# stitch_pipe_ctrl

File: src/rtl/stitch_pipe_ctrl.sv
// Elastic valid/enable sequencer for a STAGES-deep register pipeline with
// RUN/DRAIN/HALT admission control and a saturating backpressure counter.
module stitch_pipe_ctrl #(
  parameter int unsigned STAGES  = 2,
  parameter int unsigned STALL_W = 16
) (
  input  logic               clk,
  input  logic               rst_n,
  input  logic               in_valid,
  output logic               in_ready,
  output logic               out_valid,
  input  logic               out_ready,
  output logic [STAGES-1:0]  stage_en,
  output logic [STAGES-1:0]  stage_valid,
  input  logic               flush,
  input  logic               drain_req,
  input  logic               resume,
  input  logic               clr_stats,
  output logic               halted,
  output logic [7:0]         occupancy,
  output logic [STALL_W-1:0] stall_cnt
);

  typedef enum logic [1:0] {RUN, DRAIN, HALT} state_e;

  state_e               state_q, state_d;
  logic [STAGES-1:0]    valid_q, valid_d;
  logic [STALL_W-1:0]   stall_q, stall_d;
  logic                 accept;
  logic [STAGES:0]      load_src;

  // Stage k is blocked only when every slot from k to the top is full and
  // the output is stalled; this is the unrolled form of the enable chain.
  always_comb begin : enable_chain
    logic        full_above;
    int unsigned k;
    full_above = ~out_ready;
    stage_en   = '0;
    for (int unsigned i = 0; i < STAGES; i++) begin
      k            = STAGES - 1 - i;
      full_above   = full_above & valid_q[k];
      stage_en[k]  = ~full_above;
    end
  end

  always_comb begin
    occupancy = '0;
    for (int unsigned i = 0; i < STAGES; i++) begin
      occupancy = occupancy + 8'(valid_q[i]);
    end
  end

  assign stage_valid = valid_q;
  assign out_valid   = valid_q[STAGES-1];
  assign halted      = (state_q == HALT);
  assign stall_cnt   = stall_q;
  assign in_ready    = stage_en[0] & (state_q == RUN) & ~flush;
  assign accept      = in_valid & in_ready;
  assign load_src    = {valid_q, accept};

  always_comb begin
    valid_d = valid_q;
    if (flush) begin
      valid_d = '0;
    end else begin
      for (int unsigned i = 0; i < STAGES; i++) begin
        if (stage_en[i]) valid_d[i] = load_src[i];
      end
    end
  end

  always_comb begin
    state_d = state_q;
    case (state_q)
      RUN:     if (drain_req) state_d = flush ? HALT : DRAIN;
      DRAIN:   if (flush || occupancy == 8'd0) state_d = HALT;
      HALT:    if (resume && !drain_req) state_d = RUN;
      default: state_d = RUN;
    endcase
  end

  always_comb begin
    stall_d = stall_q;
    if (clr_stats) begin
      stall_d = '0;
    end else if (out_valid && !out_ready && stall_q != '1) begin
      stall_d = stall_q + STALL_W'(1);
    end
  end

  always_ff @(posedge clk) begin
    if (!rst_n) begin
      valid_q <= '0;
      state_q <= RUN;
      stall_q <= '0;
    end else begin
      valid_q <= valid_d;
      state_q <= state_d;
      stall_q <= stall_d;
    end
  end

endmodule

File: config.mk
export PLATFORM = sky130hd
export DESIGN_NAME = stitch_pipe_ctrl
export DESIGN_NICKNAME = d
export VERILOG_FILES = /design/src/rtl/stitch_pipe_ctrl.sv
export SDC_FILE = /design/constraint.sdc
export NUM_CORES = 1
export LEC_CHECK = 0
export ABC_CLOCK_PERIOD_IN_PS = 4850
export CAP_MARGIN = 20
export CORE_MARGIN = 2
export CORE_UTILIZATION = 45
export DETAILED_ROUTE_END_ITERATION = 12
export PLACE_DENSITY_LB_ADDON = 0.3
export SYNTH_ARGS = -nofsm -noshare
export SYNTH_HDL_FRONTEND = slang
export SYNTH_SLANG_ARGS = --single-unit
File: constraint.sdc
create_clock -name clk -period 4.85 [get_ports clk]
set_input_delay 0.97 -clock clk [delete_from_list [all_inputs] [get_ports clk]]
set_output_delay 0.97 -clock clk [all_outputs]
set_load 0.05 [all_outputs]
==> flow_metrics.tcl <==
# collected from the flow reports
set metrics [dict create \
    status "complete, no violations" \
    r2r-start "stall_cnt[0]$_SDFFE_PP0P_" \
    p_sw_share_pct 27.4 \
    min_to "stall_cnt[10]$_SDFFE_PP0P_" \
    cts_root_buf "clkbuf_4" \
    cts_buffers 3 \
    dr.pass1.iters 4 \
    grt_pass1_vias 938 \
    core_um2 2410 \
    port_buffers 32 \
    setup_tns_ns 0 \
    clock_sink_count 20 \
    yosysSeqAreaShare_pct 35.8 \
    hold_ws_ns 0.528 \
    fin_nets 180 \
    relSlewSlack_pct 26.7 \
    synth_top_flop_cell "dfxtp_1" \
    ys_sh_aoi_pct 17.8 \
    powerComb_uw 43.9 \
    ir_worst_vdd_uv 210 \
    synth_cells 139 \
    cts_max_level 1 \
    arrival_ns 2.98 \
    yosys_area_um2 1120 \
    logic_area_um2 648 \
    rsz0062_at_grt "no" \
    p_comb_share_pct 14.1 \
    post_cts_buffers 0 \
    synth_top_cell_by_count "dfxtp_1" \
    synth_warnings 0 \
    r2r_cells 5 \
    drcViolationCount 0 \
    ys_types 32 \
    p_leak_uw 0.000512 \
    post_dp_cell_area_um2 1420 \
    startpoint_type "input pin" \
    largest_reg_flops 16 \
    wl_per_cell_um 12.5 \
    logic_family "simple AND/OR/NAND/NOR gates" \
    mux_share_pct 2.68 \
]
-- cell type report --
cell class	instances	share of cell area [%]
multi-input combinational	108	44.5
sequential	20	27.5
timing repair buffer	32	22.0
tap	30	2.58
clock buffer	4	2.49
inverter	4	1.03
-- layer usage --
layer / GRT usage [%] / share of wire (%) / up-vias
li1: - / - / 564
met5: 0 / 0 / -
met4: 9.83 / 1.8 / 0
met1: 21.1 / 44 / 506
met2: 33.1 / 49 / 33
met3: 3.06 / 5.0 / 5
-- worst max path at each step --
stage	from	endpoint	slack [ns]	cells past startpoint
6_report	out_ready	in_ready	0.90	4
3_3_place_gp	out_ready	in_ready	0.93	4
4_1_cts	out_ready	in_ready	0.88	4
2_1_floorplan	out_ready	in_ready	0.17	2
5_1_grt	out_ready	in_ready	0.75	4
3_5_place_dp	out_ready	in_ready	0.92	4
-- critical path, cell delays in order --
cell and delay (ns):
clkdlybuf4s50_1 0.44, and2b_2 0.26, a2111oi_0 0.43, clkdlybuf4s50_1 0.88
-- metrics by stage --
stage | setup slack [ns] | instances
floorplan | 0.172 | 144
global placement | 0.927 | 194
detailed placement | 0.918 | 194
CTS | 0.885 | 198
global route | 0.753 | 198
finish | 0.896 | 198
==> stitch_pipe_ctrl/floorplan.png <==
Bar = 20 um. Pins as bars on the die edge. Tap cells in gray.
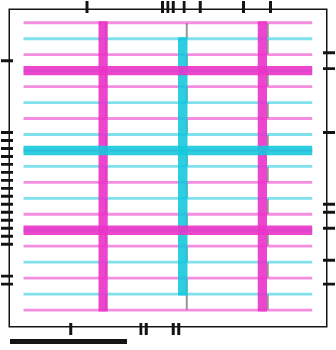
Magenta shows VSS. Cyan shows VDD.
30 tap cells. 39 signal pins sit on the boundary. 3 straps on met4.

==> stitch_pipe_ctrl/class_map.png <==
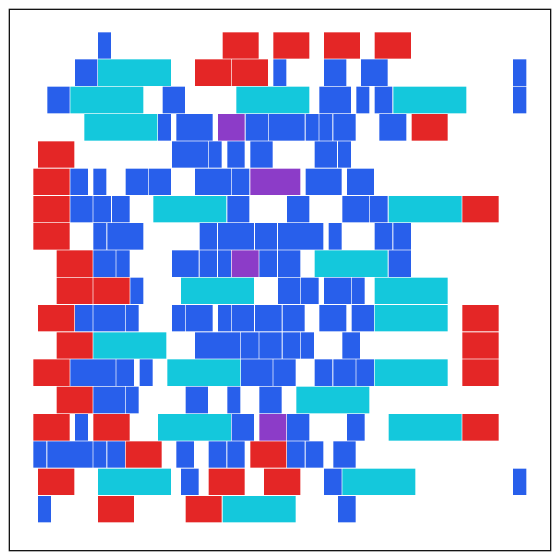
Purple shows clock drivers and dummy loads, cells 4, share of their area 2.6%. Blue shows remaining logic cells, cells 112, share of their area 47%. Cyan shows registers, cells 20, share of their area 28%. Red shows remaining buffers and delay cells, cells 32, share of their area 23%.
Post-Route Utilization: 60.5%
Seq/total area: 27.5%
Final Cell Area: 1460 um2


# mem_model_axi_manager

<file path="config.mk">
export PLATFORM = sky130hd
export DESIGN_NAME = mem_model_axi_manager
export DESIGN_NICKNAME = d
export VERILOG_FILES = /design/src/rtl/mem_model_axi_pkg.sv /design/src/rtl/mem_model_axi_manager.sv
export SDC_FILE = /design/constraint.sdc
export NUM_CORES = 1
export LEC_CHECK = 0
export CAP_MARGIN = 15
export CORE_MARGIN = 1.5
export CORE_UTILIZATION = 37
export CTS_CLUSTER_SIZE = 14
export DETAILED_ROUTE_END_ITERATION = 6
export PLACE_DENSITY_LB_ADDON = 0.15
export SLEW_MARGIN = 20
export SYNTH_ARGS = -nofsm -noshare
export SYNTH_HDL_FRONTEND = slang
export SYNTH_SLANG_ARGS = --single-unit
</file>
<file path="constraint.sdc">
create_clock -name clk -period 1.91 [get_ports clk]
set_clock_uncertainty 0.15 [all_clocks]
set_input_delay 0.2865 -clock clk [delete_from_list [all_inputs] [get_ports clk]]
set_output_delay 0.2865 -clock clk [all_outputs]
set_load 0.005 [all_outputs]
</file>
<file path="src/rtl/mem_model_axi_pkg.sv">
// Shared types and constants for the single-beat AXI4 manager that drives the memory-model subordinate.
package mem_model_axi_pkg;

  typedef enum logic [2:0] {
    IDLE    = 3'd0,
    WR_REQ  = 3'd1,
    WR_RESP = 3'd2,
    RD_REQ  = 3'd3,
    RD_DATA = 3'd4
  } state_t;

  localparam logic [1:0] AXI_BURST_INCR = 2'b01;
  localparam logic [7:0] AXI_LEN_SINGLE = 8'h00;

  // AXI size encoding is log2 of the bytes per beat.
  function automatic logic [2:0] axi_size(input int data_width);
    logic [2:0] sz;
    sz = 3'd0;
    for (int i = 0; i < 8; i++) begin
      if ((8 << i) == data_width) sz = 3'(i);
    end
    return sz;
  endfunction

endpackage

</file>
<file path="src/rtl/mem_model_axi_manager.sv">
// AXI4 manager turning single-word commands into single-beat AXI writes/reads, one outstanding at a time.
// Optional watchdog enabled by defining MEM_MODEL_AXI_MANAGER_TIMEOUT_EN.
module mem_model_axi_manager
  import mem_model_axi_pkg::*;
#(
  parameter int ADDRWIDTH      = 32,
  parameter int DATAWIDTH      = 32,
  parameter int ID_W_WIDTH     = 4,
  parameter int ID_R_WIDTH     = 4,
  parameter int TIMEOUT_CYCLES = 1024
) (
  input  logic                    clk,
  input  logic                    reset,
  input  logic [ADDRWIDTH-1:0]    av_address,
  input  logic                    av_write,
  input  logic [DATAWIDTH-1:0]    av_writedata,
  input  logic [DATAWIDTH/8-1:0]  av_byteenable,
  input  logic                    av_read,
  output logic                    av_waitrequest,
  output logic [DATAWIDTH-1:0]    av_readdata,
  output logic                    av_readdatavalid,
  output logic [ADDRWIDTH-1:0]    awaddr,
  output logic                    awvalid,
  input  logic                    awready,
  output logic [1:0]              awburst,
  output logic [2:0]              awsize,
  output logic [7:0]              awlen,
  output logic [ID_W_WIDTH-1:0]   awid,
  output logic [DATAWIDTH-1:0]    wdata,
  output logic [DATAWIDTH/8-1:0]  wstrb,
  output logic                    wvalid,
  output logic                    wlast,
  input  logic                    wready,
  input  logic                    bvalid,
  output logic                    bready,
  input  logic [ID_W_WIDTH-1:0]   bid,
  output logic [ADDRWIDTH-1:0]    araddr,
  output logic                    arvalid,
  input  logic                    arready,
  output logic [1:0]              arburst,
  output logic [2:0]              arsize,
  output logic [7:0]              arlen,
  output logic [ID_R_WIDTH-1:0]   arid,
  input  logic [DATAWIDTH-1:0]    rdata,
  input  logic                    rvalid,
  output logic                    rready,
  input  logic                    rlast,
  input  logic [ID_R_WIDTH-1:0]   rid,
  output logic                    timeout_err
);

  if (DATAWIDTH != 32 && DATAWIDTH != 64) begin : g_bad_datawidth
    $error("mem_model_axi_manager: DATAWIDTH must be 32 or 64");
  end
  if (TIMEOUT_CYCLES < 1) begin : g_bad_timeout
    $error("mem_model_axi_manager: TIMEOUT_CYCLES must be at least 1");
  end

  localparam logic [2:0] AXI_SIZE = axi_size(DATAWIDTH);

  state_t                  state;
  state_t                  state_nxt;
  logic [ADDRWIDTH-1:0]    addr_q;
  logic [DATAWIDTH-1:0]    wdata_q;
  logic [DATAWIDTH/8-1:0]  strb_q;
  logic                    aw_done;
  logic                    w_done;
  logic [ID_W_WIDTH-1:0]   wr_id;
  logic [ID_R_WIDTH-1:0]   rd_id;
  logic                    aw_hs;
  logic                    w_hs;
  logic                    b_hs;
  logic                    ar_hs;
  logic                    r_hs;
  logic                    accept;
  logic                    wd_expired;
  logic                    timeout_fire;

  // Response IDs and rlast are deliberately ignored.
  logic unused_inputs;
  assign unused_inputs = ^{bid, rid, rlast};

  assign aw_hs  = awvalid & awready;
  assign w_hs   = wvalid & wready;
  assign b_hs   = bvalid & bready;
  assign ar_hs  = arvalid & arready;
  assign r_hs   = rvalid & rready;
  assign accept = (state == IDLE) & (av_write | av_read);

`ifdef MEM_MODEL_AXI_MANAGER_TIMEOUT_EN
  localparam int WD_W = $clog2(TIMEOUT_CYCLES + 1);

  logic [WD_W-1:0] wd_cnt;
  logic            timeout_q;

  assign wd_expired  = (state != IDLE) && (wd_cnt == WD_W'(TIMEOUT_CYCLES - 1));
  assign timeout_err = timeout_q;

  // Watchdog measures time spent in the current non-idle state.
  always_ff @(posedge clk) begin
    if (reset) begin
      wd_cnt    <= '0;
      timeout_q <= 1'b0;
    end else begin
      if (state_nxt != state) begin
        wd_cnt <= '0;
      end else if (state != IDLE) begin
        wd_cnt <= wd_cnt + WD_W'(1);
      end
      if (timeout_fire) timeout_q <= 1'b1;
    end
  end
`else
  assign wd_expired  = 1'b0;
  assign timeout_err = 1'b0;
`endif

  always_ff @(posedge clk) begin
    if (reset) state <= IDLE;
    else       state <= state_nxt;
  end

  always_comb begin
    state_nxt    = state;
    timeout_fire = 1'b0;
    case (state)
      IDLE: begin
        if (av_write)     state_nxt = WR_REQ;
        else if (av_read) state_nxt = RD_REQ;
      end
      WR_REQ: begin
        if ((aw_done | aw_hs) && (w_done | w_hs)) state_nxt = WR_RESP;
      end
      WR_RESP: begin
        if (b_hs) state_nxt = IDLE;
      end
      RD_REQ: begin
        if (ar_hs) state_nxt = RD_DATA;
      end
      RD_DATA: begin
        if (r_hs) state_nxt = IDLE;
      end
      default: state_nxt = IDLE;
    endcase
    // A transaction finishing in the expiry cycle wins over the watchdog.
    if (wd_expired && (state_nxt == state)) begin
      timeout_fire = 1'b1;
      state_nxt    = IDLE;
    end
  end

  always_comb begin
    av_waitrequest = reset | (state != IDLE);
    awvalid        = (state == WR_REQ) & ~aw_done;
    wvalid         = (state == WR_REQ) & ~w_done;
    bready         = (state == WR_RESP);
    arvalid        = (state == RD_REQ);
    rready         = (state == RD_DATA);
  end

  always_ff @(posedge clk) begin
    if (reset) begin
      addr_q           <= '0;
      wdata_q          <= '0;
      strb_q           <= '0;
      aw_done          <= 1'b0;
      w_done           <= 1'b0;
      wr_id            <= '0;
      rd_id            <= '0;
      av_readdata      <= '0;
      av_readdatavalid <= 1'b0;
    end else begin
      av_readdatavalid <= 1'b0;
      if (accept) begin
        addr_q  <= av_address;
        wdata_q <= av_writedata;
        strb_q  <= av_byteenable;
        aw_done <= 1'b0;
        w_done  <= 1'b0;
      end
      if (aw_hs) aw_done <= 1'b1;
      if (w_hs)  w_done  <= 1'b1;
      if (b_hs)  wr_id   <= wr_id + ID_W_WIDTH'(1);
      if (r_hs) begin
        av_readdata      <= rdata;
        av_readdatavalid <= 1'b1;
        rd_id            <= rd_id + ID_R_WIDTH'(1);
      end else if (timeout_fire && (state == RD_REQ || state == RD_DATA)) begin
        // An abandoned read still completes towards the command side, with zero data.
        av_readdata      <= '0;
        av_readdatavalid <= 1'b1;
      end
    end
  end

  assign awaddr  = addr_q;
  assign araddr  = addr_q;
  assign wdata   = wdata_q;
  assign wstrb   = strb_q;
  assign wlast   = wvalid;
  assign awid    = wr_id;
  assign arid    = rd_id;
  assign awlen   = AXI_LEN_SINGLE;
  assign arlen   = AXI_LEN_SINGLE;
  assign awburst = AXI_BURST_INCR;
  assign arburst = AXI_BURST_INCR;
  assign awsize  = AXI_SIZE;
  assign arsize  = AXI_SIZE;

endmodule

</file>
==> mem_model_axi_manager/floorplan.png <==
Bar = 20 um. Pins as bars on the die edge. Tap cells in gray.
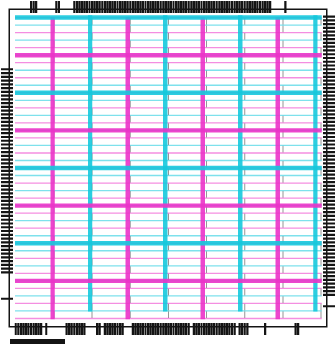
Cyan shows VDD. Magenta shows VSS.
The core has 40 rows. 41 met1 rails follow the rows. 168 tap cells. 8 straps on met4. 8 straps on met5.
die height: 114 um
Die X: 114 um
maximum VDD drop: 751 uV

==> flow_metrics.tcl <==
# collected from the flow reports
set metrics [dict create \
    status "complete, no violations" \
    power_frac_seq_pct 35.8 \
    path_class "reg2out" \
    via_count 4393 \
    logic_family "simple AND/OR/NAND/NOR gates" \
    vias_per_cell 4.50 \
    grt_use_met3_pct 7.09 \
    drt_iter0_drc 202 \
    final_antenna_net_count 0 \
    synth_top_cell_by_count "nand2_1" \
    wl_um 13100 \
    cpPeakStageDelay_ns 0.36 \
    synth_warnings 0 \
    post_dp_cell_area_um2 7020 \
    synthXorXnorAreaFrac_pct 1.15 \
    comb_share_pct 23.5 \
    antenna_found_initial 0 \
    ys_types 34 \
    cap_violations 0 \
    p_switching_uw 2140 \
    enable_flop_cells 0 \
    inverters 1 \
    yosys.area.top_type "dfxtp_1" \
    clock_sink_count 114 \
    hold_viol 0 \
    power_uw 7990 \
    num_io_pins 293 \
    yosysCellCount 577 \
    slew_violations 0 \
    dp.final_hpwl_um 9460 \
    grt-ovfl-total 0 \
    arrival_ns 1.41 \
    grt-busiest-layer "met2" \
    syn_area_um2 4580 \
    most-common-layout-cells "clkdlybuf4s50_1 (248), nand2_1 (207), dfxtp_1 (111)" \
    wl_met3_um 1000 \
    logic_area_um2 1790 \
    relSlewSlack_pct 65.9 \
    drive_gt1_share_pct 7.18 \
    dp_cells 944 \
    critical_path_buf_inv_count 2 \
    grt_pass1_wl_um 20400 \
    utilization_pct 63.0 \
    mux_share_pct 0.219 \
    cts_root_buf "clkbuf_16" \
]
## worst paths after layout
| path | from | end | slack, ns | cells past startpoint |
|---|---|---|---|---|
| min | av_writedata[29] | wdata[29]$_SDFFE_PP0P_ | 0.28 | 3 |
| min reg2reg | wdata[18]$_SDFFE_PP0P_ | wdata[18]$_SDFFE_PP0P_ | 0.30 | 2 |
| max reg2reg | state[1]$_SDFFE_PP0P_ | araddr[15]$_SDFFE_PP0P_ | 0.22 | 7 |
| max | state[2]$_SDFFE_PP0P_ | wvalid | 0.06 | 5 |
## cells by family (layout without fill, tap and decap cells)
group	after synthesis	after routing
AOI/OAI and AO/OA	114	114
xor gates and xnor gates	6	6
adders and majority gates	2	2
buffers and inverters	99	305
DFF	114	114
muxes	1	1
other	2	27
and+or+nand+nor	239	239
## registers in the layout (all words and copies together) (netlist names)
| signal | count |
|---|---|
| araddr | 32 |
| arid | 4 |
| av_readdata | 32 |
| av_readdatavalid | 1 |
| aw_done | 1 |
| awid | 4 |
| state | 3 |
| w_done | 1 |
| wdata | 32 |
| wstrb | 4 |
## repair_timing
item                                    4_1_cts  5_1_grt
buffers inserted                              1        0
endpoints found under the setup margin        7        2
pin swaps                                     1        1
resized                                      12        3

# param_queue

`config.mk`:
```
export PLATFORM = sky130hd
export DESIGN_NAME = param_queue
export DESIGN_NICKNAME = d
export VERILOG_FILES = /design/src/rtl/param_queue.sv
export SDC_FILE = /design/constraint.sdc
export NUM_CORES = 1
export LEC_CHECK = 0
export CAP_MARGIN = 40
export CORE_ASPECT_RATIO = 0.9
export CORE_MARGIN = 5
export CORE_UTILIZATION = 35
export DETAILED_ROUTE_END_ITERATION = 12
export SETUP_SLACK_MARGIN = 0.4
export SLEW_MARGIN = 20
export SYNTH_ARGS = -nofsm -noshare
export SYNTH_HDL_FRONTEND = slang
export SYNTH_SLANG_ARGS = --single-unit
```
`constraint.sdc`:
```
create_clock -name clock -period 2.6 [get_ports clock]
set_input_delay 0.26 -clock clock [delete_from_list [all_inputs] [get_ports clock]]
set_output_delay 0.26 -clock clock [all_outputs]
set_load 0.02 [all_outputs]
```
`src/rtl/param_queue.sv`:
```
// Bounded WIDTH x DEPTH word queue with compile-time FIFO/LIFO ordering,
// synchronous clear, occupancy status and sticky overflow/underflow flags.
module param_queue #(
    parameter int WIDTH     = 8,
    parameter int DEPTH     = 8,
    parameter int LIFO      = 0,
    parameter int AF_THRESH = 6,
    localparam int LW       = $clog2(DEPTH + 1)
) (
    input  logic             clock,
    input  logic             reset,
    input  logic             clear_in,
    input  logic [WIDTH-1:0] data_in,
    input  logic             enq_in,
    input  logic             deq_in,
    output logic [WIDTH-1:0] data_out,
    output logic             valid_out,
    output logic [LW-1:0]    len_out,
    output logic             empty_out,
    output logic             full_out,
    output logic             almost_full_out,
    output logic             ovf_out,
    output logic             udf_out
);

    localparam int PW = $clog2(DEPTH);

    logic [WIDTH-1:0] mem [DEPTH];
    logic [PW-1:0]    rd_ptr;
    logic [PW-1:0]    wr_ptr;
    logic [PW-1:0]    rd_idx;
    logic [PW-1:0]    wr_idx;
    logic [LW-1:0]    len;
    logic             do_enq;
    logic             do_deq;

    function automatic logic [PW-1:0] bump(input logic [PW-1:0] p);
        return (p == PW'(DEPTH - 1)) ? '0 : p + PW'(1);
    endfunction

    // A dequeue frees a slot in the same cycle, so enq+deq is accepted even when full.
    always_comb begin
        do_deq = deq_in && (len != '0) && !clear_in;
        do_enq = enq_in && ((len != LW'(DEPTH)) || do_deq) && !clear_in;
        if (LIFO != 0) begin
            rd_idx = PW'(len - LW'(1));
            wr_idx = do_deq ? rd_idx : PW'(len);
        end else begin
            rd_idx = rd_ptr;
            wr_idx = wr_ptr;
        end
    end

    always_ff @(posedge clock) begin
        if (do_enq) begin
            mem[wr_idx] <= data_in;
        end
    end

    always_ff @(posedge clock or posedge reset) begin
        if (reset) begin
            rd_ptr    <= '0;
            wr_ptr    <= '0;
            len       <= '0;
            data_out  <= '0;
            valid_out <= 1'b0;
            ovf_out   <= 1'b0;
            udf_out   <= 1'b0;
        end else if (clear_in) begin
            rd_ptr    <= '0;
            wr_ptr    <= '0;
            len       <= '0;
            valid_out <= 1'b0;
            ovf_out   <= 1'b0;
            udf_out   <= 1'b0;
        end else begin
            valid_out <= do_deq;
            if (do_deq) begin
                data_out <= mem[rd_idx];
                rd_ptr   <= bump(rd_ptr);
            end
            if (do_enq) begin
                wr_ptr <= bump(wr_ptr);
            end
            if (do_enq && !do_deq) begin
                len <= len + LW'(1);
            end else if (do_deq && !do_enq) begin
                len <= len - LW'(1);
            end
            if (enq_in && !do_enq) begin
                ovf_out <= 1'b1;
            end
            if (deq_in && (len == '0)) begin
                udf_out <= 1'b1;
            end
        end
    end

    assign len_out         = len;
    assign empty_out       = (len == '0);
    assign full_out        = (len == LW'(DEPTH));
    assign almost_full_out = (len >= LW'(AF_THRESH));

endmodule

```
==> param_queue/clock_nets.png <==
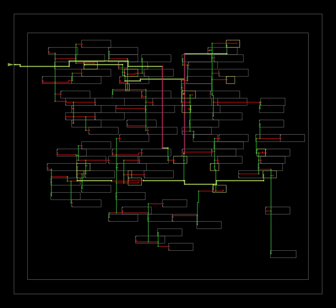
CTS Sinks: 85
clock buffer count: 10

==> param_queue/clock_wires.png <==
Bar = 20 um.
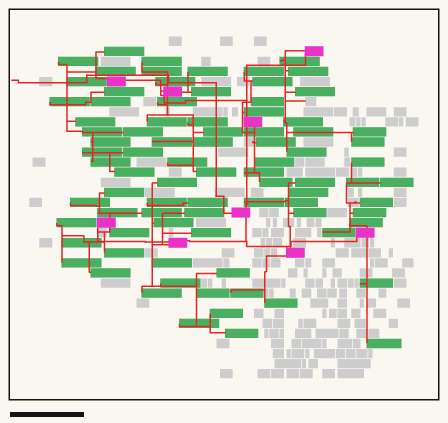
Green shows flip-flops, count 85. Red shows clock wires, length 965 um. Magenta shows clock-net drivers, count 9.
There are 10 routed clock nets.
clock power share: 21.0%
Clock Skews: 0.0169 ns

==> param_queue/layers.png <==
Bar = 20 um. Two of the layers only.
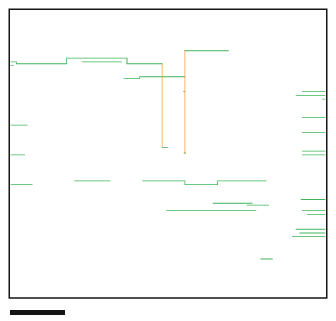
Green shows M3, wire length 361 um. Orange shows M4, wire length 68.0 um.
Tot GR Track Use: 12.8%
routed via count: 2010

[metal layers]
layer  global-route usage, %  up-vias  share of wire (%)
met2                    19.5       39                 48
met3                    4.80        6                4.9
met4                    3.52        0               0.92
met5                       0        -                  0
met1                    17.2     1029                 46
li1                        -      936                  -
[placed cells by master (no fill, tap or decap), types with 2 or more instances in the layout]
cell	n
a21oi_1	11
a31oi_1	2
buf_4	27
buf_8	3
clkbuf_8	9
clkdlybuf4s50_1	29
clkinv_4	2
dfrtp_1	20
edfxtp_1	64
ha_1	4
inv_1	5
inv_6	2
mux2i_1	14
mux4_2	16
nand2_1	3
nor2_1	27
nor3_1	4
xnor2_1	3
[kinds of logic after synthesis]
| family | synth area share (%) |
|---|---|
| compound gates | 3.81 |
| xor+xnor | 0.749 |
| fa+ha+maj | 2.71 |
| buf+inv | 1.64 |
| flops | 69.7 |
| mux | 14.3 |
| simple gates | 7.09 |
[area by class of cell]
class                           count  area [um2]  area share (%)
Clock buffer                       10         128            2.88
Clock inverter                      6        46.3            1.04
Inverter                            5        18.8           0.423
Multi-Input combinational cell    112        1090            24.5
Sequential cell                    85        2450            55.3
Tap cell                          126         158            3.56
Timing Repair Buffer               60         547            12.3
==> flow_metrics.tcl <==
# collected from the flow reports
set metrics [dict create \
    status "complete, no violations" \
    period_minus_slack_ns 2.31 \
    core_um2 9740 \
    grt-ovfl-total 0 \
    crit_slowest_cell "or4_4" \
    r2r_setup_slack_ns 0.29 \
    slew_violations 0 \
    cellPowerDensity_nw_per_um2 891 \
    grt_pass1_vias 1993 \
    relSlewSlack_pct 56.9 \
    drive_gt1_share_pct 25.9 \
    wl_per_cell_um 18.4 \
    num_io_pins 31 \
    top_cells_by_count "edfxtp_1 (64), nor2_1 (27), dfrtp_1 (21), mux4_2 (16), mux2i_1 (14)" \
    port_buffers 30 \
    worst_slew_pin_slew_ns 0.646 \
    path_class "reg2reg" \
    yosys.area.top_type "edfxtp_1" \
    top_power_group "registers" \
    synthTopCellsByArea "edfxtp_1 (55%), dfrtp_1 (15%), mux4_2 (10%), mux2i_1 (4.0%), nor2_1 (2.9%)" \
    cts_buffers 9 \
    p_comb_share_pct 36.1 \
    crit_family "simple AND/OR/NAND/NOR gates" \
    hold_viol 0 \
    gp_congestion 0.841 \
    cts_resized 2 \
    syn_avg_cell_area_um2 16.7 \
    post_dp_cell_area_um2 4150 \
    seq-power_uw 1690 \
    post_cts_buffers 0 \
    rows 34 \
    die_w_um 116 \
    dp.final_hpwl_um 4800 \
    finalCritPeriodShare_pct 88.9 \
    crit_chain "buf_4 > nor3_4 > nand3_2 > nand3_4 > ha_2 > a211oi_4 > or4_4 > o22a_1 > a21oi_2" \
]

# btn_event_ctrl

## config.mk

```make
export PLATFORM = sky130hd
export DESIGN_NAME = btn_event_ctrl
export DESIGN_NICKNAME = d
export VERILOG_FILES = /design/src/rtl/btn_evt_pkg.sv /design/src/rtl/btn_repeat_fsm.sv /design/src/rtl/btn_event_ctrl.sv
export SDC_FILE = /design/constraint.sdc
export NUM_CORES = 1
export LEC_CHECK = 0
export CORE_AREA = 4 4 160 162
export DETAILED_ROUTE_END_ITERATION = 12
export DIE_AREA = 0 0 164 166
export SYNTH_ARGS = -nofsm -noshare
export SYNTH_HDL_FRONTEND = slang
export SYNTH_HIERARCHICAL = 1
export SYNTH_SLANG_ARGS = --single-unit
```

## constraint.sdc

```tcl
create_clock -name main_clk -period 9.75 [get_ports main_clk]
set_input_delay 1.95 -clock main_clk [delete_from_list [all_inputs] [get_ports main_clk]]
set_output_delay 1.95 -clock main_clk [all_outputs]
set_load 0.05 [all_outputs]
```

## src/rtl/btn_evt_pkg.sv

```systemverilog
// Shared types and constants for the button event controller.
package btn_evt_pkg;

    localparam int unsigned N_BTN            = 5;
    localparam int unsigned IDX_W            = 3;
    localparam int unsigned HOLD_TICKS_DEF   = 1000;
    localparam int unsigned REPEAT_TICKS_DEF = 200;
    localparam int unsigned CNT_W_DEF        = 11;

    typedef enum logic [1:0] {
        IDLE,
        HOLD,
        REPEAT
    } btn_state_e;

    // Round-robin successor of a button index.
    function automatic logic [IDX_W-1:0] next_idx(input logic [IDX_W-1:0] idx);
        return (idx == IDX_W'(N_BTN - 1)) ? '0 : idx + IDX_W'(1);
    endfunction

endpackage

```

## src/rtl/btn_repeat_fsm.sv

```systemverilog
// Per-button press / hold-to-repeat FSM; emits a one-cycle raise strobe with its repeat flag.
module btn_repeat_fsm
    import btn_evt_pkg::*;
#(
    parameter int unsigned HOLD_TICKS   = HOLD_TICKS_DEF,
    parameter int unsigned REPEAT_TICKS = REPEAT_TICKS_DEF,
    parameter int unsigned CNT_W        = CNT_W_DEF
) (
    input  logic i_clk,
    input  logic i_rst,
    input  logic i_btn,
    input  logic i_repeat_en,
    output logic o_raise,
    output logic o_raise_rpt
);

    localparam logic [CNT_W-1:0] HOLD_LAST   = CNT_W'(HOLD_TICKS - 1);
    localparam logic [CNT_W-1:0] REPEAT_LAST = CNT_W'(REPEAT_TICKS - 1);

    generate
        if (HOLD_TICKS < 2 || REPEAT_TICKS < 2) begin : g_bad_ticks
            $error("btn_repeat_fsm: HOLD_TICKS and REPEAT_TICKS must be >= 2");
        end
        if ((HOLD_TICKS - 1) >= (64'd1 << CNT_W) || (REPEAT_TICKS - 1) >= (64'd1 << CNT_W)) begin : g_bad_cnt_w
            $error("btn_repeat_fsm: CNT_W too narrow for tick constants");
        end
    endgenerate

    btn_state_e       r_state, w_state_nxt;
    logic [CNT_W-1:0] r_cnt,   w_cnt_nxt;

    always_ff @(posedge i_clk or posedge i_rst) begin
        if (i_rst) begin
            r_state <= IDLE;
            r_cnt   <= '0;
        end else begin
            r_state <= w_state_nxt;
            r_cnt   <= w_cnt_nxt;
        end
    end

    always_comb begin
        w_state_nxt = r_state;
        w_cnt_nxt   = r_cnt;
        o_raise     = 1'b0;
        o_raise_rpt = 1'b0;
        if (!i_btn) begin
            w_state_nxt = IDLE;
            w_cnt_nxt   = '0;
        end else begin
            case (r_state)
                IDLE: begin
                    w_state_nxt = HOLD;
                    w_cnt_nxt   = '0;
                    o_raise     = 1'b1;
                end
                HOLD: begin
                    // Saturates at HOLD_LAST so a later repeat_en rise fires immediately.
                    if (r_cnt == HOLD_LAST) begin
                        if (i_repeat_en) begin
                            w_state_nxt = REPEAT;
                            w_cnt_nxt   = '0;
                            o_raise     = 1'b1;
                            o_raise_rpt = 1'b1;
                        end
                    end else begin
                        w_cnt_nxt = r_cnt + CNT_W'(1);
                    end
                end
                REPEAT: begin
                    if (r_cnt == REPEAT_LAST) begin
                        w_cnt_nxt   = '0;
                        o_raise     = i_repeat_en;
                        o_raise_rpt = i_repeat_en;
                    end else begin
                        w_cnt_nxt = r_cnt + CNT_W'(1);
                    end
                end
                default: begin
                    w_state_nxt = IDLE;
                    w_cnt_nxt   = '0;
                end
            endcase
        end
    end

endmodule

```

## src/rtl/btn_event_ctrl.sv

```systemverilog
// Button event controller: per-button repeat FSMs, pending bits and a round-robin
// arbiter feeding a single valid/ready event register.
module btn_event_ctrl
    import btn_evt_pkg::*;
#(
    parameter int unsigned HOLD_TICKS   = HOLD_TICKS_DEF,
    parameter int unsigned REPEAT_TICKS = REPEAT_TICKS_DEF,
    parameter int unsigned CNT_W        = CNT_W_DEF
) (
    input  logic             main_clk,
    input  logic             rst,
    input  logic [N_BTN-1:0] btn_pin_debounce,
    input  logic             repeat_en,
    input  logic             evt_ready,
    output logic             evt_valid,
    output logic [IDX_W-1:0] evt_id,
    output logic             evt_repeat,
    output logic             overrun,
    input  logic             overrun_clr
);

    logic [N_BTN-1:0] w_raise;
    logic [N_BTN-1:0] w_raise_rpt;
    logic [N_BTN-1:0] r_pend;
    logic [N_BTN-1:0] r_pend_rpt;
    logic [IDX_W-1:0] r_ptr;
    logic             r_evt_valid;
    logic [IDX_W-1:0] r_evt_id;
    logic             r_evt_repeat;
    logic             r_overrun;

    logic             w_free;
    logic             w_grant_vld;
    logic [IDX_W-1:0] w_grant_idx;
    logic             w_grant_rpt;
    logic [N_BTN-1:0] w_grant_oh;
    logic             w_ovr_set;

    for (genvar g = 0; g < N_BTN; g++) begin : g_btn
        btn_repeat_fsm #(
            .HOLD_TICKS  (HOLD_TICKS),
            .REPEAT_TICKS(REPEAT_TICKS),
            .CNT_W       (CNT_W)
        ) u_fsm (
            .i_clk      (main_clk),
            .i_rst      (rst),
            .i_btn      (btn_pin_debounce[g]),
            .i_repeat_en(repeat_en),
            .o_raise    (w_raise[g]),
            .o_raise_rpt(w_raise_rpt[g])
        );
    end

    assign w_free = !r_evt_valid || evt_ready;

    always_comb begin : arb
        int unsigned k;
        w_grant_vld = 1'b0;
        w_grant_idx = '0;
        w_grant_rpt = 1'b0;
        w_grant_oh  = '0;
        k           = 0;
        if (w_free) begin
            for (int unsigned i = 0; i < N_BTN; i++) begin
                k = (int'(r_ptr) + i) % N_BTN;
                if (!w_grant_vld && r_pend[k]) begin
                    w_grant_vld   = 1'b1;
                    w_grant_idx   = IDX_W'(k);
                    w_grant_rpt   = r_pend_rpt[k];
                    w_grant_oh[k] = 1'b1;
                end
            end
        end
    end

    assign w_ovr_set = |(w_raise & r_pend & ~w_grant_oh);

    always_ff @(posedge main_clk or posedge rst) begin
        if (rst) begin
            r_pend     <= '0;
            r_pend_rpt <= '0;
        end else begin
            for (int unsigned b = 0; b < N_BTN; b++) begin
                // A raise on a slot being granted this cycle starts a fresh event.
                if (w_raise[b]) begin
                    r_pend[b]     <= 1'b1;
                    r_pend_rpt[b] <= (r_pend[b] && !w_grant_oh[b]) ? (r_pend_rpt[b] | w_raise_rpt[b])
                                                                   : w_raise_rpt[b];
                end else if (w_grant_oh[b]) begin
                    r_pend[b] <= 1'b0;
                end
            end
        end
    end

    always_ff @(posedge main_clk or posedge rst) begin
        if (rst) begin
            r_evt_valid  <= 1'b0;
            r_evt_id     <= '0;
            r_evt_repeat <= 1'b0;
            r_ptr        <= '0;
        end else if (w_free) begin
            if (w_grant_vld) begin
                r_evt_valid  <= 1'b1;
                r_evt_id     <= w_grant_idx;
                r_evt_repeat <= w_grant_rpt;
                r_ptr        <= next_idx(w_grant_idx);
            end else begin
                r_evt_valid <= 1'b0;
            end
        end
    end

    always_ff @(posedge main_clk or posedge rst) begin
        if (rst) begin
            r_overrun <= 1'b0;
        end else if (w_ovr_set) begin
            r_overrun <= 1'b1;
        end else if (overrun_clr) begin
            r_overrun <= 1'b0;
        end
    end

    assign evt_valid  = r_evt_valid;
    assign evt_id     = r_evt_id;
    assign evt_repeat = r_evt_repeat;
    assign overrun    = r_overrun;

endmodule

```

==> btn_event_ctrl/floorplan.png <==
Bar = 50 um. Pins as bars on the die edge. Tap cells in gray.
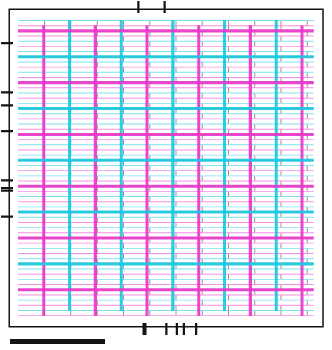
Cyan shows VDD. Magenta shows VSS.
58 met1 rails follow the rows. 324 tap cells.

==> flow_metrics.tcl <==
# collected from the flow reports
set metrics [dict create \
    top_cells_by_count "nand2_1 (88), dfrtp_1 (84), nor2_1 (83), ha_1 (61), nand3_1 (52)" \
    crit_path_end "r_ptr[2]$_DFFE_PP0P_" \
    hold_ws_ns 0.485 \
    port_buffers 15 \
    stdcell_count 1257 \
    finalSetupViolCount 0 \
    clock_sink_count 84 \
    yosysSeqAreaShare_pct 26.0 \
    seq-power_uw 460 \
    mux_share_pct 4.35 \
    wl_met3_um 702 \
    setup_ws_ns 3.13 \
    finalCritPeriodShare_pct 67.9 \
    status "complete, no violations" \
    gp_congestion 0.890 \
    period_minus_slack_ns 6.62 \
    worst_slew_pin_slew_ns 1.02 \
    startpoint_type "register" \
    fmax_ghz 0.151 \
    top_power_group "combinational logic" \
    required_ns 10.02 \
    power_frac_seq_pct 13.8 \
    met2_usage_pct 22.0 \
    r2r_cells 21 \
    yosys_area_um2 8080 \
    pg_clk_uw 360 \
    path_clk_slew_ns 0.07 \
    die_area_um2 27200 \
    cts_max_level 3 \
    initial_utilization_pct 33.5 \
    ys_sh_aoi_pct 20.9 \
    p_leak_uw 0.00336 \
    path_class "reg2reg" \
    synth_warnings 6 \
    setup_tns_ns 0 \
    synthXorXnorAreaFrac_pct 6.15 \
    cts.path.max_buffers 2 \
    inverters 56 \
    wl_met2_um 8600 \
    tap-cell-count 324 \
    path_common_cell "ha_1" \
    cts_buffers 9 \
    critical_path_buf_inv_count 4 \
    clkPwrFrac_pct 10.8 \
    antenna_found_initial 0 \
    wl_per_cell_um 15.4 \
    ys_types 109 \
    cellPowerDensity_nw_per_um2 378 \
    finalInstanceArea_um2 8790 \
    internal_power_uw 1520 \
    wl_um 19400 \
    holdCritPathClass "reg2reg" \
    grt_max_degree 51 \
    cts_resized 0 \
    cts_root_buf "clkbuf_16" \
    rsz0062_at_grt "no" \
    num_antenna_cells 0 \
    syn2layout_area_growth_pct 8.76 \
]
[placed cells by master (no fill, tap or decap), types with 9 or more instances in the layout]
| master | instances |
|---|---|
| nand2_1 | 88 |
| nand2b_1 | 22 |
| nand4_1 | 11 |
| clkbuf_16 | 9 |
| ha_1 | 61 |
| inv_1 | 51 |
| o21bai_1 | 11 |
| dfrtp_1 | 84 |
| o21ai_1 | 21 |
| xnor2_1 | 30 |
| a21oi_1 | 39 |
| nand3b_1 | 9 |
| nor3_1 | 14 |
| a211oi_1 | 9 |
| or3_1 | 9 |
| a21oi_2 | 11 |
| nand2_2 | 13 |
| xor2_1 | 18 |
| and3_1 | 9 |
| nor2_1 | 83 |
| clkdlybuf4s50_1 | 15 |
| o21ai_0 | 21 |
| nand3_1 | 52 |
| nor4_4 | 10 |
| mux2i_1 | 28 |
[sequential cells by signal, indices dropped and copies added, names as in the netlist]
signal	cells
r_pend	5
g_btn.u_fsm/r_state	10
overrun	1
r_pend_rpt	5
evt_valid	1
evt_id	3
g_btn.u_fsm/r_cnt	55
r_ptr	3
evt_repeat	1

# mem_arb

==> mem_arb/floorplan.png <==
Bar = 50 um. Pins as bars on the die edge. Tap cells in gray.
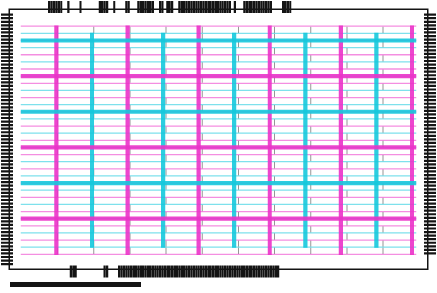
==> mem_arb/class_map.png <==
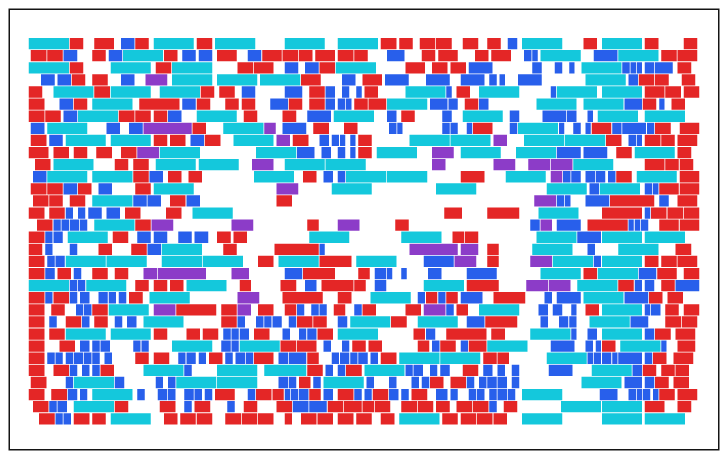
$ cat src/rtl/mem_arb.sv
`default_nettype none
// ============================================================================
//  Module   : mem_arb
//  Purpose  : Shares one memory port between instruction fetch and load/store,
//             with one transaction outstanding and responses routed to owner.
//  Revision : 1.0 - initial release
// ============================================================================
module mem_arb #(
    parameter int AW = 32,
    parameter int DW = 32,
    parameter int RR = 1
) (
    input  logic              clk,
    input  logic              rst,
    input  logic              i_req,
    input  logic [AW-1:0]     i_addr,
    output logic              i_gnt,
    output logic              i_rvalid,
    output logic [DW-1:0]     i_rdata,
    input  logic              d_req,
    input  logic              d_we,
    input  logic [AW-1:0]     d_addr,
    input  logic [DW-1:0]     d_wdata,
    input  logic [DW/8-1:0]   d_wstrb,
    output logic              d_gnt,
    output logic              d_rvalid,
    output logic [DW-1:0]     d_rdata,
    output logic              m_req,
    output logic              m_we,
    output logic [AW-1:0]     m_addr,
    output logic [DW-1:0]     m_wdata,
    output logic [DW/8-1:0]   m_wstrb,
    input  logic              m_ready,
    input  logic              m_rvalid,
    input  logic [DW-1:0]     m_rdata
);

    localparam logic [1:0] S_IDLE = 2'd0;
    localparam logic [1:0] S_REQ  = 2'd1;
    localparam logic [1:0] S_RESP = 2'd2;

    logic [1:0]       r_state;
    logic             r_last_d;
    logic             r_own_d;
    logic             r_m_req;
    logic             r_m_we;
    logic [AW-1:0]    r_m_addr;
    logic [DW-1:0]    r_m_wdata;
    logic [DW/8-1:0]  r_m_wstrb;
    logic             r_i_rvalid;
    logic [DW-1:0]    r_i_rdata;
    logic             r_d_rvalid;
    logic [DW-1:0]    r_d_rdata;
    logic             w_gnt_i;
    logic             w_gnt_d;

    // Grants are only offered from IDLE and never while reset is held.
    always_comb begin
        w_gnt_i = 1'b0;
        w_gnt_d = 1'b0;
        if (rst && (r_state == S_IDLE)) begin
            if (i_req && d_req) begin
                if (RR != 0) begin
                    w_gnt_i = r_last_d;
                    w_gnt_d = !r_last_d;
                end else begin
                    w_gnt_d = 1'b1;
                end
            end else begin
                w_gnt_i = i_req;
                w_gnt_d = d_req;
            end
        end
    end

    // r_last_d resets to 1 so the fetch side wins the first tie after reset.
    always_ff @(posedge clk or negedge rst) begin
        if (!rst) begin
            r_state    <= S_IDLE;
            r_last_d   <= 1'b1;
            r_own_d    <= 1'b0;
            r_m_req    <= 1'b0;
            r_m_we     <= 1'b0;
            r_m_addr   <= '0;
            r_m_wdata  <= '0;
            r_m_wstrb  <= '0;
            r_i_rvalid <= 1'b0;
            r_i_rdata  <= '0;
            r_d_rvalid <= 1'b0;
            r_d_rdata  <= '0;
        end else begin
            r_i_rvalid <= 1'b0;
            r_d_rvalid <= 1'b0;
            case (r_state)
                S_IDLE: begin
                    if (w_gnt_i || w_gnt_d) begin
                        r_state  <= S_REQ;
                        r_m_req  <= 1'b1;
                        r_own_d  <= w_gnt_d;
                        r_last_d <= w_gnt_d;
                        if (w_gnt_d) begin
                            r_m_we    <= d_we;
                            r_m_addr  <= d_addr;
                            r_m_wdata <= d_we ? d_wdata : '0;
                            r_m_wstrb <= d_we ? d_wstrb : '0;
                        end else begin
                            r_m_we    <= 1'b0;
                            r_m_addr  <= i_addr;
                            r_m_wdata <= '0;
                            r_m_wstrb <= '0;
                        end
                    end
                end
                S_REQ: begin
                    if (m_ready) begin
                        r_m_req <= 1'b0;
                        r_state <= S_RESP;
                    end
                end
                S_RESP: begin
                    if (m_rvalid) begin
                        r_state <= S_IDLE;
                        if (r_own_d) begin
                            r_d_rvalid <= 1'b1;
                            r_d_rdata  <= r_m_we ? '0 : m_rdata;
                        end else begin
                            r_i_rvalid <= 1'b1;
                            r_i_rdata  <= m_rdata;
                        end
                    end
                end
                default: r_state <= S_IDLE;
            endcase
        end
    end

    assign i_gnt    = w_gnt_i;
    assign d_gnt    = w_gnt_d;
    assign i_rvalid = r_i_rvalid;
    assign i_rdata  = r_i_rdata;
    assign d_rvalid = r_d_rvalid;
    assign d_rdata  = r_d_rdata;
    assign m_req    = r_m_req;
    assign m_we     = r_m_we;
    assign m_addr   = r_m_addr;
    assign m_wdata  = r_m_wdata;
    assign m_wstrb  = r_m_wstrb;

endmodule
`default_nettype wire

$ cat config.mk
export PLATFORM = sky130hd
export DESIGN_NAME = mem_arb
export DESIGN_NICKNAME = d
export VERILOG_FILES = /design/src/rtl/mem_arb.sv
export SDC_FILE = /design/constraint.sdc
export NUM_CORES = 1
export LEC_CHECK = 0
export CAP_MARGIN = 20
export CORE_ASPECT_RATIO = 0.6
export CORE_MARGIN = 4
export CORE_UTILIZATION = 42
export CTS_BUF_LIST = sky130_fd_sc_hd__clkbuf_8
export DETAILED_ROUTE_END_ITERATION = 16
export PLACE_DENSITY = 0.82
export SYNTH_ARGS = -nofsm -noshare
export SYNTH_HDL_FRONTEND = slang
export SYNTH_SLANG_ARGS = --single-unit
$ cat constraint.sdc
create_clock -name clk -period 1.7 [get_ports clk]
set_input_delay 0.34 -clock clk [delete_from_list [all_inputs] [get_ports clk]]
set_output_delay 0.34 -clock clk [all_outputs]
set_load 0.01 [all_outputs]
==> flow_metrics.tcl <==
# collected from the flow reports
set metrics [dict create \
    status "complete, but fails checks" \
    violations "setup timing" \
    setup_ws_ns -0.169 \
    hold_viol 0 \
    path_class "reg2out" \
    cts_resized 118 \
    hold_ws_ns 0.0246 \
    register_area_um2 3500 \
    worst_slew_pin_slew_ns 0.836 \
    gp_congestion 0.838 \
    grt_pass1_vias 5239 \
    period_minus_slack_ns 1.87 \
    final_antenna_net_count 0 \
    finalSetupViolCount 2 \
    bufAreaShareNonClock_pct 34.2 \
    setup_tns_ns -0.299 \
    grt_max_degree 141 \
    grt-ovfl-total 0 \
    power_uw 14700 \
    cts_tree "done" \
    topRoutingLayerUsed "met5" \
    wl_um 19700 \
    antenna_found_initial 1 \
    r2r-end "i_rdata[18]$_DFFE_PN0P_" \
    critPathLaunch "r_state[0]$_DFFE_PN0P_" \
    crit_slowest_cell "or3b_4" \
    ff_count 140 \
    synth_top_flop_cell "dfrtp_1" \
    logic_gates 316 \
]
Notes on mem_arb/floorplan.png above:
Magenta shows VSS. Cyan shows VDD.
11 straps on met4. 277 signal pins sit on the boundary. The core has 32 rows. 6 straps on met5. 33 met1 rails follow the rows.
maximum VDD drop: 590 uV
core area: 13100 um2
Die X: 159 um
die height: 98.7 um

Notes on mem_arb/class_map.png above:
Blue shows remaining logic cells, cells 318, share of their area 23%. Red shows remaining buffers and delay cells, cells 315, share of their area 35%. Cyan shows registers, cells 140, share of their area 38%. Purple shows clock drivers and dummy loads, cells 32, share of their area 4.7%.
Rows: 32
Seq/total area: 36.7%
Post-Route Utilization: 72.7%
Final Cell Area: 9540 um2

-- cells by family (layout without fill, tap and decap cells) --
group	after synthesis	after routing	share of synthesized area, %
AND-OR/OR-AND	173	173	18.3
flip-flops	140	140	60.9
AND/OR/NAND/NOR	111	111	10.2
buffers and inverters	48	349	4.33
multiplexers	32	32	6.26
-- sequential cells by signal (all words and copies together) (netlist names) --
| name | count |
|---|---|
| r_own_d | 1 |
| d_rdata | 32 |
| d_rvalid | 1 |
| m_req | 1 |
| i_rdata | 32 |
| m_wstrb | 4 |
| m_addr | 32 |
| r_last_d | 1 |
| r_state | 2 |
| m_wdata | 32 |
| i_rvalid | 1 |
| m_we | 1 |
-- cells in the mapped netlist, types with 2 or more instances --
cell      count
buf_6         6
buf_2        11
a31oi_1      33
nor2_1        2
buf_4         2
o21ai_1       3
inv_1         2
mux2_2       21
dfrtp_1     139
nand2_1      35
clkbuf_2      2
o21ai_0      64
clkbuf_1     25
nand3_1      32
a21o_1        2
a21oi_1      33
mux2_1       11
nand2b_1     34
a22o_1       36
-- worst reg2reg max path: cells and delay by family (launching register included) --
kind          cells  cell delay [ns]
buf+inv           3             0.52
flops             1             0.40
mux               1             0.30
simple gates      2             0.32

# mem_readout

$ cat src/rtl/mem_readout.sv
// mem_readout: streams parameter memory to the UART as FF sync + (address, data) byte pairs
// Ports: clk_in, reset (async, active-high); start (frame request, honoured in IDLE only);
//   mem_rd_en/mem_rd_addr/mem_rd_data (read port, data one cycle after strobe);
//   tx_data/tx_valid/tx_ready (UART byte handshake); busy (not IDLE); frame_done (end-of-frame pulse).
module mem_readout #(
  parameter int ADDR_W    = 5,
  parameter int NUM_WORDS = 32,
  parameter int PERIOD    = 0
) (
  input  logic              clk_in,
  input  logic              reset,
  input  logic              start,
  output logic              mem_rd_en,
  output logic [ADDR_W-1:0] mem_rd_addr,
  input  logic [7:0]        mem_rd_data,
  output logic [7:0]        tx_data,
  output logic              tx_valid,
  input  logic              tx_ready,
  output logic              busy,
  output logic              frame_done
);
  localparam int TW = PERIOD > 1 ? $clog2(PERIOD) : 1;
  typedef enum logic [2:0] {IDLE, SYNC, RD_REQ, RD_WAIT, SEND_ADDR, SEND_DATA, DONE} state_t;
  state_t            state_q, state_d;
  logic [ADDR_W-1:0] idx_q, idx_d;
  logic [7:0]        data_q, data_d;
  logic [TW-1:0]     timer_q, timer_d;
  logic              expire, trig, last;
  assign expire = (PERIOD > 0) && (timer_q == TW'(PERIOD - 1));
  assign trig   = start || expire;
  assign last   = idx_q == ADDR_W'(NUM_WORDS - 1);
  // Outputs decode straight from state so nothing depends combinationally on tx_ready
  assign tx_valid    = state_q == SYNC || state_q == SEND_ADDR || state_q == SEND_DATA;
  assign tx_data     = state_q == SYNC      ? 8'hFF :
                       state_q == SEND_ADDR ? 8'(idx_q) :
                       state_q == SEND_DATA ? data_q : 8'h00;
  assign mem_rd_en   = state_q == RD_REQ;
  assign mem_rd_addr = idx_q;
  assign busy        = state_q != IDLE;
  assign frame_done  = state_q == DONE;
  // The timer only runs while idle; a trigger from either source restarts it at zero
  assign timer_d = (PERIOD > 0 && state_q == IDLE && !trig) ? timer_q + 1'b1 : '0;
  always_comb begin
    state_d = state_q;
    idx_d   = idx_q;
    data_d  = data_q;
    case (state_q)
      IDLE:      if (trig) begin
                   state_d = SYNC;
                   idx_d   = '0;
                 end
      SYNC:      state_d = tx_ready ? RD_REQ : SYNC;
      RD_REQ:    state_d = RD_WAIT;
      RD_WAIT:   begin
                   data_d  = mem_rd_data == 8'hFF ? 8'hFE : mem_rd_data;
                   state_d = SEND_ADDR;
                 end
      SEND_ADDR: state_d = tx_ready ? SEND_DATA : SEND_ADDR;
      SEND_DATA: if (tx_ready) begin
                   state_d = last ? DONE : RD_REQ;
                   idx_d   = last ? idx_q : idx_q + 1'b1;
                 end
      DONE:      state_d = IDLE;
      default:   state_d = IDLE;
    endcase
  end
  always_ff @(posedge clk_in or posedge reset) begin
    if (reset) begin
      state_q <= IDLE;
      idx_q   <= '0;
      data_q  <= '0;
      timer_q <= '0;
    end else begin
      state_q <= state_d;
      idx_q   <= idx_d;
      data_q  <= data_d;
      timer_q <= timer_d;
    end
  end
endmodule

$ cat config.mk
export PLATFORM = sky130hd
export DESIGN_NAME = mem_readout
export DESIGN_NICKNAME = d
export VERILOG_FILES = /design/src/rtl/mem_readout.sv
export SDC_FILE = /design/constraint.sdc
export NUM_CORES = 1
export LEC_CHECK = 0
export CORE_ASPECT_RATIO = 1.5
export CORE_MARGIN = 2
export CORE_UTILIZATION = 48
export DETAILED_ROUTE_END_ITERATION = 16
export GPL_ROUTABILITY_DRIVEN = 0
export MAX_ROUTING_LAYER = met4
export PLACE_DENSITY = 0.93
export SYNTH_ARGS = -nofsm -noshare
export SYNTH_HDL_FRONTEND = slang
export SYNTH_SLANG_ARGS = --single-unit
$ cat constraint.sdc
create_clock -name clk_in -period 3.9 [get_ports clk_in]
set_input_delay 0.78 -clock clk_in [delete_from_list [all_inputs] [get_ports clk_in]]
set_output_delay 0.78 -clock clk_in [all_outputs]
set_load 0.01 [all_outputs]
==> mem_readout/clock_nets.png <==
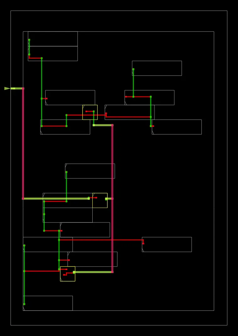
worst skew pair latency: 0.29 ns
CTS Sinks: 16

==> flow_metrics.tcl <==
# collected from the flow reports
set metrics [dict create \
    status "complete, no violations" \
    dr.pass1.iters 4 \
    grt-busiest-layer "met2" \
    syn_area_um2 942 \
    vias_per_cell 5.80 \
    arrival_ns 2.39 \
    ys_sh_aoi_pct 16.1 \
    synth_nets 109 \
    p_sw_share_pct 38.6 \
    min_from "data_q[2]$_DFFE_PP0P_" \
    wl_met1_um 749 \
    grt-ovfl-total 0 \
    most-common-layout-cells "clkdlybuf4s50_1 (28), dfrtp_1 (16), mux2_2 (10)" \
    wl_per_cell_um 14.1 \
    grt_use_total_pct 21.7 \
    die_w_um 40.2 \
    whs_path_depth 1 \
    met2_usage_pct 33.9 \
    setup_tns_ns 0 \
    pg_clk_uw 87.1 \
    cts.path.max_buffers 2 \
    r2r_setup_slack_ns 1.90 \
    synth_top_flop_cell "dfrtp_1" \
    p_comb_share_pct 50.7 \
    cellPowerDensity_nw_per_um2 667 \
    dp.final_hpwl_um 1550 \
]
==> stage by stage <==
stage | total power, uW | instances | cell area, um2 | utilization [%]
final | 827 | 141 | 1240 | 67.7
after global placement | 723 | 138 | 1220 | 66.5
after global routing | 877 | 141 | 1240 | 67.7
after detailed placement | 741 | 138 | 1220 | 66.5
after floorplan | 559 | 95 | 942 | -
after CTS | 828 | 141 | 1240 | 67.7
==> flip-flops by register name, indices dropped and copies added (netlist names) <==
signal and count:
mem_rd_addr 5, data_q 8, state_q 3
==> worst max-delay path, cell delays in order (launching register included) <==
cell	delay (ns)
dfrtp_1	0.74
nor2b_1	0.61
o21a_1	0.21
clkdlybuf4s50_1	0.53
==> final cells by class <==
cell class / instances / share of cell area (%)
clock buffer: 3 / 1.82
inverter: 8 / 2.42
multi-input combinational: 65 / 38.7
sequential: 16 / 32.3
tap: 21 / 2.12
timing repair buffer: 28 / 22.6
==> synthesized netlist by cell type, drive strengths merged (2+ instances only) <==
master / instances
nand4: 3
nor2b: 3
buf: 5
nand3: 3
inv: 8
a21oi: 6
nand2: 5
mux2: 10
and3: 3
and2: 2
or4: 2
o21a: 3
o21ai: 4
ha: 2
dfrtp: 16
a311oi: 4
nor2: 4

# sine_pwm_dac

$ cat src/rtl/sine_pwm_dac.sv
// sine_pwm_dac: 10-bit sine sample to PWM converter with one-entry shadow buffer.
// Optional SINE_PWM_UNDERRUN_CNT_EN adds a saturating 8-bit underrun_count output.
module sine_pwm_dac #(
  parameter int SIGNED_IN = 1
) (
  input  logic       clk,
  input  logic       rst,
  input  logic [9:0] sample_in,
  input  logic       sample_valid,
  output logic       sample_ready,
  output logic       pwm_out,
  output logic       period_start,
`ifdef SINE_PWM_UNDERRUN_CNT_EN
  output logic [7:0] underrun_count,
`endif
  output logic       underrun
);
  typedef enum logic {EMPTY, FULL} shadow_state_t;
  shadow_state_t state, state_next;
  logic [9:0] cnt, duty_active, shadow, duty_new;
  logic boundary, accept;
  assign duty_new = (SIGNED_IN != 0) ? (sample_in ^ 10'h200) : sample_in;
  assign boundary = cnt == 10'd1023;
  assign sample_ready = rst || state == EMPTY || boundary;
  assign accept = sample_valid && sample_ready;
  // A boundary accept keeps the shadow full; otherwise the boundary drains it.
  always_comb begin
    state_next = state;
    state_next = accept ? FULL : boundary ? EMPTY : state;
  end
  always_ff @(posedge clk) begin
    if (rst) begin
      cnt <= '0;
      duty_active <= 10'h200;
      shadow <= '0;
      state <= EMPTY;
      pwm_out <= 1'b0;
      period_start <= 1'b0;
      underrun <= 1'b0;
    end else begin
      cnt <= cnt + 10'd1;
      state <= state_next;
      pwm_out <= cnt < duty_active;
      period_start <= boundary;
      underrun <= boundary && state == EMPTY;
      if (boundary && state == FULL) duty_active <= shadow;
      if (accept) shadow <= duty_new;
    end
  end
`ifdef SINE_PWM_UNDERRUN_CNT_EN
  always_ff @(posedge clk) begin
    if (rst) underrun_count <= '0;
    else if (boundary && state == EMPTY && underrun_count != 8'hFF) underrun_count <= underrun_count + 8'd1;
  end
`endif
endmodule

$ cat config.mk
export PLATFORM = sky130hd
export DESIGN_NAME = sine_pwm_dac
export DESIGN_NICKNAME = d
export VERILOG_FILES = /design/src/rtl/sine_pwm_dac.sv
export SDC_FILE = /design/constraint.sdc
export NUM_CORES = 1
export LEC_CHECK = 0
export CAP_MARGIN = 20
export CORE_ASPECT_RATIO = 1.25
export CORE_UTILIZATION = 54
export CTS_CLUSTER_SIZE = 14
export DETAILED_ROUTE_END_ITERATION = 8
export PLACE_DENSITY = 0.78
export SKIP_LAST_GASP = 1
export SYNTH_ARGS = -nofsm -noshare
export SYNTH_HDL_FRONTEND = slang
export SYNTH_SLANG_ARGS = --single-unit
$ cat constraint.sdc
create_clock -name clk -period 2 [get_ports clk]
set_input_delay 0.4 -clock clk [delete_from_list [all_inputs] [get_ports clk]]
set_output_delay 0.4 -clock clk [all_outputs]
set_load 0.02 [all_outputs]
==> sine_pwm_dac/floorplan.png <==
Bar = 10 um. Pins as bars on the die edge. Tap cells in gray.
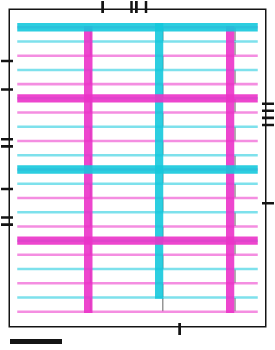
Cyan shows VDD. Magenta shows VSS.
21 met1 rails follow the rows. 17 signal pins sit on the boundary. The core has 20 rows.
core area: 2500 um2
maximum VDD drop: 632 uV
Die X: 48.7 um

==> sine_pwm_dac/class_map.png <==
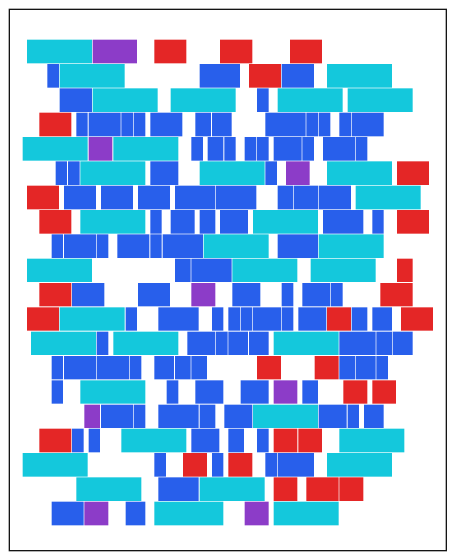
Red shows remaining buffers and delay cells, cells 27, share of their area 14%. Cyan shows registers, cells 34, share of their area 39%. Blue shows remaining logic cells, cells 112, share of their area 43%. Purple shows clock drivers and dummy loads, cells 8, share of their area 3.7%.
Final Cell Area: 1780 um2
Rows: 20
Seq/total area: 38.3%
Post-Route Utilization: 71.2%

==> sine_pwm_dac/clock_wires.png <==
Bar = 10 um.
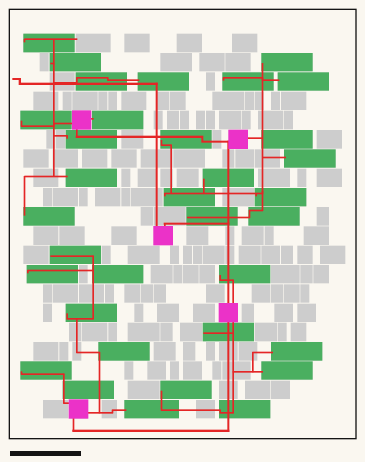
Red shows clock wires, length 398 um. Green shows flip-flops, count 34. Magenta shows clock-net drivers, count 5.
Position of the flops: all over the die. There are 6 routed clock nets.
Clock Skews: 0.0105 ns
clock network power: 399 uW
clock power share: 32.8%
worst skew pair latency: 0.34 ns

==> flow_metrics.tcl <==
# collected from the flow reports
set metrics [dict create \
    port_buffers 16 \
    p_leak_uw 0.000812 \
    yosys_area_um2 1470 \
    die_area_um2 2940 \
    internal_power_uw 924 \
    hold_viol 0 \
    ctsHoldBuffers 0 \
    mux_share_pct 12.2 \
    fa_ha_area_share_pct 8.49 \
    syn2layout_area_growth_pct 20.8 \
    crit_fanout 4 \
    ys_sh_aoi_pct 6.45 \
    antenna_found_initial 0 \
    wl_um 2630 \
    cts_buffers 5 \
    num_antenna_cells 0 \
    synthXorXnorAreaFrac_pct 4.75 \
    p_sw_share_pct 23.9 \
    crit_path_end "sample_ready" \
    post_cts_buffers 0 \
    grt-ovfl-total 0 \
    status "complete, no violations" \
    dr.pass1.iters 4 \
    required_ns 1.60 \
    startpoint_type "register" \
    slew_violations 0 \
    cap_violations 0 \
    dp.final_hpwl_um 1890 \
    relSlewSlack_pct 70.7 \
    setup_tns_ns 0 \
    path_class "reg2out" \
    ys_types 30 \
    p_comb_share_pct 8.7 \
]
[cell type report]
cell class / instances / area (um2)
multi-input cells: 102 / 718
well taps: 33 / 41.3
clock inverters: 2 / 12.5
flip-flops and latches: 34 / 682
inverters: 10 / 37.5
fillers: 200 / 722
repair buffers: 27 / 238
clock buffers: 6 / 51.3
[worst max-delay path, stage by stage (launching register included)]
cell,delay [ns]
dfxtp_2,0.36
ha_1,0.17
and4_4,0.21
nand3_1,0.11
nand2b_1,0.10
buf_2,0.16
[cells in the final DEF (no fill, tap or decap), types with 2 or more instances in the layout]
cell type         n
ha_1             10
nand3_1           5
nand2b_1          2
clkbuf_4          5
a21oi_1           4
o21ai_0           2
buf_4            11
inv_1            10
mux2i_1          18
nor2_1           31
nor3_1            2
nand2_1           3
clkdlybuf4s50_1  15
xor2_1            7
nor2b_1           2
nand4_1           3
dfxtp_1          33
and4_1            2
[metal layers]
metal	vias up	part of all wire [%]	wire (um)	GRT usage [%]
met2	28	52	1360	40.9
met1	524	41	1080	21.1
met3	8	4.9	130	7.52
met5	-	0	0	0
met4	0	2.4	64	11.3
li1	570	-	-	-

# spike_event_scheduler

==> spike_event_scheduler/floorplan.png <==
Bar = 20 um. Pins as bars on the die edge. Tap cells in gray.
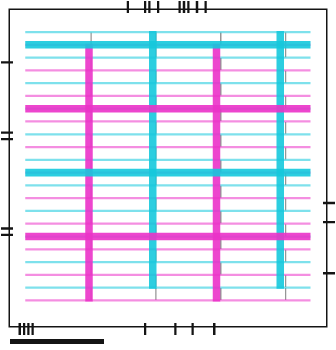
==> spike_event_scheduler/class_map.png <==
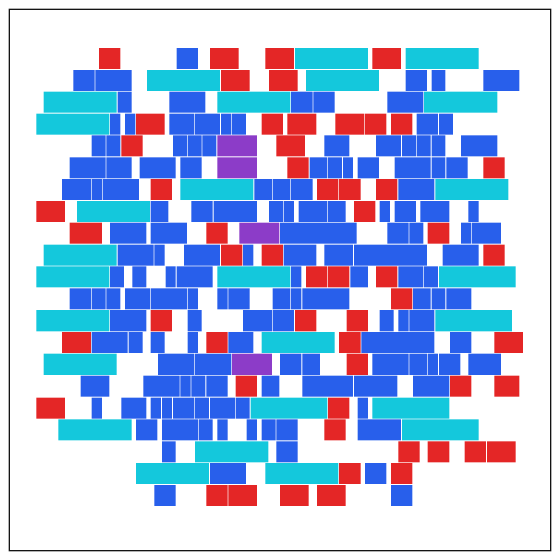
--- config.mk ---
export PLATFORM = sky130hd
export DESIGN_NAME = spike_event_scheduler
export DESIGN_NICKNAME = d
export VERILOG_FILES = /design/src/rtl/neuro_nav_pkg.sv /design/src/rtl/spike_rr_pick.sv /design/src/rtl/spike_event_scheduler.sv
export SDC_FILE = /design/constraint.sdc
export NUM_CORES = 1
export LEC_CHECK = 0
export CAP_MARGIN = 5
export CORE_MARGIN = 3
export CORE_UTILIZATION = 49
export CTS_CLUSTER_SIZE = 8
export DETAILED_ROUTE_END_ITERATION = 10
export GPL_ROUTABILITY_DRIVEN = 0
export PLACE_DENSITY_LB_ADDON = 0.2
export SLEW_MARGIN = 20
export SYNTH_ARGS = -nofsm -noshare
export SYNTH_HDL_FRONTEND = slang
export SYNTH_SLANG_ARGS = --single-unit
--- constraint.sdc ---
create_clock -name clk -period 1.8 [get_ports clk]
set_input_delay 0.18 -clock clk [delete_from_list [all_inputs] [get_ports clk]]
set_output_delay 0.18 -clock clk [all_outputs]
set_load 0.05 [all_outputs]
--- src/rtl/neuro_nav_pkg.sv ---
// Shared types for the neuromorphic nav/SLAM peripheral: direction encoding,
// channel index type and the spike scheduler FSM states.
package neuro_nav_pkg;

  localparam int NUM_DIR = 4;

  // Spike channel index doubles as heading direction.
  typedef enum logic [1:0] {
    DIR_EAST  = 2'd0,
    DIR_NORTH = 2'd1,
    DIR_WEST  = 2'd2,
    DIR_SOUTH = 2'd3
  } dir_e;

  typedef logic [$clog2(NUM_DIR)-1:0] ch_idx_t;

  typedef enum logic {
    ST_IDLE  = 1'b0,
    ST_OFFER = 1'b1
  } sched_state_e;

  // Successor of idx modulo n (idx assumed < n).
  function automatic int unsigned wrap_inc(input int unsigned idx, input int unsigned n);
    return (idx + 1 >= n) ? 0 : idx + 1;
  endfunction

endpackage

--- src/rtl/spike_rr_pick.sv ---
// Combinational round-robin picker: returns the first set bit of req found
// when searching upward from start (inclusive), wrapping modulo NUM_CH.
module spike_rr_pick #(
  parameter int NUM_CH = 4,
  parameter int CH_W   = $clog2(NUM_CH)
) (
  input  logic [NUM_CH-1:0] req,
  input  logic [CH_W-1:0]   start,
  output logic [CH_W-1:0]   grant,
  output logic              any_req
);

  logic [2*NUM_CH-1:0] req2;
  logic [2*NUM_CH-1:0] rot;

  // Doubling the mask turns the wrap-around search into a plain shift.
  assign req2 = {req, req};
  assign rot  = req2 >> start;

  // Lowest set bit of the rotated mask, mapped back to an absolute channel.
  always_comb begin
    int s;
    grant   = '0;
    any_req = 1'b0;
    s       = 0;
    for (int i = 0; i < NUM_CH; i++) begin
      if (!any_req && rot[i]) begin
        any_req = 1'b1;
        s       = int'(start) + i;
        if (s >= NUM_CH) s = s - NUM_CH;
        grant   = CH_W'(s);
      end
    end
  end

endmodule

--- src/rtl/spike_event_scheduler.sv ---
// Spike event scheduler: captures rising edges on NUM_CH spike channels into
// saturating pending counters and serializes them round-robin onto a
// valid/ready event port, one event per handshake.
// Optional refractory filtering: define SPIKE_SCHED_REFRACTORY_EN.
module spike_event_scheduler
  import neuro_nav_pkg::*;
#(
  parameter int NUM_CH    = 4,
  parameter int CNT_W     = 3,
  parameter int REFRACT_W = 4
) (
  input  logic                      clk,
  input  logic                      rst_n,
  input  logic                      enable,
  input  logic                      flush,
  input  logic [NUM_CH-1:0]         spike_in,
  output logic                      ev_valid,
  input  logic                      ev_ready,
  output logic [$clog2(NUM_CH)-1:0] ev_ch,
  output logic                      pending_any,
  output logic [NUM_CH-1:0]         overflow,
  input  logic [NUM_CH-1:0]         ovf_clr,
  input  logic [REFRACT_W-1:0]      refract_period
);

  localparam int              CH_W    = $clog2(NUM_CH);
  localparam logic [CNT_W-1:0] CNT_MAX = '1;
  localparam logic [CH_W-1:0]  LAST_CH = CH_W'(NUM_CH - 1);

  logic [NUM_CH-1:0][CNT_W-1:0] cnt, cnt_nxt;
  logic [NUM_CH-1:0]            prev, rise, cap, dec;
  logic [NUM_CH-1:0]            cnt_nz, post_nz, sat_set, refr_busy;
  logic                         hs;
  sched_state_e                 state;
  logic [CH_W-1:0]              last_grant;
  logic [NUM_CH-1:0]            pick_req;
  logic [CH_W-1:0]              pick_start, pick_grant;
  logic                         pick_any;

  assign rise = spike_in & ~prev;
  assign hs   = ev_valid & ev_ready;
  assign cap  = rise & {NUM_CH{enable}} & ~refr_busy;

  // Edge history follows spike_in unconditionally so enabling capture while a
  // spike is already high never looks like a fresh edge.
  always_ff @(posedge clk or negedge rst_n) begin
    if (!rst_n) prev <= '0;
    else        prev <= spike_in;
  end

`ifdef SPIKE_SCHED_REFRACTORY_EN
  logic [NUM_CH-1:0][REFRACT_W-1:0] refr;

  for (genvar g = 0; g < NUM_CH; g++) begin : g_refr_busy
    assign refr_busy[g] = |refr[g];
  end

  // Per-channel refractory timer: armed by a capture, counts down to zero,
  // and blocks captures while nonzero.
  always_ff @(posedge clk or negedge rst_n) begin
    if (!rst_n) begin
      refr <= '0;
    end else if (flush) begin
      refr <= '0;
    end else begin
      for (int i = 0; i < NUM_CH; i++) begin
        if (cap[i])            refr[i] <= refract_period;
        else if (refr_busy[i]) refr[i] <= refr[i] - REFRACT_W'(1);
      end
    end
  end
`else
  logic unused_refract;
  assign refr_busy      = '0;
  assign unused_refract = ^refract_period;
`endif

  // Per-channel counter next-state: simultaneous capture and delivery cancel;
  // a capture at full scale holds the count and raises the sticky flag.
  for (genvar g = 0; g < NUM_CH; g++) begin : g_ch
    assign dec[g]     = hs && (ev_ch == CH_W'(g));
    assign cnt_nz[g]  = |cnt[g];
    assign post_nz[g] = cnt_nz[g] && !(dec[g] && (cnt[g] == CNT_W'(1)));
    assign sat_set[g] = cap[g] && !dec[g] && (cnt[g] == CNT_MAX);
    assign cnt_nxt[g] = (cap[g] && !dec[g]) ? ((cnt[g] == CNT_MAX) ? cnt[g] : cnt[g] + CNT_W'(1)) :
                        (dec[g] && !cap[g]) ? cnt[g] - CNT_W'(1) :
                                              cnt[g];
  end

  // Pending counters; flush discards everything including a same-cycle capture.
  always_ff @(posedge clk or negedge rst_n) begin
    if (!rst_n)     cnt <= '0;
    else if (flush) cnt <= '0;
    else            cnt <= cnt_nxt;
  end

  // Sticky saturation flags: a new set beats a same-cycle clear; flush leaves them alone.
  always_ff @(posedge clk or negedge rst_n) begin
    if (!rst_n)      overflow <= '0;
    else if (!flush) overflow <= sat_set | (overflow & ~ovf_clr);
  end

  assign pending_any = |cnt_nz;

  // One picker serves both the idle pick (registered counts, after last_grant)
  // and the back-to-back re-pick (counts with this handshake removed, after ev_ch).
  assign pick_req   = (state == ST_OFFER) ? post_nz : cnt_nz;
  assign pick_start = (state == ST_OFFER) ? CH_W'(wrap_inc(int'(ev_ch), NUM_CH))
                                          : CH_W'(wrap_inc(int'(last_grant), NUM_CH));

  spike_rr_pick #(
    .NUM_CH (NUM_CH),
    .CH_W   (CH_W)
  ) u_pick (
    .req     (pick_req),
    .start   (pick_start),
    .grant   (pick_grant),
    .any_req (pick_any)
  );

  // Offer FSM: the offer is frozen until accepted, then immediately replaced
  // by the next round-robin pick so a busy integrator sees one event per cycle.
  always_ff @(posedge clk or negedge rst_n) begin
    if (!rst_n) begin
      state      <= ST_IDLE;
      ev_valid   <= 1'b0;
      ev_ch      <= '0;
      last_grant <= LAST_CH;
    end else if (flush) begin
      state      <= ST_IDLE;
      ev_valid   <= 1'b0;
      last_grant <= LAST_CH;
    end else begin
      case (state)
        ST_IDLE: begin
          if (pick_any) begin
            ev_ch    <= pick_grant;
            ev_valid <= 1'b1;
            state    <= ST_OFFER;
          end
        end
        ST_OFFER: begin
          if (hs) begin
            last_grant <= ev_ch;
            if (pick_any) begin
              ev_ch <= pick_grant;
            end else begin
              ev_valid <= 1'b0;
              state    <= ST_IDLE;
            end
          end
        end
        default: begin
          state    <= ST_IDLE;
          ev_valid <= 1'b0;
        end
      endcase
    end
  end

endmodule

==> flow_metrics.tcl <==
# collected from the flow reports
set metrics [dict create \
    status "complete, but fails checks" \
    violations "setup timing" \
    setup_tns_ns -0.122 \
    seq_area_share_pct 26.9 \
    pg_clk_uw 390 \
    die_w_um 67.2 \
    cts_tree "done" \
    hold_viol 0 \
    seq-power_uw 856 \
    hold_ws_ns 0.275 \
    logic_family "AND-OR/OR-AND gates" \
    syn2layout_area_growth_pct 33.0 \
    yosysCellCount 183 \
    setup_ws_ns -0.0587 \
    synth_warnings 0 \
    cpPeakStageDelay_ns 0.44 \
    finalSetupViolCount 3 \
    cap_violations 0 \
    num_antenna_cells 0 \
    ys_async_sr_fraction_pct 100 \
    grt_use_total_pct 21.1 \
    fin_nets 281 \
    internal_power_uw 1630 \
]
About spike_event_scheduler/floorplan.png:
Cyan shows VDD. Magenta shows VSS.
The core has 21 rows. 46 tap cells. 25 signal pins sit on the boundary.

About spike_event_scheduler/class_map.png:
Red shows remaining buffers and delay cells, cells 56, share of their area 20%. Blue shows remaining logic cells, cells 151, share of their area 51%. Purple shows clock drivers and dummy loads, cells 4, share of their area 2.3%. Cyan shows registers, cells 26, share of their area 28%.

per-layer routing:
metal	track usage, %	up-vias	share of wire (%)
met5	0	-	0
met4	7.59	0	1.5
met3	3.33	9	4.1
met2	36.0	43	51
met1	26.9	773	43
li1	-	773	-
final timing paths:
path / to / slack, ns / depth (start not counted)
setup / recovery: ev_ch[1]$_DFFE_PN0P_ / -0.06 / 7
hold / removal: prev[3]$_DFF_PN0_ / 0.28 / 2
setup reg to reg: ev_ch[1]$_DFFE_PN0P_ / -0.06 / 7
hold reg to reg: overflow[2]$_DFFE_PN0N_ / 0.51 / 1
max in group asynchronous: last_grant[1]$_DFFE_PN1P_ / 1.23 / 2
min in group clk: prev[2]$_DFF_PN0_ / 0.37 / 1
stage by stage:
step / setup slack (ns) / utilization, % / power (uW)
after floorplan: -0.102 / - / 1600
after global placement: -0.0818 / 64.2 / 1950
after detailed placement: -0.149 / 64.2 / 2030
after CTS: -0.0418 / 67.9 / 2540
after global routing: -0.121 / 70.5 / 2860
final: -0.0587 / 70.5 / 2680
sequential cells by signal, indices dropped and copies added (netlist names):
signal and cells:
state 1, overflow 4, cnt 12, prev 4, last_grant 2, ev_ch 2, ev_valid 1

# dmem_arbiter

### src/rtl/dmem_pkg.sv
// Shared definitions for the data-memory arbiter: FSM encoding,
// arbitration modes and port identifiers.
package dmem_pkg;

    typedef enum logic [1:0] {
        IDLE   = 2'd0,
        ACCESS = 2'd1,
        DONE   = 2'd2
    } state_t;

    localparam int ARB_FIXED = 32'sd0;
    localparam int ARB_RR    = 32'sd1;

    localparam logic PORT_CPU = 1'b0;
    localparam logic PORT_DBG = 1'b1;

endpackage

### src/rtl/dmem_rr_pick.sv
// Combinational winner selection between the CPU port and the debug port.
// Fixed mode always favours the CPU port; round-robin mode hands a tie to
// the port that did not win last time.
module dmem_rr_pick
    import dmem_pkg::*;
#(
    parameter int ARB_MODE = ARB_RR
) (
    input  logic p0_req,
    input  logic p1_req,
    input  logic last_grant,
    output logic win_id,
    output logic any_req
);

    // Pick the winning port from the live requests and the previous grant.
    always_comb begin
        win_id  = PORT_CPU;
        any_req = p0_req | p1_req;
        if (ARB_MODE == ARB_FIXED) begin
            if (p0_req) begin
                win_id = PORT_CPU;
            end else if (p1_req) begin
                win_id = PORT_DBG;
            end else begin
                win_id = PORT_CPU;
            end
        end else begin
            if (p0_req && p1_req) begin
                win_id = ~last_grant;
            end else if (p1_req) begin
                win_id = PORT_DBG;
            end else begin
                win_id = PORT_CPU;
            end
        end
    end

endmodule

### src/rtl/dmem_arbiter.sv
// Two-port arbiter/sequencer for the 8-bit data memory. Every access is a
// fixed IDLE -> ACCESS -> DONE sequence. All memory-side controls and all
// handshake outputs come straight from flops so the combinationally-written
// memory never sees a decode glitch.
module dmem_arbiter
    import dmem_pkg::*;
#(
    parameter int ADDR_W   = 8,
    parameter int DATA_W   = 8,
    parameter int ARB_MODE = ARB_RR
) (
    input  logic              clk,
    input  logic              rst_n,
    input  logic              p0_req,
    input  logic              p0_we,
    input  logic [ADDR_W-1:0] p0_addr,
    input  logic [DATA_W-1:0] p0_wdata,
    output logic              p0_gnt,
    output logic              p0_done,
    output logic [DATA_W-1:0] p0_rdata,
    input  logic              p1_req,
    input  logic              p1_we,
    input  logic [ADDR_W-1:0] p1_addr,
    input  logic [DATA_W-1:0] p1_wdata,
    output logic              p1_gnt,
    output logic              p1_done,
    output logic [DATA_W-1:0] p1_rdata,
    output logic              mem_enable,
    output logic              mem_write,
    output logic [ADDR_W-1:0] mem_read_addr,
    output logic [ADDR_W-1:0] mem_write_addr,
    output logic [DATA_W-1:0] mem_write_data,
    input  logic [DATA_W-1:0] mem_read_data,
    output logic              busy
);

    state_t              state_r, state_s;
    logic                win_id_s, any_req_s;
    logic                win_id_r, last_grant_r;
    logic                cmd_we_s;
    logic [ADDR_W-1:0]   cmd_addr_s, addr_r;
    logic [DATA_W-1:0]   cmd_wdata_s, wdata_r;
    logic                latch_s, finish_s;
    logic                p0_gnt_s, p1_gnt_s, p0_done_s, p1_done_s;
    logic                mem_en_s, mem_wr_s, busy_s;
    logic                p0_gnt_r, p1_gnt_r, p0_done_r, p1_done_r;
    logic                mem_en_r, mem_wr_r, busy_r;
    logic [DATA_W-1:0]   p0_rdata_r, p1_rdata_r;

    dmem_rr_pick #(
        .ARB_MODE (ARB_MODE)
    ) u_pick (
        .p0_req     (p0_req),
        .p1_req     (p1_req),
        .last_grant (last_grant_r),
        .win_id     (win_id_s),
        .any_req    (any_req_s)
    );

    // Route the winning port's command fields toward the command registers.
    always_comb begin
        cmd_we_s    = p0_we;
        cmd_addr_s  = p0_addr;
        cmd_wdata_s = p0_wdata;
        if (win_id_s == PORT_DBG) begin
            cmd_we_s    = p1_we;
            cmd_addr_s  = p1_addr;
            cmd_wdata_s = p1_wdata;
        end else begin
            cmd_we_s    = p0_we;
            cmd_addr_s  = p0_addr;
            cmd_wdata_s = p0_wdata;
        end
    end

    // Next state plus the next value of every registered control output.
    always_comb begin
        state_s   = state_r;
        latch_s   = 1'b0;
        finish_s  = 1'b0;
        p0_gnt_s  = 1'b0;
        p1_gnt_s  = 1'b0;
        p0_done_s = 1'b0;
        p1_done_s = 1'b0;
        mem_en_s  = 1'b0;
        mem_wr_s  = 1'b0;
        busy_s    = 1'b0;
        case (state_r)
            IDLE: begin
                if (any_req_s) begin
                    state_s  = ACCESS;
                    latch_s  = 1'b1;
                    mem_en_s = 1'b1;
                    mem_wr_s = cmd_we_s;
                    p0_gnt_s = (win_id_s == PORT_CPU);
                    p1_gnt_s = (win_id_s == PORT_DBG);
                    busy_s   = 1'b1;
                end else begin
                    state_s  = IDLE;
                end
            end
            ACCESS: begin
                state_s   = DONE;
                finish_s  = 1'b1;
                p0_done_s = (win_id_r == PORT_CPU);
                p1_done_s = (win_id_r == PORT_DBG);
                busy_s    = 1'b1;
            end
            DONE: begin
                state_s = IDLE;
            end
            default: begin
                state_s = IDLE;
            end
        endcase
    end

    // FSM state register.
    always_ff @(posedge clk or negedge rst_n) begin
        if (!rst_n) begin
            state_r <= IDLE;
        end else begin
            state_r <= state_s;
        end
    end

    // Handshake and memory-control flops; reset drops mem_enable at once.
    always_ff @(posedge clk or negedge rst_n) begin
        if (!rst_n) begin
            p0_gnt_r  <= 1'b0;
            p1_gnt_r  <= 1'b0;
            p0_done_r <= 1'b0;
            p1_done_r <= 1'b0;
            mem_en_r  <= 1'b0;
            mem_wr_r  <= 1'b0;
            busy_r    <= 1'b0;
        end else begin
            p0_gnt_r  <= p0_gnt_s;
            p1_gnt_r  <= p1_gnt_s;
            p0_done_r <= p0_done_s;
            p1_done_r <= p1_done_s;
            mem_en_r  <= mem_en_s;
            mem_wr_r  <= mem_wr_s;
            busy_r    <= busy_s;
        end
    end

    // Command registers, loaded once per transaction when leaving IDLE;
    // they double as the memory address/data drivers.
    always_ff @(posedge clk or negedge rst_n) begin
        if (!rst_n) begin
            win_id_r <= PORT_CPU;
            addr_r   <= {ADDR_W{1'b0}};
            wdata_r  <= {DATA_W{1'b0}};
        end else if (latch_s) begin
            win_id_r <= win_id_s;
            addr_r   <= cmd_addr_s;
            wdata_r  <= cmd_wdata_s;
        end else begin
            win_id_r <= win_id_r;
            addr_r   <= addr_r;
            wdata_r  <= wdata_r;
        end
    end

    // Close of ACCESS: record the grant and capture load data for the winner.
    // mem_wr_r holds the latched write flag throughout ACCESS.
    always_ff @(posedge clk or negedge rst_n) begin
        if (!rst_n) begin
            last_grant_r <= PORT_DBG;
            p0_rdata_r   <= {DATA_W{1'b0}};
            p1_rdata_r   <= {DATA_W{1'b0}};
        end else if (finish_s) begin
            last_grant_r <= win_id_r;
            if (!mem_wr_r) begin
                if (win_id_r == PORT_DBG) begin
                    p1_rdata_r <= mem_read_data;
                end else begin
                    p0_rdata_r <= mem_read_data;
                end
            end else begin
                p0_rdata_r <= p0_rdata_r;
                p1_rdata_r <= p1_rdata_r;
            end
        end else begin
            last_grant_r <= last_grant_r;
            p0_rdata_r   <= p0_rdata_r;
            p1_rdata_r   <= p1_rdata_r;
        end
    end

    assign p0_gnt         = p0_gnt_r;
    assign p1_gnt         = p1_gnt_r;
    assign p0_done        = p0_done_r;
    assign p1_done        = p1_done_r;
    assign p0_rdata       = p0_rdata_r;
    assign p1_rdata       = p1_rdata_r;
    assign mem_enable     = mem_en_r;
    assign mem_write      = mem_wr_r;
    assign mem_read_addr  = addr_r;
    assign mem_write_addr = addr_r;
    assign mem_write_data = wdata_r;
    assign busy           = busy_r;

endmodule

### config.mk
export PLATFORM = sky130hd
export DESIGN_NAME = dmem_arbiter
export DESIGN_NICKNAME = d
export VERILOG_FILES = /design/src/rtl/dmem_pkg.sv /design/src/rtl/dmem_rr_pick.sv /design/src/rtl/dmem_arbiter.sv
export SDC_FILE = /design/constraint.sdc
export NUM_CORES = 1
export LEC_CHECK = 0
export CAP_MARGIN = 20
export CORE_ASPECT_RATIO = 2
export CORE_UTILIZATION = 36
export DETAILED_ROUTE_END_ITERATION = 10
export GPL_TIMING_DRIVEN = 0
export MAX_ROUTING_LAYER = met4
export PLACE_DENSITY = 0.77
export SKIP_LAST_GASP = 1
export SLEW_MARGIN = 20
export SYNTH_ARGS = -nofsm -noshare
export SYNTH_HDL_FRONTEND = slang
export SYNTH_HIERARCHICAL = 1
export SYNTH_SLANG_ARGS = --single-unit
### constraint.sdc
create_clock -name clk -period 1.5 [get_ports clk]
set_input_delay 0.15 -clock clk [delete_from_list [all_inputs] [get_ports clk]]
set_output_delay 0.15 -clock clk [all_outputs]
set_load 0.03 [all_outputs]
==> dmem_arbiter/floorplan.png <==
Bar = 20 um. Pins as bars on the die edge. Tap cells in gray.
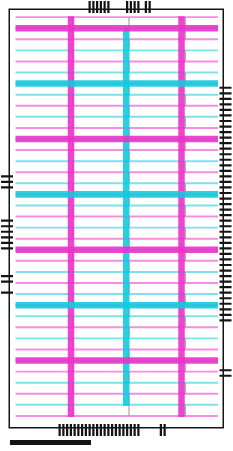
Magenta shows VSS. Cyan shows VDD.
57 tap cells. 7 straps on met5. The core has 36 rows. 3 straps on met4.

==> dmem_arbiter/class_map.png <==
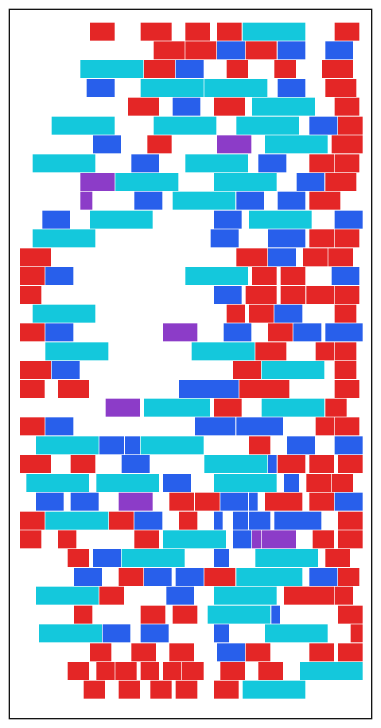
Red shows remaining buffers and delay cells, cells 110, share of their area 38%. Blue shows remaining logic cells, cells 65, share of their area 24%. Cyan shows registers, cells 42, share of their area 35%. Purple shows clock drivers and dummy loads, cells 8, share of their area 3.1%.

==> metal layers <==
layer | vias to the layer above | track usage [%] | wire length, um
met1 | 641 | 15.0 | 1450
li1 | 619 | - | -
met2 | 65 | 33.7 | 2500
met5 | - | - | 0
met3 | 11 | 5.80 | 335
met4 | 0 | 10.1 | 132
==> state kept, by name, indices dropped and copies added (netlist names) <==
name,cells
busy,1
last_grant_r,1
mem_enable,1
mem_read_addr,8
mem_write,1
mem_write_data,8
p0_done,1
p0_gnt,1
p0_rdata,8
p1_done,1
p1_gnt,1
p1_rdata,8
state_r,1
win_id_r,1
==> per-stage QoR <==
| step | hold slack [ns] | area, um2 | setup TNS, ns |
|---|---|---|---|
| final | 0.253 | 3050 | 0 |
| after global routing | 0.289 | 3050 | -0.116 |
| after CTS | 0.249 | 2960 | -0.00457 |
| after detailed placement | 0.0451 | 2830 | -6.91 |
| after global placement | 0.489 | 2810 | -40.12 |
| after floorplan | -0.146 | 1820 | 0 |
==> power by group <==
| part | leakage [uW] | internal (uW) | switching (uW) | total, uW |
|---|---|---|---|---|
| combinational | 0.000951 | 1820 | 2010 | 3830 |
| sequential | 0.000500 | 1700 | 340 | 2040 |
| clock | 0.0000482 | 371 | 365 | 736 |
==> flow_metrics.tcl <==
# collected from the flow reports
set metrics [dict create \
    status "complete, no violations" \
    p_leak_uw 0.00150 \
    skew_ns 0.00527 \
    layout_top_cell "clkdlybuf4s50_1" \
    seq_area_share_pct 34.5 \
    final-clk-cell-share_pct 2.99 \
    synth_nets 166 \
    syn_avg_cell_area_um2 15.1 \
    die_area_um2 5340 \
    ir_worst_vdd_uv 1400 \
    fmax_ghz 0.678 \
    gp_congestion 0.787 \
    cts.path.max_buffers 2 \
    r2r-end "mem_write_data[7]$_DFFE_PN0P_" \
    holdCritPathClass "in2async" \
    port_buffers 92 \
    cts_resized 30 \
    clock_latency_ns 0.29 \
    ys_types 19 \
    wl_um 4410 \
    dp_cells 270 \
    antenna_found_initial 0 \
    final_antenna_net_count 0 \
    die_w_um 52.2 \
    ys_sh_aoi_pct 0.828 \
    via_count 1336 \
    fillerInstances 395 \
    logic_gates 64 \
    post_cts_buffers 1 \
    vias_per_cell 4.74 \
    rsz0062_at_grt "yes" \
    ys_sh_simple_pct 5.24 \
]

# video_pattern_gen_flat

[config.mk]
export PLATFORM = sky130hd
export DESIGN_NAME = video_pattern_gen_flat
export DESIGN_NICKNAME = d
export VERILOG_FILES = /design/src/rtl/video_pattern_gen_pkg.sv /design/src/rtl/video_pattern_gen_if.sv /design/src/rtl/video_pattern_gen_chroma_lut.sv /design/src/rtl/video_pattern_gen.sv /design/src/flat_wrapper.sv
export SDC_FILE = /design/constraint.sdc
export NUM_CORES = 1
export LEC_CHECK = 0
export ABC_AREA = 1
export CAP_MARGIN = 10
export CORE_MARGIN = 2
export CORE_UTILIZATION = 59
export CTS_BUF_LIST = sky130_fd_sc_hd__clkbuf_2
export DETAILED_ROUTE_END_ITERATION = 8
export GPL_ROUTABILITY_DRIVEN = 0
export MAX_ROUTING_LAYER = met4
export PLACE_DENSITY = 0.95
export SYNTH_ARGS = -nofsm -noshare
export SYNTH_HDL_FRONTEND = slang
export SYNTH_SLANG_ARGS = --single-unit
[constraint.sdc]
create_clock -name clk_sys -period 4.5 [get_ports clk_sys]
set_input_delay 0.45 -clock clk_sys [delete_from_list [all_inputs] [get_ports clk_sys]]
set_output_delay 0.45 -clock clk_sys [all_outputs]
set_load 0.005 [all_outputs]
[src/rtl/video_pattern_gen_pkg.sv]
// Shared types and helpers for the composite-video test-pattern generator.
// Mode codes, the chroma subcarrier table entry function and the DAC-code clamp.
package video_pattern_gen_pkg;

    typedef enum logic [1:0] {
        VSQ_MODE_RAMP = 2'd0,
        VSQ_MODE_BARS = 2'd1,
        VSQ_MODE_FLAT = 2'd2,
        VSQ_MODE_GRID = 2'd3
    } vsq_mode_e;

    // The 8-phase table is fixed by hand; wider phase words use a Bhaskara
    // sine approximation so the table can be built at elaboration time.
    function automatic logic signed [3:0] chroma_lut_entry(input int p, input int cph_w);
        int m, u, a, b, num, den, mag;
        if (cph_w == 3) begin
            case (p)
                0, 3:    return 4'sd3;
                1, 2:    return 4'sd6;
                4, 7:    return -4'sd3;
                default: return -4'sd6;
            endcase
        end
        m   = 1 << cph_w;
        u   = 2 * p + 1;
        a   = (u < m) ? u : u - m;
        b   = m - a;
        num = 96 * a * b;
        den = 5 * m * m - 4 * a * b;
        mag = (2 * num + den) / (2 * den);
        return 4'((u < m) ? mag : -mag);
    endfunction

    function automatic int clamp_code(input int v, input int max_code);
        if (v < 0)
            return 0;
        else if (v > max_code)
            return max_code;
        else
            return v;
    endfunction

endpackage

[src/rtl/video_pattern_gen_if.sv]
// Timing, configuration and DAC-sample bundle between the timing generator
// side (master) and the pattern generator (slave).
interface video_pattern_gen_if #(
    parameter int C_VIDEO_W = 5,
    parameter int C_CPH_W   = 3
);
    logic                 ck_ee;
    logic [9:0]           hctr;
    logic [8:0]           vctr;
    logic [7:0]           fctr;
    logic                 xblk;
    logic                 xsync;
    logic                 burst;
    logic [C_CPH_W-1:0]   cph;
    logic [1:0]           mode;
    logic [C_VIDEO_W-1:0] level;
    logic [2:0]           gain;
    logic [C_VIDEO_W-1:0] video;
    logic [1:0]           mode_act;
    logic                 xsync_dly;

    modport master (
        output ck_ee, hctr, vctr, fctr, xblk, xsync, burst, cph, mode, level, gain,
        input  video, mode_act, xsync_dly
    );

    modport slave (
        input  ck_ee, hctr, vctr, fctr, xblk, xsync, burst, cph, mode, level, gain,
        output video, mode_act, xsync_dly
    );
endinterface

[src/rtl/video_pattern_gen_chroma_lut.sv]
// Second pipeline stage: subcarrier phase to signed chroma, scaled by gain
// (gain 4 = unity) with a floor-rounding arithmetic shift.
module video_pattern_gen_chroma_lut
    import video_pattern_gen_pkg::*;
#(
    parameter int C_CPH_W = 3,
    parameter int OUT_W   = 7
) (
    input  logic                    clk_sys,
    input  logic                    rst,
    input  logic                    en,
    input  logic [C_CPH_W-1:0]      phase,
    input  logic [2:0]              gain,
    output logic signed [OUT_W-1:0] chroma
);
    localparam int N_PH = 2 ** C_CPH_W;

    logic signed [3:0] lut [N_PH];
    logic signed [7:0] prod;

    for (genvar p = 0; p < N_PH; p++) begin : g_lut
        localparam logic signed [3:0] ENTRY = chroma_lut_entry(p, C_CPH_W);
        assign lut[p] = ENTRY;
    end

    assign prod = 8'(lut[phase]) * 8'($signed({1'b0, gain}));

    always_ff @(posedge clk_sys) begin
        if (rst)
            chroma <= '0;
        else if (en)
            chroma <= OUT_W'(prod >>> 2);
    end
endmodule

[src/rtl/video_pattern_gen.sv]
// Composite-video test-pattern generator: three enabled stages from timing
// inputs to DAC code, with the mode latched only at the first pixel of a frame.
module video_pattern_gen
    import video_pattern_gen_pkg::*;
#(
    parameter int C_VIDEO_W = 5,
    parameter int C_PEDE    = 12,
    parameter int C_CPH_W   = 3,
    parameter int C_BAR_Y   = 8,
    parameter int C_RAMP_W  = 3
) (
    input logic clk_sys,
    input logic rst,
    video_pattern_gen_if.slave bus
);
    localparam int SW       = C_VIDEO_W + 2;
    localparam int MAX_CODE = 2 ** C_VIDEO_W - 1;
    localparam logic signed [SW-1:0] PEDE_S = SW'(C_PEDE);

    vsq_mode_e            mode_act;
    logic                 s1_xsync, s1_xblk, s1_burst;
    logic signed [SW-1:0] s1_luma;
    logic [C_CPH_W-1:0]   s1_phase;
    logic [2:0]           s1_gain;
    logic                 s2_xsync, s2_xblk, s2_burst;
    logic signed [SW-1:0] s2_luma;
    logic signed [SW-1:0] s2_chroma;
    logic [C_VIDEO_W-1:0] video;
    logic                 xsync_dly;

    logic [9:0]           ramp_sum;
    logic [C_RAMP_W-1:0]  ramp_y;
    logic [C_CPH_W-1:0]   hue;
    logic [C_CPH_W-1:0]   phase_n;
    logic signed [SW-1:0] luma_n;
    logic                 chroma_on;
    logic [2:0]           gain_n;
    logic signed [SW-1:0] sum_act;
    logic signed [SW-1:0] sum_burst;
    logic [C_VIDEO_W-1:0] video_n;

    always_comb begin
        ramp_sum  = {1'b0, bus.hctr[9:1]} + {1'b0, bus.vctr} + {2'b0, bus.fctr};
        ramp_y    = C_RAMP_W'(ramp_sum >> (8 - C_RAMP_W));
        hue       = C_CPH_W'(bus.hctr[8:6]);
        luma_n    = '0;
        chroma_on = 1'b0;
        case (mode_act)
            VSQ_MODE_RAMP: begin
                luma_n    = SW'({ramp_y, 1'b0});
                chroma_on = 1'b1;
            end
            VSQ_MODE_BARS: begin
                luma_n    = SW'(C_BAR_Y);
                chroma_on = 1'b1;
            end
            VSQ_MODE_FLAT: luma_n = SW'({1'b0, bus.level}) - PEDE_S;
            default: begin
                if (bus.hctr[5:0] == '0 || bus.vctr[4:0] == '0)
                    luma_n = SW'(MAX_CODE - C_PEDE);
            end
        endcase
        // Burst keeps its reference phase in every mode; only the picture chroma is mode-gated.
        phase_n = bus.burst ? bus.cph + C_CPH_W'(2 ** (C_CPH_W - 1)) : bus.cph + hue;
        gain_n  = (bus.burst || chroma_on) ? bus.gain : 3'd0;
    end

    always_comb begin
        sum_act   = PEDE_S + s2_luma + s2_chroma;
        sum_burst = PEDE_S + (s2_chroma >>> 1);
        if (!s2_xsync)
            video_n = '0;
        else if (s2_burst)
            video_n = C_VIDEO_W'(clamp_code(int'(sum_burst), MAX_CODE));
        else if (!s2_xblk)
            video_n = C_VIDEO_W'(C_PEDE);
        else
            video_n = C_VIDEO_W'(clamp_code(int'(sum_act), MAX_CODE));
    end

    // Reset fills the pipe with blank, non-sync samples so output sits at pedestal until refilled.
    always_ff @(posedge clk_sys) begin
        if (rst) begin
            mode_act  <= VSQ_MODE_RAMP;
            s1_xsync  <= 1'b1;
            s1_xblk   <= 1'b0;
            s1_burst  <= 1'b0;
            s1_luma   <= '0;
            s1_phase  <= '0;
            s1_gain   <= '0;
            s2_xsync  <= 1'b1;
            s2_xblk   <= 1'b0;
            s2_burst  <= 1'b0;
            s2_luma   <= '0;
            video     <= C_VIDEO_W'(C_PEDE);
            xsync_dly <= 1'b1;
        end else if (bus.ck_ee) begin
            if (bus.hctr == '0 && bus.vctr == '0)
                mode_act <= vsq_mode_e'(bus.mode);
            s1_xsync  <= bus.xsync;
            s1_xblk   <= bus.xblk;
            s1_burst  <= bus.burst;
            s1_luma   <= luma_n;
            s1_phase  <= phase_n;
            s1_gain   <= gain_n;
            s2_xsync  <= s1_xsync;
            s2_xblk   <= s1_xblk;
            s2_burst  <= s1_burst;
            s2_luma   <= s1_luma;
            video     <= video_n;
            xsync_dly <= s2_xsync;
        end
    end

    video_pattern_gen_chroma_lut #(
        .C_CPH_W (C_CPH_W),
        .OUT_W   (SW)
    ) u_chroma_lut (
        .clk_sys (clk_sys),
        .rst     (rst),
        .en      (bus.ck_ee),
        .phase   (s1_phase),
        .gain    (s1_gain),
        .chroma  (s2_chroma)
    );

    assign bus.video     = video;
    assign bus.mode_act  = mode_act;
    assign bus.xsync_dly = xsync_dly;
endmodule

[src/flat_wrapper.sv]
// flat-port wrapper written by rule: the top's interface ports become plain ports
module video_pattern_gen_flat import video_pattern_gen_pkg::*;
#(
    parameter int C_VIDEO_W = 5,
    parameter int C_PEDE    = 12,
    parameter int C_CPH_W   = 3,
    parameter int C_BAR_Y   = 8,
    parameter int C_RAMP_W  = 3
)
  (clk_sys, rst, bus_ck_ee, bus_hctr, bus_vctr, bus_fctr, bus_xblk, bus_xsync, bus_burst, bus_cph, bus_mode, bus_level, bus_gain, bus_video, bus_mode_act, bus_xsync_dly);
  video_pattern_gen_if #(.C_VIDEO_W(C_VIDEO_W), .C_CPH_W(C_CPH_W)) bus_i ();
  input logic clk_sys;
  input logic rst;
  input wire logic [$bits(bus_i.ck_ee)-1:0] bus_ck_ee;
  input wire logic [$bits(bus_i.hctr)-1:0] bus_hctr;
  input wire logic [$bits(bus_i.vctr)-1:0] bus_vctr;
  input wire logic [$bits(bus_i.fctr)-1:0] bus_fctr;
  input wire logic [$bits(bus_i.xblk)-1:0] bus_xblk;
  input wire logic [$bits(bus_i.xsync)-1:0] bus_xsync;
  input wire logic [$bits(bus_i.burst)-1:0] bus_burst;
  input wire logic [$bits(bus_i.cph)-1:0] bus_cph;
  input wire logic [$bits(bus_i.mode)-1:0] bus_mode;
  input wire logic [$bits(bus_i.level)-1:0] bus_level;
  input wire logic [$bits(bus_i.gain)-1:0] bus_gain;
  output wire logic [$bits(bus_i.video)-1:0] bus_video;
  output wire logic [$bits(bus_i.mode_act)-1:0] bus_mode_act;
  output wire logic [$bits(bus_i.xsync_dly)-1:0] bus_xsync_dly;
  assign bus_i.ck_ee = bus_ck_ee;
  assign bus_i.hctr = bus_hctr;
  assign bus_i.vctr = bus_vctr;
  assign bus_i.fctr = bus_fctr;
  assign bus_i.xblk = bus_xblk;
  assign bus_i.xsync = bus_xsync;
  assign bus_i.burst = bus_burst;
  assign bus_i.cph = bus_cph;
  assign bus_i.mode = bus_mode;
  assign bus_i.level = bus_level;
  assign bus_i.gain = bus_gain;
  assign bus_video = bus_i.video;
  assign bus_mode_act = bus_i.mode_act;
  assign bus_xsync_dly = bus_i.xsync_dly;
  video_pattern_gen #(.C_VIDEO_W(C_VIDEO_W), .C_PEDE(C_PEDE), .C_CPH_W(C_CPH_W), .C_BAR_Y(C_BAR_Y), .C_RAMP_W(C_RAMP_W)) u_core (.clk_sys(clk_sys), .rst(rst), .bus(bus_i));
endmodule
==> flow_metrics.tcl <==
# collected from the flow reports
set metrics [dict create \
    hold_ws_ns 0.476 \
    synthTopCellsByArea "dfxtp_1 (26%), ha_1 (14%), inv_1 (10%), nand2_1 (9.4%), fa_1 (8.2%)" \
    fin_nets 553 \
    cts_resized 0 \
    clock_sink_count 38 \
    holdCritPathClass "reg2reg" \
    relSlewSlack_pct 24.9 \
    synth_nets 504 \
    status "complete, no violations" \
    mux_share_pct 0 \
    cpPeakStageDelay_ns 0.50 \
    place_ws_ns 1.43 \
    ys.flops 38 \
    logic_family "adder cells" \
    enable_flop_cells 0 \
    wl_per_cell_um 12.2 \
    synth_top_flop_cell "dfxtp_1" \
    finalInstanceArea_um2 3520 \
    cts.path.max_buffers 2 \
    synthXorXnorAreaFrac_pct 3.31 \
    utilization_pct 74.0 \
    cts_max_level 2 \
    cap_violations 0 \
    warning_count 27 \
    startpoint_type "register" \
    grt_pass1_vias 2735 \
    slew_violations 0 \
    arrival_ns 3.44 \
    wl_met1_um 2760 \
    netlist.area_leader.share_pct 26.1 \
    drcViolationCount 0 \
]
-- critical path: cells and delay by family (launching register included) --
kind | cells | cell delay (ns)
adder cells (fa/ha/maj) | 3 | 1.13
AND/OR/NAND/NOR | 11 | 1.02
XOR/XNOR | 1 | 0.17
flip-flops | 1 | 0.37
buffers and inverters | 4 | 0.18
AND-OR/OR-AND | 1 | 0.17
-- final cells by class --
| cell class | count | share of cell area [%] |
|---|---|---|
| clock inverter | 3 | 0.320 |
| tap | 67 | 2.38 |
| inverter | 81 | 8.64 |
| clock buffer | 5 | 0.711 |
| timing repair buffer | 53 | 15.1 |
| sequential | 38 | 21.6 |
| multi-input combinational | 284 | 51.3 |
-- layout by cell type, fill, tap and decap left out, types with 7 or more instances in the layout --
master and count:
dfxtp_1 38, o21ai_0 30, xnor2_1 7, a21oi_1 39, fa_1 12, inv_1 78
clkdlybuf4s50_1 53, ha_1 32, nand3_1 29, nor2_1 33, nand2_1 73
-- power by group --
| part | total [uW] | switching [uW] | internal [uW] | leakage, uW |
|---|---|---|---|---|
| Sequential | 377 | 15.6 | 361 | 0.000314 |
| Combinational | 316 | 174 | 143 | 0.00143 |
| Clock | 144 | 111 | 33.1 | 0.0000255 |
==> video_pattern_gen_flat/floorplan.png <==
Bar = 20 um. Pins as bars on the die edge. Tap cells in gray.
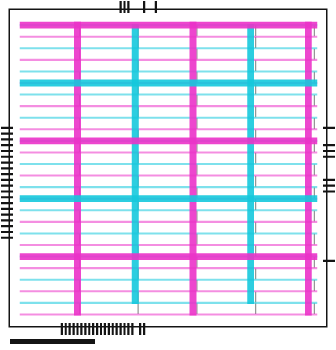
Cyan shows VDD. Magenta shows VSS.
The core has 25 rows. 5 straps on met4. 67 tap cells.
die height: 74.3 um
Die X: 74.3 um
core area: 4750 um2
maximum VDD drop: 113 uV

==> video_pattern_gen_flat/class_map.png <==
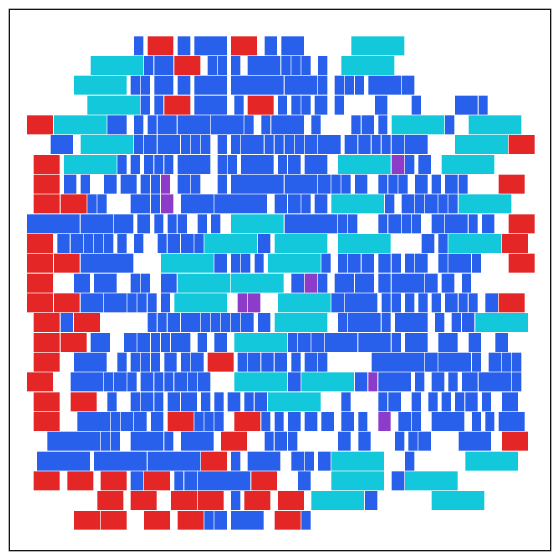
Purple shows clock drivers and dummy loads, cells 8, share of their area 1.1%. Blue shows remaining logic cells, cells 365, share of their area 61%. Cyan shows registers, cells 38, share of their area 22%. Red shows remaining buffers and delay cells, cells 53, share of their area 15%.
Rows: 25
Seq/total area: 21.6%


# fetch_redirect

===== config.mk =====
export PLATFORM = sky130hd
export DESIGN_NAME = fetch_redirect
export DESIGN_NICKNAME = d
export VERILOG_FILES = /design/src/rtl/fetch_redirect_pkg.sv /design/src/rtl/fetch_redirect_sat_counter.sv /design/src/rtl/fetch_redirect.sv
export SDC_FILE = /design/constraint.sdc
export NUM_CORES = 1
export LEC_CHECK = 0
export CAP_MARGIN = 20
export CELL_PAD_IN_SITES_DETAIL_PLACEMENT = 1
export CELL_PAD_IN_SITES_GLOBAL_PLACEMENT = 1
export CORE_ASPECT_RATIO = 0.8
export CORE_MARGIN = 1.5
export CORE_UTILIZATION = 28
export CTS_CLUSTER_DIAMETER = 80
export DETAILED_ROUTE_END_ITERATION = 8
export GPL_TIMING_DRIVEN = 1
export MAX_ROUTING_LAYER = met4
export PLACE_DENSITY = 0.87
export RECOVER_POWER = 50
export SLEW_MARGIN = 10
export SYNTH_ARGS = -nofsm -noshare
export SYNTH_HDL_FRONTEND = slang
export SYNTH_SLANG_ARGS = --single-unit
export TNS_END_PERCENT = 10

===== constraint.sdc =====
create_clock -name clk -period 1.6 [get_ports clk]
set_input_delay 0.32 -clock clk [delete_from_list [all_inputs] [get_ports clk]]
set_output_delay 0.32 -clock clk [all_outputs]
set_load 0.02 [all_outputs]

===== src/rtl/fetch_redirect_pkg.sv =====
// Shared constants and fetch-state encoding for the fetch/redirect stage.
// Holds reset PC, NOP encoding and counter width defaults.
package fetch_redirect_pkg;

  localparam logic [31:0] RESETPC_DEF = 32'h0000_0000;
  localparam logic [31:0] NOP_INSN    = 32'h0000_0000;
  localparam int          CNTW_DEF    = 16;

  typedef enum logic {
    BOOT = 1'b0,
    RUN  = 1'b1
  } fetch_state_e;

endpackage


===== src/rtl/fetch_redirect_sat_counter.sv =====
// Saturating up-counter with synchronous clear; sticks at all-ones instead of wrapping.
module sat_counter #(
  parameter int W = 16
) (
  input  logic         clk,
  input  logic         rst,
  input  logic         en,
  output logic [W-1:0] cnt
);

  logic [W-1:0] cnt_q;
  logic [W-1:0] cnt_d;

  always_comb begin
    cnt_d = cnt_q;
    if (en && !(&cnt_q)) begin
      cnt_d = cnt_q + {{(W-1){1'b0}}, 1'b1};
    end
  end

  always_ff @(posedge clk) begin
    if (rst) begin
      cnt_q <= '0;
    end else begin
      cnt_q <= cnt_d;
    end
  end

  assign cnt = cnt_q;

endmodule


===== src/rtl/fetch_redirect.sv =====
// Fetch PC register and IF/ID latch with redirect (flush) and stall handling.
// All outputs come straight from flops; one-cycle BOOT state suppresses irvalid after reset.
module fetch_redirect
  import fetch_redirect_pkg::*;
#(
  parameter logic [31:0] RESETPC = RESETPC_DEF,
  parameter int          CNTW    = CNTW_DEF
) (
  input  logic            clk,
  input  logic            rst,
  input  logic [31:0]     newpc,
  input  logic            pcclear,
  input  logic            pcen,
  input  logic [31:0]     imemdata,
  output logic [31:0]     pc,
  output logic [31:0]     idpc,
  output logic [31:0]     ir,
  output logic            irvalid,
  output logic            misalign,
  output logic [CNTW-1:0] flushsum,
  output logic [CNTW-1:0] stallsum
);

  fetch_state_e state_q, state_d;
  logic [31:0]  pc_q, pc_d;
  logic [31:0]  idpc_q, idpc_d;
  logic [31:0]  ir_q, ir_d;
  logic         irvalid_q, irvalid_d;
  logic         misalign_q, misalign_d;
  logic         flush_en;
  logic         stall_en;

  always_comb begin
    state_d    = RUN;
    pc_d       = pc_q;
    idpc_d     = idpc_q;
    ir_d       = ir_q;
    irvalid_d  = irvalid_q;
    misalign_d = misalign_q;

    // A redirect kills the younger fetch even when the hazard unit is stalling.
    if (pcclear) begin
      ir_d      = NOP_INSN;
      idpc_d    = pc_q;
      irvalid_d = 1'b0;
    end else if (pcen) begin
      ir_d      = imemdata;
      idpc_d    = pc_q;
      irvalid_d = (state_q == RUN);
    end

    if (pcen || pcclear) begin
      pc_d = {newpc[31:2], 2'b00};
      if (newpc[1:0] != 2'b00) begin
        misalign_d = 1'b1;
      end
    end
  end

  always_ff @(posedge clk) begin
    if (rst) begin
      state_q    <= BOOT;
      pc_q       <= RESETPC;
      idpc_q     <= RESETPC;
      ir_q       <= NOP_INSN;
      irvalid_q  <= 1'b0;
      misalign_q <= 1'b0;
    end else begin
      state_q    <= state_d;
      pc_q       <= pc_d;
      idpc_q     <= idpc_d;
      ir_q       <= ir_d;
      irvalid_q  <= irvalid_d;
      misalign_q <= misalign_d;
    end
  end

  assign flush_en = pcclear;
  assign stall_en = !pcen && !pcclear;

  sat_counter #(.W(CNTW)) u_flush_cnt (
    .clk (clk),
    .rst (rst),
    .en  (flush_en),
    .cnt (flushsum)
  );

  sat_counter #(.W(CNTW)) u_stall_cnt (
    .clk (clk),
    .rst (rst),
    .en  (stall_en),
    .cnt (stallsum)
  );

  assign pc       = pc_q;
  assign idpc     = idpc_q;
  assign ir       = ir_q;
  assign irvalid  = irvalid_q;
  assign misalign = misalign_q;

endmodule


==> fetch_redirect/layers.png <==
Bar = 50 um. Two of the layers only.
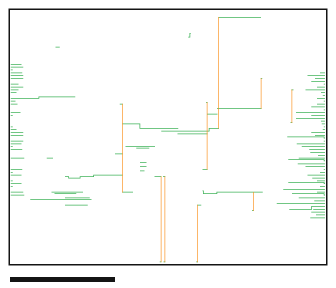
Orange shows M4, wire length 275 um. Green shows M3, wire length 824 um.

==> flow_metrics.tcl <==
# collected from the flow reports
set metrics [dict create \
    num_antenna_cells 0 \
    wl_met2_um 8350 \
    seq-power_uw 3350 \
    cap_violations 0 \
    grt_max_degree 54 \
    cts_resized 145 \
    drcViolationCount 0 \
    syn_avg_cell_area_um2 8.61 \
    most-common-layout-cells "nand2_1 (132), dlygate4sd2_1 (122), dfxtp_1 (107)" \
    grt_pass1_vias 5209 \
    dr.pass1.iters 4 \
    violations "setup timing" \
    nClkBuffers 21 \
    seq_area_share_pct 32.1 \
    yosys_area_um2 4910 \
    wl_per_cell_um 16.1 \
    grt_use_met3_pct 4.36 \
    skew_ns 0.00700 \
    powerComb_uw 849 \
    tap-cell-count 225 \
    status "complete, but fails checks" \
    vias_per_cell 4.81 \
    syn_area_um2 4910 \
    warning_count 29 \
    yosysSeqAreaShare_pct 51.7 \
    yosys.area.top_type "dfxtp_1" \
    num_io_pins 198 \
    p_switching_uw 2040 \
    arrival_ns 2.00 \
    setup_ws_ns -0.0710 \
    clock_latency_ns 0.41 \
    finalSetupViolCount 9 \
    post_cts_buffers 0 \
    p_leak_uw 0.00365 \
    slew_violations 0 \
    rsz0062_at_grt "yes" \
    internal_power_uw 6140 \
    worst_slew_pin_slew_ns 0.673 \
    dp_cells 1016 \
    fmax_ghz 0.598 \
    syn2layout_area_growth_pct 63.9 \
    core_um2 17300 \
    power_uw 8180 \
    pg_clk_uw 3980 \
    die_w_um 151 \
    synth_cells 571 \
]
path summary, 6_finish.rpt:
kind	from	end
min reg2reg	idpc[31]$_SDFFE_PP0P_	idpc[31]$_SDFFE_PP0P_
min	rst	u_stall_cnt.cnt[0]$_SDFFE_PP0P_
max reg2reg	u_flush_cnt.cnt[5]$_SDFFE_PP0P_	u_flush_cnt.cnt[13]$_SDFFE_PP0P_
max	u_flush_cnt.cnt[5]$_SDFFE_PP0P_	u_flush_cnt.cnt[13]$_SDFFE_PP0P_
synthesized netlist by cell type, drive strengths merged:
master / number
o21bai: 1
a21oi: 84
inv: 3
nor2b: 3
nor2: 43
a31oi: 1
o2111ai: 2
clkbuf: 29
o21ai: 11
o31ai: 9
nand3: 12
ha: 2
clkinv: 1
nor4b: 1
nor3: 5
o211a: 1
a211oi: 1
nand2b: 1
and3: 4
or3: 10
nand2: 132
dfxtp: 127
or2: 3
nand4: 12
conb: 1
and4: 5
o311ai: 2
nor4: 2
or4: 9
mux2: 3
buf: 11
o311a: 1
mux2i: 35
a311oi: 2
xor2: 2
critical path, delay by kind of cell, from the launching register on:
kind | cells | cell delay, ns
simple gates | 3 | 1.09
compound gates | 1 | 0.17
flops | 1 | 0.34

# mem_dsram_ctrl

==> mem_dsram_ctrl/floorplan.png <==
Bar = 50 um. Pins as bars on the die edge. Tap cells in gray.
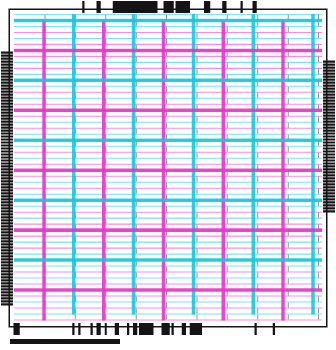
==> mem_dsram_ctrl/class_map.png <==
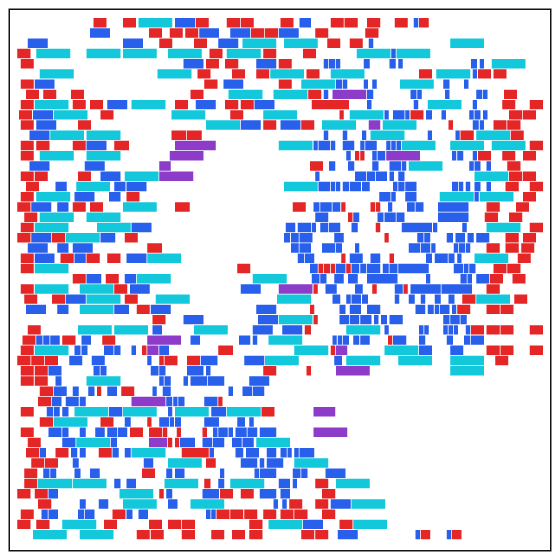
==> mem_dsram_ctrl/clock_wires.png <==
Bar = 50 um.
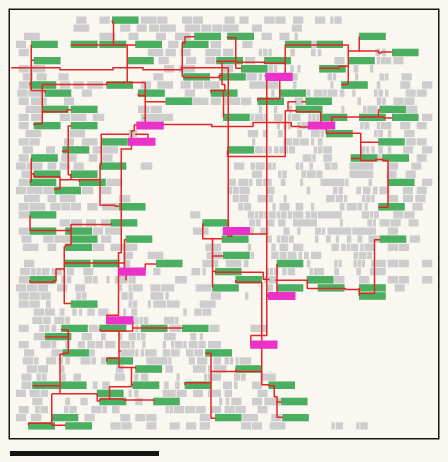
**config.mk**
```make
export PLATFORM = sky130hd
export DESIGN_NAME = mem_dsram_ctrl
export DESIGN_NICKNAME = d
export VERILOG_FILES = /design/src/rtl/mem_dsram_ctrl.sv
export SDC_FILE = /design/constraint.sdc
export NUM_CORES = 1
export LEC_CHECK = 0
export CAP_MARGIN = 15
export CORE_MARGIN = 1.5
export CORE_UTILIZATION = 30
export DETAILED_ROUTE_END_ITERATION = 6
export GPL_TIMING_DRIVEN = 0
export SYNTH_ARGS = -nofsm -noshare
export SYNTH_HDL_FRONTEND = slang
export SYNTH_SLANG_ARGS = --single-unit
```
**constraint.sdc**
```tcl
create_clock -name clk -period 4.1 [get_ports clk]
set_input_delay 0.82 -clock clk [delete_from_list [all_inputs] [get_ports clk]]
set_output_delay 0.82 -clock clk [all_outputs]
set_load 0.01 [all_outputs]
```
**src/rtl/mem_dsram_ctrl.sv**
```systemverilog
// MEM-stage data-SRAM controller: issues one req/addr_ok/data_ok access per M-stage load/store,
// stalls M until it completes, flags AdEL/AdES and extends the load result for MEM/WB.
module mem_dsram_ctrl #(
    parameter logic [31:0] PHYS_MASK = 32'h1FFF_FFFF
) (
    input  logic        clk,
    input  logic        rst,
    input  logic        flush,
    input  logic        m_valid,
    input  logic        m_load,
    input  logic        m_store,
    input  logic [2:0]  m_ltype,
    input  logic [1:0]  m_stype,
    input  logic [31:0] m_addr,
    input  logic [31:0] m_wdata,
    input  logic        m_allowout,
    output logic        data_sram_req,
    output logic        data_sram_wr,
    output logic [1:0]  data_sram_size,
    output logic [31:0] data_sram_addr,
    output logic [3:0]  data_sram_wstrb,
    output logic [31:0] data_sram_wdata,
    input  logic        data_sram_addr_ok,
    input  logic        data_sram_data_ok,
    input  logic [31:0] data_sram_rdata,
    output logic        stall_m,
    output logic [31:0] load_data,
    output logic        adel,
    output logic        ades
);
    typedef enum logic [1:0] {IDLE, REQ, WAIT, DONE} state_t;

    state_t      state, state_nxt;
    logic        discard, discard_nxt;
    logic [2:0]  ltype_q;
    logic [1:0]  off_q;
    logic        access;
    logic [1:0]  size_c;
    logic [3:0]  wstrb_c;
    logic [31:0] wdata_c;
    logic [7:0]  byte_sel;
    logic [15:0] half_sel;
    logic [31:0] ext_c;

    always_comb begin
        adel = 1'b0;
        ades = 1'b0;
        if (m_valid && m_load) begin
            case (m_ltype)
                3'd0:       adel = |m_addr[1:0];
                3'd1, 3'd2: adel = m_addr[0];
                default:    adel = 1'b0;
            endcase
        end
        if (m_valid && m_store) begin
            case (m_stype)
                2'd0:    ades = |m_addr[1:0];
                2'd1:    ades = m_addr[0];
                default: ades = 1'b0;
            endcase
        end
    end

    assign access = m_valid && (m_load || m_store) && !adel && !ades && !flush;

    // Request fields decoded from the M-stage instruction; captured only when leaving IDLE.
    always_comb begin
        size_c  = 2'd2;
        wstrb_c = 4'b0000;
        wdata_c = m_wdata;
        if (m_store) begin
            case (m_stype)
                2'd1: begin
                    size_c  = 2'd1;
                    wstrb_c = 4'b0011 << m_addr[1:0];
                    wdata_c = {2{m_wdata[15:0]}};
                end
                2'd2: begin
                    size_c  = 2'd0;
                    wstrb_c = 4'b0001 << m_addr[1:0];
                    wdata_c = {4{m_wdata[7:0]}};
                end
                default: wstrb_c = 4'b1111;
            endcase
        end else begin
            case (m_ltype)
                3'd1, 3'd2: size_c = 2'd1;
                3'd3, 3'd4: size_c = 2'd0;
                default:    size_c = 2'd2;
            endcase
        end
    end

    always_comb begin
        case (off_q)
            2'd0:    byte_sel = data_sram_rdata[7:0];
            2'd1:    byte_sel = data_sram_rdata[15:8];
            2'd2:    byte_sel = data_sram_rdata[23:16];
            default: byte_sel = data_sram_rdata[31:24];
        endcase
        half_sel = off_q[1] ? data_sram_rdata[31:16] : data_sram_rdata[15:0];
        case (ltype_q)
            3'd1:    ext_c = {{16{half_sel[15]}}, half_sel};
            3'd2:    ext_c = {16'd0, half_sel};
            3'd3:    ext_c = {{24{byte_sel[7]}}, byte_sel};
            3'd4:    ext_c = {24'd0, byte_sel};
            default: ext_c = data_sram_rdata;
        endcase
    end

    // NOTE: sequential state uses non-blocking assignments so every register samples pre-edge values.
    always_ff @(posedge clk or posedge rst) begin
        if (rst) begin
            state   <= IDLE;
            discard <= 1'b0;
        end else begin
            state   <= state_nxt;
            discard <= discard_nxt;
        end
    end

    // NOTE: every output of this block is defaulted first so no path leaves one unassigned (no latch).
    always_comb begin
        state_nxt   = state;
        discard_nxt = discard;
        stall_m     = 1'b0;
        case (state)
            IDLE: begin
                stall_m = access;
                if (access) state_nxt = REQ;
            end
            REQ: begin
                stall_m = 1'b1;
                if (flush) discard_nxt = 1'b1;
                if (data_sram_addr_ok) state_nxt = WAIT;
            end
            WAIT: begin
                stall_m = 1'b1;
                if (data_sram_data_ok) begin
                    discard_nxt = 1'b0;
                    state_nxt   = (discard || flush) ? IDLE : DONE;
                end else if (flush) begin
                    discard_nxt = 1'b1;
                end
            end
            DONE: begin
                if (m_allowout || flush) state_nxt = IDLE;
            end
            default: state_nxt = IDLE;
        endcase
    end

    always_ff @(posedge clk or posedge rst) begin
        if (rst) begin
            data_sram_req   <= 1'b0;
            data_sram_wr    <= 1'b0;
            data_sram_size  <= 2'd0;
            data_sram_addr  <= 32'd0;
            data_sram_wstrb <= 4'd0;
            data_sram_wdata <= 32'd0;
            ltype_q         <= 3'd0;
            off_q           <= 2'd0;
            load_data       <= 32'd0;
        end else begin
            if (state == IDLE && access) begin
                data_sram_req   <= 1'b1;
                data_sram_wr    <= m_store;
                data_sram_size  <= size_c;
                data_sram_addr  <= m_addr & PHYS_MASK;
                data_sram_wstrb <= wstrb_c;
                data_sram_wdata <= wdata_c;
                ltype_q         <= m_ltype;
                off_q           <= m_addr[1:0];
            end else if (state == REQ && data_sram_addr_ok) begin
                data_sram_req <= 1'b0;
            end
            // A flushed transaction drains without touching the result register.
            if (state == WAIT && data_sram_data_ok && !discard && !flush)
                load_data <= data_sram_wr ? 32'd0 : ext_c;
        end
    end
endmodule
```
==> flow_metrics.tcl <==
# collected from the flow reports
set metrics [dict create \
    status "complete, no violations" \
    ys_async_sr_fraction_pct 100 \
    top_power_group "combinational logic" \
    warning_count 37 \
    layout_top_cell "clkdlybuf4s50_1" \
    drt_iter0_drc 314 \
    yosysSeqAreaShare_pct 45.2 \
    setup_ws_ns 0.124 \
    nClkBuffers 10 \
    syn_avg_cell_area_um2 10.6 \
    startpoint_type "input pin" \
    pg_clk_uw 942 \
    crit_path_end_kind "output port" \
    hold_viol 0 \
    crit_family "simple AND/OR/NAND/NOR gates" \
    via_count 5366 \
    fmax_ghz 0.252 \
    p_sw_share_pct 36.7 \
    r2r_cells 9 \
    grtUsageMet1_pct 24.6 \
    register_area_um2 2680 \
    crit_fanout 10 \
    clock_latency_ns 0.36 \
    fillerInstances 1878 \
    grt_use_total_pct 19.0 \
    initial_utilization_pct 30.5 \
    num_io_pins 217 \
    grt_pass1_vias 5219 \
    num_antenna_cells 0 \
    ctsHoldBuffers 0 \
    logic_area_um2 2980 \
    seq-power_uw 1850 \
    whs_path_depth 2 \
    enable_flop_cells 0 \
    seq_area_share_pct 30.6 \
    cp.depth 10 \
    r2r_setup_slack_ns 1.25 \
    largest_registers "data_sram_wdata (32), load_data (32), data_sram_addr (28)" \
    synth_warnings 0 \
    finalInstanceArea_um2 8740 \
    die_area_um2 20600 \
    dominant_cells "combinational gates" \
    post_dp_cell_area_um2 8390 \
    buffers 258 \
    post_cts_buffers 0 \
    drive_gt1_share_pct 12.3 \
    p_comb_share_pct 53.2 \
    arrival_ns 3.16 \
    grt_max_degree 82 \
    comb_share_pct 34.1 \
    port_buffers 210 \
    fin_nets 902 \
    relSlewSlack_pct 46.9 \
    tap-cell-count 265 \
    skew_ns 0.0113 \
    critPathLaunch "m_stype[1]" \
    yosysCellCount 558 \
    finalCritPeriodShare_pct 97.0 \
    wl_per_cell_um 18.6 \
    min_from "data_sram_req$_DFFE_PP0P_" \
    gp_congestion 0.884 \
    powerComb_uw 3170 \
    logic_gates 394 \
    dp.final_hpwl_um 14400 \
]
About mem_dsram_ctrl/floorplan.png:
Cyan shows VDD. Magenta shows VSS.
10 straps on met4. 217 signal pins sit on the boundary.
Die X: 143 um
die height: 143 um
maximum VDD drop: 339 uV
core area: 19400 um2

About mem_dsram_ctrl/class_map.png:
Red shows remaining buffers and delay cells, cells 258, share of their area 28%. Blue shows remaining logic cells, cells 406, share of their area 36%. Cyan shows registers, cells 107, share of their area 32%. Purple shows clock drivers and dummy loads, cells 16, share of their area 3.8%.
Post-Route Utilization: 45.1%
Rows: 51

About mem_dsram_ctrl/clock_wires.png:
Green shows flip-flops, count 107. Magenta shows clock-net drivers, count 9. Red shows clock wires, length 1530 um.
There are 10 routed clock nets. Position of the flops: all over the die.

[metal layers]
metal | share of wire (%) | wire length, um
met5 | 0 | 0
met3 | 9.2 | 1800
met1 | 43 | 8410
met2 | 46 | 8940
met4 | 2.2 | 426
[synthesized netlist by cell type (all sizes together) (2+ instances only)]
cell type | n | area share [%]
xnor2 | 2 | 0.30
a211o | 7 | 1.0
dfrtp | 107 | 45
or4 | 2 | 0.25
clkbuf | 32 | 2.0
o21ai | 67 | 5.7
a221o | 8 | 1.4
ha | 10 | 2.1
o31ai | 20 | 2.5
or2 | 2 | 0.21
o2111ai | 2 | 0.30
buf | 15 | 2.0
and3 | 2 | 0.21
o41ai | 8 | 1.2
a32o | 7 | 1.2
nor3b | 6 | 0.76
a22o | 8 | 1.2
inv | 11 | 0.70
nand2b | 6 | 0.63
o211ai | 10 | 1.3
nand2 | 49 | 3.1
mux2i | 6 | 1.0
xor2 | 2 | 0.30
nand3 | 16 | 1.4
o21a | 4 | 0.51
mux2 | 52 | 13
nor2 | 44 | 2.8
mux4 | 7 | 2.7
nor2b | 10 | 1.1
and2 | 2 | 0.21
a21oi | 13 | 1.1

# rd_wait_counter

==> rd_wait_counter/clock_nets.png <==
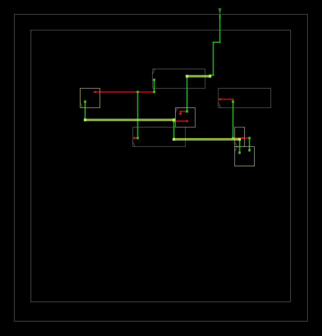
==> rd_wait_counter/class_map.png <==
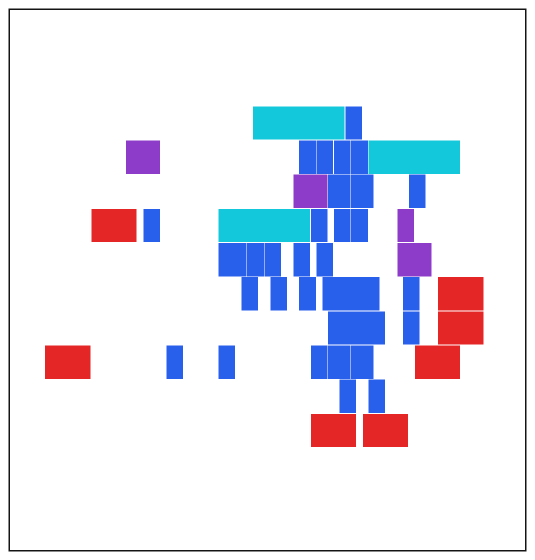
==> config.mk <==
export PLATFORM = sky130hd
export DESIGN_NAME = rd_wait_counter
export DESIGN_NICKNAME = d
export VERILOG_FILES = /design/src/rtl/rd_wait_counter.sv
export SDC_FILE = /design/constraint.sdc
export NUM_CORES = 1
export LEC_CHECK = 0
export ABC_AREA = 1
export CORE_AREA = 2 2 39 41
export DETAILED_ROUTE_END_ITERATION = 10
export DIE_AREA = 0 0 41 43
export PLACE_DENSITY = 0.32
export SYNTH_ARGS = -nofsm -noshare
export SYNTH_HDL_FRONTEND = slang
export SYNTH_SLANG_ARGS = --single-unit
==> constraint.sdc <==
create_clock -name clk -period 2.5 [get_ports clk]
set_clock_uncertainty 0.1 [all_clocks]
set_input_delay 0.625 -clock clk [delete_from_list [all_inputs] [get_ports clk]]
set_output_delay 0.625 -clock clk [all_outputs]
set_load 0.005 [all_outputs]
==> src/rtl/rd_wait_counter.sv <==
`default_nettype none
// ----------------------------------------------------------------------------
// rd_wait_counter : loadable down-counter with zero flag for read latency
// Rev 1.0
// ----------------------------------------------------------------------------
module rd_wait_counter #(
  parameter int CNT_W = 3
) (
  input  logic             clk,
  input  logic             rst,
  input  logic             load,
  input  logic [CNT_W-1:0] load_val,
  input  logic             count,
  output logic             zero
);

  logic [CNT_W-1:0] cnt_q;
  logic [CNT_W-1:0] cnt_d;

  always_comb begin
    cnt_d = cnt_q;
    if (load) begin
      cnt_d = load_val;
    end else if (count && (cnt_q != '0)) begin
      cnt_d = cnt_q - 1'b1;
    end
  end

  always_ff @(posedge clk) begin
    if (rst) begin
      cnt_q <= '0;
    end else begin
      cnt_q <= cnt_d;
    end
  end

  assign zero = (cnt_q == '0);

endmodule
`default_nettype wire

==> flow_metrics.tcl <==
# collected from the flow reports
set metrics [dict create \
    logic_gates 23 \
    yosysSeqAreaShare_pct 29.8 \
    port_buffers 7 \
    seq_area_share_pct 18.9 \
    arrival_ns 1.43 \
    internal_power_uw 140 \
    ys_types 9 \
    wl_um 403 \
    cpPeakStageDelay_ns 0.44 \
    grt_pass1_wl_um 676 \
    largest_registers "cnt_q (3)" \
    slew_violations 0 \
    wl_met1_um 164 \
    finalSetupViolCount 0 \
    wl_met2_um 176 \
    place_ws_ns 0.586 \
    power_frac_seq_pct 29.2 \
    power_uw 191 \
    status "complete, no violations" \
    inverters 8 \
    setup_tns_ns 0 \
    cts_max_level 1 \
]
About rd_wait_counter/clock_nets.png:
flip-flops: 3
clock buffer count: 4
worst skew pair latency: 0.23 ns

About rd_wait_counter/class_map.png:
Purple shows clock drivers and dummy loads, cells 4, share of their area 8.8%. Blue shows remaining logic cells, cells 31, share of their area 47%. Red shows remaining buffers and delay cells, cells 7, share of their area 24%. Cyan shows registers, cells 3, share of their area 20%.
core area: 1380 um2
Final Cell Area: 318 um2
Rows: 14
Post-Route Utilization: 23.0%

layout by cell type (no fill, tap or decap):
cell type and n:
nand2_1 11, inv_1 7, clkdlybuf4s50_1 7, nor2_1 5, clkbuf_4 3, dfxtp_1 3, nand3_1 2, o21ai_0 2
ha_1 2, inv_2 1, nor2_2 1, clkbuf_1 1
per-layer routing:
metal | up-vias | track usage, %
met5 | - | 0
met4 | 0 | 4.00
met3 | 0 | 6.28
met2 | 12 | 7.50
met1 | 80 | 6.71
li1 | 121 | -
final timing paths:
check	startpoint	to	slack (ns)
max	cnt_q[0]$_SDFFE_PP0P_	zero	0.35
min reg2reg	cnt_q[0]$_SDFFE_PP0P_	cnt_q[0]$_SDFFE_PP0P_	0.41
min	cnt_q[0]$_SDFFE_PP0P_	cnt_q[0]$_SDFFE_PP0P_	0.41
max reg2reg	cnt_q[0]$_SDFFE_PP0P_	cnt_q[1]$_SDFFE_PP0P_	1.12
power groups by stage:
stage / Clock, uW / Sequential, uW / Combinational (uW)
after floorplan: 0 / 56.3 / 29.4
after global placement: 0 / 56.7 / 51.2
after detailed placement: 0 / 56.7 / 51.0
after CTS: 90.6 / 55.9 / 51.0
after global routing: 92.0 / 56.5 / 59.1
final: 85.8 / 55.8 / 49.6

# uart_rx_core_flat

### src/rtl/uart_pkg.sv
// Shared UART definitions: receiver FSM states and oversampling constants.
// Shared by the transmitter, receiver and baud generator.
package uart_pkg;

  typedef enum logic [1:0] {IDLE, START, DATA, STOP} rx_state_t;

  localparam int OVS       = 16;
  localparam int START_MID = 7;
  localparam int DVSR_W    = 11;

endpackage

### src/rtl/uart_rx_core_if.sv
// Register-file side of the UART receiver: baud/stop configuration in, received byte and status out.
interface uart_rx_core_if #(
  parameter int DBIT = 8
);
  import uart_pkg::*;

  logic [DVSR_W-1:0] dvsr;
  logic              snum;
  logic [DBIT-1:0]   d_rx;
  logic              rx_done;
  logic              rxing;
  logic              frame_err;

  modport master (
    input  dvsr, snum,
    output d_rx, rx_done, rxing, frame_err
  );

  modport slave (
    output dvsr, snum,
    input  d_rx, rx_done, rxing, frame_err
  );

endinterface

### src/rtl/uart_baud_gen.sv
// Oversampling tick generator: one-clk tick every dvsr+1 cycles.
// Also used by the transmitter.
module uart_baud_gen
  import uart_pkg::*;
(
  input  logic              clk,
  input  logic              rst,
  input  logic [DVSR_W-1:0] dvsr,
  output logic              tick
);

  logic [DVSR_W-1:0] cnt;
  logic [DVSR_W-1:0] dvsr_q;

  // The period is captured only at a wrap, so a new dvsr never strands cnt above the limit.
  assign tick = (cnt == dvsr_q);

  // NOTE: sequential state uses non-blocking assignments so every flop samples pre-edge values.
  always_ff @(posedge clk) begin
    if (rst) begin
      cnt    <= '0;
      dvsr_q <= '0;
    end else if (tick) begin
      cnt    <= '0;
      dvsr_q <= dvsr;
    end else begin
      cnt    <= cnt + DVSR_W'(1);
    end
  end

endmodule

### src/rtl/uart_rx_core.sv
// UART receiver: synchronises rx, finds the start bit mid-point and shifts in DBIT data bits LSB first.
// It then checks one or two stop bits.
module uart_rx_core
  import uart_pkg::*;
#(
  parameter int DBIT    = 8,
  parameter int SYNC_FF = 2
) (
  input  logic           clk,
  input  logic           rst,
  input  logic           rx,
  uart_rx_core_if.master bus
);

  localparam int N_W = (DBIT > 1) ? $clog2(DBIT) : 1;

  localparam logic [4:0]     S_MID  = 5'(START_MID);
  localparam logic [4:0]     S_BIT  = 5'(OVS - 1);
  localparam logic [4:0]     S_BIT2 = 5'(2 * OVS - 1);
  localparam logic [N_W-1:0] N_LAST = N_W'(DBIT - 1);

  logic tick;

  uart_baud_gen u_baud_gen (
    .clk  (clk),
    .rst  (rst),
    .dvsr (bus.dvsr),
    .tick (tick)
  );

  // Synchroniser resets to the idle level so reset release never looks like a start edge.
  logic [SYNC_FF-1:0] sync_q;
  logic               rx_s;

  always_ff @(posedge clk) begin
    if (rst) sync_q <= '1;
    else     sync_q <= {sync_q[SYNC_FF-2:0], rx};
  end

  assign rx_s = sync_q[SYNC_FF-1];

  rx_state_t       state;
  logic [4:0]      s_cnt;
  logic [N_W-1:0]  n;
  logic [DBIT-1:0] shreg;
  logic            snum_q;
  logic            stop_bad;
  logic [DBIT-1:0] d_rx_q;
  logic            rx_done_q;
  logic            rxing_q;
  logic            frame_err_q;
  logic [4:0]      stop_last;

  assign stop_last = snum_q ? S_BIT2 : S_BIT;

  always_ff @(posedge clk) begin
    if (rst) begin
      state       <= IDLE;
      s_cnt       <= '0;
      n           <= '0;
      shreg       <= '0;
      snum_q      <= 1'b0;
      stop_bad    <= 1'b0;
      d_rx_q      <= '0;
      rx_done_q   <= 1'b0;
      rxing_q     <= 1'b0;
      frame_err_q <= 1'b0;
    end else begin
      rx_done_q   <= 1'b0;
      frame_err_q <= 1'b0;
      unique case (state)
        IDLE: begin
          rxing_q <= 1'b0;
          if (!rx_s) begin
            state <= START;
            s_cnt <= '0;
          end
        end
        START: if (tick) begin
          if (s_cnt == S_MID) begin
            s_cnt <= '0;
            if (!rx_s) begin
              state    <= DATA;
              n        <= '0;
              rxing_q  <= 1'b1;
              snum_q   <= bus.snum;
              stop_bad <= 1'b0;
            end else begin
              state <= IDLE;
            end
          end else begin
            s_cnt <= s_cnt + 5'd1;
          end
        end
        DATA: if (tick) begin
          if (s_cnt == S_BIT) begin
            s_cnt <= '0;
            shreg <= {rx_s, shreg[DBIT-1:1]};
            if (n == N_LAST) state <= STOP;
            else             n     <= n + N_W'(1);
          end else begin
            s_cnt <= s_cnt + 5'd1;
          end
        end
        STOP: if (tick) begin
          if (s_cnt == stop_last) begin
            // Final stop sample folds straight into frame_err; earlier ones accumulate in stop_bad.
            state       <= IDLE;
            s_cnt       <= '0;
            d_rx_q      <= shreg;
            rx_done_q   <= 1'b1;
            frame_err_q <= stop_bad | ~rx_s;
          end else begin
            s_cnt <= s_cnt + 5'd1;
            if (s_cnt == S_BIT && !rx_s) stop_bad <= 1'b1;
          end
        end
        default: state <= IDLE;
      endcase
    end
  end

  assign bus.d_rx      = d_rx_q;
  assign bus.rx_done   = rx_done_q;
  assign bus.rxing     = rxing_q;
  assign bus.frame_err = frame_err_q;

endmodule

### src/flat_wrapper.sv
// flat-port wrapper written by rule: the top's interface ports become plain ports
module uart_rx_core_flat import uart_pkg::*;
#(
  parameter int DBIT    = 8,
  parameter int SYNC_FF = 2
)
  (clk, rst, rx, bus_dvsr, bus_snum, bus_d_rx, bus_rx_done, bus_rxing, bus_frame_err);
  uart_rx_core_if #(.DBIT(DBIT)) bus_i ();
  input  logic clk;
  input  logic rst;
  input  logic rx;
  input wire logic [$bits(bus_i.dvsr)-1:0] bus_dvsr;
  input wire logic [$bits(bus_i.snum)-1:0] bus_snum;
  output wire logic [$bits(bus_i.d_rx)-1:0] bus_d_rx;
  output wire logic [$bits(bus_i.rx_done)-1:0] bus_rx_done;
  output wire logic [$bits(bus_i.rxing)-1:0] bus_rxing;
  output wire logic [$bits(bus_i.frame_err)-1:0] bus_frame_err;
  assign bus_i.dvsr = bus_dvsr;
  assign bus_i.snum = bus_snum;
  assign bus_d_rx = bus_i.d_rx;
  assign bus_rx_done = bus_i.rx_done;
  assign bus_rxing = bus_i.rxing;
  assign bus_frame_err = bus_i.frame_err;
  uart_rx_core #(.DBIT(DBIT), .SYNC_FF(SYNC_FF)) u_core (.clk(clk), .rst(rst), .rx(rx), .bus(bus_i));
endmodule
### config.mk
export PLATFORM = sky130hd
export DESIGN_NAME = uart_rx_core_flat
export DESIGN_NICKNAME = d
export VERILOG_FILES = /design/src/rtl/uart_pkg.sv /design/src/rtl/uart_rx_core_if.sv /design/src/rtl/uart_baud_gen.sv /design/src/rtl/uart_rx_core.sv /design/src/flat_wrapper.sv
export SDC_FILE = /design/constraint.sdc
export NUM_CORES = 1
export LEC_CHECK = 0
export ABC_CLOCK_PERIOD_IN_PS = 2400
export CAP_MARGIN = 10
export CORE_ASPECT_RATIO = 1.25
export CORE_MARGIN = 10
export CORE_UTILIZATION = 45
export CTS_BUF_LIST = sky130_fd_sc_hd__clkbuf_8
export CTS_CLUSTER_DIAMETER = 100
export DETAILED_ROUTE_END_ITERATION = 8
export PLACE_DENSITY_LB_ADDON = 0.25
export SLEW_MARGIN = 20
export SYNTH_ARGS = -nofsm -noshare
export SYNTH_HDL_FRONTEND = slang
export SYNTH_SLANG_ARGS = --single-unit
### constraint.sdc
create_clock -name clk -period 2.4 [get_ports clk]
set_input_delay 0.24 -clock clk [delete_from_list [all_inputs] [get_ports clk]]
set_output_delay 0.24 -clock clk [all_outputs]
set_load 0.02 [all_outputs]
==> flow_metrics.tcl <==
# collected from the flow reports
set metrics [dict create \
    relSlewSlack_pct 70.8 \
    setup_tns_ns 0 \
    drt_iter0_drc 143 \
    synth_cells 289 \
    min_to "u_core.sync_q[1]$_SDFF_PP1_" \
    finalSetupViolCount 0 \
    p_leak_uw 0.00110 \
    cts.path.max_buffers 2 \
    fmax_ghz 0.499 \
    grt_pass1_wl_um 9540 \
    vias_per_cell 5.42 \
    warning_count 26 \
    ys_sh_aoi_pct 11.6 \
    syn_area_um2 2480 \
    grt_use_total_pct 13.1 \
    fin_nets 332 \
    die_height_um 103 \
    yosysCellCount 289 \
    cts_tree "done" \
    status "complete, no violations" \
    most-common-layout-cells "dfxtp_1 (55), nand2_1 (47), nor2_1 (31)" \
    crit_fanout 7 \
]
## metal layers
metal,track usage (%),wire length (um)
met2,22.8,2680
met5,0,0
met3,3.87,295
met4,4.87,95
met1,14.6,2310
## where the power goes
part           leakage (uW)  switching (uW)  internal [uW]  total (uW)
logic              0.000607             609            336         945
clock network     0.0000477             299            201         500
registers          0.000445            73.2            998        1070
## critical path: stages (launching register included)
cell       delay (ns)
dfxtp_1          0.39
ha_1             0.30
nand2_1          0.17
nor4b_4          0.39
o2111ai_2        0.20
or3_1            0.36
a21oi_2          0.13
## kinds of logic (layout without fill, tap and decap cells)
logic type                 after synthesis  after routing
AOI/OAI and AO/OA                       48             48
xor gates and xnor gates                21             21
adders and majority gates                5              5
buffers and inverters                   19             43
DFF                                     55             55
muxes                                    8              8
and+or+nand+nor                        133            133
## final cells by class
class	count	area, um2
clock buffers	5	68.8
clock inverters	3	15.0
fillers	545	2530
inverters	2	7.51
multi-input cells	215	1290
flip-flops and latches	55	1100
well taps	64	80.1
repair buffers	33	310
==> uart_rx_core_flat/floorplan.png <==
Bar = 20 um. Pins as bars on the die edge. Tap cells in gray.
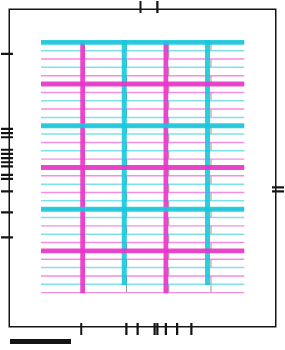
Magenta shows VSS. Cyan shows VDD.
26 signal pins sit on the boundary. 31 met1 rails follow the rows.


# cswap_serial_adder

$ cat config.mk
export PLATFORM = sky130hd
export DESIGN_NAME = cswap_serial_adder
export DESIGN_NICKNAME = d
export VERILOG_FILES = /design/src/rtl/cswap_serial_adder_pkg.sv /design/src/rtl/cswap_serial_adder_fa.sv /design/src/rtl/cswap_serial_adder.sv
export SDC_FILE = /design/constraint.sdc
export NUM_CORES = 1
export LEC_CHECK = 0
export CAP_MARGIN = 0
export CORE_MARGIN = 2
export CORE_UTILIZATION = 51
export DETAILED_ROUTE_END_ITERATION = 16
export GPL_ROUTABILITY_DRIVEN = 0
export PLACE_DENSITY_LB_ADDON = 0.12
export SETUP_SLACK_MARGIN = 0.3
export SYNTH_ARGS = -nofsm -noshare
export SYNTH_HDL_FRONTEND = slang
export SYNTH_SLANG_ARGS = --single-unit
$ cat constraint.sdc
create_clock -name clk -period 1.55 [get_ports clk]
set_clock_uncertainty 0.05 [all_clocks]
set_input_delay 0.31 -clock clk [delete_from_list [all_inputs] [get_ports clk]]
set_output_delay 0.31 -clock clk [all_outputs]
set_load 0.01 [all_outputs]
$ cat src/rtl/cswap_serial_adder_pkg.sv
// rtl/cswap_serial_adder_pkg.sv - shared types, mode constants and controlled-swap helper
//
// Purpose: FSM state type, add/sub mode encodings and the Fredkin gate
//          primitive used by the bit-serial adder and its full-adder cell.
// Ports:   none (package).

package cswap_serial_adder_pkg;

    typedef enum logic [1:0] {
        IDLE = 2'd0,
        RUN  = 2'd1,
        DONE = 2'd2
    } state_t;

    localparam logic ADD = 1'b0;
    localparam logic SUB = 1'b1;

    // Fredkin (controlled-swap) gate: control passes through unchanged,
    // x and y are exchanged when c is high. Returns {x_out, y_out}.
    function automatic logic [1:0] cswap(input logic c, input logic x, input logic y);
        return c ? {y, x} : {x, y};
    endfunction

endpackage

$ cat src/rtl/cswap_serial_adder_fa.sv
// rtl/cswap_serial_adder_fa.sv - 1-bit full adder built only from controlled-swap gates
//
// Purpose: reversible-logic full adder; constant 0/1 ancillas provide fan-out
//          and inversion, garbage outputs are discarded.
// Ports:   a, b, cin  - addend bits and carry in
//          sum, carry - sum bit and carry out

module cswap_fa
    import cswap_serial_adder_pkg::*;
(
    input  logic a,
    input  logic b,
    input  logic cin,
    output logic sum,
    output logic carry
);

    logic [1:0] g_b;
    logic [1:0] g_p;
    logic [1:0] g_s;
    logic [1:0] g_c;
    logic       unused_garbage;

    // Ancillas (0,1) controlled by b yield {b, ~b}.
    assign g_b = cswap(b, 1'b0, 1'b1);
    // Controlled by a: {a ^ b, ~(a ^ b)}.
    assign g_p = cswap(a, g_b[1], g_b[0]);
    // Controlled by cin: first output is propagate ^ cin.
    assign g_s = cswap(cin, g_p[1], g_p[0]);
    // Controlled by propagate: carry = p ? cin : a (a == b when p is low).
    assign g_c = cswap(g_p[1], a, cin);

    assign sum            = g_s[1];
    assign carry          = g_c[1];
    assign unused_garbage = g_s[0] ^ g_c[0];

endmodule

$ cat src/rtl/cswap_serial_adder.sv
// rtl/cswap_serial_adder.sv - bit-serial adder/subtractor around a single Fredkin full adder
//
// Purpose: one bit per cycle, LSB first; W+1 cycles from accepted start to done.
// Ports:   clk, rst_n (sync, active-low)
//          start, sub, a, b - request, mode (0 add / 1 sub) and operands
//          busy             - operation in progress
//          done             - one-cycle pulse when sum/cout/ovf update
//          sum, cout, ovf   - result, carry out of MSB, signed overflow

module cswap_serial_adder
    import cswap_serial_adder_pkg::*;
#(
    parameter int W  = 8,
    parameter int CW = $clog2(W + 1)
) (
    input  logic         clk,
    input  logic         rst_n,
    input  logic         start,
    input  logic         sub,
    input  logic [W-1:0] a,
    input  logic [W-1:0] b,
    output logic         busy,
    output logic         done,
    output logic [W-1:0] sum,
    output logic         cout,
    output logic         ovf
);

    state_t        state;
    state_t        state_nx;
    logic [W-1:0]  a_sr;
    logic [W-1:0]  b_sr;
    logic [W-1:0]  res_sr;
    logic [W-1:0]  res_next;
    logic          carry;
    logic [CW-1:0] count;
    logic          fa_sum;
    logic          fa_carry;
    logic          last;
    logic          accept;

    cswap_fa u_fa (
        .a     (a_sr[0]),
        .b     (b_sr[0]),
        .cin   (carry),
        .sum   (fa_sum),
        .carry (fa_carry)
    );

    assign last     = (count == CW'(W - 1));
    assign accept   = start && (state != RUN);
    // New sum bit enters from the MSB side so that after W shifts the
    // first (LSB) result bit has reached bit 0.
    assign res_next = W'({fa_sum, res_sr} >> 1);

    assign busy = (state == RUN);
    assign done = (state == DONE);

    always_ff @(posedge clk) begin
        if (!rst_n) begin
            state <= IDLE;
        end else begin
            state <= state_nx;
        end
    end

    always_comb begin
        state_nx = state;
        case (state)
            IDLE:    if (start) state_nx = RUN;
            RUN:     if (last)  state_nx = DONE;
            DONE:    state_nx = start ? RUN : IDLE;
            default: state_nx = IDLE;
        endcase
    end

    always_ff @(posedge clk) begin
        if (!rst_n) begin
            a_sr   <= '0;
            b_sr   <= '0;
            res_sr <= '0;
            carry  <= 1'b0;
            count  <= '0;
            sum    <= '0;
            cout   <= 1'b0;
            ovf    <= 1'b0;
        end else if (accept) begin
            // Subtraction is a + ~b + 1: the +1 rides in as the initial carry.
            a_sr   <= a;
            b_sr   <= (sub == ADD) ? b : ~b;
            carry  <= (sub == SUB);
            count  <= '0;
        end else if (state == RUN) begin
            a_sr   <= a_sr >> 1;
            b_sr   <= b_sr >> 1;
            res_sr <= res_next;
            carry  <= fa_carry;
            count  <= count + 1'b1;
            if (last) begin
                sum  <= res_next;
                cout <= fa_carry;
                // On the MSB cycle, carry holds the carry into the MSB.
                ovf  <= carry ^ fa_carry;
            end
        end
    end

endmodule

==> cswap_serial_adder/floorplan.png <==
Bar = 20 um. Pins as bars on the die edge. Tap cells in gray.
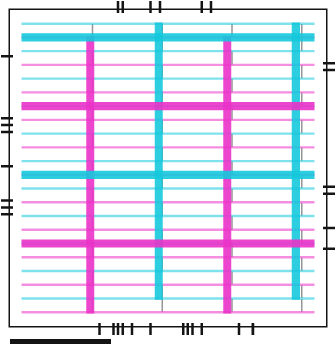
Magenta shows VSS. Cyan shows VDD.
4 straps on met4. The core has 21 rows.
maximum VDD drop: 480 uV
die height: 62.5 um

==> flow_metrics.tcl <==
# collected from the flow reports
set metrics [dict create \
    place_ws_ns -0.0309 \
    grt_pass1_vias 1482 \
    most-common-layout-cells "dfxtp_1 (26), clkdlybuf4s50_1 (17), nand3_1 (16), mux2i_1 (16), a21oi_1 (14)" \
    whs_path_depth 3 \
    grt-ovfl-total 0 \
    startpoint_type "register" \
    cap_violations 0 \
    cts_tree "done" \
    drt_iter0_drc 101 \
    period_minus_slack_ns 1.36 \
    r2r-start "count[1]$_SDFFE_PP0P_" \
    synth_top_cell_by_count "dfxtp_1" \
    syn_avg_cell_area_um2 9.10 \
    final_antenna_net_count 0 \
    p_leak_uw 0.000989 \
    drive_gt1_share_pct 32.9 \
    syn2layout_area_growth_pct 38.9 \
    path_class "reg2out" \
    top_cells_by_count "dfxtp_1 (40), nand3_1 (20), a21oi_1 (18), mux2i_1 (16), o21ai_0 (16)" \
    finalCritPeriodShare_pct 87.5 \
    syn_area_um2 1750 \
    port_buffers 31 \
    post_dp_cell_area_um2 2100 \
    rsz0062_at_grt "yes" \
    r2r_cells 5 \
    antenna_found_initial 0 \
    powerComb_uw 385 \
    required_ns 1.19 \
    synth_warnings 0 \
    ys_async_sr_fraction_pct 0 \
    die_area_um2 3910 \
    status "complete, no violations" \
    dp.final_hpwl_um 2590 \
    min_from "rst_n" \
    cellPowerDensity_nw_per_um2 825 \
    hold_ws_ns 0.351 \
    internal_power_uw 1450 \
    layout_top_cell "dfxtp_1" \
    crit_path_end "busy" \
    cts_max_level 2 \
    clkPwrFrac_pct 25.4 \
    r2r_setup_slack_ns 0.26 \
    fin_nets 261 \
    ys.flops 40 \
    p_comb_share_pct 19.2 \
    grt_use_total_pct 21.3 \
    via_count 1567 \
    power_frac_seq_pct 55.4 \
    r2r-end "sum[6]$_SDFFE_PN0P_" \
    power_uw 2000 \
    p_switching_uw 553 \
    synthTopCellsByArea "dfxtp_1 (46%), mux2i_1 (9.2%), nand3_1 (5.7%), a21oi_1 (5.2%), o21ai_0 (4.6%)" \
    cts_resized 77 \
    wl_per_cell_um 15.3 \
    initial_utilization_pct 52.8 \
    min_to "b_sr[7]$_SDFFE_PN0P_" \
    relSlewSlack_pct 80.3 \
    seq-power_uw 1110 \
    stdcell_count 286 \
    dp_cells 265 \
    rows 21 \
    core_um2 3310 \
    critPathLaunch "state[1]$_SDFFE_PN0P_" \
    dr.pass1.iters 4 \
    finalInstanceArea_um2 2430 \
    post_cts_buffers 8 \
    worst_slew_pin_slew_ns 0.295 \
    drcViolationCount 0 \
]
## layout make-up
type / count / area [um2]
clock buffers: 5 / 37.5
clock inverters: 2 / 12.5
fillers: 251 / 883
inverters: 4 / 20.0
multi-input cells: 134 / 931
flip-flops and latches: 40 / 823
well taps: 46 / 57.6
repair buffers: 55 / 546
## routing by layer
metal / up-vias / track usage, % / share of wire [%]
met2: 40 / 35.3 / 50
met1: 745 / 26.8 / 43
met4: 0 / 8.89 / 1.7
met3: 10 / 4.68 / 5.1
met5: - / 0 / 0
li1: 772 / - / -
## critical path, stage by stage, from the launching register on
cell and delay (ns):
dfxtp_2 0.34, nand2b_4 0.15, inv_4 0.07, buf_6 0.09
## logic make-up (layout without fill, tap and decap cells)
group,Yosys count,count (layout),synth area share [%]
AOI/OAI and AO/OA,49,49,16.3
buffers and inverters,18,66,5.94
muxes,17,17,10.0
DFF,40,40,45.8
adders and majority gates,2,2,1.29
xor gates and xnor gates,10,10,5.01
and+or+nand+nor,56,56,15.6
## registers in the layout, summed over array words and instances, names as in the netlist
signal,flops
ovf,1
res_sr,7
cout,1
b_sr,8
a_sr,8
carry,1
state,2
sum,8
count,4

# axi_stream_demux_flat

### config.mk
export PLATFORM = sky130hd
export DESIGN_NAME = axi_stream_demux_flat
export DESIGN_NICKNAME = d
export VERILOG_FILES = /design/src/rtl/axi_stream_pkg.sv /design/src/rtl/axi_stream_demux_if.sv /design/src/rtl/axi_stream_reg_slice.sv /design/src/rtl/axi_stream_demux.sv /design/src/flat_wrapper.sv
export SDC_FILE = /design/constraint.sdc
export NUM_CORES = 1
export LEC_CHECK = 0
export ABC_AREA = 1
export CAP_MARGIN = 20
export CORE_MARGIN = 5
export CORE_UTILIZATION = 30
export CTS_CLUSTER_SIZE = 12
export DETAILED_ROUTE_END_ITERATION = 12
export PLACE_DENSITY_LB_ADDON = 0.08
export SYNTH_ARGS = -nofsm -noshare
export SYNTH_HDL_FRONTEND = slang
export SYNTH_HIERARCHICAL = 1
export SYNTH_SLANG_ARGS = --single-unit
### constraint.sdc
create_clock -name clk -period 3.25 [get_ports clk]
set_input_delay 0.8125 -clock clk [delete_from_list [all_inputs] [get_ports clk]]
set_output_delay 0.8125 -clock clk [all_outputs]
set_load 0.005 [all_outputs]
### src/rtl/axi_stream_pkg.sv
// Shared definitions for the AXI-Stream demux: default widths, FSM encoding
// and the destination routing rule.
package axi_stream_pkg;

  localparam int DEFAULT_DATA_WIDTH = 8;
  localparam int DEFAULT_CNT_WIDTH  = 16;

  typedef enum logic {
    IDLE = 1'b0,
    PKT  = 1'b1
  } demux_state_t;

  // Destination for an incoming beat: sampled from select only on a packet's first beat.
  function automatic logic route_dest(demux_state_t st, logic sel, logic locked_dest);
    return (st == IDLE) ? sel : locked_dest;
  endfunction

endpackage

### src/rtl/axi_stream_demux_if.sv
// One input stream plus two output streams of the demux, bundled for port lists.
// Handshake: a beat transfers on a rising clk edge where tvalid and tready are both high;
// once tvalid is high its data/last must hold until that transfer happens.
interface axi_stream_demux_if #(
  parameter int DATA_WIDTH = 8
);
  logic                  select;
  logic [DATA_WIDTH-1:0] s_tdata;
  logic                  s_tlast;
  logic                  s_tvalid;
  logic                  s_tready;
  logic [DATA_WIDTH-1:0] stream_output_0;
  logic [DATA_WIDTH-1:0] stream_output_1;
  logic                  m_tlast_0;
  logic                  m_tlast_1;
  logic                  m_tvalid_0;
  logic                  m_tvalid_1;
  logic                  m_tready_0;
  logic                  m_tready_1;

  modport slave (
    input  select, s_tdata, s_tlast, s_tvalid, m_tready_0, m_tready_1,
    output s_tready, stream_output_0, stream_output_1,
           m_tlast_0, m_tlast_1, m_tvalid_0, m_tvalid_1
  );

  modport master (
    output select, s_tdata, s_tlast, s_tvalid, m_tready_0, m_tready_1,
    input  s_tready, stream_output_0, stream_output_1,
           m_tlast_0, m_tlast_1, m_tvalid_0, m_tvalid_1
  );
endinterface

### src/rtl/axi_stream_reg_slice.sv
// Single-entry valid/ready holding register; full throughput when the sink is ready.
module axi_stream_reg_slice #(
  parameter int W = 8
) (
  input  logic         clk,
  input  logic         rst_n,
  input  logic         in_valid,
  output logic         in_ready,
  input  logic [W-1:0] in_data,
  output logic         out_valid,
  input  logic         out_ready,
  output logic [W-1:0] out_data
);

  // Accept a new beat whenever the slot is empty or is being drained this cycle.
  assign in_ready = !out_valid || out_ready;

  always_ff @(posedge clk) begin
    if (!rst_n) begin
      out_valid <= 1'b0;
      out_data  <= '0;
    end else if (in_valid && in_ready) begin
      out_valid <= 1'b1;
      out_data  <= in_data;
    end else if (out_ready) begin
      out_valid <= 1'b0;
    end
  end

endmodule

### src/rtl/axi_stream_demux.sv
// Packet-aware 1-to-2 AXI-Stream demux: destination is locked for a whole packet,
// with a registered datapath and saturating per-output packet counters.
module axi_stream_demux
  import axi_stream_pkg::*;
#(
  parameter int DATA_WIDTH = DEFAULT_DATA_WIDTH,
  parameter int CNT_WIDTH  = DEFAULT_CNT_WIDTH
) (
  input  logic                 clk,
  input  logic                 rst_n,
  axi_stream_demux_if.slave    bus,
  output logic [CNT_WIDTH-1:0] pkt_cnt_0,
  output logic [CNT_WIDTH-1:0] pkt_cnt_1,
  output logic                 busy,
  output demux_state_t         state_dbg
);

  localparam int PW = DATA_WIDTH + 2;

  demux_state_t          state, state_nxt;
  logic                  lock_dest, lock_dest_nxt;
  logic                  in_acc;
  logic                  in_dest;
  logic                  slice_in_ready;
  logic                  hold_valid;
  logic                  hold_ready;
  logic [PW-1:0]         hold_payload;
  logic                  hold_dest;
  logic                  hold_last;
  logic [DATA_WIDTH-1:0] hold_data;
  logic                  out_last_acc_0;
  logic                  out_last_acc_1;

  assign in_acc  = bus.s_tvalid && bus.s_tready;
  assign in_dest = route_dest(state, bus.select, lock_dest);

  always_ff @(posedge clk) begin
    if (!rst_n) begin
      state     <= IDLE;
      lock_dest <= 1'b0;
    end else begin
      state     <= state_nxt;
      lock_dest <= lock_dest_nxt;
    end
  end

  always_comb begin
    state_nxt     = state;
    lock_dest_nxt = lock_dest;
    case (state)
      IDLE: if (in_acc && !bus.s_tlast) begin
        state_nxt     = PKT;
        lock_dest_nxt = bus.select;
      end
      PKT: if (in_acc && bus.s_tlast) state_nxt = IDLE;
      default: state_nxt = IDLE;
    endcase
  end

  axi_stream_reg_slice #(.W(PW)) u_hold (
    .clk       (clk),
    .rst_n     (rst_n),
    .in_valid  (bus.s_tvalid),
    .in_ready  (slice_in_ready),
    .in_data   ({in_dest, bus.s_tlast, bus.s_tdata}),
    .out_valid (hold_valid),
    .out_ready (hold_ready),
    .out_data  (hold_payload)
  );

  assign {hold_dest, hold_last, hold_data} = hold_payload;
  assign hold_ready = hold_dest ? bus.m_tready_1 : bus.m_tready_0;

  // Handshake outputs are forced low while reset is held, even before the first edge.
  assign bus.s_tready        = rst_n && slice_in_ready;
  assign bus.m_tvalid_0      = rst_n && hold_valid && !hold_dest;
  assign bus.m_tvalid_1      = rst_n && hold_valid && hold_dest;
  assign bus.stream_output_0 = hold_data;
  assign bus.stream_output_1 = hold_data;
  assign bus.m_tlast_0       = hold_last;
  assign bus.m_tlast_1       = hold_last;

  assign out_last_acc_0 = bus.m_tvalid_0 && bus.m_tready_0 && hold_last;
  assign out_last_acc_1 = bus.m_tvalid_1 && bus.m_tready_1 && hold_last;

  always_ff @(posedge clk) begin
    if (!rst_n) begin
      pkt_cnt_0 <= '0;
    end else if (out_last_acc_0 && (pkt_cnt_0 != '1)) begin
      pkt_cnt_0 <= pkt_cnt_0 + CNT_WIDTH'(1);
    end
  end

  always_ff @(posedge clk) begin
    if (!rst_n) begin
      pkt_cnt_1 <= '0;
    end else if (out_last_acc_1 && (pkt_cnt_1 != '1)) begin
      pkt_cnt_1 <= pkt_cnt_1 + CNT_WIDTH'(1);
    end
  end

  assign busy      = (state == PKT);
  assign state_dbg = state;

endmodule

### src/flat_wrapper.sv
// flat-port wrapper written by rule: the top's interface ports become plain ports
module axi_stream_demux_flat import axi_stream_pkg::*;
#(
  parameter int DATA_WIDTH = DEFAULT_DATA_WIDTH,
  parameter int CNT_WIDTH  = DEFAULT_CNT_WIDTH
)
  (clk, rst_n, pkt_cnt_0, pkt_cnt_1, busy, state_dbg, bus_select, bus_s_tdata, bus_s_tlast, bus_s_tvalid, bus_m_tready_0, bus_m_tready_1, bus_s_tready, bus_stream_output_0, bus_stream_output_1, bus_m_tlast_0, bus_m_tlast_1, bus_m_tvalid_0, bus_m_tvalid_1);
  axi_stream_demux_if #(.DATA_WIDTH(DATA_WIDTH)) bus_i ();
  input  logic clk;
  input  logic rst_n;
  output logic [CNT_WIDTH-1:0] pkt_cnt_0;
  output logic [CNT_WIDTH-1:0] pkt_cnt_1;
  output logic busy;
  output demux_state_t state_dbg;
  input wire logic [$bits(bus_i.select)-1:0] bus_select;
  input wire logic [$bits(bus_i.s_tdata)-1:0] bus_s_tdata;
  input wire logic [$bits(bus_i.s_tlast)-1:0] bus_s_tlast;
  input wire logic [$bits(bus_i.s_tvalid)-1:0] bus_s_tvalid;
  input wire logic [$bits(bus_i.m_tready_0)-1:0] bus_m_tready_0;
  input wire logic [$bits(bus_i.m_tready_1)-1:0] bus_m_tready_1;
  output wire logic [$bits(bus_i.s_tready)-1:0] bus_s_tready;
  output wire logic [$bits(bus_i.stream_output_0)-1:0] bus_stream_output_0;
  output wire logic [$bits(bus_i.stream_output_1)-1:0] bus_stream_output_1;
  output wire logic [$bits(bus_i.m_tlast_0)-1:0] bus_m_tlast_0;
  output wire logic [$bits(bus_i.m_tlast_1)-1:0] bus_m_tlast_1;
  output wire logic [$bits(bus_i.m_tvalid_0)-1:0] bus_m_tvalid_0;
  output wire logic [$bits(bus_i.m_tvalid_1)-1:0] bus_m_tvalid_1;
  assign bus_i.select = bus_select;
  assign bus_i.s_tdata = bus_s_tdata;
  assign bus_i.s_tlast = bus_s_tlast;
  assign bus_i.s_tvalid = bus_s_tvalid;
  assign bus_i.m_tready_0 = bus_m_tready_0;
  assign bus_i.m_tready_1 = bus_m_tready_1;
  assign bus_s_tready = bus_i.s_tready;
  assign bus_stream_output_0 = bus_i.stream_output_0;
  assign bus_stream_output_1 = bus_i.stream_output_1;
  assign bus_m_tlast_0 = bus_i.m_tlast_0;
  assign bus_m_tlast_1 = bus_i.m_tlast_1;
  assign bus_m_tvalid_0 = bus_i.m_tvalid_0;
  assign bus_m_tvalid_1 = bus_i.m_tvalid_1;
  axi_stream_demux #(.DATA_WIDTH(DATA_WIDTH), .CNT_WIDTH(CNT_WIDTH)) u_core (.clk(clk), .rst_n(rst_n), .bus(bus_i), .pkt_cnt_0(pkt_cnt_0), .pkt_cnt_1(pkt_cnt_1), .busy(busy), .state_dbg(state_dbg));
endmodule
==> flow_metrics.tcl <==
# collected from the flow reports
set metrics [dict create \
    status "complete, no violations" \
    dp.final_hpwl_um 4920 \
    finalInstanceArea_um2 3410 \
    min_to "u_core/lock_dest$_SDFFE_PN0P_" \
    cp.depth 8 \
    seq-power_uw 576 \
    clkPwrFrac_pct 34.0 \
    finalSetupViolCount 0 \
    met2_usage_pct 21.3 \
    power_frac_seq_pct 54.0 \
    grt_pass1_wl_um 11700 \
    wl_um 6740 \
    critical_path_buf_inv_count 4 \
    pg_clk_uw 363 \
    whs_path_depth 2 \
    critPathLaunch "bus_m_tready_1" \
    skew_ns 0.00526 \
    wl_met1_um 3220 \
    synth_top_cell_by_count "nand2_1" \
    ys_async_sr_fraction_pct 0 \
    synth_nets 438 \
    top_cells_by_count "nand2_1 (104), nor2_1 (91), inv_1 (50), dfxtp_1 (45), nand3_1 (41)" \
    powerComb_uw 128 \
    cts_root_buf "clkbuf_8" \
    yosys_area_um2 2650 \
    netlist.area_leader.share_pct 34.1 \
    enable_flop_cells 0 \
    worst_slew_pin_slew_ns 0.487 \
    p_leak_uw 0.00137 \
]
[cell type report]
| type | count | area (um2) |
|---|---|---|
| flip-flops and latches | 45 | 901 |
| inverters | 52 | 195 |
| clock inverters | 1 | 7.51 |
| well taps | 108 | 135 |
| multi-input cells | 302 | 1380 |
| repair buffers | 72 | 713 |
| fillers | 923 | 5220 |
| clock buffers | 6 | 82.6 |
[registers in the layout, indices dropped and copies added, names as in the netlist, named ones only]
| name | cells |
|---|---|
| u_core/pkt_cnt_0 | 16 |
| u_core/pkt_cnt_1 | 16 |
| u_core/u_hold/out_data | 10 |
| u_core/lock_dest | 1 |
| u_core/u_hold/out_valid | 1 |
[per-stage QoR]
stage | power [uW] | setup slack [ns] | instances | hold WS (ns) | util (%)
final | 1070 | 0.253 | 586 | 0.488 | 39.5
after global routing | 1120 | 0.170 | 586 | 0.531 | 39.5
after CTS | 1090 | 0.249 | 586 | 0.488 | 39.5
after detailed placement | 718 | 0.250 | 579 | 0.475 | 38.5
after global placement | 718 | 0.256 | 579 | 0.463 | 38.5
after floorplan | 662 | 1.08 | 421 | 0.450 | -
==> axi_stream_demux_flat/floorplan.png <==
Bar = 20 um. Pins as bars on the die edge. Tap cells in gray.
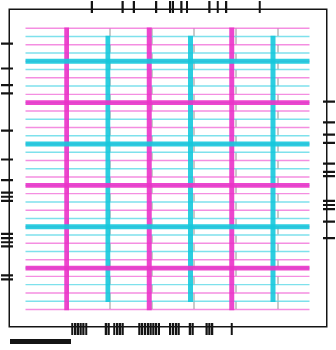
Magenta shows VSS. Cyan shows VDD.
The core has 34 rows. 6 straps on met4. 70 signal pins sit on the boundary. 108 tap cells.
core area: 8640 um2
Die X: 104 um

==> axi_stream_demux_flat/class_map.png <==
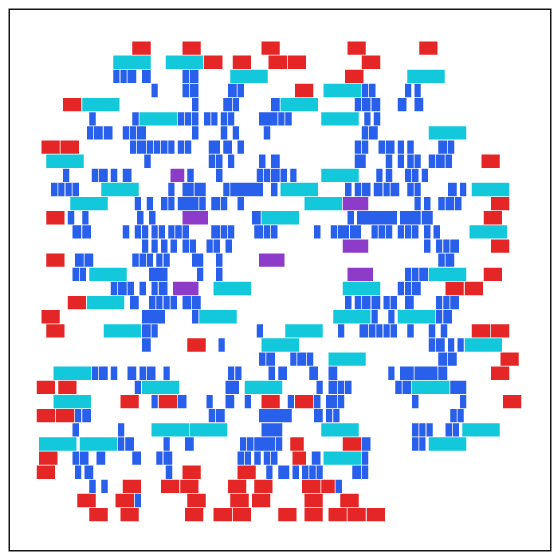
Purple shows clock drivers and dummy loads, cells 7, share of their area 2.7%. Blue shows remaining logic cells, cells 354, share of their area 48%. Red shows remaining buffers and delay cells, cells 72, share of their area 22%. Cyan shows registers, cells 45, share of their area 27%.
Rows: 34
Post-Route Utilization: 39.5%
Seq/total area: 26.4%


# cnt_inc_arb

==> cnt_inc_arb/class_map.png <==
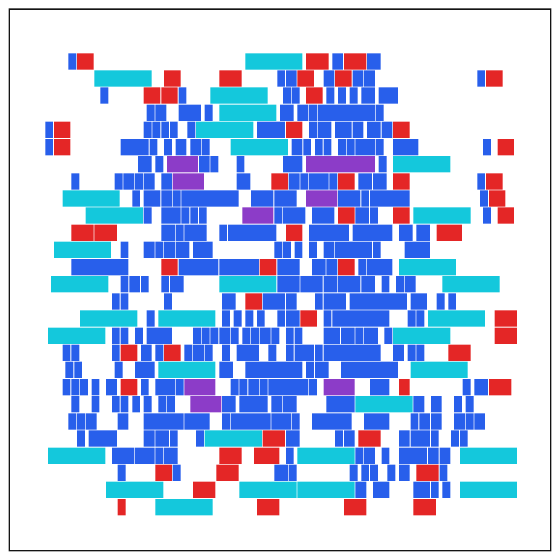
==> cnt_inc_arb/clock_wires.png <==
Bar = 20 um.
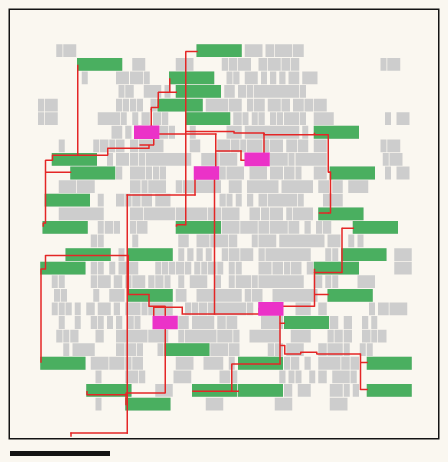
==> cnt_inc_arb/clock_nets.png <==
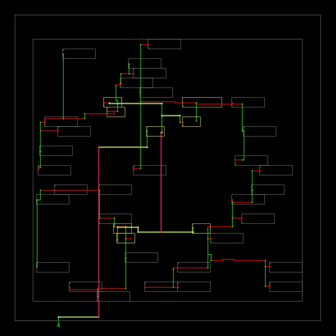
## config.mk

```make
export PLATFORM = sky130hd
export DESIGN_NAME = cnt_inc_arb
export DESIGN_NICKNAME = d
export VERILOG_FILES = /design/src/rtl/cnt_inc_arb.sv
export SDC_FILE = /design/constraint.sdc
export NUM_CORES = 1
export LEC_CHECK = 0
export ABC_AREA = 1
export CAP_MARGIN = 30
export CORE_MARGIN = 5
export CORE_UTILIZATION = 45
export CTS_CLUSTER_DIAMETER = 150
export DETAILED_ROUTE_END_ITERATION = 8
export GPL_TIMING_DRIVEN = 0
export PLACE_DENSITY_LB_ADDON = 0.2
export RECOVER_POWER = 50
export SETUP_SLACK_MARGIN = 0.02
export SYNTH_ARGS = -nofsm -noshare
export SYNTH_HDL_FRONTEND = slang
export SYNTH_SLANG_ARGS = --single-unit
```

## constraint.sdc

```tcl
create_clock -name clk_a -period 3.2 [get_ports clk_a]
set_clock_uncertainty 0.2 [all_clocks]
set_input_delay 0.64 -clock clk_a [delete_from_list [all_inputs] [get_ports clk_a]]
set_output_delay 0.64 -clock clk_a [all_outputs]
set_load 0.02 [all_outputs]
```

## src/rtl/cnt_inc_arb.sv

```systemverilog
`default_nettype none
// ============================================================================
//  Module   : cnt_inc_arb
//  Purpose  : Round-robin arbiter and rate pacer. Merges N event-request lines
//             into one registered inc strobe for a Gray-coded cross-clock
//             event counter. Bursts are buffered in per-requester pending
//             counters, and successive strobes are spaced by a programmable
//             gap.
//  Config   : CNT_ARB_DROPS_EN - when defined, a saturating lost-event counter
//             drives drops. When undefined, drops is tied to zero.
//  Revision : 1.0 - initial release
// ============================================================================
module cnt_inc_arb #(
    parameter int N  = 4,
    parameter int PW = 4,
    parameter int GW = 4,
    parameter int DW = 8
) (
    input  logic                 clk_a,
    input  logic                 rst_a_n,
    input  logic                 en,
    input  logic [GW-1:0]        gap,
    input  logic [N-1:0]         req,
    input  logic                 clr_ovf,
    output logic                 inc,
    output logic [$clog2(N)-1:0] inc_src,
    output logic                 pending_any,
    output logic [N-1:0]         ovf,
    output logic [DW-1:0]        drops
);

    localparam int              SW    = $clog2(N);
    localparam logic [SW:0]     N_EXT = (SW+1)'(N);
    localparam logic [SW-1:0]   LAST  = SW'(N-1);

    typedef enum logic [1:0] {
        IDLE  = 2'd0,
        ISSUE = 2'd1,
        HOLD  = 2'd2
    } state_t;

    state_t          state;
    logic [PW-1:0]   pend      [N];
    logic [PW-1:0]   pend_next [N];
    logic [N-1:0]    elig;
    logic [N-1:0]    grant_vec;
    logic [N-1:0]    drop_vec;
    logic            any_next;
    logic [SW-1:0]   rr_ptr;
    logic [SW-1:0]   winner;
    logic [SW:0]     rr_sum;
    logic            found;
    logic            decide;
    logic            grant;
    logic [GW-1:0]   gap_cnt;

    // Eligibility is taken from the registered counters only, so an event
    // becomes grantable in the cycle after its request pulse.
    always_comb begin
        for (int i = 0; i < N; i++) begin
            elig[i] = (pend[i] != '0);
        end
    end

    // Round-robin search starting at the pointer, ascending with wrap-around.
    always_comb begin
        found  = 1'b0;
        winner = '0;
        rr_sum = '0;
        for (int k = 0; k < N; k++) begin
            rr_sum = {1'b0, rr_ptr} + (SW+1)'(k);
            if (rr_sum >= N_EXT) begin
                rr_sum = rr_sum - N_EXT;
            end
            if (!found && elig[rr_sum[SW-1:0]]) begin
                found  = 1'b1;
                winner = rr_sum[SW-1:0];
            end
        end
    end

    // A grant may only be issued in the cycles where the pacer permits one.
    always_comb begin
        case (state)
            IDLE:    decide = 1'b1;
            ISSUE:   decide = (gap == '0);
            HOLD:    decide = (gap_cnt == GW'(1));
            default: decide = 1'b0;
        endcase
    end

    assign grant = decide & en & found;

    for (genvar gi = 0; gi < N; gi++) begin : g_req
        assign grant_vec[gi] = grant && (winner == SW'(gi));
        // A lost event is a request that finds its counter full and is not
        // offset by a same-cycle grant.
        assign drop_vec[gi]  = (&pend[gi]) && req[gi] && !grant_vec[gi];
    end

    // Next pending count: +1 per request, -1 per grant, saturating when full.
    always_comb begin
        any_next = 1'b0;
        for (int i = 0; i < N; i++) begin
            pend_next[i] = pend[i];
            if (req[i] && !grant_vec[i] && !(&pend[i])) begin
                pend_next[i] = pend[i] + 1'b1;
            end else if (!req[i] && grant_vec[i]) begin
                pend_next[i] = pend[i] - 1'b1;
            end
            any_next = any_next | (pend_next[i] != '0);
        end
    end

    // Pending counters, registered pending summary and sticky overflow flags.
    // A bit that drops in the same cycle as clr_ovf stays set.
    always_ff @(posedge clk_a or negedge rst_a_n) begin
        if (!rst_a_n) begin
            for (int i = 0; i < N; i++) begin
                pend[i] <= '0;
            end
            pending_any <= 1'b0;
            ovf         <= '0;
        end else begin
            for (int i = 0; i < N; i++) begin
                pend[i] <= pend_next[i];
            end
            pending_any <= any_next;
            ovf         <= (clr_ovf ? '0 : ovf) | drop_vec;
        end
    end

    // Issue FSM. inc follows the grant by one cycle. The gap counter is loaded
    // in ISSUE and counts down in HOLD, and the next decision is made at 1.
    always_ff @(posedge clk_a or negedge rst_a_n) begin
        if (!rst_a_n) begin
            state   <= IDLE;
            inc     <= 1'b0;
            inc_src <= '0;
            rr_ptr  <= '0;
            gap_cnt <= '0;
        end else begin
            inc <= grant;
            if (grant) begin
                inc_src <= winner;
                rr_ptr  <= (winner == LAST) ? '0 : winner + 1'b1;
            end
            case (state)
                IDLE: begin
                    if (grant) begin
                        state <= ISSUE;
                    end
                end
                ISSUE: begin
                    gap_cnt <= gap;
                    if (gap == '0) begin
                        state <= grant ? ISSUE : IDLE;
                    end else begin
                        state <= HOLD;
                    end
                end
                HOLD: begin
                    if (gap_cnt == GW'(1)) begin
                        state <= grant ? ISSUE : IDLE;
                    end else begin
                        gap_cnt <= gap_cnt - 1'b1;
                    end
                end
                default: state <= IDLE;
            endcase
        end
    end

`ifdef CNT_ARB_DROPS_EN
    logic [SW:0] drop_cnt;
    logic [DW:0] drop_sum;

    // Several requesters can lose an event in the same cycle, so count them all.
    always_comb begin
        drop_cnt = '0;
        for (int i = 0; i < N; i++) begin
            drop_cnt = drop_cnt + (SW+1)'(drop_vec[i]);
        end
        drop_sum = {1'b0, drops} + (DW+1)'(drop_cnt);
    end

    // Saturating lost-event counter, cleared only by reset.
    always_ff @(posedge clk_a or negedge rst_a_n) begin
        if (!rst_a_n) begin
            drops <= '0;
        end else begin
            drops <= drop_sum[DW] ? '1 : drop_sum[DW-1:0];
        end
    end
`else
    assign drops = '0;
`endif

endmodule
`default_nettype wire

```

==> flow_metrics.tcl <==
# collected from the flow reports
set metrics [dict create \
    status "complete, but fails checks" \
    violations "capacitance limit, slew limit" \
    register_area_um2 801 \
    dp.final_hpwl_um 4030 \
    fmax_ghz 0.316 \
    die_height_um 85.7 \
    startpoint_type "register" \
    num_io_pins 28 \
    grt-ovfl-total 0 \
    via_count 2302 \
    die_w_um 85.7 \
    r2r-end "pending_any$_DFF_PN0_" \
    vias_per_cell 4.89 \
    path_clk_slew_ns 0.07 \
    critical_path_buf_inv_count 7 \
    num_antenna_cells 0 \
    clkPwrFrac_pct 12.2 \
    grt_max_degree 33 \
    utilization_pct 60.5 \
    cpPeakStageDelay_ns 0.38 \
    p_switching_uw 1690 \
    hold_ws_ns 0.283 \
    crit_path_end_kind "register" \
    mux_share_pct 0 \
    path_common_cell "nand2_2" \
    seq_area_share_pct 23.9 \
    power_uw 3560 \
    p_sw_share_pct 47.6 \
    stdcell_count 471 \
    nClkBuffers 7 \
    drcViolationCount 0 \
    crit_slowest_cell "dfrtp_1" \
    fa_ha_area_share_pct 6.80 \
    rows 27 \
    period_minus_slack_ns 3.16 \
    ys.flops 32 \
    syn_area_um2 2580 \
    internal_power_uw 1870 \
    cap_violations 1 \
    cts_tree "done" \
    fin_nets 424 \
    path_class "reg2reg" \
    ys_sh_simple_pct 37.4 \
    cellPowerDensity_nw_per_um2 1060 \
    setup_tns_ns 0 \
    cts_buffers 5 \
    dp_cells 441 \
    slew_violations 33 \
    final-clk-cell-share_pct 3.77 \
    drive_gt1_share_pct 29.3 \
    powerComb_uw 2390 \
    cts.path.max_buffers 2 \
    clock_sink_count 32 \
    fillerInstances 506 \
    power_frac_seq_pct 20.6 \
    finalInstanceArea_um2 3350 \
    finalSetupViolCount 0 \
    wl_per_cell_um 12.7 \
    logic_family "simple AND/OR/NAND/NOR gates" \
    grt_use_total_pct 15.7 \
    buffers 53 \
    wl_um 5980 \
    yosysSeqAreaShare_pct 31.1 \
    synth_warnings 0 \
    holdCritPathClass "reg2reg" \
]
Notes on cnt_inc_arb/class_map.png above:
Purple shows clock drivers and dummy loads, cells 8, share of their area 3.9%. Red shows remaining buffers and delay cells, cells 53, share of their area 14%. Blue shows remaining logic cells, cells 306, share of their area 58%. Cyan shows registers, cells 32, share of their area 25%.

Notes on cnt_inc_arb/clock_wires.png above:
Magenta shows clock-net drivers, count 5. Green shows flip-flops, count 32. Red shows clock wires, length 532 um.
Position of the flops: all over the die. There are 6 routed clock nets.

Notes on cnt_inc_arb/clock_nets.png above:
flip-flops: 32
clock network power: 433 uW

==> what timing repair did <==
item | 4_1_cts | 5_1_grt
setup buffers | 2 | 20
gates resized | 15 | 33
endpoints found under the setup margin | 1 | 5
pin swaps | 2 | 19
hold buffers | 0 | 0
==> Yosys cell counts (all sizes together) <==
cell,instances,share of area (%)
conb,1,0.15
and3,1,0.24
dfrtp,32,31
nand3,43,14
nor2,31,5.8
a22oi,1,0.29
nand2,85,13
o211ai,2,0.58
a21oi,10,2.1
o31ai,2,0.58
ha,14,6.8
a31oi,1,0.24
nand4,9,2.4
o21bai,1,0.29
o22ai,2,0.49
nor3,6,1.2
buf,12,3.7
inv,62,9.2
xnor2,6,2.0
xor2,4,1.4
o21ai,18,3.6
==> layer usage <==
layer  track usage [%]  part of all wire [%]  wire length, um
met1              20.2                    44             2640
met2              25.6                    49             2950
met3              3.46                   4.1              244
met4              6.04                   2.4              141
met5                 0                     0                0
==> state kept, by name (all words and copies together), names as in the netlist <==
signal and count:
state 2, inc 1, pending_any 1, ovf 4, rr_ptr 2, pend 16
inc_src 2, gap_cnt 4
==> tightest hold or removal path: stages, from the launching register on <==
cell and delay, ns:
dfrtp_1 0.35, nand2_1 0.05, o21ai_0 0.05

# fifo_burst_reader

==> fifo_burst_reader/floorplan.png <==
Bar = 20 um. Pins as bars on the die edge. Tap cells in gray.
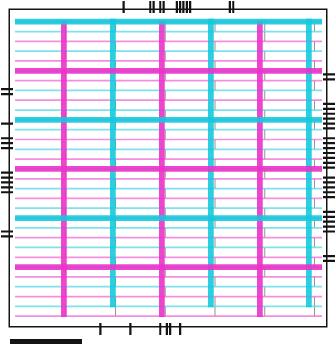
==> fifo_burst_reader/class_map.png <==
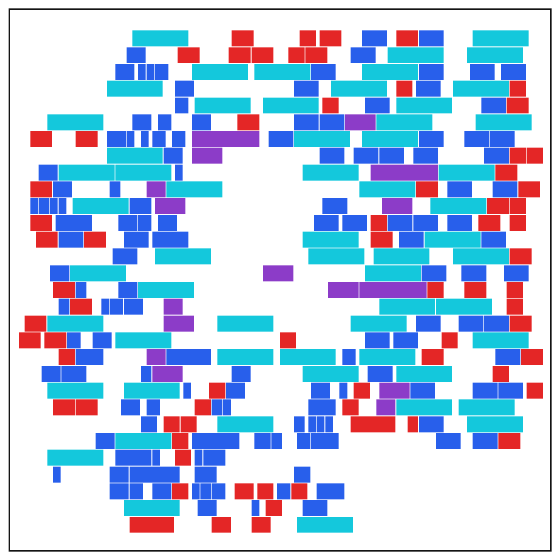
## config.mk

```make
export PLATFORM = sky130hd
export DESIGN_NAME = fifo_burst_reader
export DESIGN_NICKNAME = d
export VERILOG_FILES = /design/src/rtl/fifo_burst_reader.sv
export SDC_FILE = /design/constraint.sdc
export NUM_CORES = 1
export LEC_CHECK = 0
export CELL_PAD_IN_SITES_DETAIL_PLACEMENT = 0
export CELL_PAD_IN_SITES_GLOBAL_PLACEMENT = 1
export CORE_MARGIN = 1
export CORE_UTILIZATION = 37
export CTS_CLUSTER_SIZE = 10
export DETAILED_ROUTE_END_ITERATION = 10
export HOLD_SLACK_MARGIN = 0.03
export PLACE_DENSITY = 0.86
export REMOVE_ABC_BUFFERS = 1
export SLEW_MARGIN = 20
export SYNTH_ARGS = -nofsm -noshare
export SYNTH_HDL_FRONTEND = slang
export SYNTH_SLANG_ARGS = --single-unit
export TNS_END_PERCENT = 100
```

## constraint.sdc

```tcl
create_clock -name clk -period 2.4 [get_ports clk]
set_input_delay 0.48 -clock clk [delete_from_list [all_inputs] [get_ports clk]]
set_output_delay 0.48 -clock clk [all_outputs]
set_load 0.05 [all_outputs]
```

## src/rtl/fifo_burst_reader.sv

```systemverilog
// fifo_burst_reader: drain stage for the 16-bit synchronous FIFO.
// Issues FIFO read strobes with credit-based flow control, absorbs the
// RAM read latency in a small skid buffer and presents the words as a
// valid/ready stream framed into fixed-length bursts (sop/eop).
//
// Ports:
//   clk, rst_n         clock, asynchronous active-low reset
//   en                 read enable (in-flight words still drain when low)
//   fifo_empty         FIFO empty flag
//   fifo_rd_en         FIFO read strobe
//   fifo_rd_data       FIFO read data, valid RD_LAT cycles after strobe
//   m_valid/m_ready    output stream handshake
//   m_data             output word
//   m_sop/m_eop        first/last word of a burst (qualified by m_valid)
//   burst_cnt          completed bursts, wraps at 2^BCNT_W
//   busy               a word is in flight or buffered
`timescale 1ns/1ps

module fifo_burst_reader #(
    parameter int DATA_W    = 16,
    parameter int RD_LAT    = 1,
    parameter int BURST_LEN = 8,
    parameter int BCNT_W    = 16
) (
    input  logic              clk,
    input  logic              rst_n,
    input  logic              en,
    input  logic              fifo_empty,
    output logic              fifo_rd_en,
    input  logic [DATA_W-1:0] fifo_rd_data,
    output logic              m_valid,
    input  logic              m_ready,
    output logic [DATA_W-1:0] m_data,
    output logic              m_sop,
    output logic              m_eop,
    output logic [BCNT_W-1:0] burst_cnt,
    output logic              busy
);

    localparam int DEPTH  = RD_LAT + 1;
    localparam int PTR_W  = $clog2(DEPTH);
    // One spare bit so occ + inflight never overflows.
    localparam int CNT_W  = $clog2(DEPTH + 1) + 1;
    localparam int BEAT_W = $clog2(BURST_LEN);

    localparam logic [PTR_W-1:0]  PTR_LAST  = PTR_W'(DEPTH - 1);
    localparam logic [CNT_W-1:0]  DEPTH_C   = CNT_W'(DEPTH);
    localparam logic [BEAT_W-1:0] BEAT_LAST = BEAT_W'(BURST_LEN - 1);

    // Skid buffer storage and control
    logic [DATA_W-1:0] mem_q [DEPTH];
    logic [DATA_W-1:0] mem_d [DEPTH];
    logic [PTR_W-1:0]  wr_ptr_q, wr_ptr_d;
    logic [PTR_W-1:0]  rd_ptr_q, rd_ptr_d;
    logic [CNT_W-1:0]  occ_q, occ_d;

    // Strobe flags travelling alongside the RAM read latency
    logic [RD_LAT-1:0] pipe_q, pipe_d;

    // Burst framing
    logic [BEAT_W-1:0] beat_q, beat_d;
    logic [BCNT_W-1:0] bcnt_q, bcnt_d;

    // Low during reset and the first cycle after release, so no
    // strobe is issued while rst_n is low or on the release edge.
    logic run_q, run_d;

    logic [CNT_W-1:0] inflight;
    logic             valid;
    logic             pop;
    logic             capture;
    logic             credit;
    logic             rd_en;

    always_comb begin
        inflight = '0;
        for (int i = 0; i < RD_LAT; i++) begin
            inflight = inflight + CNT_W'(pipe_q[i]);
        end
    end

    assign valid   = (occ_q != '0);
    assign pop     = valid & m_ready;
    assign capture = pipe_q[RD_LAT-1];

    // A pop in this cycle frees a slot, which keeps a 1 word/clk
    // stream going with m_ready held high.
    assign credit = (occ_q + inflight - CNT_W'(pop)) < DEPTH_C;
    assign rd_en  = run_q & en & ~fifo_empty & credit;

    always_comb begin
        run_d    = 1'b1;
        mem_d    = mem_q;
        wr_ptr_d = wr_ptr_q;
        rd_ptr_d = rd_ptr_q;
        occ_d    = occ_q;
        beat_d   = beat_q;
        bcnt_d   = bcnt_q;

        pipe_d[0] = rd_en;
        for (int i = 1; i < RD_LAT; i++) begin
            pipe_d[i] = pipe_q[i-1];
        end

        if (capture) begin
            mem_d[wr_ptr_q] = fifo_rd_data;
            if (wr_ptr_q == PTR_LAST) begin
                wr_ptr_d = '0;
            end else begin
                wr_ptr_d = wr_ptr_q + PTR_W'(1);
            end
        end

        if (pop) begin
            if (rd_ptr_q == PTR_LAST) begin
                rd_ptr_d = '0;
            end else begin
                rd_ptr_d = rd_ptr_q + PTR_W'(1);
            end
            if (beat_q == BEAT_LAST) begin
                beat_d = '0;
                bcnt_d = bcnt_q + BCNT_W'(1);
            end else begin
                beat_d = beat_q + BEAT_W'(1);
            end
        end

        unique case ({capture, pop})
            2'b10:   occ_d = occ_q + CNT_W'(1);
            2'b01:   occ_d = occ_q - CNT_W'(1);
            default: occ_d = occ_q;
        endcase
    end

    always_ff @(posedge clk or negedge rst_n) begin
        if (!rst_n) begin
            run_q    <= 1'b0;
            wr_ptr_q <= '0;
            rd_ptr_q <= '0;
            occ_q    <= '0;
            pipe_q   <= '0;
            beat_q   <= '0;
            bcnt_q   <= '0;
            for (int i = 0; i < DEPTH; i++) begin
                mem_q[i] <= '0;
            end
        end else begin
            run_q    <= run_d;
            mem_q    <= mem_d;
            wr_ptr_q <= wr_ptr_d;
            rd_ptr_q <= rd_ptr_d;
            occ_q    <= occ_d;
            pipe_q   <= pipe_d;
            beat_q   <= beat_d;
            bcnt_q   <= bcnt_d;
        end
    end

    assign fifo_rd_en = rd_en;
    assign m_valid    = valid;
    assign m_data     = mem_q[rd_ptr_q];
    assign m_sop      = valid & (beat_q == '0);
    assign m_eop      = valid & (beat_q == BEAT_LAST);
    assign burst_cnt  = bcnt_q;
    assign busy       = valid | (|pipe_q);

endmodule

```

==> flow_metrics.tcl <==
# collected from the flow reports
set metrics [dict create \
    status "complete, but fails checks" \
    violations "setup timing" \
    setup_ws_ns -0.255 \
    dominant_cells "flip-flops and latches" \
    tap-cell-count 96 \
    internal_power_uw 3150 \
    slew_violations 0 \
    power_uw 5330 \
    seq-power_uw 1580 \
    ys.flops 58 \
    crit_fanout 2 \
    syn2layout_area_growth_pct 36.4 \
    p_sw_share_pct 41.0 \
    wl_met2_um 2390 \
    fin_nets 303 \
    syn_area_um2 2710 \
    setup_tns_ns -0.255 \
    arrival_ns 2.17 \
    hold_viol 0 \
    ff_count 58 \
    ys_async_sr_fraction_pct 100 \
    warning_count 28 \
    synth_cells 203 \
    cts_buffers 9 \
    fa_ha_area_share_pct 3.33 \
    clkPwrFrac_pct 20.8 \
    top_power_group "combinational logic" \
    register_area_um2 1450 \
    bufAreaShareNonClock_pct 17.2 \
    finalSetupViolCount 1 \
    logic_family "multiplexers" \
    finalCritPeriodShare_pct 111 \
    initial_utilization_pct 39.0 \
    p_switching_uw 2190 \
    skew_ns 0.00980 \
    grt_pass1_wl_um 8610 \
    ys_sh_simple_pct 9.61 \
    drt_iter0_drc 27 \
    final-clk-cell-share_pct 6.74 \
    die_w_um 87.6 \
    required_ns 1.92 \
    dp.final_hpwl_um 3620 \
    cts.path.max_buffers 2 \
    drive_gt1_share_pct 39.9 \
    rsz0062_at_grt "yes" \
    pg_clk_uw 1110 \
    ys_types 35 \
    wl_met1_um 2500 \
    largest_register "mem_q" \
    via_count 1780 \
    drcViolationCount 0 \
    syn_avg_cell_area_um2 13.3 \
]
About fifo_burst_reader/floorplan.png:
Magenta shows VSS. Cyan shows VDD.
31 met1 rails follow the rows. 6 straps on met4. The core has 30 rows.

About fifo_burst_reader/class_map.png:
Purple shows clock drivers and dummy loads, cells 16, share of their area 7.0%. Cyan shows registers, cells 58, share of their area 41%. Blue shows remaining logic cells, cells 137, share of their area 35%. Red shows remaining buffers and delay cells, cells 70, share of their area 18%.
core area: 6940 um2
Rows: 30
Final Cell Area: 3700 um2
Seq/total area: 39.3%
Post-Route Utilization: 53.2%

## critical path, stage by stage (launching register included)
cell	delay (ns)
dfrtp_1	0.41
o31ai_4	0.27
or2_4	0.16
inv_2	0.03
fa_2	0.52
nand4b_1	0.11
nor2_2	0.19
buf_12	0.15
## repair_timing
action	CTS	global route
setup buffers	1	0
pin swaps	7	3
gates resized	9	1
endpoints found under the setup margin	3	1
## final timing paths
kind | end | slack [ns] | cells after the start | startpoint
worst max-delay path | fifo_rd_en | -0.25 | 7 | occ_q[2]$_DFFE_PN0N_
worst max register to register | occ_q[2]$_DFFE_PN0N_ | 0.52 | 7 | capture$_DFF_PN0_
worst min-delay path | beat_q[0]$_DFFE_PN0P_ | 0.11 | 1 | rst_n
max in group asynchronous | burst_cnt[14]$_DFFE_PN0P_ | 1.72 | 2 | rst_n
min in group clk | burst_cnt[15]$_DFFE_PN0P_ | 0.47 | 1 | burst_cnt[15]$_DFFE_PN0P_
worst min register to register | burst_cnt[15]$_DFFE_PN0P_ | 0.47 | 1 | burst_cnt[15]$_DFFE_PN0P_

# ahb_spi_fifo

`config.mk`:
```
export PLATFORM = sky130hd
export DESIGN_NAME = ahb_spi_fifo
export DESIGN_NICKNAME = d
export VERILOG_FILES = /design/src/rtl/ahb_spi_fifo_pkg.sv /design/src/rtl/spi_byte_fifo.sv /design/src/rtl/ahb_spi_fifo.sv
export SDC_FILE = /design/constraint.sdc
export NUM_CORES = 1
export LEC_CHECK = 0
export CORE_AREA = 5 5 143 145
export DETAILED_ROUTE_END_ITERATION = 7
export DIE_AREA = 0 0 148 150
export PLACE_DENSITY = 0.72
export SKIP_LAST_GASP = 1
export SLEW_MARGIN = 20
export SYNTH_ARGS = -nofsm -noshare
export SYNTH_HDL_FRONTEND = slang
export SYNTH_SLANG_ARGS = --single-unit
```
`constraint.sdc`:
```
create_clock -name HCLK -period 8.3 [get_ports HCLK]
set_clock_uncertainty 0.05 [all_clocks]
set_input_delay 0.83 -clock HCLK [delete_from_list [all_inputs] [get_ports HCLK]]
set_output_delay 0.83 -clock HCLK [all_outputs]
set_load 0.005 [all_outputs]
```
`src/rtl/ahb_spi_fifo_pkg.sv`:
```
// Shared register map, CTRL/STATUS bit positions and engine state encoding for ahb_spi_fifo.
package ahb_spi_fifo_pkg;

    localparam logic [7:0] ADDR_CTRL   = 8'h00;
    localparam logic [7:0] ADDR_STATUS = 8'h04;
    localparam logic [7:0] ADDR_SS_SEL = 8'h08;
    localparam logic [7:0] ADDR_TXDATA = 8'h0C;
    localparam logic [7:0] ADDR_RXDATA = 8'h10;

    localparam int CTRL_EN      = 0;
    localparam int CTRL_CPOL    = 1;
    localparam int CTRL_CPHA    = 2;
    localparam int CTRL_SS_AH   = 3;
    localparam int CTRL_IRQ_EN  = 4;
    localparam int CTRL_DIV_LSB = 8;

    localparam int STAT_BUSY       = 0;
    localparam int STAT_TX_FULL    = 1;
    localparam int STAT_TX_EMPTY   = 2;
    localparam int STAT_RX_FULL    = 3;
    localparam int STAT_RX_EMPTY   = 4;
    localparam int STAT_TX_OVF     = 5;
    localparam int STAT_RX_UNF     = 6;
    localparam int STAT_TX_LVL_LSB = 8;
    localparam int STAT_RX_LVL_LSB = 16;

    // Index of the final half-period of an 8-bit frame.
    localparam logic [3:0] LAST_HALF = 4'd15;

    typedef enum logic {
        ENG_IDLE  = 1'b0,
        ENG_SHIFT = 1'b1
    } eng_state_e;

endpackage

```
`src/rtl/spi_byte_fifo.sv`:
```
// Byte-wide synchronous FIFO with exact occupancy; a push into a full FIFO is
// accepted only when a pop happens in the same cycle.
module spi_byte_fifo #(
    parameter int DEPTH = 8,
    localparam int AW = $clog2(DEPTH),
    localparam int LW = AW + 1
) (
    input  logic          clk,
    input  logic          rst,
    input  logic          push,
    input  logic [7:0]    push_data,
    input  logic          pop,
    output logic [7:0]    pop_data,
    output logic          full,
    output logic          empty,
    output logic [LW-1:0] level
);

    logic [7:0]    mem [DEPTH];
    logic [AW-1:0] wr_ptr;
    logic [AW-1:0] rd_ptr;
    logic          push_ok;
    logic          pop_ok;

    assign full     = (level == LW'(DEPTH));
    assign empty    = (level == '0);
    assign push_ok  = push && (!full || pop);
    assign pop_ok   = pop && !empty;
    assign pop_data = mem[rd_ptr];

    always_ff @(posedge clk) begin
        if (push_ok) mem[wr_ptr] <= push_data;
    end

    always_ff @(posedge clk) begin
        if (rst) begin
            wr_ptr <= '0;
            rd_ptr <= '0;
            level  <= '0;
        end else begin
            if (push_ok) wr_ptr <= wr_ptr + 1'b1;
            if (pop_ok)  rd_ptr <= rd_ptr + 1'b1;
            case ({push_ok, pop_ok})
                2'b10:   level <= level + 1'b1;
                2'b01:   level <= level - 1'b1;
                default: level <= level;
            endcase
        end
    end

endmodule

```
`src/rtl/ahb_spi_fifo.sv`:
```
// AHB-Lite SPI master with TX/RX byte FIFOs and a single-frame shift engine.
// Define AHB_SPI_FIFO_IRQ_EN to add CTRL[4] IRQ_EN and the registered SPI_IRQ_o output.
module ahb_spi_fifo
    import ahb_spi_fifo_pkg::*;
#(
    parameter int NUM_SS     = 4,
    parameter int FIFO_DEPTH = 8,
    parameter int DIV_W      = 8
) (
    input  logic              HCLK,
    input  logic              HRESET,
    input  logic              HSEL,
    input  logic              HREADY,
    input  logic [31:0]       HADDR,
    input  logic              HWRITE,
    input  logic [2:0]        HSIZE,
    input  logic [1:0]        HTRANS,
    input  logic [31:0]       HWDATA,
    output logic [31:0]       HRDATA,
    output logic              HREADYOUT,
    input  logic              SPI_MISO_i,
    output logic              SPI_MOSI_o,
    output logic              SPI_CLK_o,
    output logic [NUM_SS-1:0] SPI_SS_o,
`ifdef AHB_SPI_FIFO_IRQ_EN
    output logic              SPI_IRQ_o,
`endif
    output eng_state_e        engine_state
);

    localparam int LW = $clog2(FIFO_DEPTH) + 1;

    logic [7:0]        addr_q;
    logic              wr_q, rd_q;
    logic              en, cpol, cpha, ss_ah, irq_en;
    logic [DIV_W-1:0]  clkdiv;
    logic [NUM_SS-1:0] ss_sel;
    logic              tx_ovf, rx_unf;
    logic              tx_full, tx_empty, rx_full, rx_empty;
    logic [LW-1:0]     tx_level, rx_level;
    logic [7:0]        tx_data, rx_data, rx_byte;
    logic              tx_pop, rx_push, half_tick, busy;
    eng_state_e        state_q, state_d;
    logic [DIV_W-1:0]  div_cnt;
    logic [3:0]        half_cnt;
    logic [7:0]        tx_sr, rx_sr;
    logic              sclk, mosi;
    logic [31:0]       ctrl_word, status_word;
    logic              unused_bits;

    assign unused_bits = ^{HADDR, HWDATA, HSIZE, HTRANS};

    logic wr_ctrl, wr_status, wr_ss, wr_tx, rd_rx;
    assign wr_ctrl   = wr_q && (addr_q == ADDR_CTRL);
    assign wr_status = wr_q && (addr_q == ADDR_STATUS);
    assign wr_ss     = wr_q && (addr_q == ADDR_SS_SEL);
    assign wr_tx     = wr_q && (addr_q == ADDR_TXDATA);
    assign rd_rx     = rd_q && (addr_q == ADDR_RXDATA);

    assign busy         = (state_q == ENG_SHIFT);
    assign HREADYOUT    = 1'b1;
    assign SPI_SS_o     = ss_ah ? ss_sel : ~ss_sel;
    assign SPI_CLK_o    = sclk;
    assign SPI_MOSI_o   = mosi;
    assign engine_state = state_q;

    always_ff @(posedge HCLK) begin
        if (HRESET) begin
            addr_q <= '0;
            wr_q   <= 1'b0;
            rd_q   <= 1'b0;
        end else begin
            addr_q <= HADDR[7:0];
            wr_q   <= HSEL && HREADY && HTRANS[1] && HWRITE;
            rd_q   <= HSEL && HREADY && HTRANS[1] && !HWRITE;
        end
    end

    // Mode and divider are frozen while a frame is on the wire.
    always_ff @(posedge HCLK) begin
        if (HRESET) begin
            en     <= 1'b0;
            cpol   <= 1'b0;
            cpha   <= 1'b0;
            ss_ah  <= 1'b0;
            clkdiv <= '0;
            ss_sel <= '0;
            tx_ovf <= 1'b0;
            rx_unf <= 1'b0;
        end else begin
            if (wr_ctrl) begin
                en    <= HWDATA[CTRL_EN];
                ss_ah <= HWDATA[CTRL_SS_AH];
                if (!busy) begin
                    cpol   <= HWDATA[CTRL_CPOL];
                    cpha   <= HWDATA[CTRL_CPHA];
                    clkdiv <= HWDATA[CTRL_DIV_LSB +: DIV_W];
                end
            end
            if (wr_ss) ss_sel <= HWDATA[NUM_SS-1:0];
            if (wr_tx && tx_full && !tx_pop)         tx_ovf <= 1'b1;
            else if (wr_status && HWDATA[STAT_TX_OVF]) tx_ovf <= 1'b0;
            if (rd_rx && rx_empty)                   rx_unf <= 1'b1;
            else if (wr_status && HWDATA[STAT_RX_UNF]) rx_unf <= 1'b0;
        end
    end

`ifdef AHB_SPI_FIFO_IRQ_EN
    always_ff @(posedge HCLK) begin
        if (HRESET) begin
            irq_en    <= 1'b0;
            SPI_IRQ_o <= 1'b0;
        end else begin
            if (wr_ctrl) irq_en <= HWDATA[CTRL_IRQ_EN];
            SPI_IRQ_o <= irq_en && (!rx_empty || tx_ovf || rx_unf);
        end
    end
`else
    assign irq_en = 1'b0;
`endif

    always_comb begin
        ctrl_word                             = '0;
        ctrl_word[CTRL_EN]                    = en;
        ctrl_word[CTRL_CPOL]                  = cpol;
        ctrl_word[CTRL_CPHA]                  = cpha;
        ctrl_word[CTRL_SS_AH]                 = ss_ah;
        ctrl_word[CTRL_IRQ_EN]                = irq_en;
        ctrl_word[CTRL_DIV_LSB +: DIV_W]      = clkdiv;
        status_word                           = '0;
        status_word[STAT_BUSY]                = busy;
        status_word[STAT_TX_FULL]             = tx_full;
        status_word[STAT_TX_EMPTY]            = tx_empty;
        status_word[STAT_RX_FULL]             = rx_full;
        status_word[STAT_RX_EMPTY]            = rx_empty;
        status_word[STAT_TX_OVF]              = tx_ovf;
        status_word[STAT_RX_UNF]              = rx_unf;
        status_word[STAT_TX_LVL_LSB +: 8]     = 8'(tx_level);
        status_word[STAT_RX_LVL_LSB +: 8]     = 8'(rx_level);
        HRDATA = '0;
        if (rd_q) begin
            case (addr_q)
                ADDR_CTRL:   HRDATA = ctrl_word;
                ADDR_STATUS: HRDATA = status_word;
                ADDR_SS_SEL: HRDATA = 32'(ss_sel);
                ADDR_RXDATA: HRDATA = rx_empty ? 32'h0 : {24'h0, rx_data};
                default:     HRDATA = '0;
            endcase
        end
    end

    spi_byte_fifo #(.DEPTH(FIFO_DEPTH)) u_tx_fifo (
        .clk(HCLK), .rst(HRESET), .push(wr_tx), .push_data(HWDATA[7:0]),
        .pop(tx_pop), .pop_data(tx_data), .full(tx_full), .empty(tx_empty),
        .level(tx_level)
    );

    spi_byte_fifo #(.DEPTH(FIFO_DEPTH)) u_rx_fifo (
        .clk(HCLK), .rst(HRESET), .push(rx_push), .push_data(rx_byte),
        .pop(rd_rx), .pop_data(rx_data), .full(rx_full), .empty(rx_empty),
        .level(rx_level)
    );

    // With CPHA=1 the final sample lands on the last edge, so merge it directly.
    assign rx_byte = cpha ? {rx_sr[6:0], SPI_MISO_i} : rx_sr;

    always_ff @(posedge HCLK) begin
        if (HRESET) state_q <= ENG_IDLE;
        else        state_q <= state_d;
    end

    always_comb begin
        state_d   = state_q;
        tx_pop    = 1'b0;
        rx_push   = 1'b0;
        half_tick = 1'b0;
        case (state_q)
            ENG_IDLE: begin
                if (en && !tx_empty && !rx_full) begin
                    state_d = ENG_SHIFT;
                    tx_pop  = 1'b1;
                end
            end
            ENG_SHIFT: begin
                half_tick = (div_cnt == clkdiv);
                if (half_tick && half_cnt == LAST_HALF) begin
                    state_d = ENG_IDLE;
                    rx_push = 1'b1;
                end
            end
            default: state_d = ENG_IDLE;
        endcase
    end

    // Even half indices end on a leading edge; CPHA picks sample vs. shift.
    always_ff @(posedge HCLK) begin
        if (HRESET) begin
            sclk     <= 1'b0;
            mosi     <= 1'b0;
            div_cnt  <= '0;
            half_cnt <= '0;
            tx_sr    <= '0;
            rx_sr    <= '0;
        end else if (state_q == ENG_IDLE) begin
            sclk     <= cpol;
            div_cnt  <= '0;
            half_cnt <= '0;
            if (tx_pop) begin
                if (!cpha) begin
                    mosi  <= tx_data[7];
                    tx_sr <= {tx_data[6:0], 1'b0};
                end else begin
                    tx_sr <= tx_data;
                end
            end
        end else if (half_tick) begin
            div_cnt  <= '0;
            sclk     <= ~sclk;
            half_cnt <= half_cnt + 1'b1;
            if (half_cnt[0] == cpha) begin
                rx_sr <= {rx_sr[6:0], SPI_MISO_i};
            end else begin
                mosi  <= tx_sr[7];
                tx_sr <= {tx_sr[6:0], 1'b0};
            end
        end else begin
            div_cnt <= div_cnt + 1'b1;
        end
    end

endmodule
```
==> ahb_spi_fifo/floorplan.png <==
Bar = 50 um. Pins as bars on the die edge. Tap cells in gray.
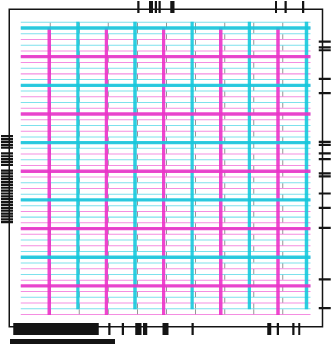
Cyan shows VDD. Magenta shows VSS.
10 straps on met4. 115 signal pins sit on the boundary.

==> flow_metrics.tcl <==
# collected from the flow reports
set metrics [dict create \
    syn2layout_area_growth_pct 15.7 \
    crit_fanout 11 \
    period_minus_slack_ns 4.05 \
    warning_count 72 \
    via_count 6030 \
    ctsHoldBuffers 0 \
    grt_pass1_wl_um 32600 \
    path_class "reg2out" \
    grt_pass1_vias 6141 \
    cts_root_buf "clkbuf_16" \
    p_switching_uw 423 \
    r2r_cells 10 \
    antenna_found_initial 0 \
    fin_nets 879 \
    num_antenna_cells 0 \
    dp_cells 1006 \
    initial_utilization_pct 48.7 \
    r2r-end "u_tx_fifo.level[2]$_SDFFE_PP0P_" \
    drt_iter0_drc 369 \
    synth_warnings 0 \
    r2r_setup_slack_ns 4.82 \
    startpoint_type "register" \
    post_cts_buffers 0 \
    hold_viol 0 \
    netlist.area_leader.share_pct 41.3 \
    dp.final_hpwl_um 13900 \
    drcViolationCount 0 \
    cap_violations 0 \
    die_w_um 148 \
    drive_gt1_share_pct 12.0 \
    power_frac_seq_pct 51.7 \
    synth_cells 744 \
    status "complete, no violations" \
    layout_top_cell "edfxtp_1" \
    p_sw_share_pct 19.5 \
    r2r-start "u_rx_fifo.level[0]$_SDFFE_PP0P_" \
    utilization_pct 56.4 \
    dr.pass1.iters 5 \
    yosysCellCount 744 \
    finalSetupViolCount 0 \
    post_dp_cell_area_um2 10000 \
    most-common-layout-cells "edfxtp_1 (128), dfxtp_1 (84), nor2_1 (69)" \
    stdcell_count 1046 \
    cts_resized 0 \
    cts_buffers 22 \
    cts_tree "done" \
    clkPwrFrac_pct 46.4 \
    required_ns 7.42 \
    die_height_um 150 \
    yosys.area.top_type "edfxtp_1" \
    power_uw 2160 \
    setup_ws_ns 4.25 \
    yosys_area_um2 9300 \
    port_buffers 57 \
    syn_avg_cell_area_um2 12.5 \
    final_antenna_net_count 0 \
]
-- power by group through the flow --
stage	registers [uW]	clock network (uW)	logic (uW)
6_report	1120	1000	40.2
3_3_place_gp	1140	0	38.7
5_1_grt	1120	1070	43.9
2_1_floorplan	1140	0	22.0
4_1_cts	1120	1020	39.9
3_5_place_dp	1140	0	39.8
-- worst max-delay path, cell delays in order, from the launching register on --
cell             delay (ns)
dfxtp_1                0.41
or4_1                  0.68
or4_1                  0.59
nor2_1                 0.17
a21oi_1                0.06
nor2b_1                0.22
clkdlybuf4s50_1        0.54
-- per-layer routing --
layer,routed length [um],track usage [%],up-vias
met5,0,0,-
met4,533,6.14,0
met3,1360,3.66,40
met2,9780,30.3,214
met1,8620,24.9,2968
li1,-,-,2808
-- cell families after synthesis --
kind of cell / share of synthesized area, %
simple gates: 13.4
flops: 59.6
compound gates: 6.55
mux: 11.9
buf+inv: 3.53
xor+xnor: 3.30
fa+ha+maj: 1.61
other cells: 0.0808
-- cell type report --
class                   count  share of cell area (%)
well taps                 238                    2.77
flip-flops and latches    213                    51.6
inverters                  16                   0.558
repair buffers             66                    5.89
multi-input cells         473                    32.3
clock inverters             6                   0.861
clock buffers              34                    6.11

# filter_test_sequencer

==> filter_test_sequencer/floorplan.png <==
Bar = 20 um. Pins as bars on the die edge. Tap cells in gray.
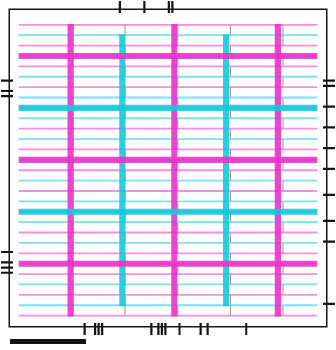
==> filter_test_sequencer/class_map.png <==
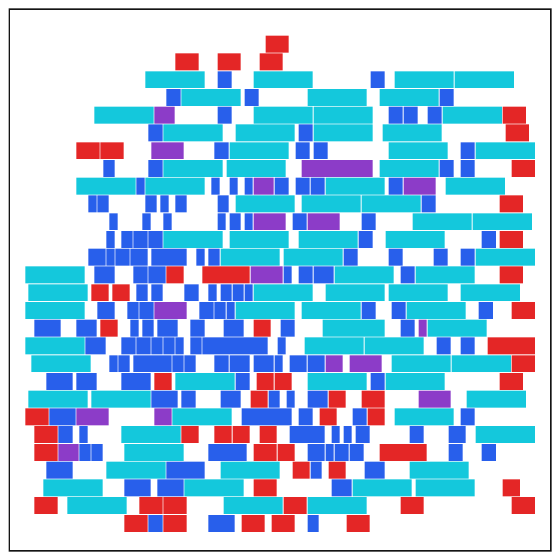
==> filter_test_sequencer/clock_wires.png <==
Bar = 20 um.
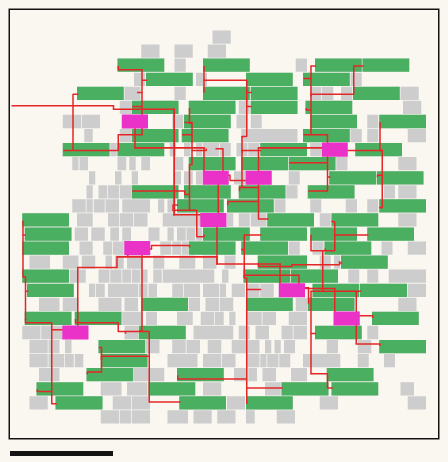
### config.mk
export PLATFORM = sky130hd
export DESIGN_NAME = filter_test_sequencer
export DESIGN_NICKNAME = d
export VERILOG_FILES = /design/src/rtl/filter_test_sequencer.sv
export SDC_FILE = /design/constraint.sdc
export NUM_CORES = 1
export LEC_CHECK = 0
export ABC_CLOCK_PERIOD_IN_PS = 1910
export CAP_MARGIN = 20
export CORE_MARGIN = 2
export CORE_UTILIZATION = 50
export CTS_CLUSTER_SIZE = 30
export DETAILED_ROUTE_END_ITERATION = 6
export PLACE_DENSITY = 0.75
export SKIP_CTS_REPAIR_TIMING = 1
export SLEW_MARGIN = 20
export SYNTH_ARGS = -nofsm -noshare
export SYNTH_HDL_FRONTEND = slang
export SYNTH_SLANG_ARGS = --single-unit
### constraint.sdc
create_clock -name clk -period 1.91 [get_ports clk]
set_clock_uncertainty 0.15 [all_clocks]
set_input_delay 0.191 -clock clk [delete_from_list [all_inputs] [get_ports clk]]
set_output_delay 0.191 -clock clk [all_outputs]
set_load 0.01 [all_outputs]
### src/rtl/filter_test_sequencer.sv
// filter_test_sequencer: drives a filter test run from stimulus ROM to result RAM
// Ports:
//   clk      - single clock, rising-edge
//   rst      - asynchronous active-low reset
//   start    - request one run (accepted only in IDLE)
//   abort    - cancel a run in progress
//   len      - run length latched with start, 0 means 2^ADDR_W
//   filt_clr - one-cycle filter clear pulse
//   rd_en    - ROM read strobe / filter input valid
//   rom_addr - ROM address
//   ram_wren - result RAM write enable (rd_en delayed by MEM_LAT+FILT_LAT)
//   ram_addr - result RAM address (rom_addr delayed by MEM_LAT+FILT_LAT)
//   busy     - high whenever not IDLE
//   done     - one-cycle completion pulse
module filter_test_sequencer #(
    parameter int ADDR_W   = 8,
    parameter int MEM_LAT  = 1,
    parameter int FILT_LAT = 4
) (
    input  logic              clk,
    input  logic              rst,
    input  logic              start,
    input  logic              abort,
    input  logic [ADDR_W-1:0] len,
    output logic              filt_clr,
    output logic              rd_en,
    output logic [ADDR_W-1:0] rom_addr,
    output logic              ram_wren,
    output logic [ADDR_W-1:0] ram_addr,
    output logic              busy,
    output logic              done
);
    localparam int D = MEM_LAT + FILT_LAT;

    typedef enum logic [2:0] {IDLE, CLEAR, RUN, DRAIN, DONE} stateT;

    stateT             state, nxt;
    logic [ADDR_W:0]   runLen, issued;
    logic [D-1:0]      wrPipe, lowPipe;
    logic [ADDR_W-1:0] addrPipe [D];
    logic              active;

    assign active   = (state == CLEAR) || (state == RUN) || (state == DRAIN);
    // Pipe without its output stage: nonzero means writes are still pending.
    assign lowPipe  = wrPipe << 1;
    assign ram_wren = wrPipe[D-1];
    assign ram_addr = addrPipe[D-1];

    always_ff @(posedge clk or negedge rst) begin
        if (!rst) state <= IDLE;
        else      state <= nxt;
    end

    always_comb begin
        nxt = state;
        if (active && abort) nxt = IDLE;
        else begin
            case (state)
                IDLE:    nxt = start ? CLEAR : IDLE;
                CLEAR:   nxt = RUN;
                RUN:     nxt = (issued == runLen) ? DRAIN : RUN;
                DRAIN:   nxt = (lowPipe == '0) ? DONE : DRAIN;
                DONE:    nxt = IDLE;
                default: nxt = IDLE;
            endcase
        end
    end

    // Outputs are registered from the next state so they line up with the state register.
    always_ff @(posedge clk or negedge rst) begin
        if (!rst) begin
            filt_clr <= 1'b0;
            busy     <= 1'b0;
            done     <= 1'b0;
            rd_en    <= 1'b0;
            rom_addr <= '0;
            runLen   <= '0;
            issued   <= '0;
            wrPipe   <= '0;
            for (int i = 0; i < D; i++) addrPipe[i] <= '0;
        end else begin
            filt_clr <= nxt == CLEAR;
            busy     <= nxt != IDLE;
            done     <= nxt == DONE;
            rd_en    <= nxt == RUN;
            // len of 0 becomes 2^ADDR_W via the extra top bit.
            if (state == IDLE && start) runLen <= {len == '0, len};
            if (nxt == RUN) begin
                rom_addr <= (state == CLEAR) ? '0 : issued[ADDR_W-1:0];
                issued   <= (state == CLEAR) ? (ADDR_W+1)'(1) : issued + 1'b1;
            end
            if (active && abort) begin
                wrPipe <= '0;
                for (int i = 0; i < D; i++) addrPipe[i] <= '0;
            end else begin
                wrPipe      <= (wrPipe << 1) | D'(rd_en);
                addrPipe[0] <= rom_addr;
                for (int i = 1; i < D; i++) addrPipe[i] <= addrPipe[i-1];
            end
        end
    end
endmodule

==> flow_metrics.tcl <==
# collected from the flow reports
set metrics [dict create \
    status "complete, but fails checks" \
    violations "setup timing" \
    ys_types 30 \
    cts.path.max_buffers 2 \
    required_ns 1.99 \
    ys.flops 78 \
    grt_pass1_vias 1892 \
    finalSetupViolCount 3 \
    topRoutingLayerUsed "met4" \
    top_cells_by_count "dfrtp_1 (78), nor2b_1 (48), nand2_1 (20), o21ai_0 (19), xnor2_1 (10)" \
    stdcell_count 380 \
    crit_fanout 27 \
    antenna_found_initial 0 \
    drive_gt1_share_pct 19.3 \
    drt_iter0_drc 157 \
    cts_max_level 3 \
    crit_chain "xnor2_1 > nand4_1 > o41ai_4 > buf_12 > mux2_4" \
    setup_ws_ns -0.105 \
    grt-ovfl-total 0 \
    cap_violations 0 \
    cp.depth 5 \
]
Notes on filter_test_sequencer/floorplan.png above:
Magenta shows VSS. Cyan shows VDD.
75 tap cells. 5 straps on met5. 5 straps on met4. The core has 28 rows.
die height: 82.8 um
Die X: 82.8 um
maximum VDD drop: 812 uV

Notes on filter_test_sequencer/class_map.png above:
Red shows remaining buffers and delay cells, cells 55, share of their area 14%. Blue shows remaining logic cells, cells 156, share of their area 28%. Purple shows clock drivers and dummy loads, cells 16, share of their area 5.3%. Cyan shows registers, cells 78, share of their area 52%.
Seq/total area: 51.1%
Rows: 28
Post-Route Utilization: 64.2%
Final Cell Area: 3820 um2

Notes on filter_test_sequencer/clock_wires.png above:
Magenta shows clock-net drivers, count 9. Green shows flip-flops, count 78. Red shows clock wires, length 788 um.
There are 10 routed clock nets. Position of the flops: all over the die.
worst skew pair latency: 0.34 ns
clock power share: 25.4%
clock network power: 1200 uW

-- cell families (layout without fill, tap and decap cells) --
logic type | count (synthesis) | after routing | synth area share, %
multiplexers | 9 | 9 | 3.39
AND-OR/OR-AND | 32 | 32 | 6.66
AND/OR/NAND/NOR | 100 | 100 | 18.3
buffers and inverters | 28 | 75 | 5.49
flip-flops | 78 | 78 | 62.9
XOR/XNOR | 10 | 10 | 2.82
adder cells (fa/ha/maj) | 1 | 1 | 0.403
-- power by group through the flow --
| stage | Clock (uW) | Combinational (uW) | Sequential, uW |
|---|---|---|---|
| 6_report | 1200 | 1370 | 2160 |
| 5_1_grt | 1330 | 1500 | 2200 |
| 4_1_cts | 1240 | 1340 | 2160 |
| 3_5_place_dp | 0 | 1330 | 2190 |
| 3_3_place_gp | 0 | 1300 | 2190 |
| 2_1_floorplan | 0 | 922 | 2150 |
-- final cells by class --
class	instances	area share, %
sequential	78	51.1
timing repair buffer	55	13.9
clock inverter	6	1.87
clock buffer	10	3.34
multi-input combinational	152	27.0
inverter	4	0.393
tap	75	2.45

# burst_rr_arbiter

### config.mk
export PLATFORM = sky130hd
export DESIGN_NAME = burst_rr_arbiter
export DESIGN_NICKNAME = d
export VERILOG_FILES = /design/src/rtl/arb_pkg.sv /design/src/rtl/burst_rr_arbiter_sva.sv /design/src/rtl/rr_pick.sv /design/src/rtl/burst_rr_arbiter.sv
export SDC_FILE = /design/constraint.sdc
export NUM_CORES = 1
export LEC_CHECK = 0
export CELL_PAD_IN_SITES_DETAIL_PLACEMENT = 1
export CELL_PAD_IN_SITES_GLOBAL_PLACEMENT = 1
export CORE_ASPECT_RATIO = 0.7
export CORE_MARGIN = 8
export CORE_UTILIZATION = 33
export DETAILED_ROUTE_END_ITERATION = 16
export PLACE_DENSITY = 0.83
export SLEW_MARGIN = 20
export SYNTH_ARGS = -nofsm -noshare
export SYNTH_HDL_FRONTEND = slang
export SYNTH_SLANG_ARGS = --single-unit
### constraint.sdc
create_clock -name clock -period 2.2 [get_ports clock]
set_clock_uncertainty 0.2 [all_clocks]
set_input_delay 0.44 -clock clock [delete_from_list [all_inputs] [get_ports clock]]
set_output_delay 0.44 -clock clock [all_outputs]
set_load 0.01 [all_outputs]
### src/rtl/arb_pkg.sv
// Shared types and helpers for the burst round-robin arbiter.
package arb_pkg;

  typedef enum logic {
    StIdle = 1'b0,
    StBusy = 1'b1
  } arb_state_e;

  // Width of a requester index; never zero even for a single requester.
  function automatic int unsigned idx_width(input int unsigned n);
    return (n > 1) ? $clog2(n) : 1;
  endfunction

endpackage

### src/rtl/burst_rr_arbiter_sva.sv
// Assertion monitor for burst_rr_arbiter: grant/ready exclusivity and proto_err behaviour.
module burst_rr_arbiter_sva
  import arb_pkg::*;
#(
  parameter int unsigned N  = 3,
  parameter int unsigned IW = idx_width(N)
) (
  input logic          clock,
  input logic          reset_n,
  input logic          busy,
  input logic [IW-1:0] sel,
  input logic [N-1:0]  req_valid,
  input logic [N-1:0]  req_ready,
  input logic [N-1:0]  grant,
  input logic          proto_err
);

  a_grant_onehot0 : assert property (@(posedge clock) disable iff (!reset_n)
    $onehot0(grant))
    else $error("grant is multi-hot: %b", grant);

  a_ready_onehot0 : assert property (@(posedge clock) disable iff (!reset_n)
    $onehot0(req_ready))
    else $error("req_ready is multi-hot: %b", req_ready);

  a_perr_on_drop : assert property (@(posedge clock) disable iff (!reset_n)
    (busy && !req_valid[sel]) |=> proto_err)
    else $error("granted valid dropped without proto_err");

  a_perr_sticky : assert property (@(posedge clock) disable iff (!reset_n)
    proto_err |=> proto_err)
    else $error("proto_err cleared without reset");

endmodule

### src/rtl/rr_pick.sv
// Round-robin pick: lowest requester above the last winner, else lowest overall.
module rr_pick
  import arb_pkg::*;
#(
  parameter int unsigned N  = 3,
  parameter int unsigned IW = idx_width(N)
) (
  input  logic [N-1:0]  req,
  input  logic [IW-1:0] last,
  output logic          found,
  output logic [IW-1:0] idx
);

  logic [N-1:0] masked;

  always_comb begin
    masked = '0;
    for (int i = 0; i < int'(N); i++) begin
      masked[i] = req[i] && (i > int'(last));
    end
  end

  // Descending scans so the lowest set index is the one left standing; the
  // masked scan runs last so it overrides the unmasked fallback when non-empty.
  always_comb begin
    found = |req;
    idx   = '0;
    for (int i = int'(N) - 1; i >= 0; i--) begin
      if (req[i]) idx = IW'(i);
    end
    for (int i = int'(N) - 1; i >= 0; i--) begin
      if (masked[i]) idx = IW'(i);
    end
  end

endmodule

### src/rtl/burst_rr_arbiter.sv
// Burst-granular round-robin arbiter: one requester owns the output for len+1 beats.
module burst_rr_arbiter
  import arb_pkg::*;
#(
  parameter int unsigned N     = 3,
  parameter int unsigned BEATW = 4,
  localparam int unsigned IW   = idx_width(N)
) (
  input  logic               clock,
  input  logic               reset_n,
  input  logic [N-1:0]       req_valid,
  input  logic [N*BEATW-1:0] req_len,
  output logic [N-1:0]       req_ready,
  output logic               out_valid,
  input  logic               out_ready,
  output logic [IW-1:0]      out_sel,
  output logic               out_last,
  output logic [N-1:0]       grant,
  output logic               proto_err
);

  arb_state_e       state_q, state_d;
  logic [N-1:0]     grant_q, grant_d;
  logic [IW-1:0]    sel_q, sel_d;
  logic [IW-1:0]    last_q, last_d;
  logic [BEATW-1:0] cnt_q, cnt_d;
  logic             perr_q, perr_d;

  logic             pick_found;
  logic [IW-1:0]    pick_idx;
  logic [BEATW-1:0] len_arr [N];

  always_comb begin
    for (int i = 0; i < int'(N); i++) begin
      len_arr[i] = req_len[i*BEATW +: BEATW];
    end
  end

  rr_pick #(
    .N  (N),
    .IW (IW)
  ) u_pick (
    .req   (req_valid),
    .last  (last_q),
    .found (pick_found),
    .idx   (pick_idx)
  );

  always_comb begin
    out_valid = 1'b0;
    out_last  = 1'b0;
    req_ready = '0;
    if (state_q == StBusy) begin
      out_valid         = req_valid[sel_q];
      out_last          = (cnt_q == '0);
      req_ready[sel_q]  = out_ready;
    end
  end

  assign grant     = grant_q;
  assign out_sel   = sel_q;
  assign proto_err = perr_q;

  always_comb begin
    state_d = state_q;
    grant_d = grant_q;
    sel_d   = sel_q;
    last_d  = last_q;
    cnt_d   = cnt_q;
    perr_d  = perr_q;
    case (state_q)
      StIdle: begin
        if (pick_found) begin
          grant_d           = '0;
          grant_d[pick_idx] = 1'b1;
          sel_d             = pick_idx;
          cnt_d             = len_arr[pick_idx];
          state_d           = StBusy;
        end
      end
      StBusy: begin
        // A dropped valid mid-burst is flagged but the burst keeps ownership.
        if (!req_valid[sel_q]) perr_d = 1'b1;
        if (out_valid && out_ready) begin
          if (cnt_q == '0) begin
            state_d = StIdle;
            grant_d = '0;
            last_d  = sel_q;
          end else begin
            cnt_d = cnt_q - 1'b1;
          end
        end
      end
      default: state_d = StIdle;
    endcase
  end

  always_ff @(posedge clock or negedge reset_n) begin
    if (!reset_n) begin
      state_q <= StIdle;
      grant_q <= '0;
      sel_q   <= '0;
      last_q  <= IW'(N - 1);
      cnt_q   <= '0;
      perr_q  <= 1'b0;
    end else begin
      state_q <= state_d;
      grant_q <= grant_d;
      sel_q   <= sel_d;
      last_q  <= last_d;
      cnt_q   <= cnt_d;
      perr_q  <= perr_d;
    end
  end

`ifndef SYNTHESIS
  burst_rr_arbiter_sva #(
    .N  (N),
    .IW (IW)
  ) u_sva (
    .clock     (clock),
    .reset_n   (reset_n),
    .busy      (state_q == StBusy),
    .sel       (sel_q),
    .req_valid (req_valid),
    .req_ready (req_ready),
    .grant     (grant_q),
    .proto_err (perr_q)
  );
`endif

endmodule
==> burst_rr_arbiter/floorplan.png <==
Bar = 20 um. Pins as bars on the die edge. Tap cells in gray.
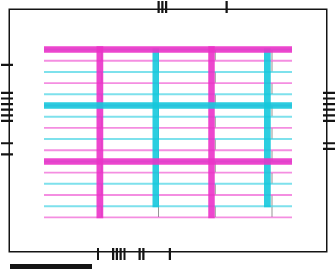
Magenta shows VSS. Cyan shows VDD.
29 signal pins sit on the boundary. 16 met1 rails follow the rows. 3 straps on met5. The core has 15 rows. 34 tap cells.

==> burst_rr_arbiter/class_map.png <==
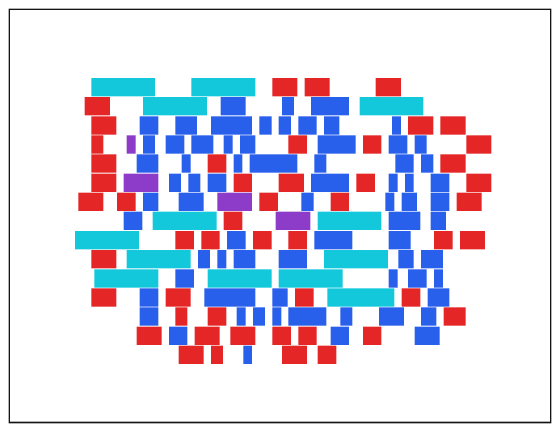
Blue shows remaining logic cells, cells 71, share of their area 40%. Red shows remaining buffers and delay cells, cells 49, share of their area 32%. Purple shows clock drivers and dummy loads, cells 4, share of their area 3.4%. Cyan shows registers, cells 13, share of their area 25%.

==> flow_metrics.tcl <==
# collected from the flow reports
set metrics [dict create \
    status "complete, no violations" \
    largest_register "cnt_q" \
    place_ws_ns -0.412 \
    wl_met1_um 1390 \
    post_dp_cell_area_um2 1330 \
    grt-ovfl-total 0 \
    initial_utilization_pct 34.8 \
    wl_met2_um 1370 \
    drive_gt1_share_pct 29.9 \
    num_antenna_cells 0 \
    hold_viol 0 \
    cpPeakStageDelay_ns 0.47 \
    logic_family "AND-OR/OR-AND gates" \
    fa_ha_area_share_pct 1.46 \
    p_comb_share_pct 60.2 \
    core_um2 2460 \
    post_cts_buffers 0 \
    power_frac_seq_pct 26.8 \
    relSlewSlack_pct 60.7 \
    required_ns 1.56 \
    crit_slowest_cell "clkdlybuf4s50_1" \
    num_io_pins 29 \
    vias_per_cell 5.28 \
    die_w_um 76.8 \
    finalInstanceArea_um2 1380 \
    worst_slew_pin_slew_ns 0.588 \
    path_class "in2out" \
    grt_use_met3_pct 5.02 \
    gp_congestion 0.827 \
    enable_flop_cells 0 \
    most-common-layout-cells "clkdlybuf4s50_1 (22), buf_4 (21), dfrtp_1 (12)" \
    syn2layout_area_growth_pct 60.9 \
    grt_use_total_pct 14.0 \
    fmax_ghz 0.468 \
    slew_violations 0 \
    dp_cells 167 \
    grt_pass1_vias 990 \
    holdCritPathClass "reg2reg" \
    critical_path_buf_inv_count 2 \
    seq-power_uw 444 \
    utilization_pct 55.9 \
    layout_top_cell "clkdlybuf4s50_1" \
    synth_warnings 0 \
    rsz0062_at_grt "yes" \
    synthXorXnorAreaFrac_pct 0 \
    yosys.area.top_type "dfrtp_1" \
    cts_max_level 1 \
    wl_met3_um 208 \
    yosysCellCount 86 \
    port_buffers 28 \
    synth_cells 86 \
    ys.flops 13 \
    yosys_area_um2 855 \
    path_clk_slew_ns 0.05 \
    p_sw_share_pct 39.1 \
    cap_violations 0 \
    mux_share_pct 8.20 \
    finalCritPeriodShare_pct 97.2 \
    cts_tree "done" \
]
==> burst_rr_arbiter/clock_wires.png <==
Bar = 20 um.
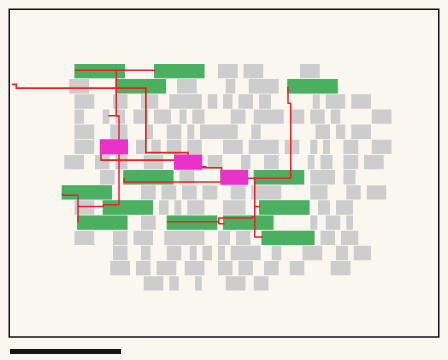
Magenta shows clock-net drivers, count 3. Green shows flip-flops, count 13. Red shows clock wires, length 213 um.
There are 4 routed clock nets.

[synth_stat cells, types with 2 or more instances]
library cell,n
inv_1,4
nand2_1,5
nand2b_1,3
nor2_1,4
dfrtp_1,12
a22o_1,3
o21ai_1,2
a22oi_1,5
mux2_4,4
o21ai_0,2
nor3b_1,2
a21oi_1,5
o211ai_1,2
a21o_1,4
nor3_1,4
nand3_1,3
[path summary, 6_finish.rpt]
check / endpoint / depth (start not counted) / start
worst max register to register: cnt_q[0]$_DFFE_PN0P_ / 6 / out_sel[1]$_DFFE_PN0P_
max in group asynchronous: out_sel[1]$_DFFE_PN0P_ / 1 / reset_n
worst min-delay path: proto_err$_DFFE_PN0P_ / 1 / proto_err$_DFFE_PN0P_
worst min register to register: proto_err$_DFFE_PN0P_ / 1 / proto_err$_DFFE_PN0P_
min in group asynchronous: cnt_q[1]$_DFFE_PN0P_ / 1 / reset_n
worst max-delay path: req_ready[2] / 4 / out_ready
[layout make-up]
type                            count  area (um2)  share of cell area [%]
Multi-Input combinational cell     67         524                    38.1
Timing Repair Buffer               49         422                    30.7
Sequential cell                    13         327                    23.7
Clock buffer                        4        45.0                    3.28
Tap cell                           34        42.5                    3.09
Inverter                            4        15.0                    1.09

# bilinear_interp

==> bilinear_interp/floorplan.png <==
Bar = 50 um. Pins as bars on the die edge. Tap cells in gray.
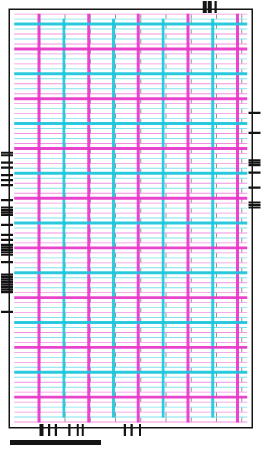
==> bilinear_interp/class_map.png <==
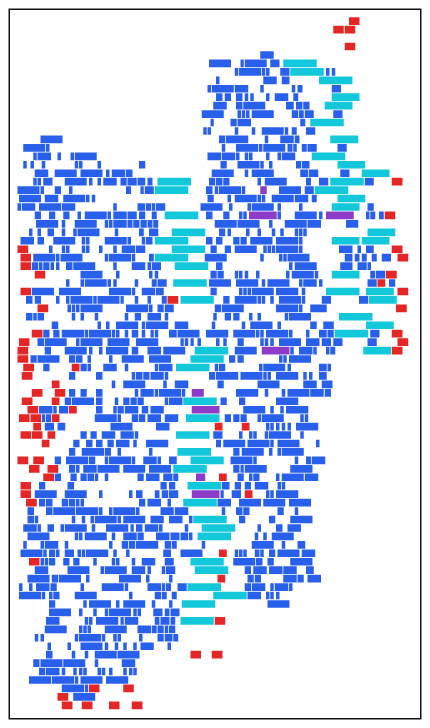
$ cat config.mk
export PLATFORM = sky130hd
export DESIGN_NAME = bilinear_interp
export DESIGN_NICKNAME = d
export VERILOG_FILES = /design/src/rtl/bilinear_interp.sv
export SDC_FILE = /design/constraint.sdc
export NUM_CORES = 1
export LEC_CHECK = 0
export CORE_AREA = 2 2 130 226
export DETAILED_ROUTE_END_ITERATION = 10
export DIE_AREA = 0 0 132 228
export GPL_ROUTABILITY_DRIVEN = 0
export PLACE_DENSITY = 0.58
export SYNTH_ARGS = -nofsm -noshare
export SYNTH_HDL_FRONTEND = slang
export SYNTH_SLANG_ARGS = --single-unit
$ cat constraint.sdc
create_clock -name clk -period 6.61 [get_ports clk]
set_input_delay 0.661 -clock clk [delete_from_list [all_inputs] [get_ports clk]]
set_output_delay 0.661 -clock clk [all_outputs]
set_load 0.05 [all_outputs]
$ cat src/rtl/bilinear_interp.sv
// Bilinear interpolation of a 2x2 pixel neighbourhood.
// The block is a three-stage pipeline:
//   1. horizontal blend, giving top and bot
//   2. vertical blend, giving acc
//   3. normalise and saturate
// Its output is an AXI-Stream-style pixel stream. m_tlast marks the last
// pixel of each row of img_width pixels.
// Optional feature: define BILINEAR_ROUND_EN to round half up in stage 3.
// When it is undefined, stage 3 truncates and no rounding adder is built.
module bilinear_interp #(
    parameter int img_width = 16,
    parameter int FRAC_W    = 4
) (
    input  logic              clk,
    input  logic              rst,
    input  logic              in_valid,
    output logic              in_ready,
    input  logic [7:0]        lu,
    input  logic [7:0]        ru,
    input  logic [7:0]        ld,
    input  logic [7:0]        rd,
    input  logic [FRAC_W-1:0] xfrac,
    input  logic [FRAC_W-1:0] yfrac,
    output logic [7:0]        m_tdata,
    output logic              m_tvalid,
    input  logic              m_tready,
    output logic              m_tlast
);

    localparam int TOP_W = 8 + FRAC_W + 1;
    localparam int ACC_W = 8 + 2 * FRAC_W + 2;
    localparam int CNT_W = (img_width > 1) ? $clog2(img_width) : 1;
    localparam logic [CNT_W-1:0]  COL_LAST = CNT_W'(img_width - 1);
    localparam logic [FRAC_W:0]   ONE_W    = {1'b1, {FRAC_W{1'b0}}};

    // Scale acc back to pixel range (weights sum to 2^(2*FRAC_W)).
    function automatic logic [ACC_W-1:0] round_shift(input logic [ACC_W-1:0] a);
`ifdef BILINEAR_ROUND_EN
        logic [ACC_W:0] s;
        s = {1'b0, a} + ((ACC_W + 1)'(1) << (2 * FRAC_W - 1));
        return ACC_W'(s >> (2 * FRAC_W));
`else
        return a >> (2 * FRAC_W);
`endif
    endfunction

    // Clamp to the 8-bit pixel range.
    function automatic logic [7:0] sat8(input logic [ACC_W-1:0] v);
        return (v > ACC_W'(255)) ? 8'hFF : v[7:0];
    endfunction

    logic              stall;
    logic              adv;
    logic              vld_p0_q, vld_p0_d;
    logic              vld_p1_q, vld_p1_d;
    logic              vld_p2_q, vld_p2_d;
    logic [CNT_W-1:0]  col_q, col_d;
    logic [7:0]        tdata_p2_q, tdata_p2_d;
    logic [TOP_W-1:0]  top_p0_q, top_p0_d;
    logic [TOP_W-1:0]  bot_p0_q, bot_p0_d;
    logic [FRAC_W-1:0] yfrac_p0_q, yfrac_p0_d;
    logic [ACC_W-1:0]  acc_p1_q, acc_p1_d;
    logic [FRAC_W:0]   wx_inv;
    logic [FRAC_W:0]   wy_inv;

    assign stall    = vld_p2_q && !m_tready;
    assign adv      = !stall;
    assign in_ready = rst && !stall;
    assign m_tvalid = vld_p2_q;
    assign m_tdata  = tdata_p2_q;
    assign m_tlast  = vld_p2_q && (col_q == COL_LAST);

    // Next-state for the whole pipeline; everything holds while stalled.
    always_comb begin
        wx_inv     = ONE_W - {1'b0, xfrac};
        wy_inv     = ONE_W - {1'b0, yfrac_p0_q};
        // ---- stage 1: horizontal blend ----
        top_p0_d   = TOP_W'(lu) * TOP_W'(wx_inv) + TOP_W'(ru) * TOP_W'(xfrac);
        bot_p0_d   = TOP_W'(ld) * TOP_W'(wx_inv) + TOP_W'(rd) * TOP_W'(xfrac);
        yfrac_p0_d = yfrac;
        // ---- stage 2: vertical blend ----
        acc_p1_d   = ACC_W'(top_p0_q) * ACC_W'(wy_inv)
                   + ACC_W'(bot_p0_q) * ACC_W'(yfrac_p0_q);
        // ---- stage 3: normalise and saturate ----
        tdata_p2_d = sat8(round_shift(acc_p1_q));

        vld_p0_d = vld_p0_q;
        vld_p1_d = vld_p1_q;
        vld_p2_d = vld_p2_q;
        if (adv) begin
            vld_p0_d = in_valid && in_ready;
            vld_p1_d = vld_p0_q;
            vld_p2_d = vld_p1_q;
        end

        col_d = col_q;
        if (vld_p2_q && m_tready) begin
            col_d = (col_q == COL_LAST) ? '0 : col_q + CNT_W'(1);
        end
    end

    // Control state and output pixel register, cleared asynchronously.
    always_ff @(posedge clk or negedge rst) begin
        if (!rst) begin
            vld_p0_q   <= 1'b0;
            vld_p1_q   <= 1'b0;
            vld_p2_q   <= 1'b0;
            col_q      <= '0;
            tdata_p2_q <= 8'd0;
        end else begin
            vld_p0_q   <= vld_p0_d;
            vld_p1_q   <= vld_p1_d;
            vld_p2_q   <= vld_p2_d;
            col_q      <= col_d;
            if (adv) begin
                tdata_p2_q <= tdata_p2_d;
            end
        end
    end

    // Intermediate datapath registers; qualified by the valid bits, so no reset.
    always_ff @(posedge clk) begin
        if (adv) begin
            top_p0_q   <= top_p0_d;
            bot_p0_q   <= bot_p0_d;
            yfrac_p0_q <= yfrac_p0_d;
            acc_p1_q   <= acc_p1_d;
        end
    end

endmodule

==> flow_metrics.tcl <==
# collected from the flow reports
set metrics [dict create \
    status "complete, no violations" \
    num_antenna_cells 0 \
    whs_path_depth 1 \
    hold_ws_ns 0.464 \
    stdcell_count 1449 \
    fa_ha_area_share_pct 48.3 \
    dr.pass1.iters 4 \
    clock_latency_ns 0.31 \
    cts_resized 0 \
    r2r_setup_slack_ns 0.71 \
    dp_cells 1441 \
    enable_flop_cells 40 \
    crit_slowest_cell "xnor2_1" \
    synth_warnings 0 \
    cts_buffers 5 \
    grt_pass1_wl_um 34900 \
    finalCritPeriodShare_pct 89.3 \
    drive_gt1_share_pct 2.71 \
    antenna_found_initial 0 \
    r2r_cells 17 \
    mux_share_pct 0.232 \
    cts_tree "done" \
    inverters 248 \
    path_clk_slew_ns 0.08 \
    grt_pass1_vias 7361 \
    cts.path.max_buffers 2 \
    cts_root_buf "clkbuf_16" \
    grt-ovfl-total 0 \
    finalSetupViolCount 0 \
    wl_met3_um 429 \
    initial_utilization_pct 34.2 \
    buffers 69 \
    synth_cells 1017 \
    rows 82 \
    required_ns 6.67 \
    cts_max_level 2 \
    post_cts_buffers 0 \
    crit_fanout 15 \
    cpPeakStageDelay_ns 0.72 \
    min_from "acc_p1_q[13]$_DFFE_PN_" \
    vias_per_cell 4.54 \
]
About bilinear_interp/floorplan.png:
Magenta shows VSS. Cyan shows VDD.
55 signal pins sit on the boundary. 378 tap cells. The core has 82 rows.
die height: 228 um

About bilinear_interp/class_map.png:
Purple shows clock drivers and dummy loads, cells 8, share of their area 1.4%. Cyan shows registers, cells 55, share of their area 15%. Blue shows remaining logic cells, cells 939, share of their area 77%. Red shows remaining buffers and delay cells, cells 69, share of their area 6.3%.

[per-stage QoR]
stage | utilization, % | cell area, um2 | setup WS (ns)
floorplan | - | 9730 | 0.992
global placement | 37.9 | 10800 | 0.560
detailed placement | 37.9 | 10800 | 0.417
CTS | 38.4 | 10900 | 0.682
global route | 38.4 | 10900 | 0.331
finish | 38.4 | 10900 | 0.709
[worst max path at each step]
stage	end	slack, ns	cells past startpoint
floorplan	acc_p1_q[15]$_DFFE_PN_	0.99	21
global placement	top_p0_q[12]$_DFFE_PN_	0.56	18
detailed placement	top_p0_q[12]$_DFFE_PN_	0.42	18
CTS	acc_p1_q[15]$_DFFE_PN_	0.68	17
global route	acc_p1_q[15]$_DFFE_PN_	0.33	17
finish	acc_p1_q[15]$_DFFE_PN_	0.71	17
[worst register-to-register path, stage by stage, from the launching register on]
cell and delay [ns]:
edfxtp_1 0.63, nor3_1 0.12, xnor2_1 0.72, nand2_1 0.16
fa_1 0.51, inv_1 0.05, fa_1 0.47, fa_1 0.54
inv_1 0.05, fa_1 0.53, inv_1 0.04, ha_1 0.35
and3_1 0.24, a221oi_2 0.27, o31ai_2 0.17, a31o_1 0.30
or3b_1 0.35, and3_1 0.17

# mem_arbiter_flat

## config.mk

```make
export PLATFORM = sky130hd
export DESIGN_NAME = mem_arbiter_flat
export DESIGN_NICKNAME = d
export VERILOG_FILES = /design/src/rtl/mem_arbiter_if.sv /design/src/rtl/mem_arbiter.sv /design/src/flat_wrapper.sv
export SDC_FILE = /design/constraint.sdc
export NUM_CORES = 1
export LEC_CHECK = 0
export CORE_ASPECT_RATIO = 0.5
export CORE_MARGIN = 2
export CORE_UTILIZATION = 36
export CTS_CLUSTER_SIZE = 12
export DETAILED_ROUTE_END_ITERATION = 10
export GPL_TIMING_DRIVEN = 0
export PLACE_DENSITY = 0.74
export SYNTH_ARGS = -nofsm -noshare
export SYNTH_HDL_FRONTEND = slang
export SYNTH_SLANG_ARGS = --single-unit
```

## constraint.sdc

```tcl
create_clock -name clk -period 2.6 [get_ports clk]
set_input_delay 0.65 -clock clk [delete_from_list [all_inputs] [get_ports clk]]
set_output_delay 0.65 -clock clk [all_outputs]
set_load 0.1 [all_outputs]
```

## src/rtl/mem_arbiter_if.sv

```systemverilog
// mem_arbiter_if: requester, memory-port and status signals of mem_arbiter.
//
// Handshake rules for every signal in this bundle:
//   - A requester raises rN_req together with rN_we/rN_addr/rN_wdata. It keeps
//     them stable until it sees the one-cycle rN_gnt pulse. The fields are
//     captured on the edge that produces rN_gnt, so they may change afterwards.
//   - The arbiter raises mem_req with mem_we/mem_addr/mem_wdata. It holds all
//     of them stable until the first edge at which it samples mem_ack high.
//     mem_rdata is only meaningful in that same cycle.
//   - rN_done pulses for one cycle to the owning requester. rdata and err are
//     valid while a done is high and keep their value afterwards.
//
// modport slave  : the arbiter's view of the bundle.
// modport master : the surrounding environment (requesters plus memory).
interface mem_arbiter_if #(
  parameter int ADDR_W = 23
);
  // requester 0 (loader)
  logic              r0_req;
  logic              r0_we;
  logic [ADDR_W-1:0] r0_addr;
  logic [7:0]        r0_wdata;
  logic              r0_gnt;
  logic              r0_done;
  // requester 1 (CPU)
  logic              r1_req;
  logic              r1_we;
  logic [ADDR_W-1:0] r1_addr;
  logic [7:0]        r1_wdata;
  logic              r1_gnt;
  logic              r1_done;
  // shared response
  logic [7:0]        rdata;
  logic              err;
  // memory port
  logic              mem_req;
  logic              mem_we;
  logic [ADDR_W-1:0] mem_addr;
  logic [7:0]        mem_wdata;
  logic              mem_ack;
  logic [7:0]        mem_rdata;
  // status
  logic              busy;

  modport slave (
    input  r0_req, r0_we, r0_addr, r0_wdata,
    input  r1_req, r1_we, r1_addr, r1_wdata,
    input  mem_ack, mem_rdata,
    output r0_gnt, r0_done, r1_gnt, r1_done,
    output rdata, err,
    output mem_req, mem_we, mem_addr, mem_wdata,
    output busy
  );

  modport master (
    output r0_req, r0_we, r0_addr, r0_wdata,
    output r1_req, r1_we, r1_addr, r1_wdata,
    output mem_ack, mem_rdata,
    input  r0_gnt, r0_done, r1_gnt, r1_done,
    input  rdata, err,
    input  mem_req, mem_we, mem_addr, mem_wdata,
    input  busy
  );
endinterface

```

## src/rtl/mem_arbiter.sv

```systemverilog
// mem_arbiter: two-requester arbiter in front of a single byte-wide memory port.
// Requester 0 is the loader and requester 1 is the CPU. One transaction runs at
// a time and always passes through IDLE -> ACCESS -> RESP. Every output is a
// register.
//
// Optional feature: define MEM_ARB_ROUND_ROBIN_EN to resolve simultaneous
// requests in favour of the requester that was not granted last. When the macro
// is undefined, requester 0 always wins a tie and no last-grant state is built.
//
// TIMEOUT is the number of ACCESS cycles to wait for mem_ack before giving up
// with err=1. A value of 0 makes the arbiter wait forever. Legal range is
// 0..65535.
//
// o_dbg_state exposes the FSM state (0 IDLE, 1 ACCESS, 2 RESP).
module mem_arbiter #(
  parameter int ADDR_W  = 23,
  parameter int TIMEOUT = 255
) (
  input  logic         clk,
  input  logic         rst,
  mem_arbiter_if.slave bus,
  output logic [1:0]   o_dbg_state
);

  localparam logic [1:0]  S_IDLE   = 2'd0;
  localparam logic [1:0]  S_ACCESS = 2'd1;
  localparam logic [1:0]  S_RESP   = 2'd2;

  // One extra bit so that the incremented count never wraps before the compare.
  localparam logic [16:0] TO_LIMIT = 17'(TIMEOUT);
  localparam bit          TO_EN    = (TIMEOUT != 0);

  // FSM and transaction state
  logic [1:0]        r_state;
  logic [15:0]       r_cnt;       // ACCESS cycles spent without mem_ack
  logic              r_owner;     // 1: requester 1 owns the transaction

  // registered outputs
  logic              r_r0_gnt;
  logic              r_r1_gnt;
  logic              r_r0_done;
  logic              r_r1_done;
  logic [7:0]        r_rdata;
  logic              r_err;
  logic              r_mem_req;
  logic              r_mem_we;
  logic [ADDR_W-1:0] r_mem_addr;
  logic [7:0]        r_mem_wdata;
  logic              r_busy;

  // winner selection and timeout detection
  logic              w_any_req;
  logic              w_win_r1;
  logic              w_win_we;
  logic [ADDR_W-1:0] w_win_addr;
  logic [7:0]        w_win_wdata;
  logic [16:0]       w_cnt_next;
  logic              w_timeout;

`ifdef MEM_ARB_ROUND_ROBIN_EN
  logic              r_last;      // 1: requester 1 received the most recent grant
`endif

  assign w_any_req = bus.r0_req | bus.r1_req;

  // Pick the winner among the currently raised requests.
  always_comb begin
    w_win_r1 = 1'b0;
`ifdef MEM_ARB_ROUND_ROBIN_EN
    // On a tie, the requester that was not granted last wins.
    if (bus.r0_req && bus.r1_req) begin
      w_win_r1 = ~r_last;
    end else begin
      w_win_r1 = ~bus.r0_req;
    end
`else
    // Fixed priority: the loader wins whenever it is requesting.
    w_win_r1 = ~bus.r0_req;
`endif
  end

  // Route the winner's request fields toward the capture registers.
  always_comb begin
    w_win_we    = bus.r0_we;
    w_win_addr  = bus.r0_addr;
    w_win_wdata = bus.r0_wdata;
    if (w_win_r1) begin
      w_win_we    = bus.r1_we;
      w_win_addr  = bus.r1_addr;
      w_win_wdata = bus.r1_wdata;
    end
  end

  // Detect the ACCESS cycle in which the wait budget runs out.
  always_comb begin
    w_cnt_next = {1'b0, r_cnt} + 17'd1;
    w_timeout  = TO_EN && (w_cnt_next == TO_LIMIT);
  end

  // Main FSM. This block owns every output register and the transaction state.
  always_ff @(posedge clk) begin
    if (rst) begin
      r_state     <= S_IDLE;
      r_cnt       <= 16'd0;
      r_owner     <= 1'b0;
      r_r0_gnt    <= 1'b0;
      r_r1_gnt    <= 1'b0;
      r_r0_done   <= 1'b0;
      r_r1_done   <= 1'b0;
      r_rdata     <= 8'd0;
      r_err       <= 1'b0;
      r_mem_req   <= 1'b0;
      r_mem_we    <= 1'b0;
      r_mem_addr  <= '0;
      r_mem_wdata <= 8'd0;
      r_busy      <= 1'b0;
    end else begin
      // Grant and done are single-cycle pulses unless a state below sets them.
      r_r0_gnt  <= 1'b0;
      r_r1_gnt  <= 1'b0;
      r_r0_done <= 1'b0;
      r_r1_done <= 1'b0;
      case (r_state)
        S_IDLE: begin
          if (w_any_req) begin
            r_owner     <= w_win_r1;
            r_r0_gnt    <= ~w_win_r1;
            r_r1_gnt    <= w_win_r1;
            r_mem_req   <= 1'b1;
            r_mem_we    <= w_win_we;
            r_mem_addr  <= w_win_addr;
            r_mem_wdata <= w_win_wdata;
            r_cnt       <= 16'd0;
            r_busy      <= 1'b1;
            r_state     <= S_ACCESS;
          end
        end
        S_ACCESS: begin
          if (bus.mem_ack) begin
            // Writes report zero so that rdata never carries stale bus data.
            r_mem_req <= 1'b0;
            r_rdata   <= r_mem_we ? 8'd0 : bus.mem_rdata;
            r_err     <= 1'b0;
            r_r0_done <= ~r_owner;
            r_r1_done <= r_owner;
            r_state   <= S_RESP;
          end else if (w_timeout) begin
            r_mem_req <= 1'b0;
            r_rdata   <= 8'd0;
            r_err     <= 1'b1;
            r_r0_done <= ~r_owner;
            r_r1_done <= r_owner;
            r_state   <= S_RESP;
          end else begin
            r_cnt <= w_cnt_next[15:0];
          end
        end
        S_RESP: begin
          // The done pulse is visible during this state. No grant is issued
          // here; a waiting request is picked up in the following IDLE cycle.
          r_busy  <= 1'b0;
          r_state <= S_IDLE;
        end
        default: begin
          r_mem_req <= 1'b0;
          r_busy    <= 1'b0;
          r_state   <= S_IDLE;
        end
      endcase
    end
  end

`ifdef MEM_ARB_ROUND_ROBIN_EN
  // Remember which requester received the last grant. Reset points at
  // requester 1, so the first tie after reset goes to requester 0.
  always_ff @(posedge clk) begin
    if (rst) begin
      r_last <= 1'b1;
    end else if (r_state == S_IDLE && w_any_req) begin
      r_last <= w_win_r1;
    end
  end
`endif

  assign bus.r0_gnt    = r_r0_gnt;
  assign bus.r1_gnt    = r_r1_gnt;
  assign bus.r0_done   = r_r0_done;
  assign bus.r1_done   = r_r1_done;
  assign bus.rdata     = r_rdata;
  assign bus.err       = r_err;
  assign bus.mem_req   = r_mem_req;
  assign bus.mem_we    = r_mem_we;
  assign bus.mem_addr  = r_mem_addr;
  assign bus.mem_wdata = r_mem_wdata;
  assign bus.busy      = r_busy;
  assign o_dbg_state   = r_state;

endmodule

```

## src/flat_wrapper.sv

```systemverilog
// flat-port wrapper written by rule: the top's interface ports become plain ports
module mem_arbiter_flat 
#(
  parameter int ADDR_W  = 23,
  parameter int TIMEOUT = 255
)
  (clk, rst, o_dbg_state, bus_r0_req, bus_r0_we, bus_r0_addr, bus_r0_wdata, bus_r1_req, bus_r1_we, bus_r1_addr, bus_r1_wdata, bus_mem_ack, bus_mem_rdata, bus_r0_gnt, bus_r0_done, bus_r1_gnt, bus_r1_done, bus_rdata, bus_err, bus_mem_req, bus_mem_we, bus_mem_addr, bus_mem_wdata, bus_busy);
  mem_arbiter_if #(.ADDR_W(ADDR_W)) bus_i ();
  input  logic clk;
  input  logic rst;
  output logic [1:0] o_dbg_state;
  input wire logic [$bits(bus_i.r0_req)-1:0] bus_r0_req;
  input wire logic [$bits(bus_i.r0_we)-1:0] bus_r0_we;
  input wire logic [$bits(bus_i.r0_addr)-1:0] bus_r0_addr;
  input wire logic [$bits(bus_i.r0_wdata)-1:0] bus_r0_wdata;
  input wire logic [$bits(bus_i.r1_req)-1:0] bus_r1_req;
  input wire logic [$bits(bus_i.r1_we)-1:0] bus_r1_we;
  input wire logic [$bits(bus_i.r1_addr)-1:0] bus_r1_addr;
  input wire logic [$bits(bus_i.r1_wdata)-1:0] bus_r1_wdata;
  input wire logic [$bits(bus_i.mem_ack)-1:0] bus_mem_ack;
  input wire logic [$bits(bus_i.mem_rdata)-1:0] bus_mem_rdata;
  output wire logic [$bits(bus_i.r0_gnt)-1:0] bus_r0_gnt;
  output wire logic [$bits(bus_i.r0_done)-1:0] bus_r0_done;
  output wire logic [$bits(bus_i.r1_gnt)-1:0] bus_r1_gnt;
  output wire logic [$bits(bus_i.r1_done)-1:0] bus_r1_done;
  output wire logic [$bits(bus_i.rdata)-1:0] bus_rdata;
  output wire logic [$bits(bus_i.err)-1:0] bus_err;
  output wire logic [$bits(bus_i.mem_req)-1:0] bus_mem_req;
  output wire logic [$bits(bus_i.mem_we)-1:0] bus_mem_we;
  output wire logic [$bits(bus_i.mem_addr)-1:0] bus_mem_addr;
  output wire logic [$bits(bus_i.mem_wdata)-1:0] bus_mem_wdata;
  output wire logic [$bits(bus_i.busy)-1:0] bus_busy;
  assign bus_i.r0_req = bus_r0_req;
  assign bus_i.r0_we = bus_r0_we;
  assign bus_i.r0_addr = bus_r0_addr;
  assign bus_i.r0_wdata = bus_r0_wdata;
  assign bus_i.r1_req = bus_r1_req;
  assign bus_i.r1_we = bus_r1_we;
  assign bus_i.r1_addr = bus_r1_addr;
  assign bus_i.r1_wdata = bus_r1_wdata;
  assign bus_i.mem_ack = bus_mem_ack;
  assign bus_i.mem_rdata = bus_mem_rdata;
  assign bus_r0_gnt = bus_i.r0_gnt;
  assign bus_r0_done = bus_i.r0_done;
  assign bus_r1_gnt = bus_i.r1_gnt;
  assign bus_r1_done = bus_i.r1_done;
  assign bus_rdata = bus_i.rdata;
  assign bus_err = bus_i.err;
  assign bus_mem_req = bus_i.mem_req;
  assign bus_mem_we = bus_i.mem_we;
  assign bus_mem_addr = bus_i.mem_addr;
  assign bus_mem_wdata = bus_i.mem_wdata;
  assign bus_busy = bus_i.busy;
  mem_arbiter #(.ADDR_W(ADDR_W), .TIMEOUT(TIMEOUT)) u_core (.clk(clk), .rst(rst), .bus(bus_i), .o_dbg_state(o_dbg_state));
endmodule
```

==> mem_arbiter_flat/floorplan.png <==
Bar = 50 um. Pins as bars on the die edge. Tap cells in gray.
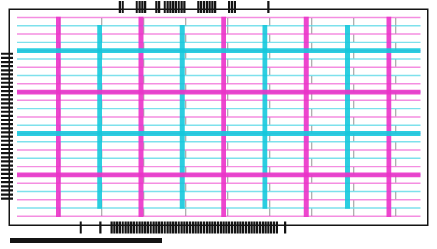
Cyan shows VDD. Magenta shows VSS.
9 straps on met4. The core has 24 rows. 25 met1 rails follow the rows. 126 signal pins sit on the boundary.

==> flow_metrics.tcl <==
# collected from the flow reports
set metrics [dict create \
    ys_types 52 \
    ys_async_sr_fraction_pct 0 \
    core_um2 8650 \
    p_sw_share_pct 37.4 \
    startpoint_type "register" \
    yosysSeqAreaShare_pct 41.5 \
    gp_congestion 0.818 \
    cts_root_buf "clkbuf_16" \
    synth_nets 442 \
    syn_area_um2 3180 \
    rsz0062_at_grt "yes" \
    nClkBuffers 11 \
    arrival_ns 1.85 \
    min_to "u_core.bus.r0_done$_SDFF_PP0_" \
    buffers 155 \
    ys_sh_simple_pct 16.6 \
    seq_area_share_pct 27.3 \
    critPathLaunch "u_core.bus.mem_we$_SDFFE_PP0P_" \
    grt_pass1_vias 3064 \
    dr.pass1.iters 4 \
    min_from "u_core.r_owner$_SDFFE_PP0P_" \
    final-clk-cell-share_pct 5.63 \
    p_leak_uw 0.00179 \
    setup_tns_ns 0 \
    cap_violations 0 \
    post_dp_cell_area_um2 4570 \
    die_area_um2 9650 \
    synth_cells 363 \
    place_ws_ns 0.0838 \
    finalInstanceArea_um2 4850 \
    port_buffers 124 \
    crit_slowest_cell "clkdlybuf4s50_1" \
    holdCritPathClass "reg2reg" \
    utilization_pct 56.0 \
    yosys_area_um2 3180 \
    drt_iter0_drc 206 \
    fmax_ghz 0.400 \
    r2r-start "u_core.r_cnt[1]$_SDFFE_PP0P_" \
    fillerInstances 785 \
    ir_worst_vdd_uv 385 \
    num_io_pins 126 \
    status "complete, no violations" \
    clock_latency_ns 0.34 \
    initial_utilization_pct 36.8 \
    antenna_found_initial 0 \
    ff_count 66 \
    inverters 4 \
    syn_avg_cell_area_um2 8.77 \
    clkPwrFrac_pct 33.7 \
    critical_path_buf_inv_count 1 \
    cts_resized 1 \
    r2r_setup_slack_ns 0.16 \
    die_w_um 137 \
    num_antenna_cells 0 \
    cts.path.max_buffers 2 \
    ctsHoldBuffers 0 \
    synth_warnings 0 \
    grt_pass1_wl_um 15000 \
    logic_family "AND-OR/OR-AND gates" \
    dominant_cells "combinational gates" \
    period_minus_slack_ns 2.50 \
    mux_share_pct 10.4 \
    power_uw 3290 \
    r2r-end "u_core.r_cnt[5]$_SDFFE_PP0P_" \
    logic_gates 262 \
]
==> mem_arbiter_flat/class_map.png <==
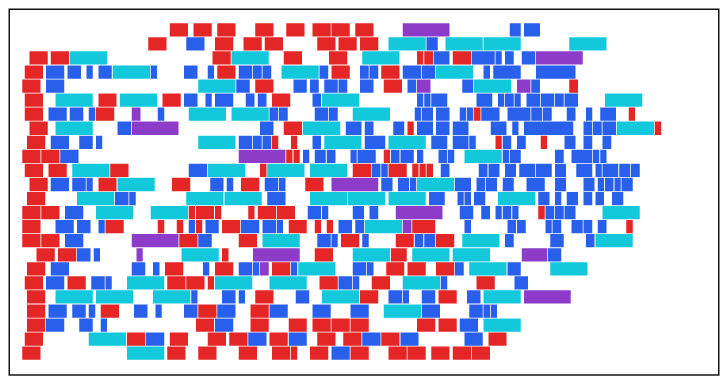
Purple shows clock drivers and dummy loads, cells 16, share of their area 5.8%. Blue shows remaining logic cells, cells 266, share of their area 37%. Red shows remaining buffers and delay cells, cells 155, share of their area 29%. Cyan shows registers, cells 66, share of their area 28%.

registers in the layout (all words and copies together), names as in the netlist, 2 cells and up:
name,flops
u_core.r_cnt,16
u_core.bus.rdata,8
u_core.bus.mem_wdata,8
u_core.o_dbg_state,2
u_core.bus.mem_addr,23
routing by layer:
layer  routed length [um]  vias up  GRT usage [%]
li1                     -     1612              -
met1                 3950     1444           23.2
met2                 4380       81           32.7
met3                  503       19           7.55
met4                  217        0           8.71
met5                    0        -              0
synthesized netlist by cell type (all sizes together) (2+ instances only):
master	instances	area [um2]
dfxtp	66	1320
nand3b	2	15.0
o31ai	4	30.0
or3	3	18.8
nand2b	4	25.0
inv	4	15.0
o21ai	17	92.6
o21a	4	30.0
nor2b	3	18.8
a211oi	42	320
o211ai	2	15.0
mux2i	32	320
nand3	10	50.1
nand4	4	40.0
a22oi	2	15.0
and2	2	12.5
nor4	6	37.5
and3	3	18.8
buf	8	32.5
clkbuf	23	86.3
a31oi	2	12.5
nor3	6	30.0
ha	2	25.0
nor2	49	184
xnor2	3	26.3
a21oi	26	130
xor2	2	17.5
nand2	12	45.0
a32o	2	20.0


==> gallery <==
Clock wiring as the flow saved it.
Plate I
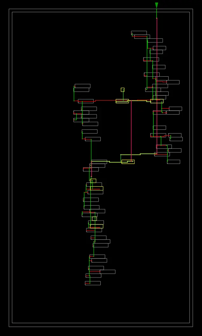
Plate II
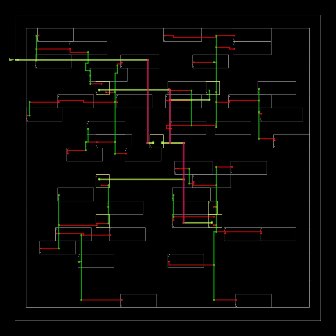
Plate III
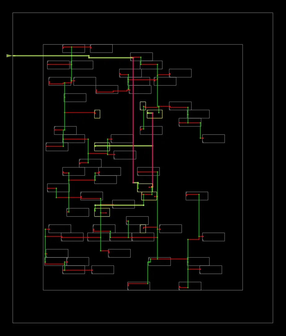
Plate IV
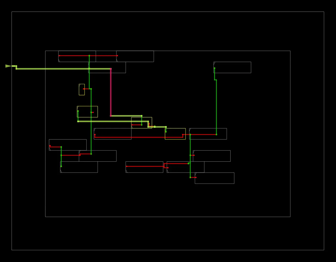
Plate V
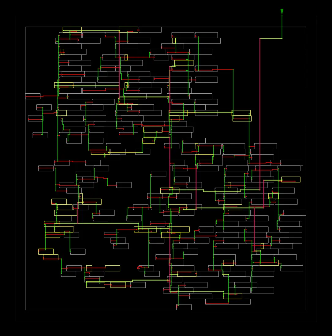
Plate VI
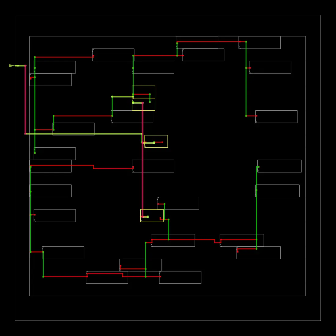
For cswap_serial_adder, see Plate II.
For bilinear_interp, see Plate I.
For spike_event_scheduler, see Plate VI.
For burst_rr_arbiter, see Plate IV.
For uart_rx_core_flat, see Plate III.
For ahb_spi_fifo, see Plate V.
The one with the fewest sequential cells is Plate IV.
The one with the most clock buffers is Plate V.


==> notes/layouts.md <==
Pictures saved along the way, in no particular order.

Supply network.
panel A
Bar = 10 um. Pins as bars on the die edge. Tap cells in gray.
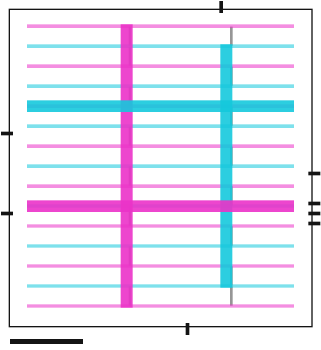
panel B
Bar = 50 um. Pins as bars on the die edge. Tap cells in gray.
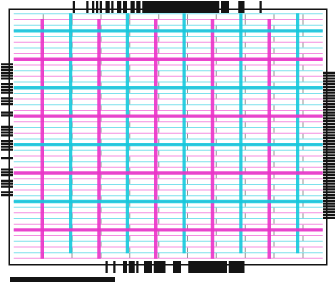
panel C
Bar = 20 um. Pins as bars on the die edge. Tap cells in gray.
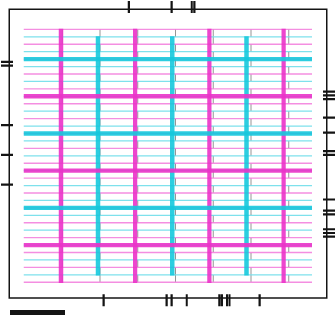
panel D
Bar = 20 um. Pins as bars on the die edge. Tap cells in gray.
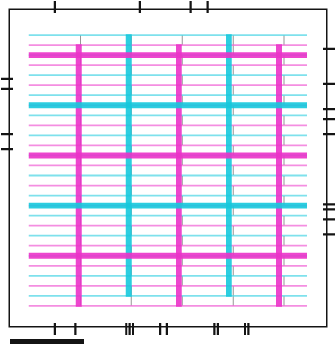
panel E
Bar = 10 um. Pins as bars on the die edge. Tap cells in gray.
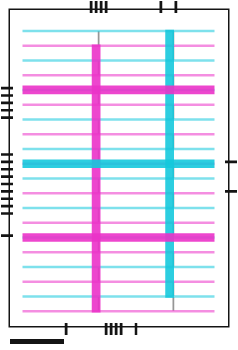
panel A: rd_wait_counter
panel C: param_queue
panel E: mem_readout
panel B: fetch_redirect
panel D: cnt_inc_arb
The one with the fewest pins is panel A.
The one with the largest die is panel B.

Key to panel C:
Magenta shows VSS. Cyan shows VDD.
126 tap cells. 6 straps on met5. The core has 34 rows. 7 straps on met4.

No activity file was given, so power comes from the tool's default toggle rates.
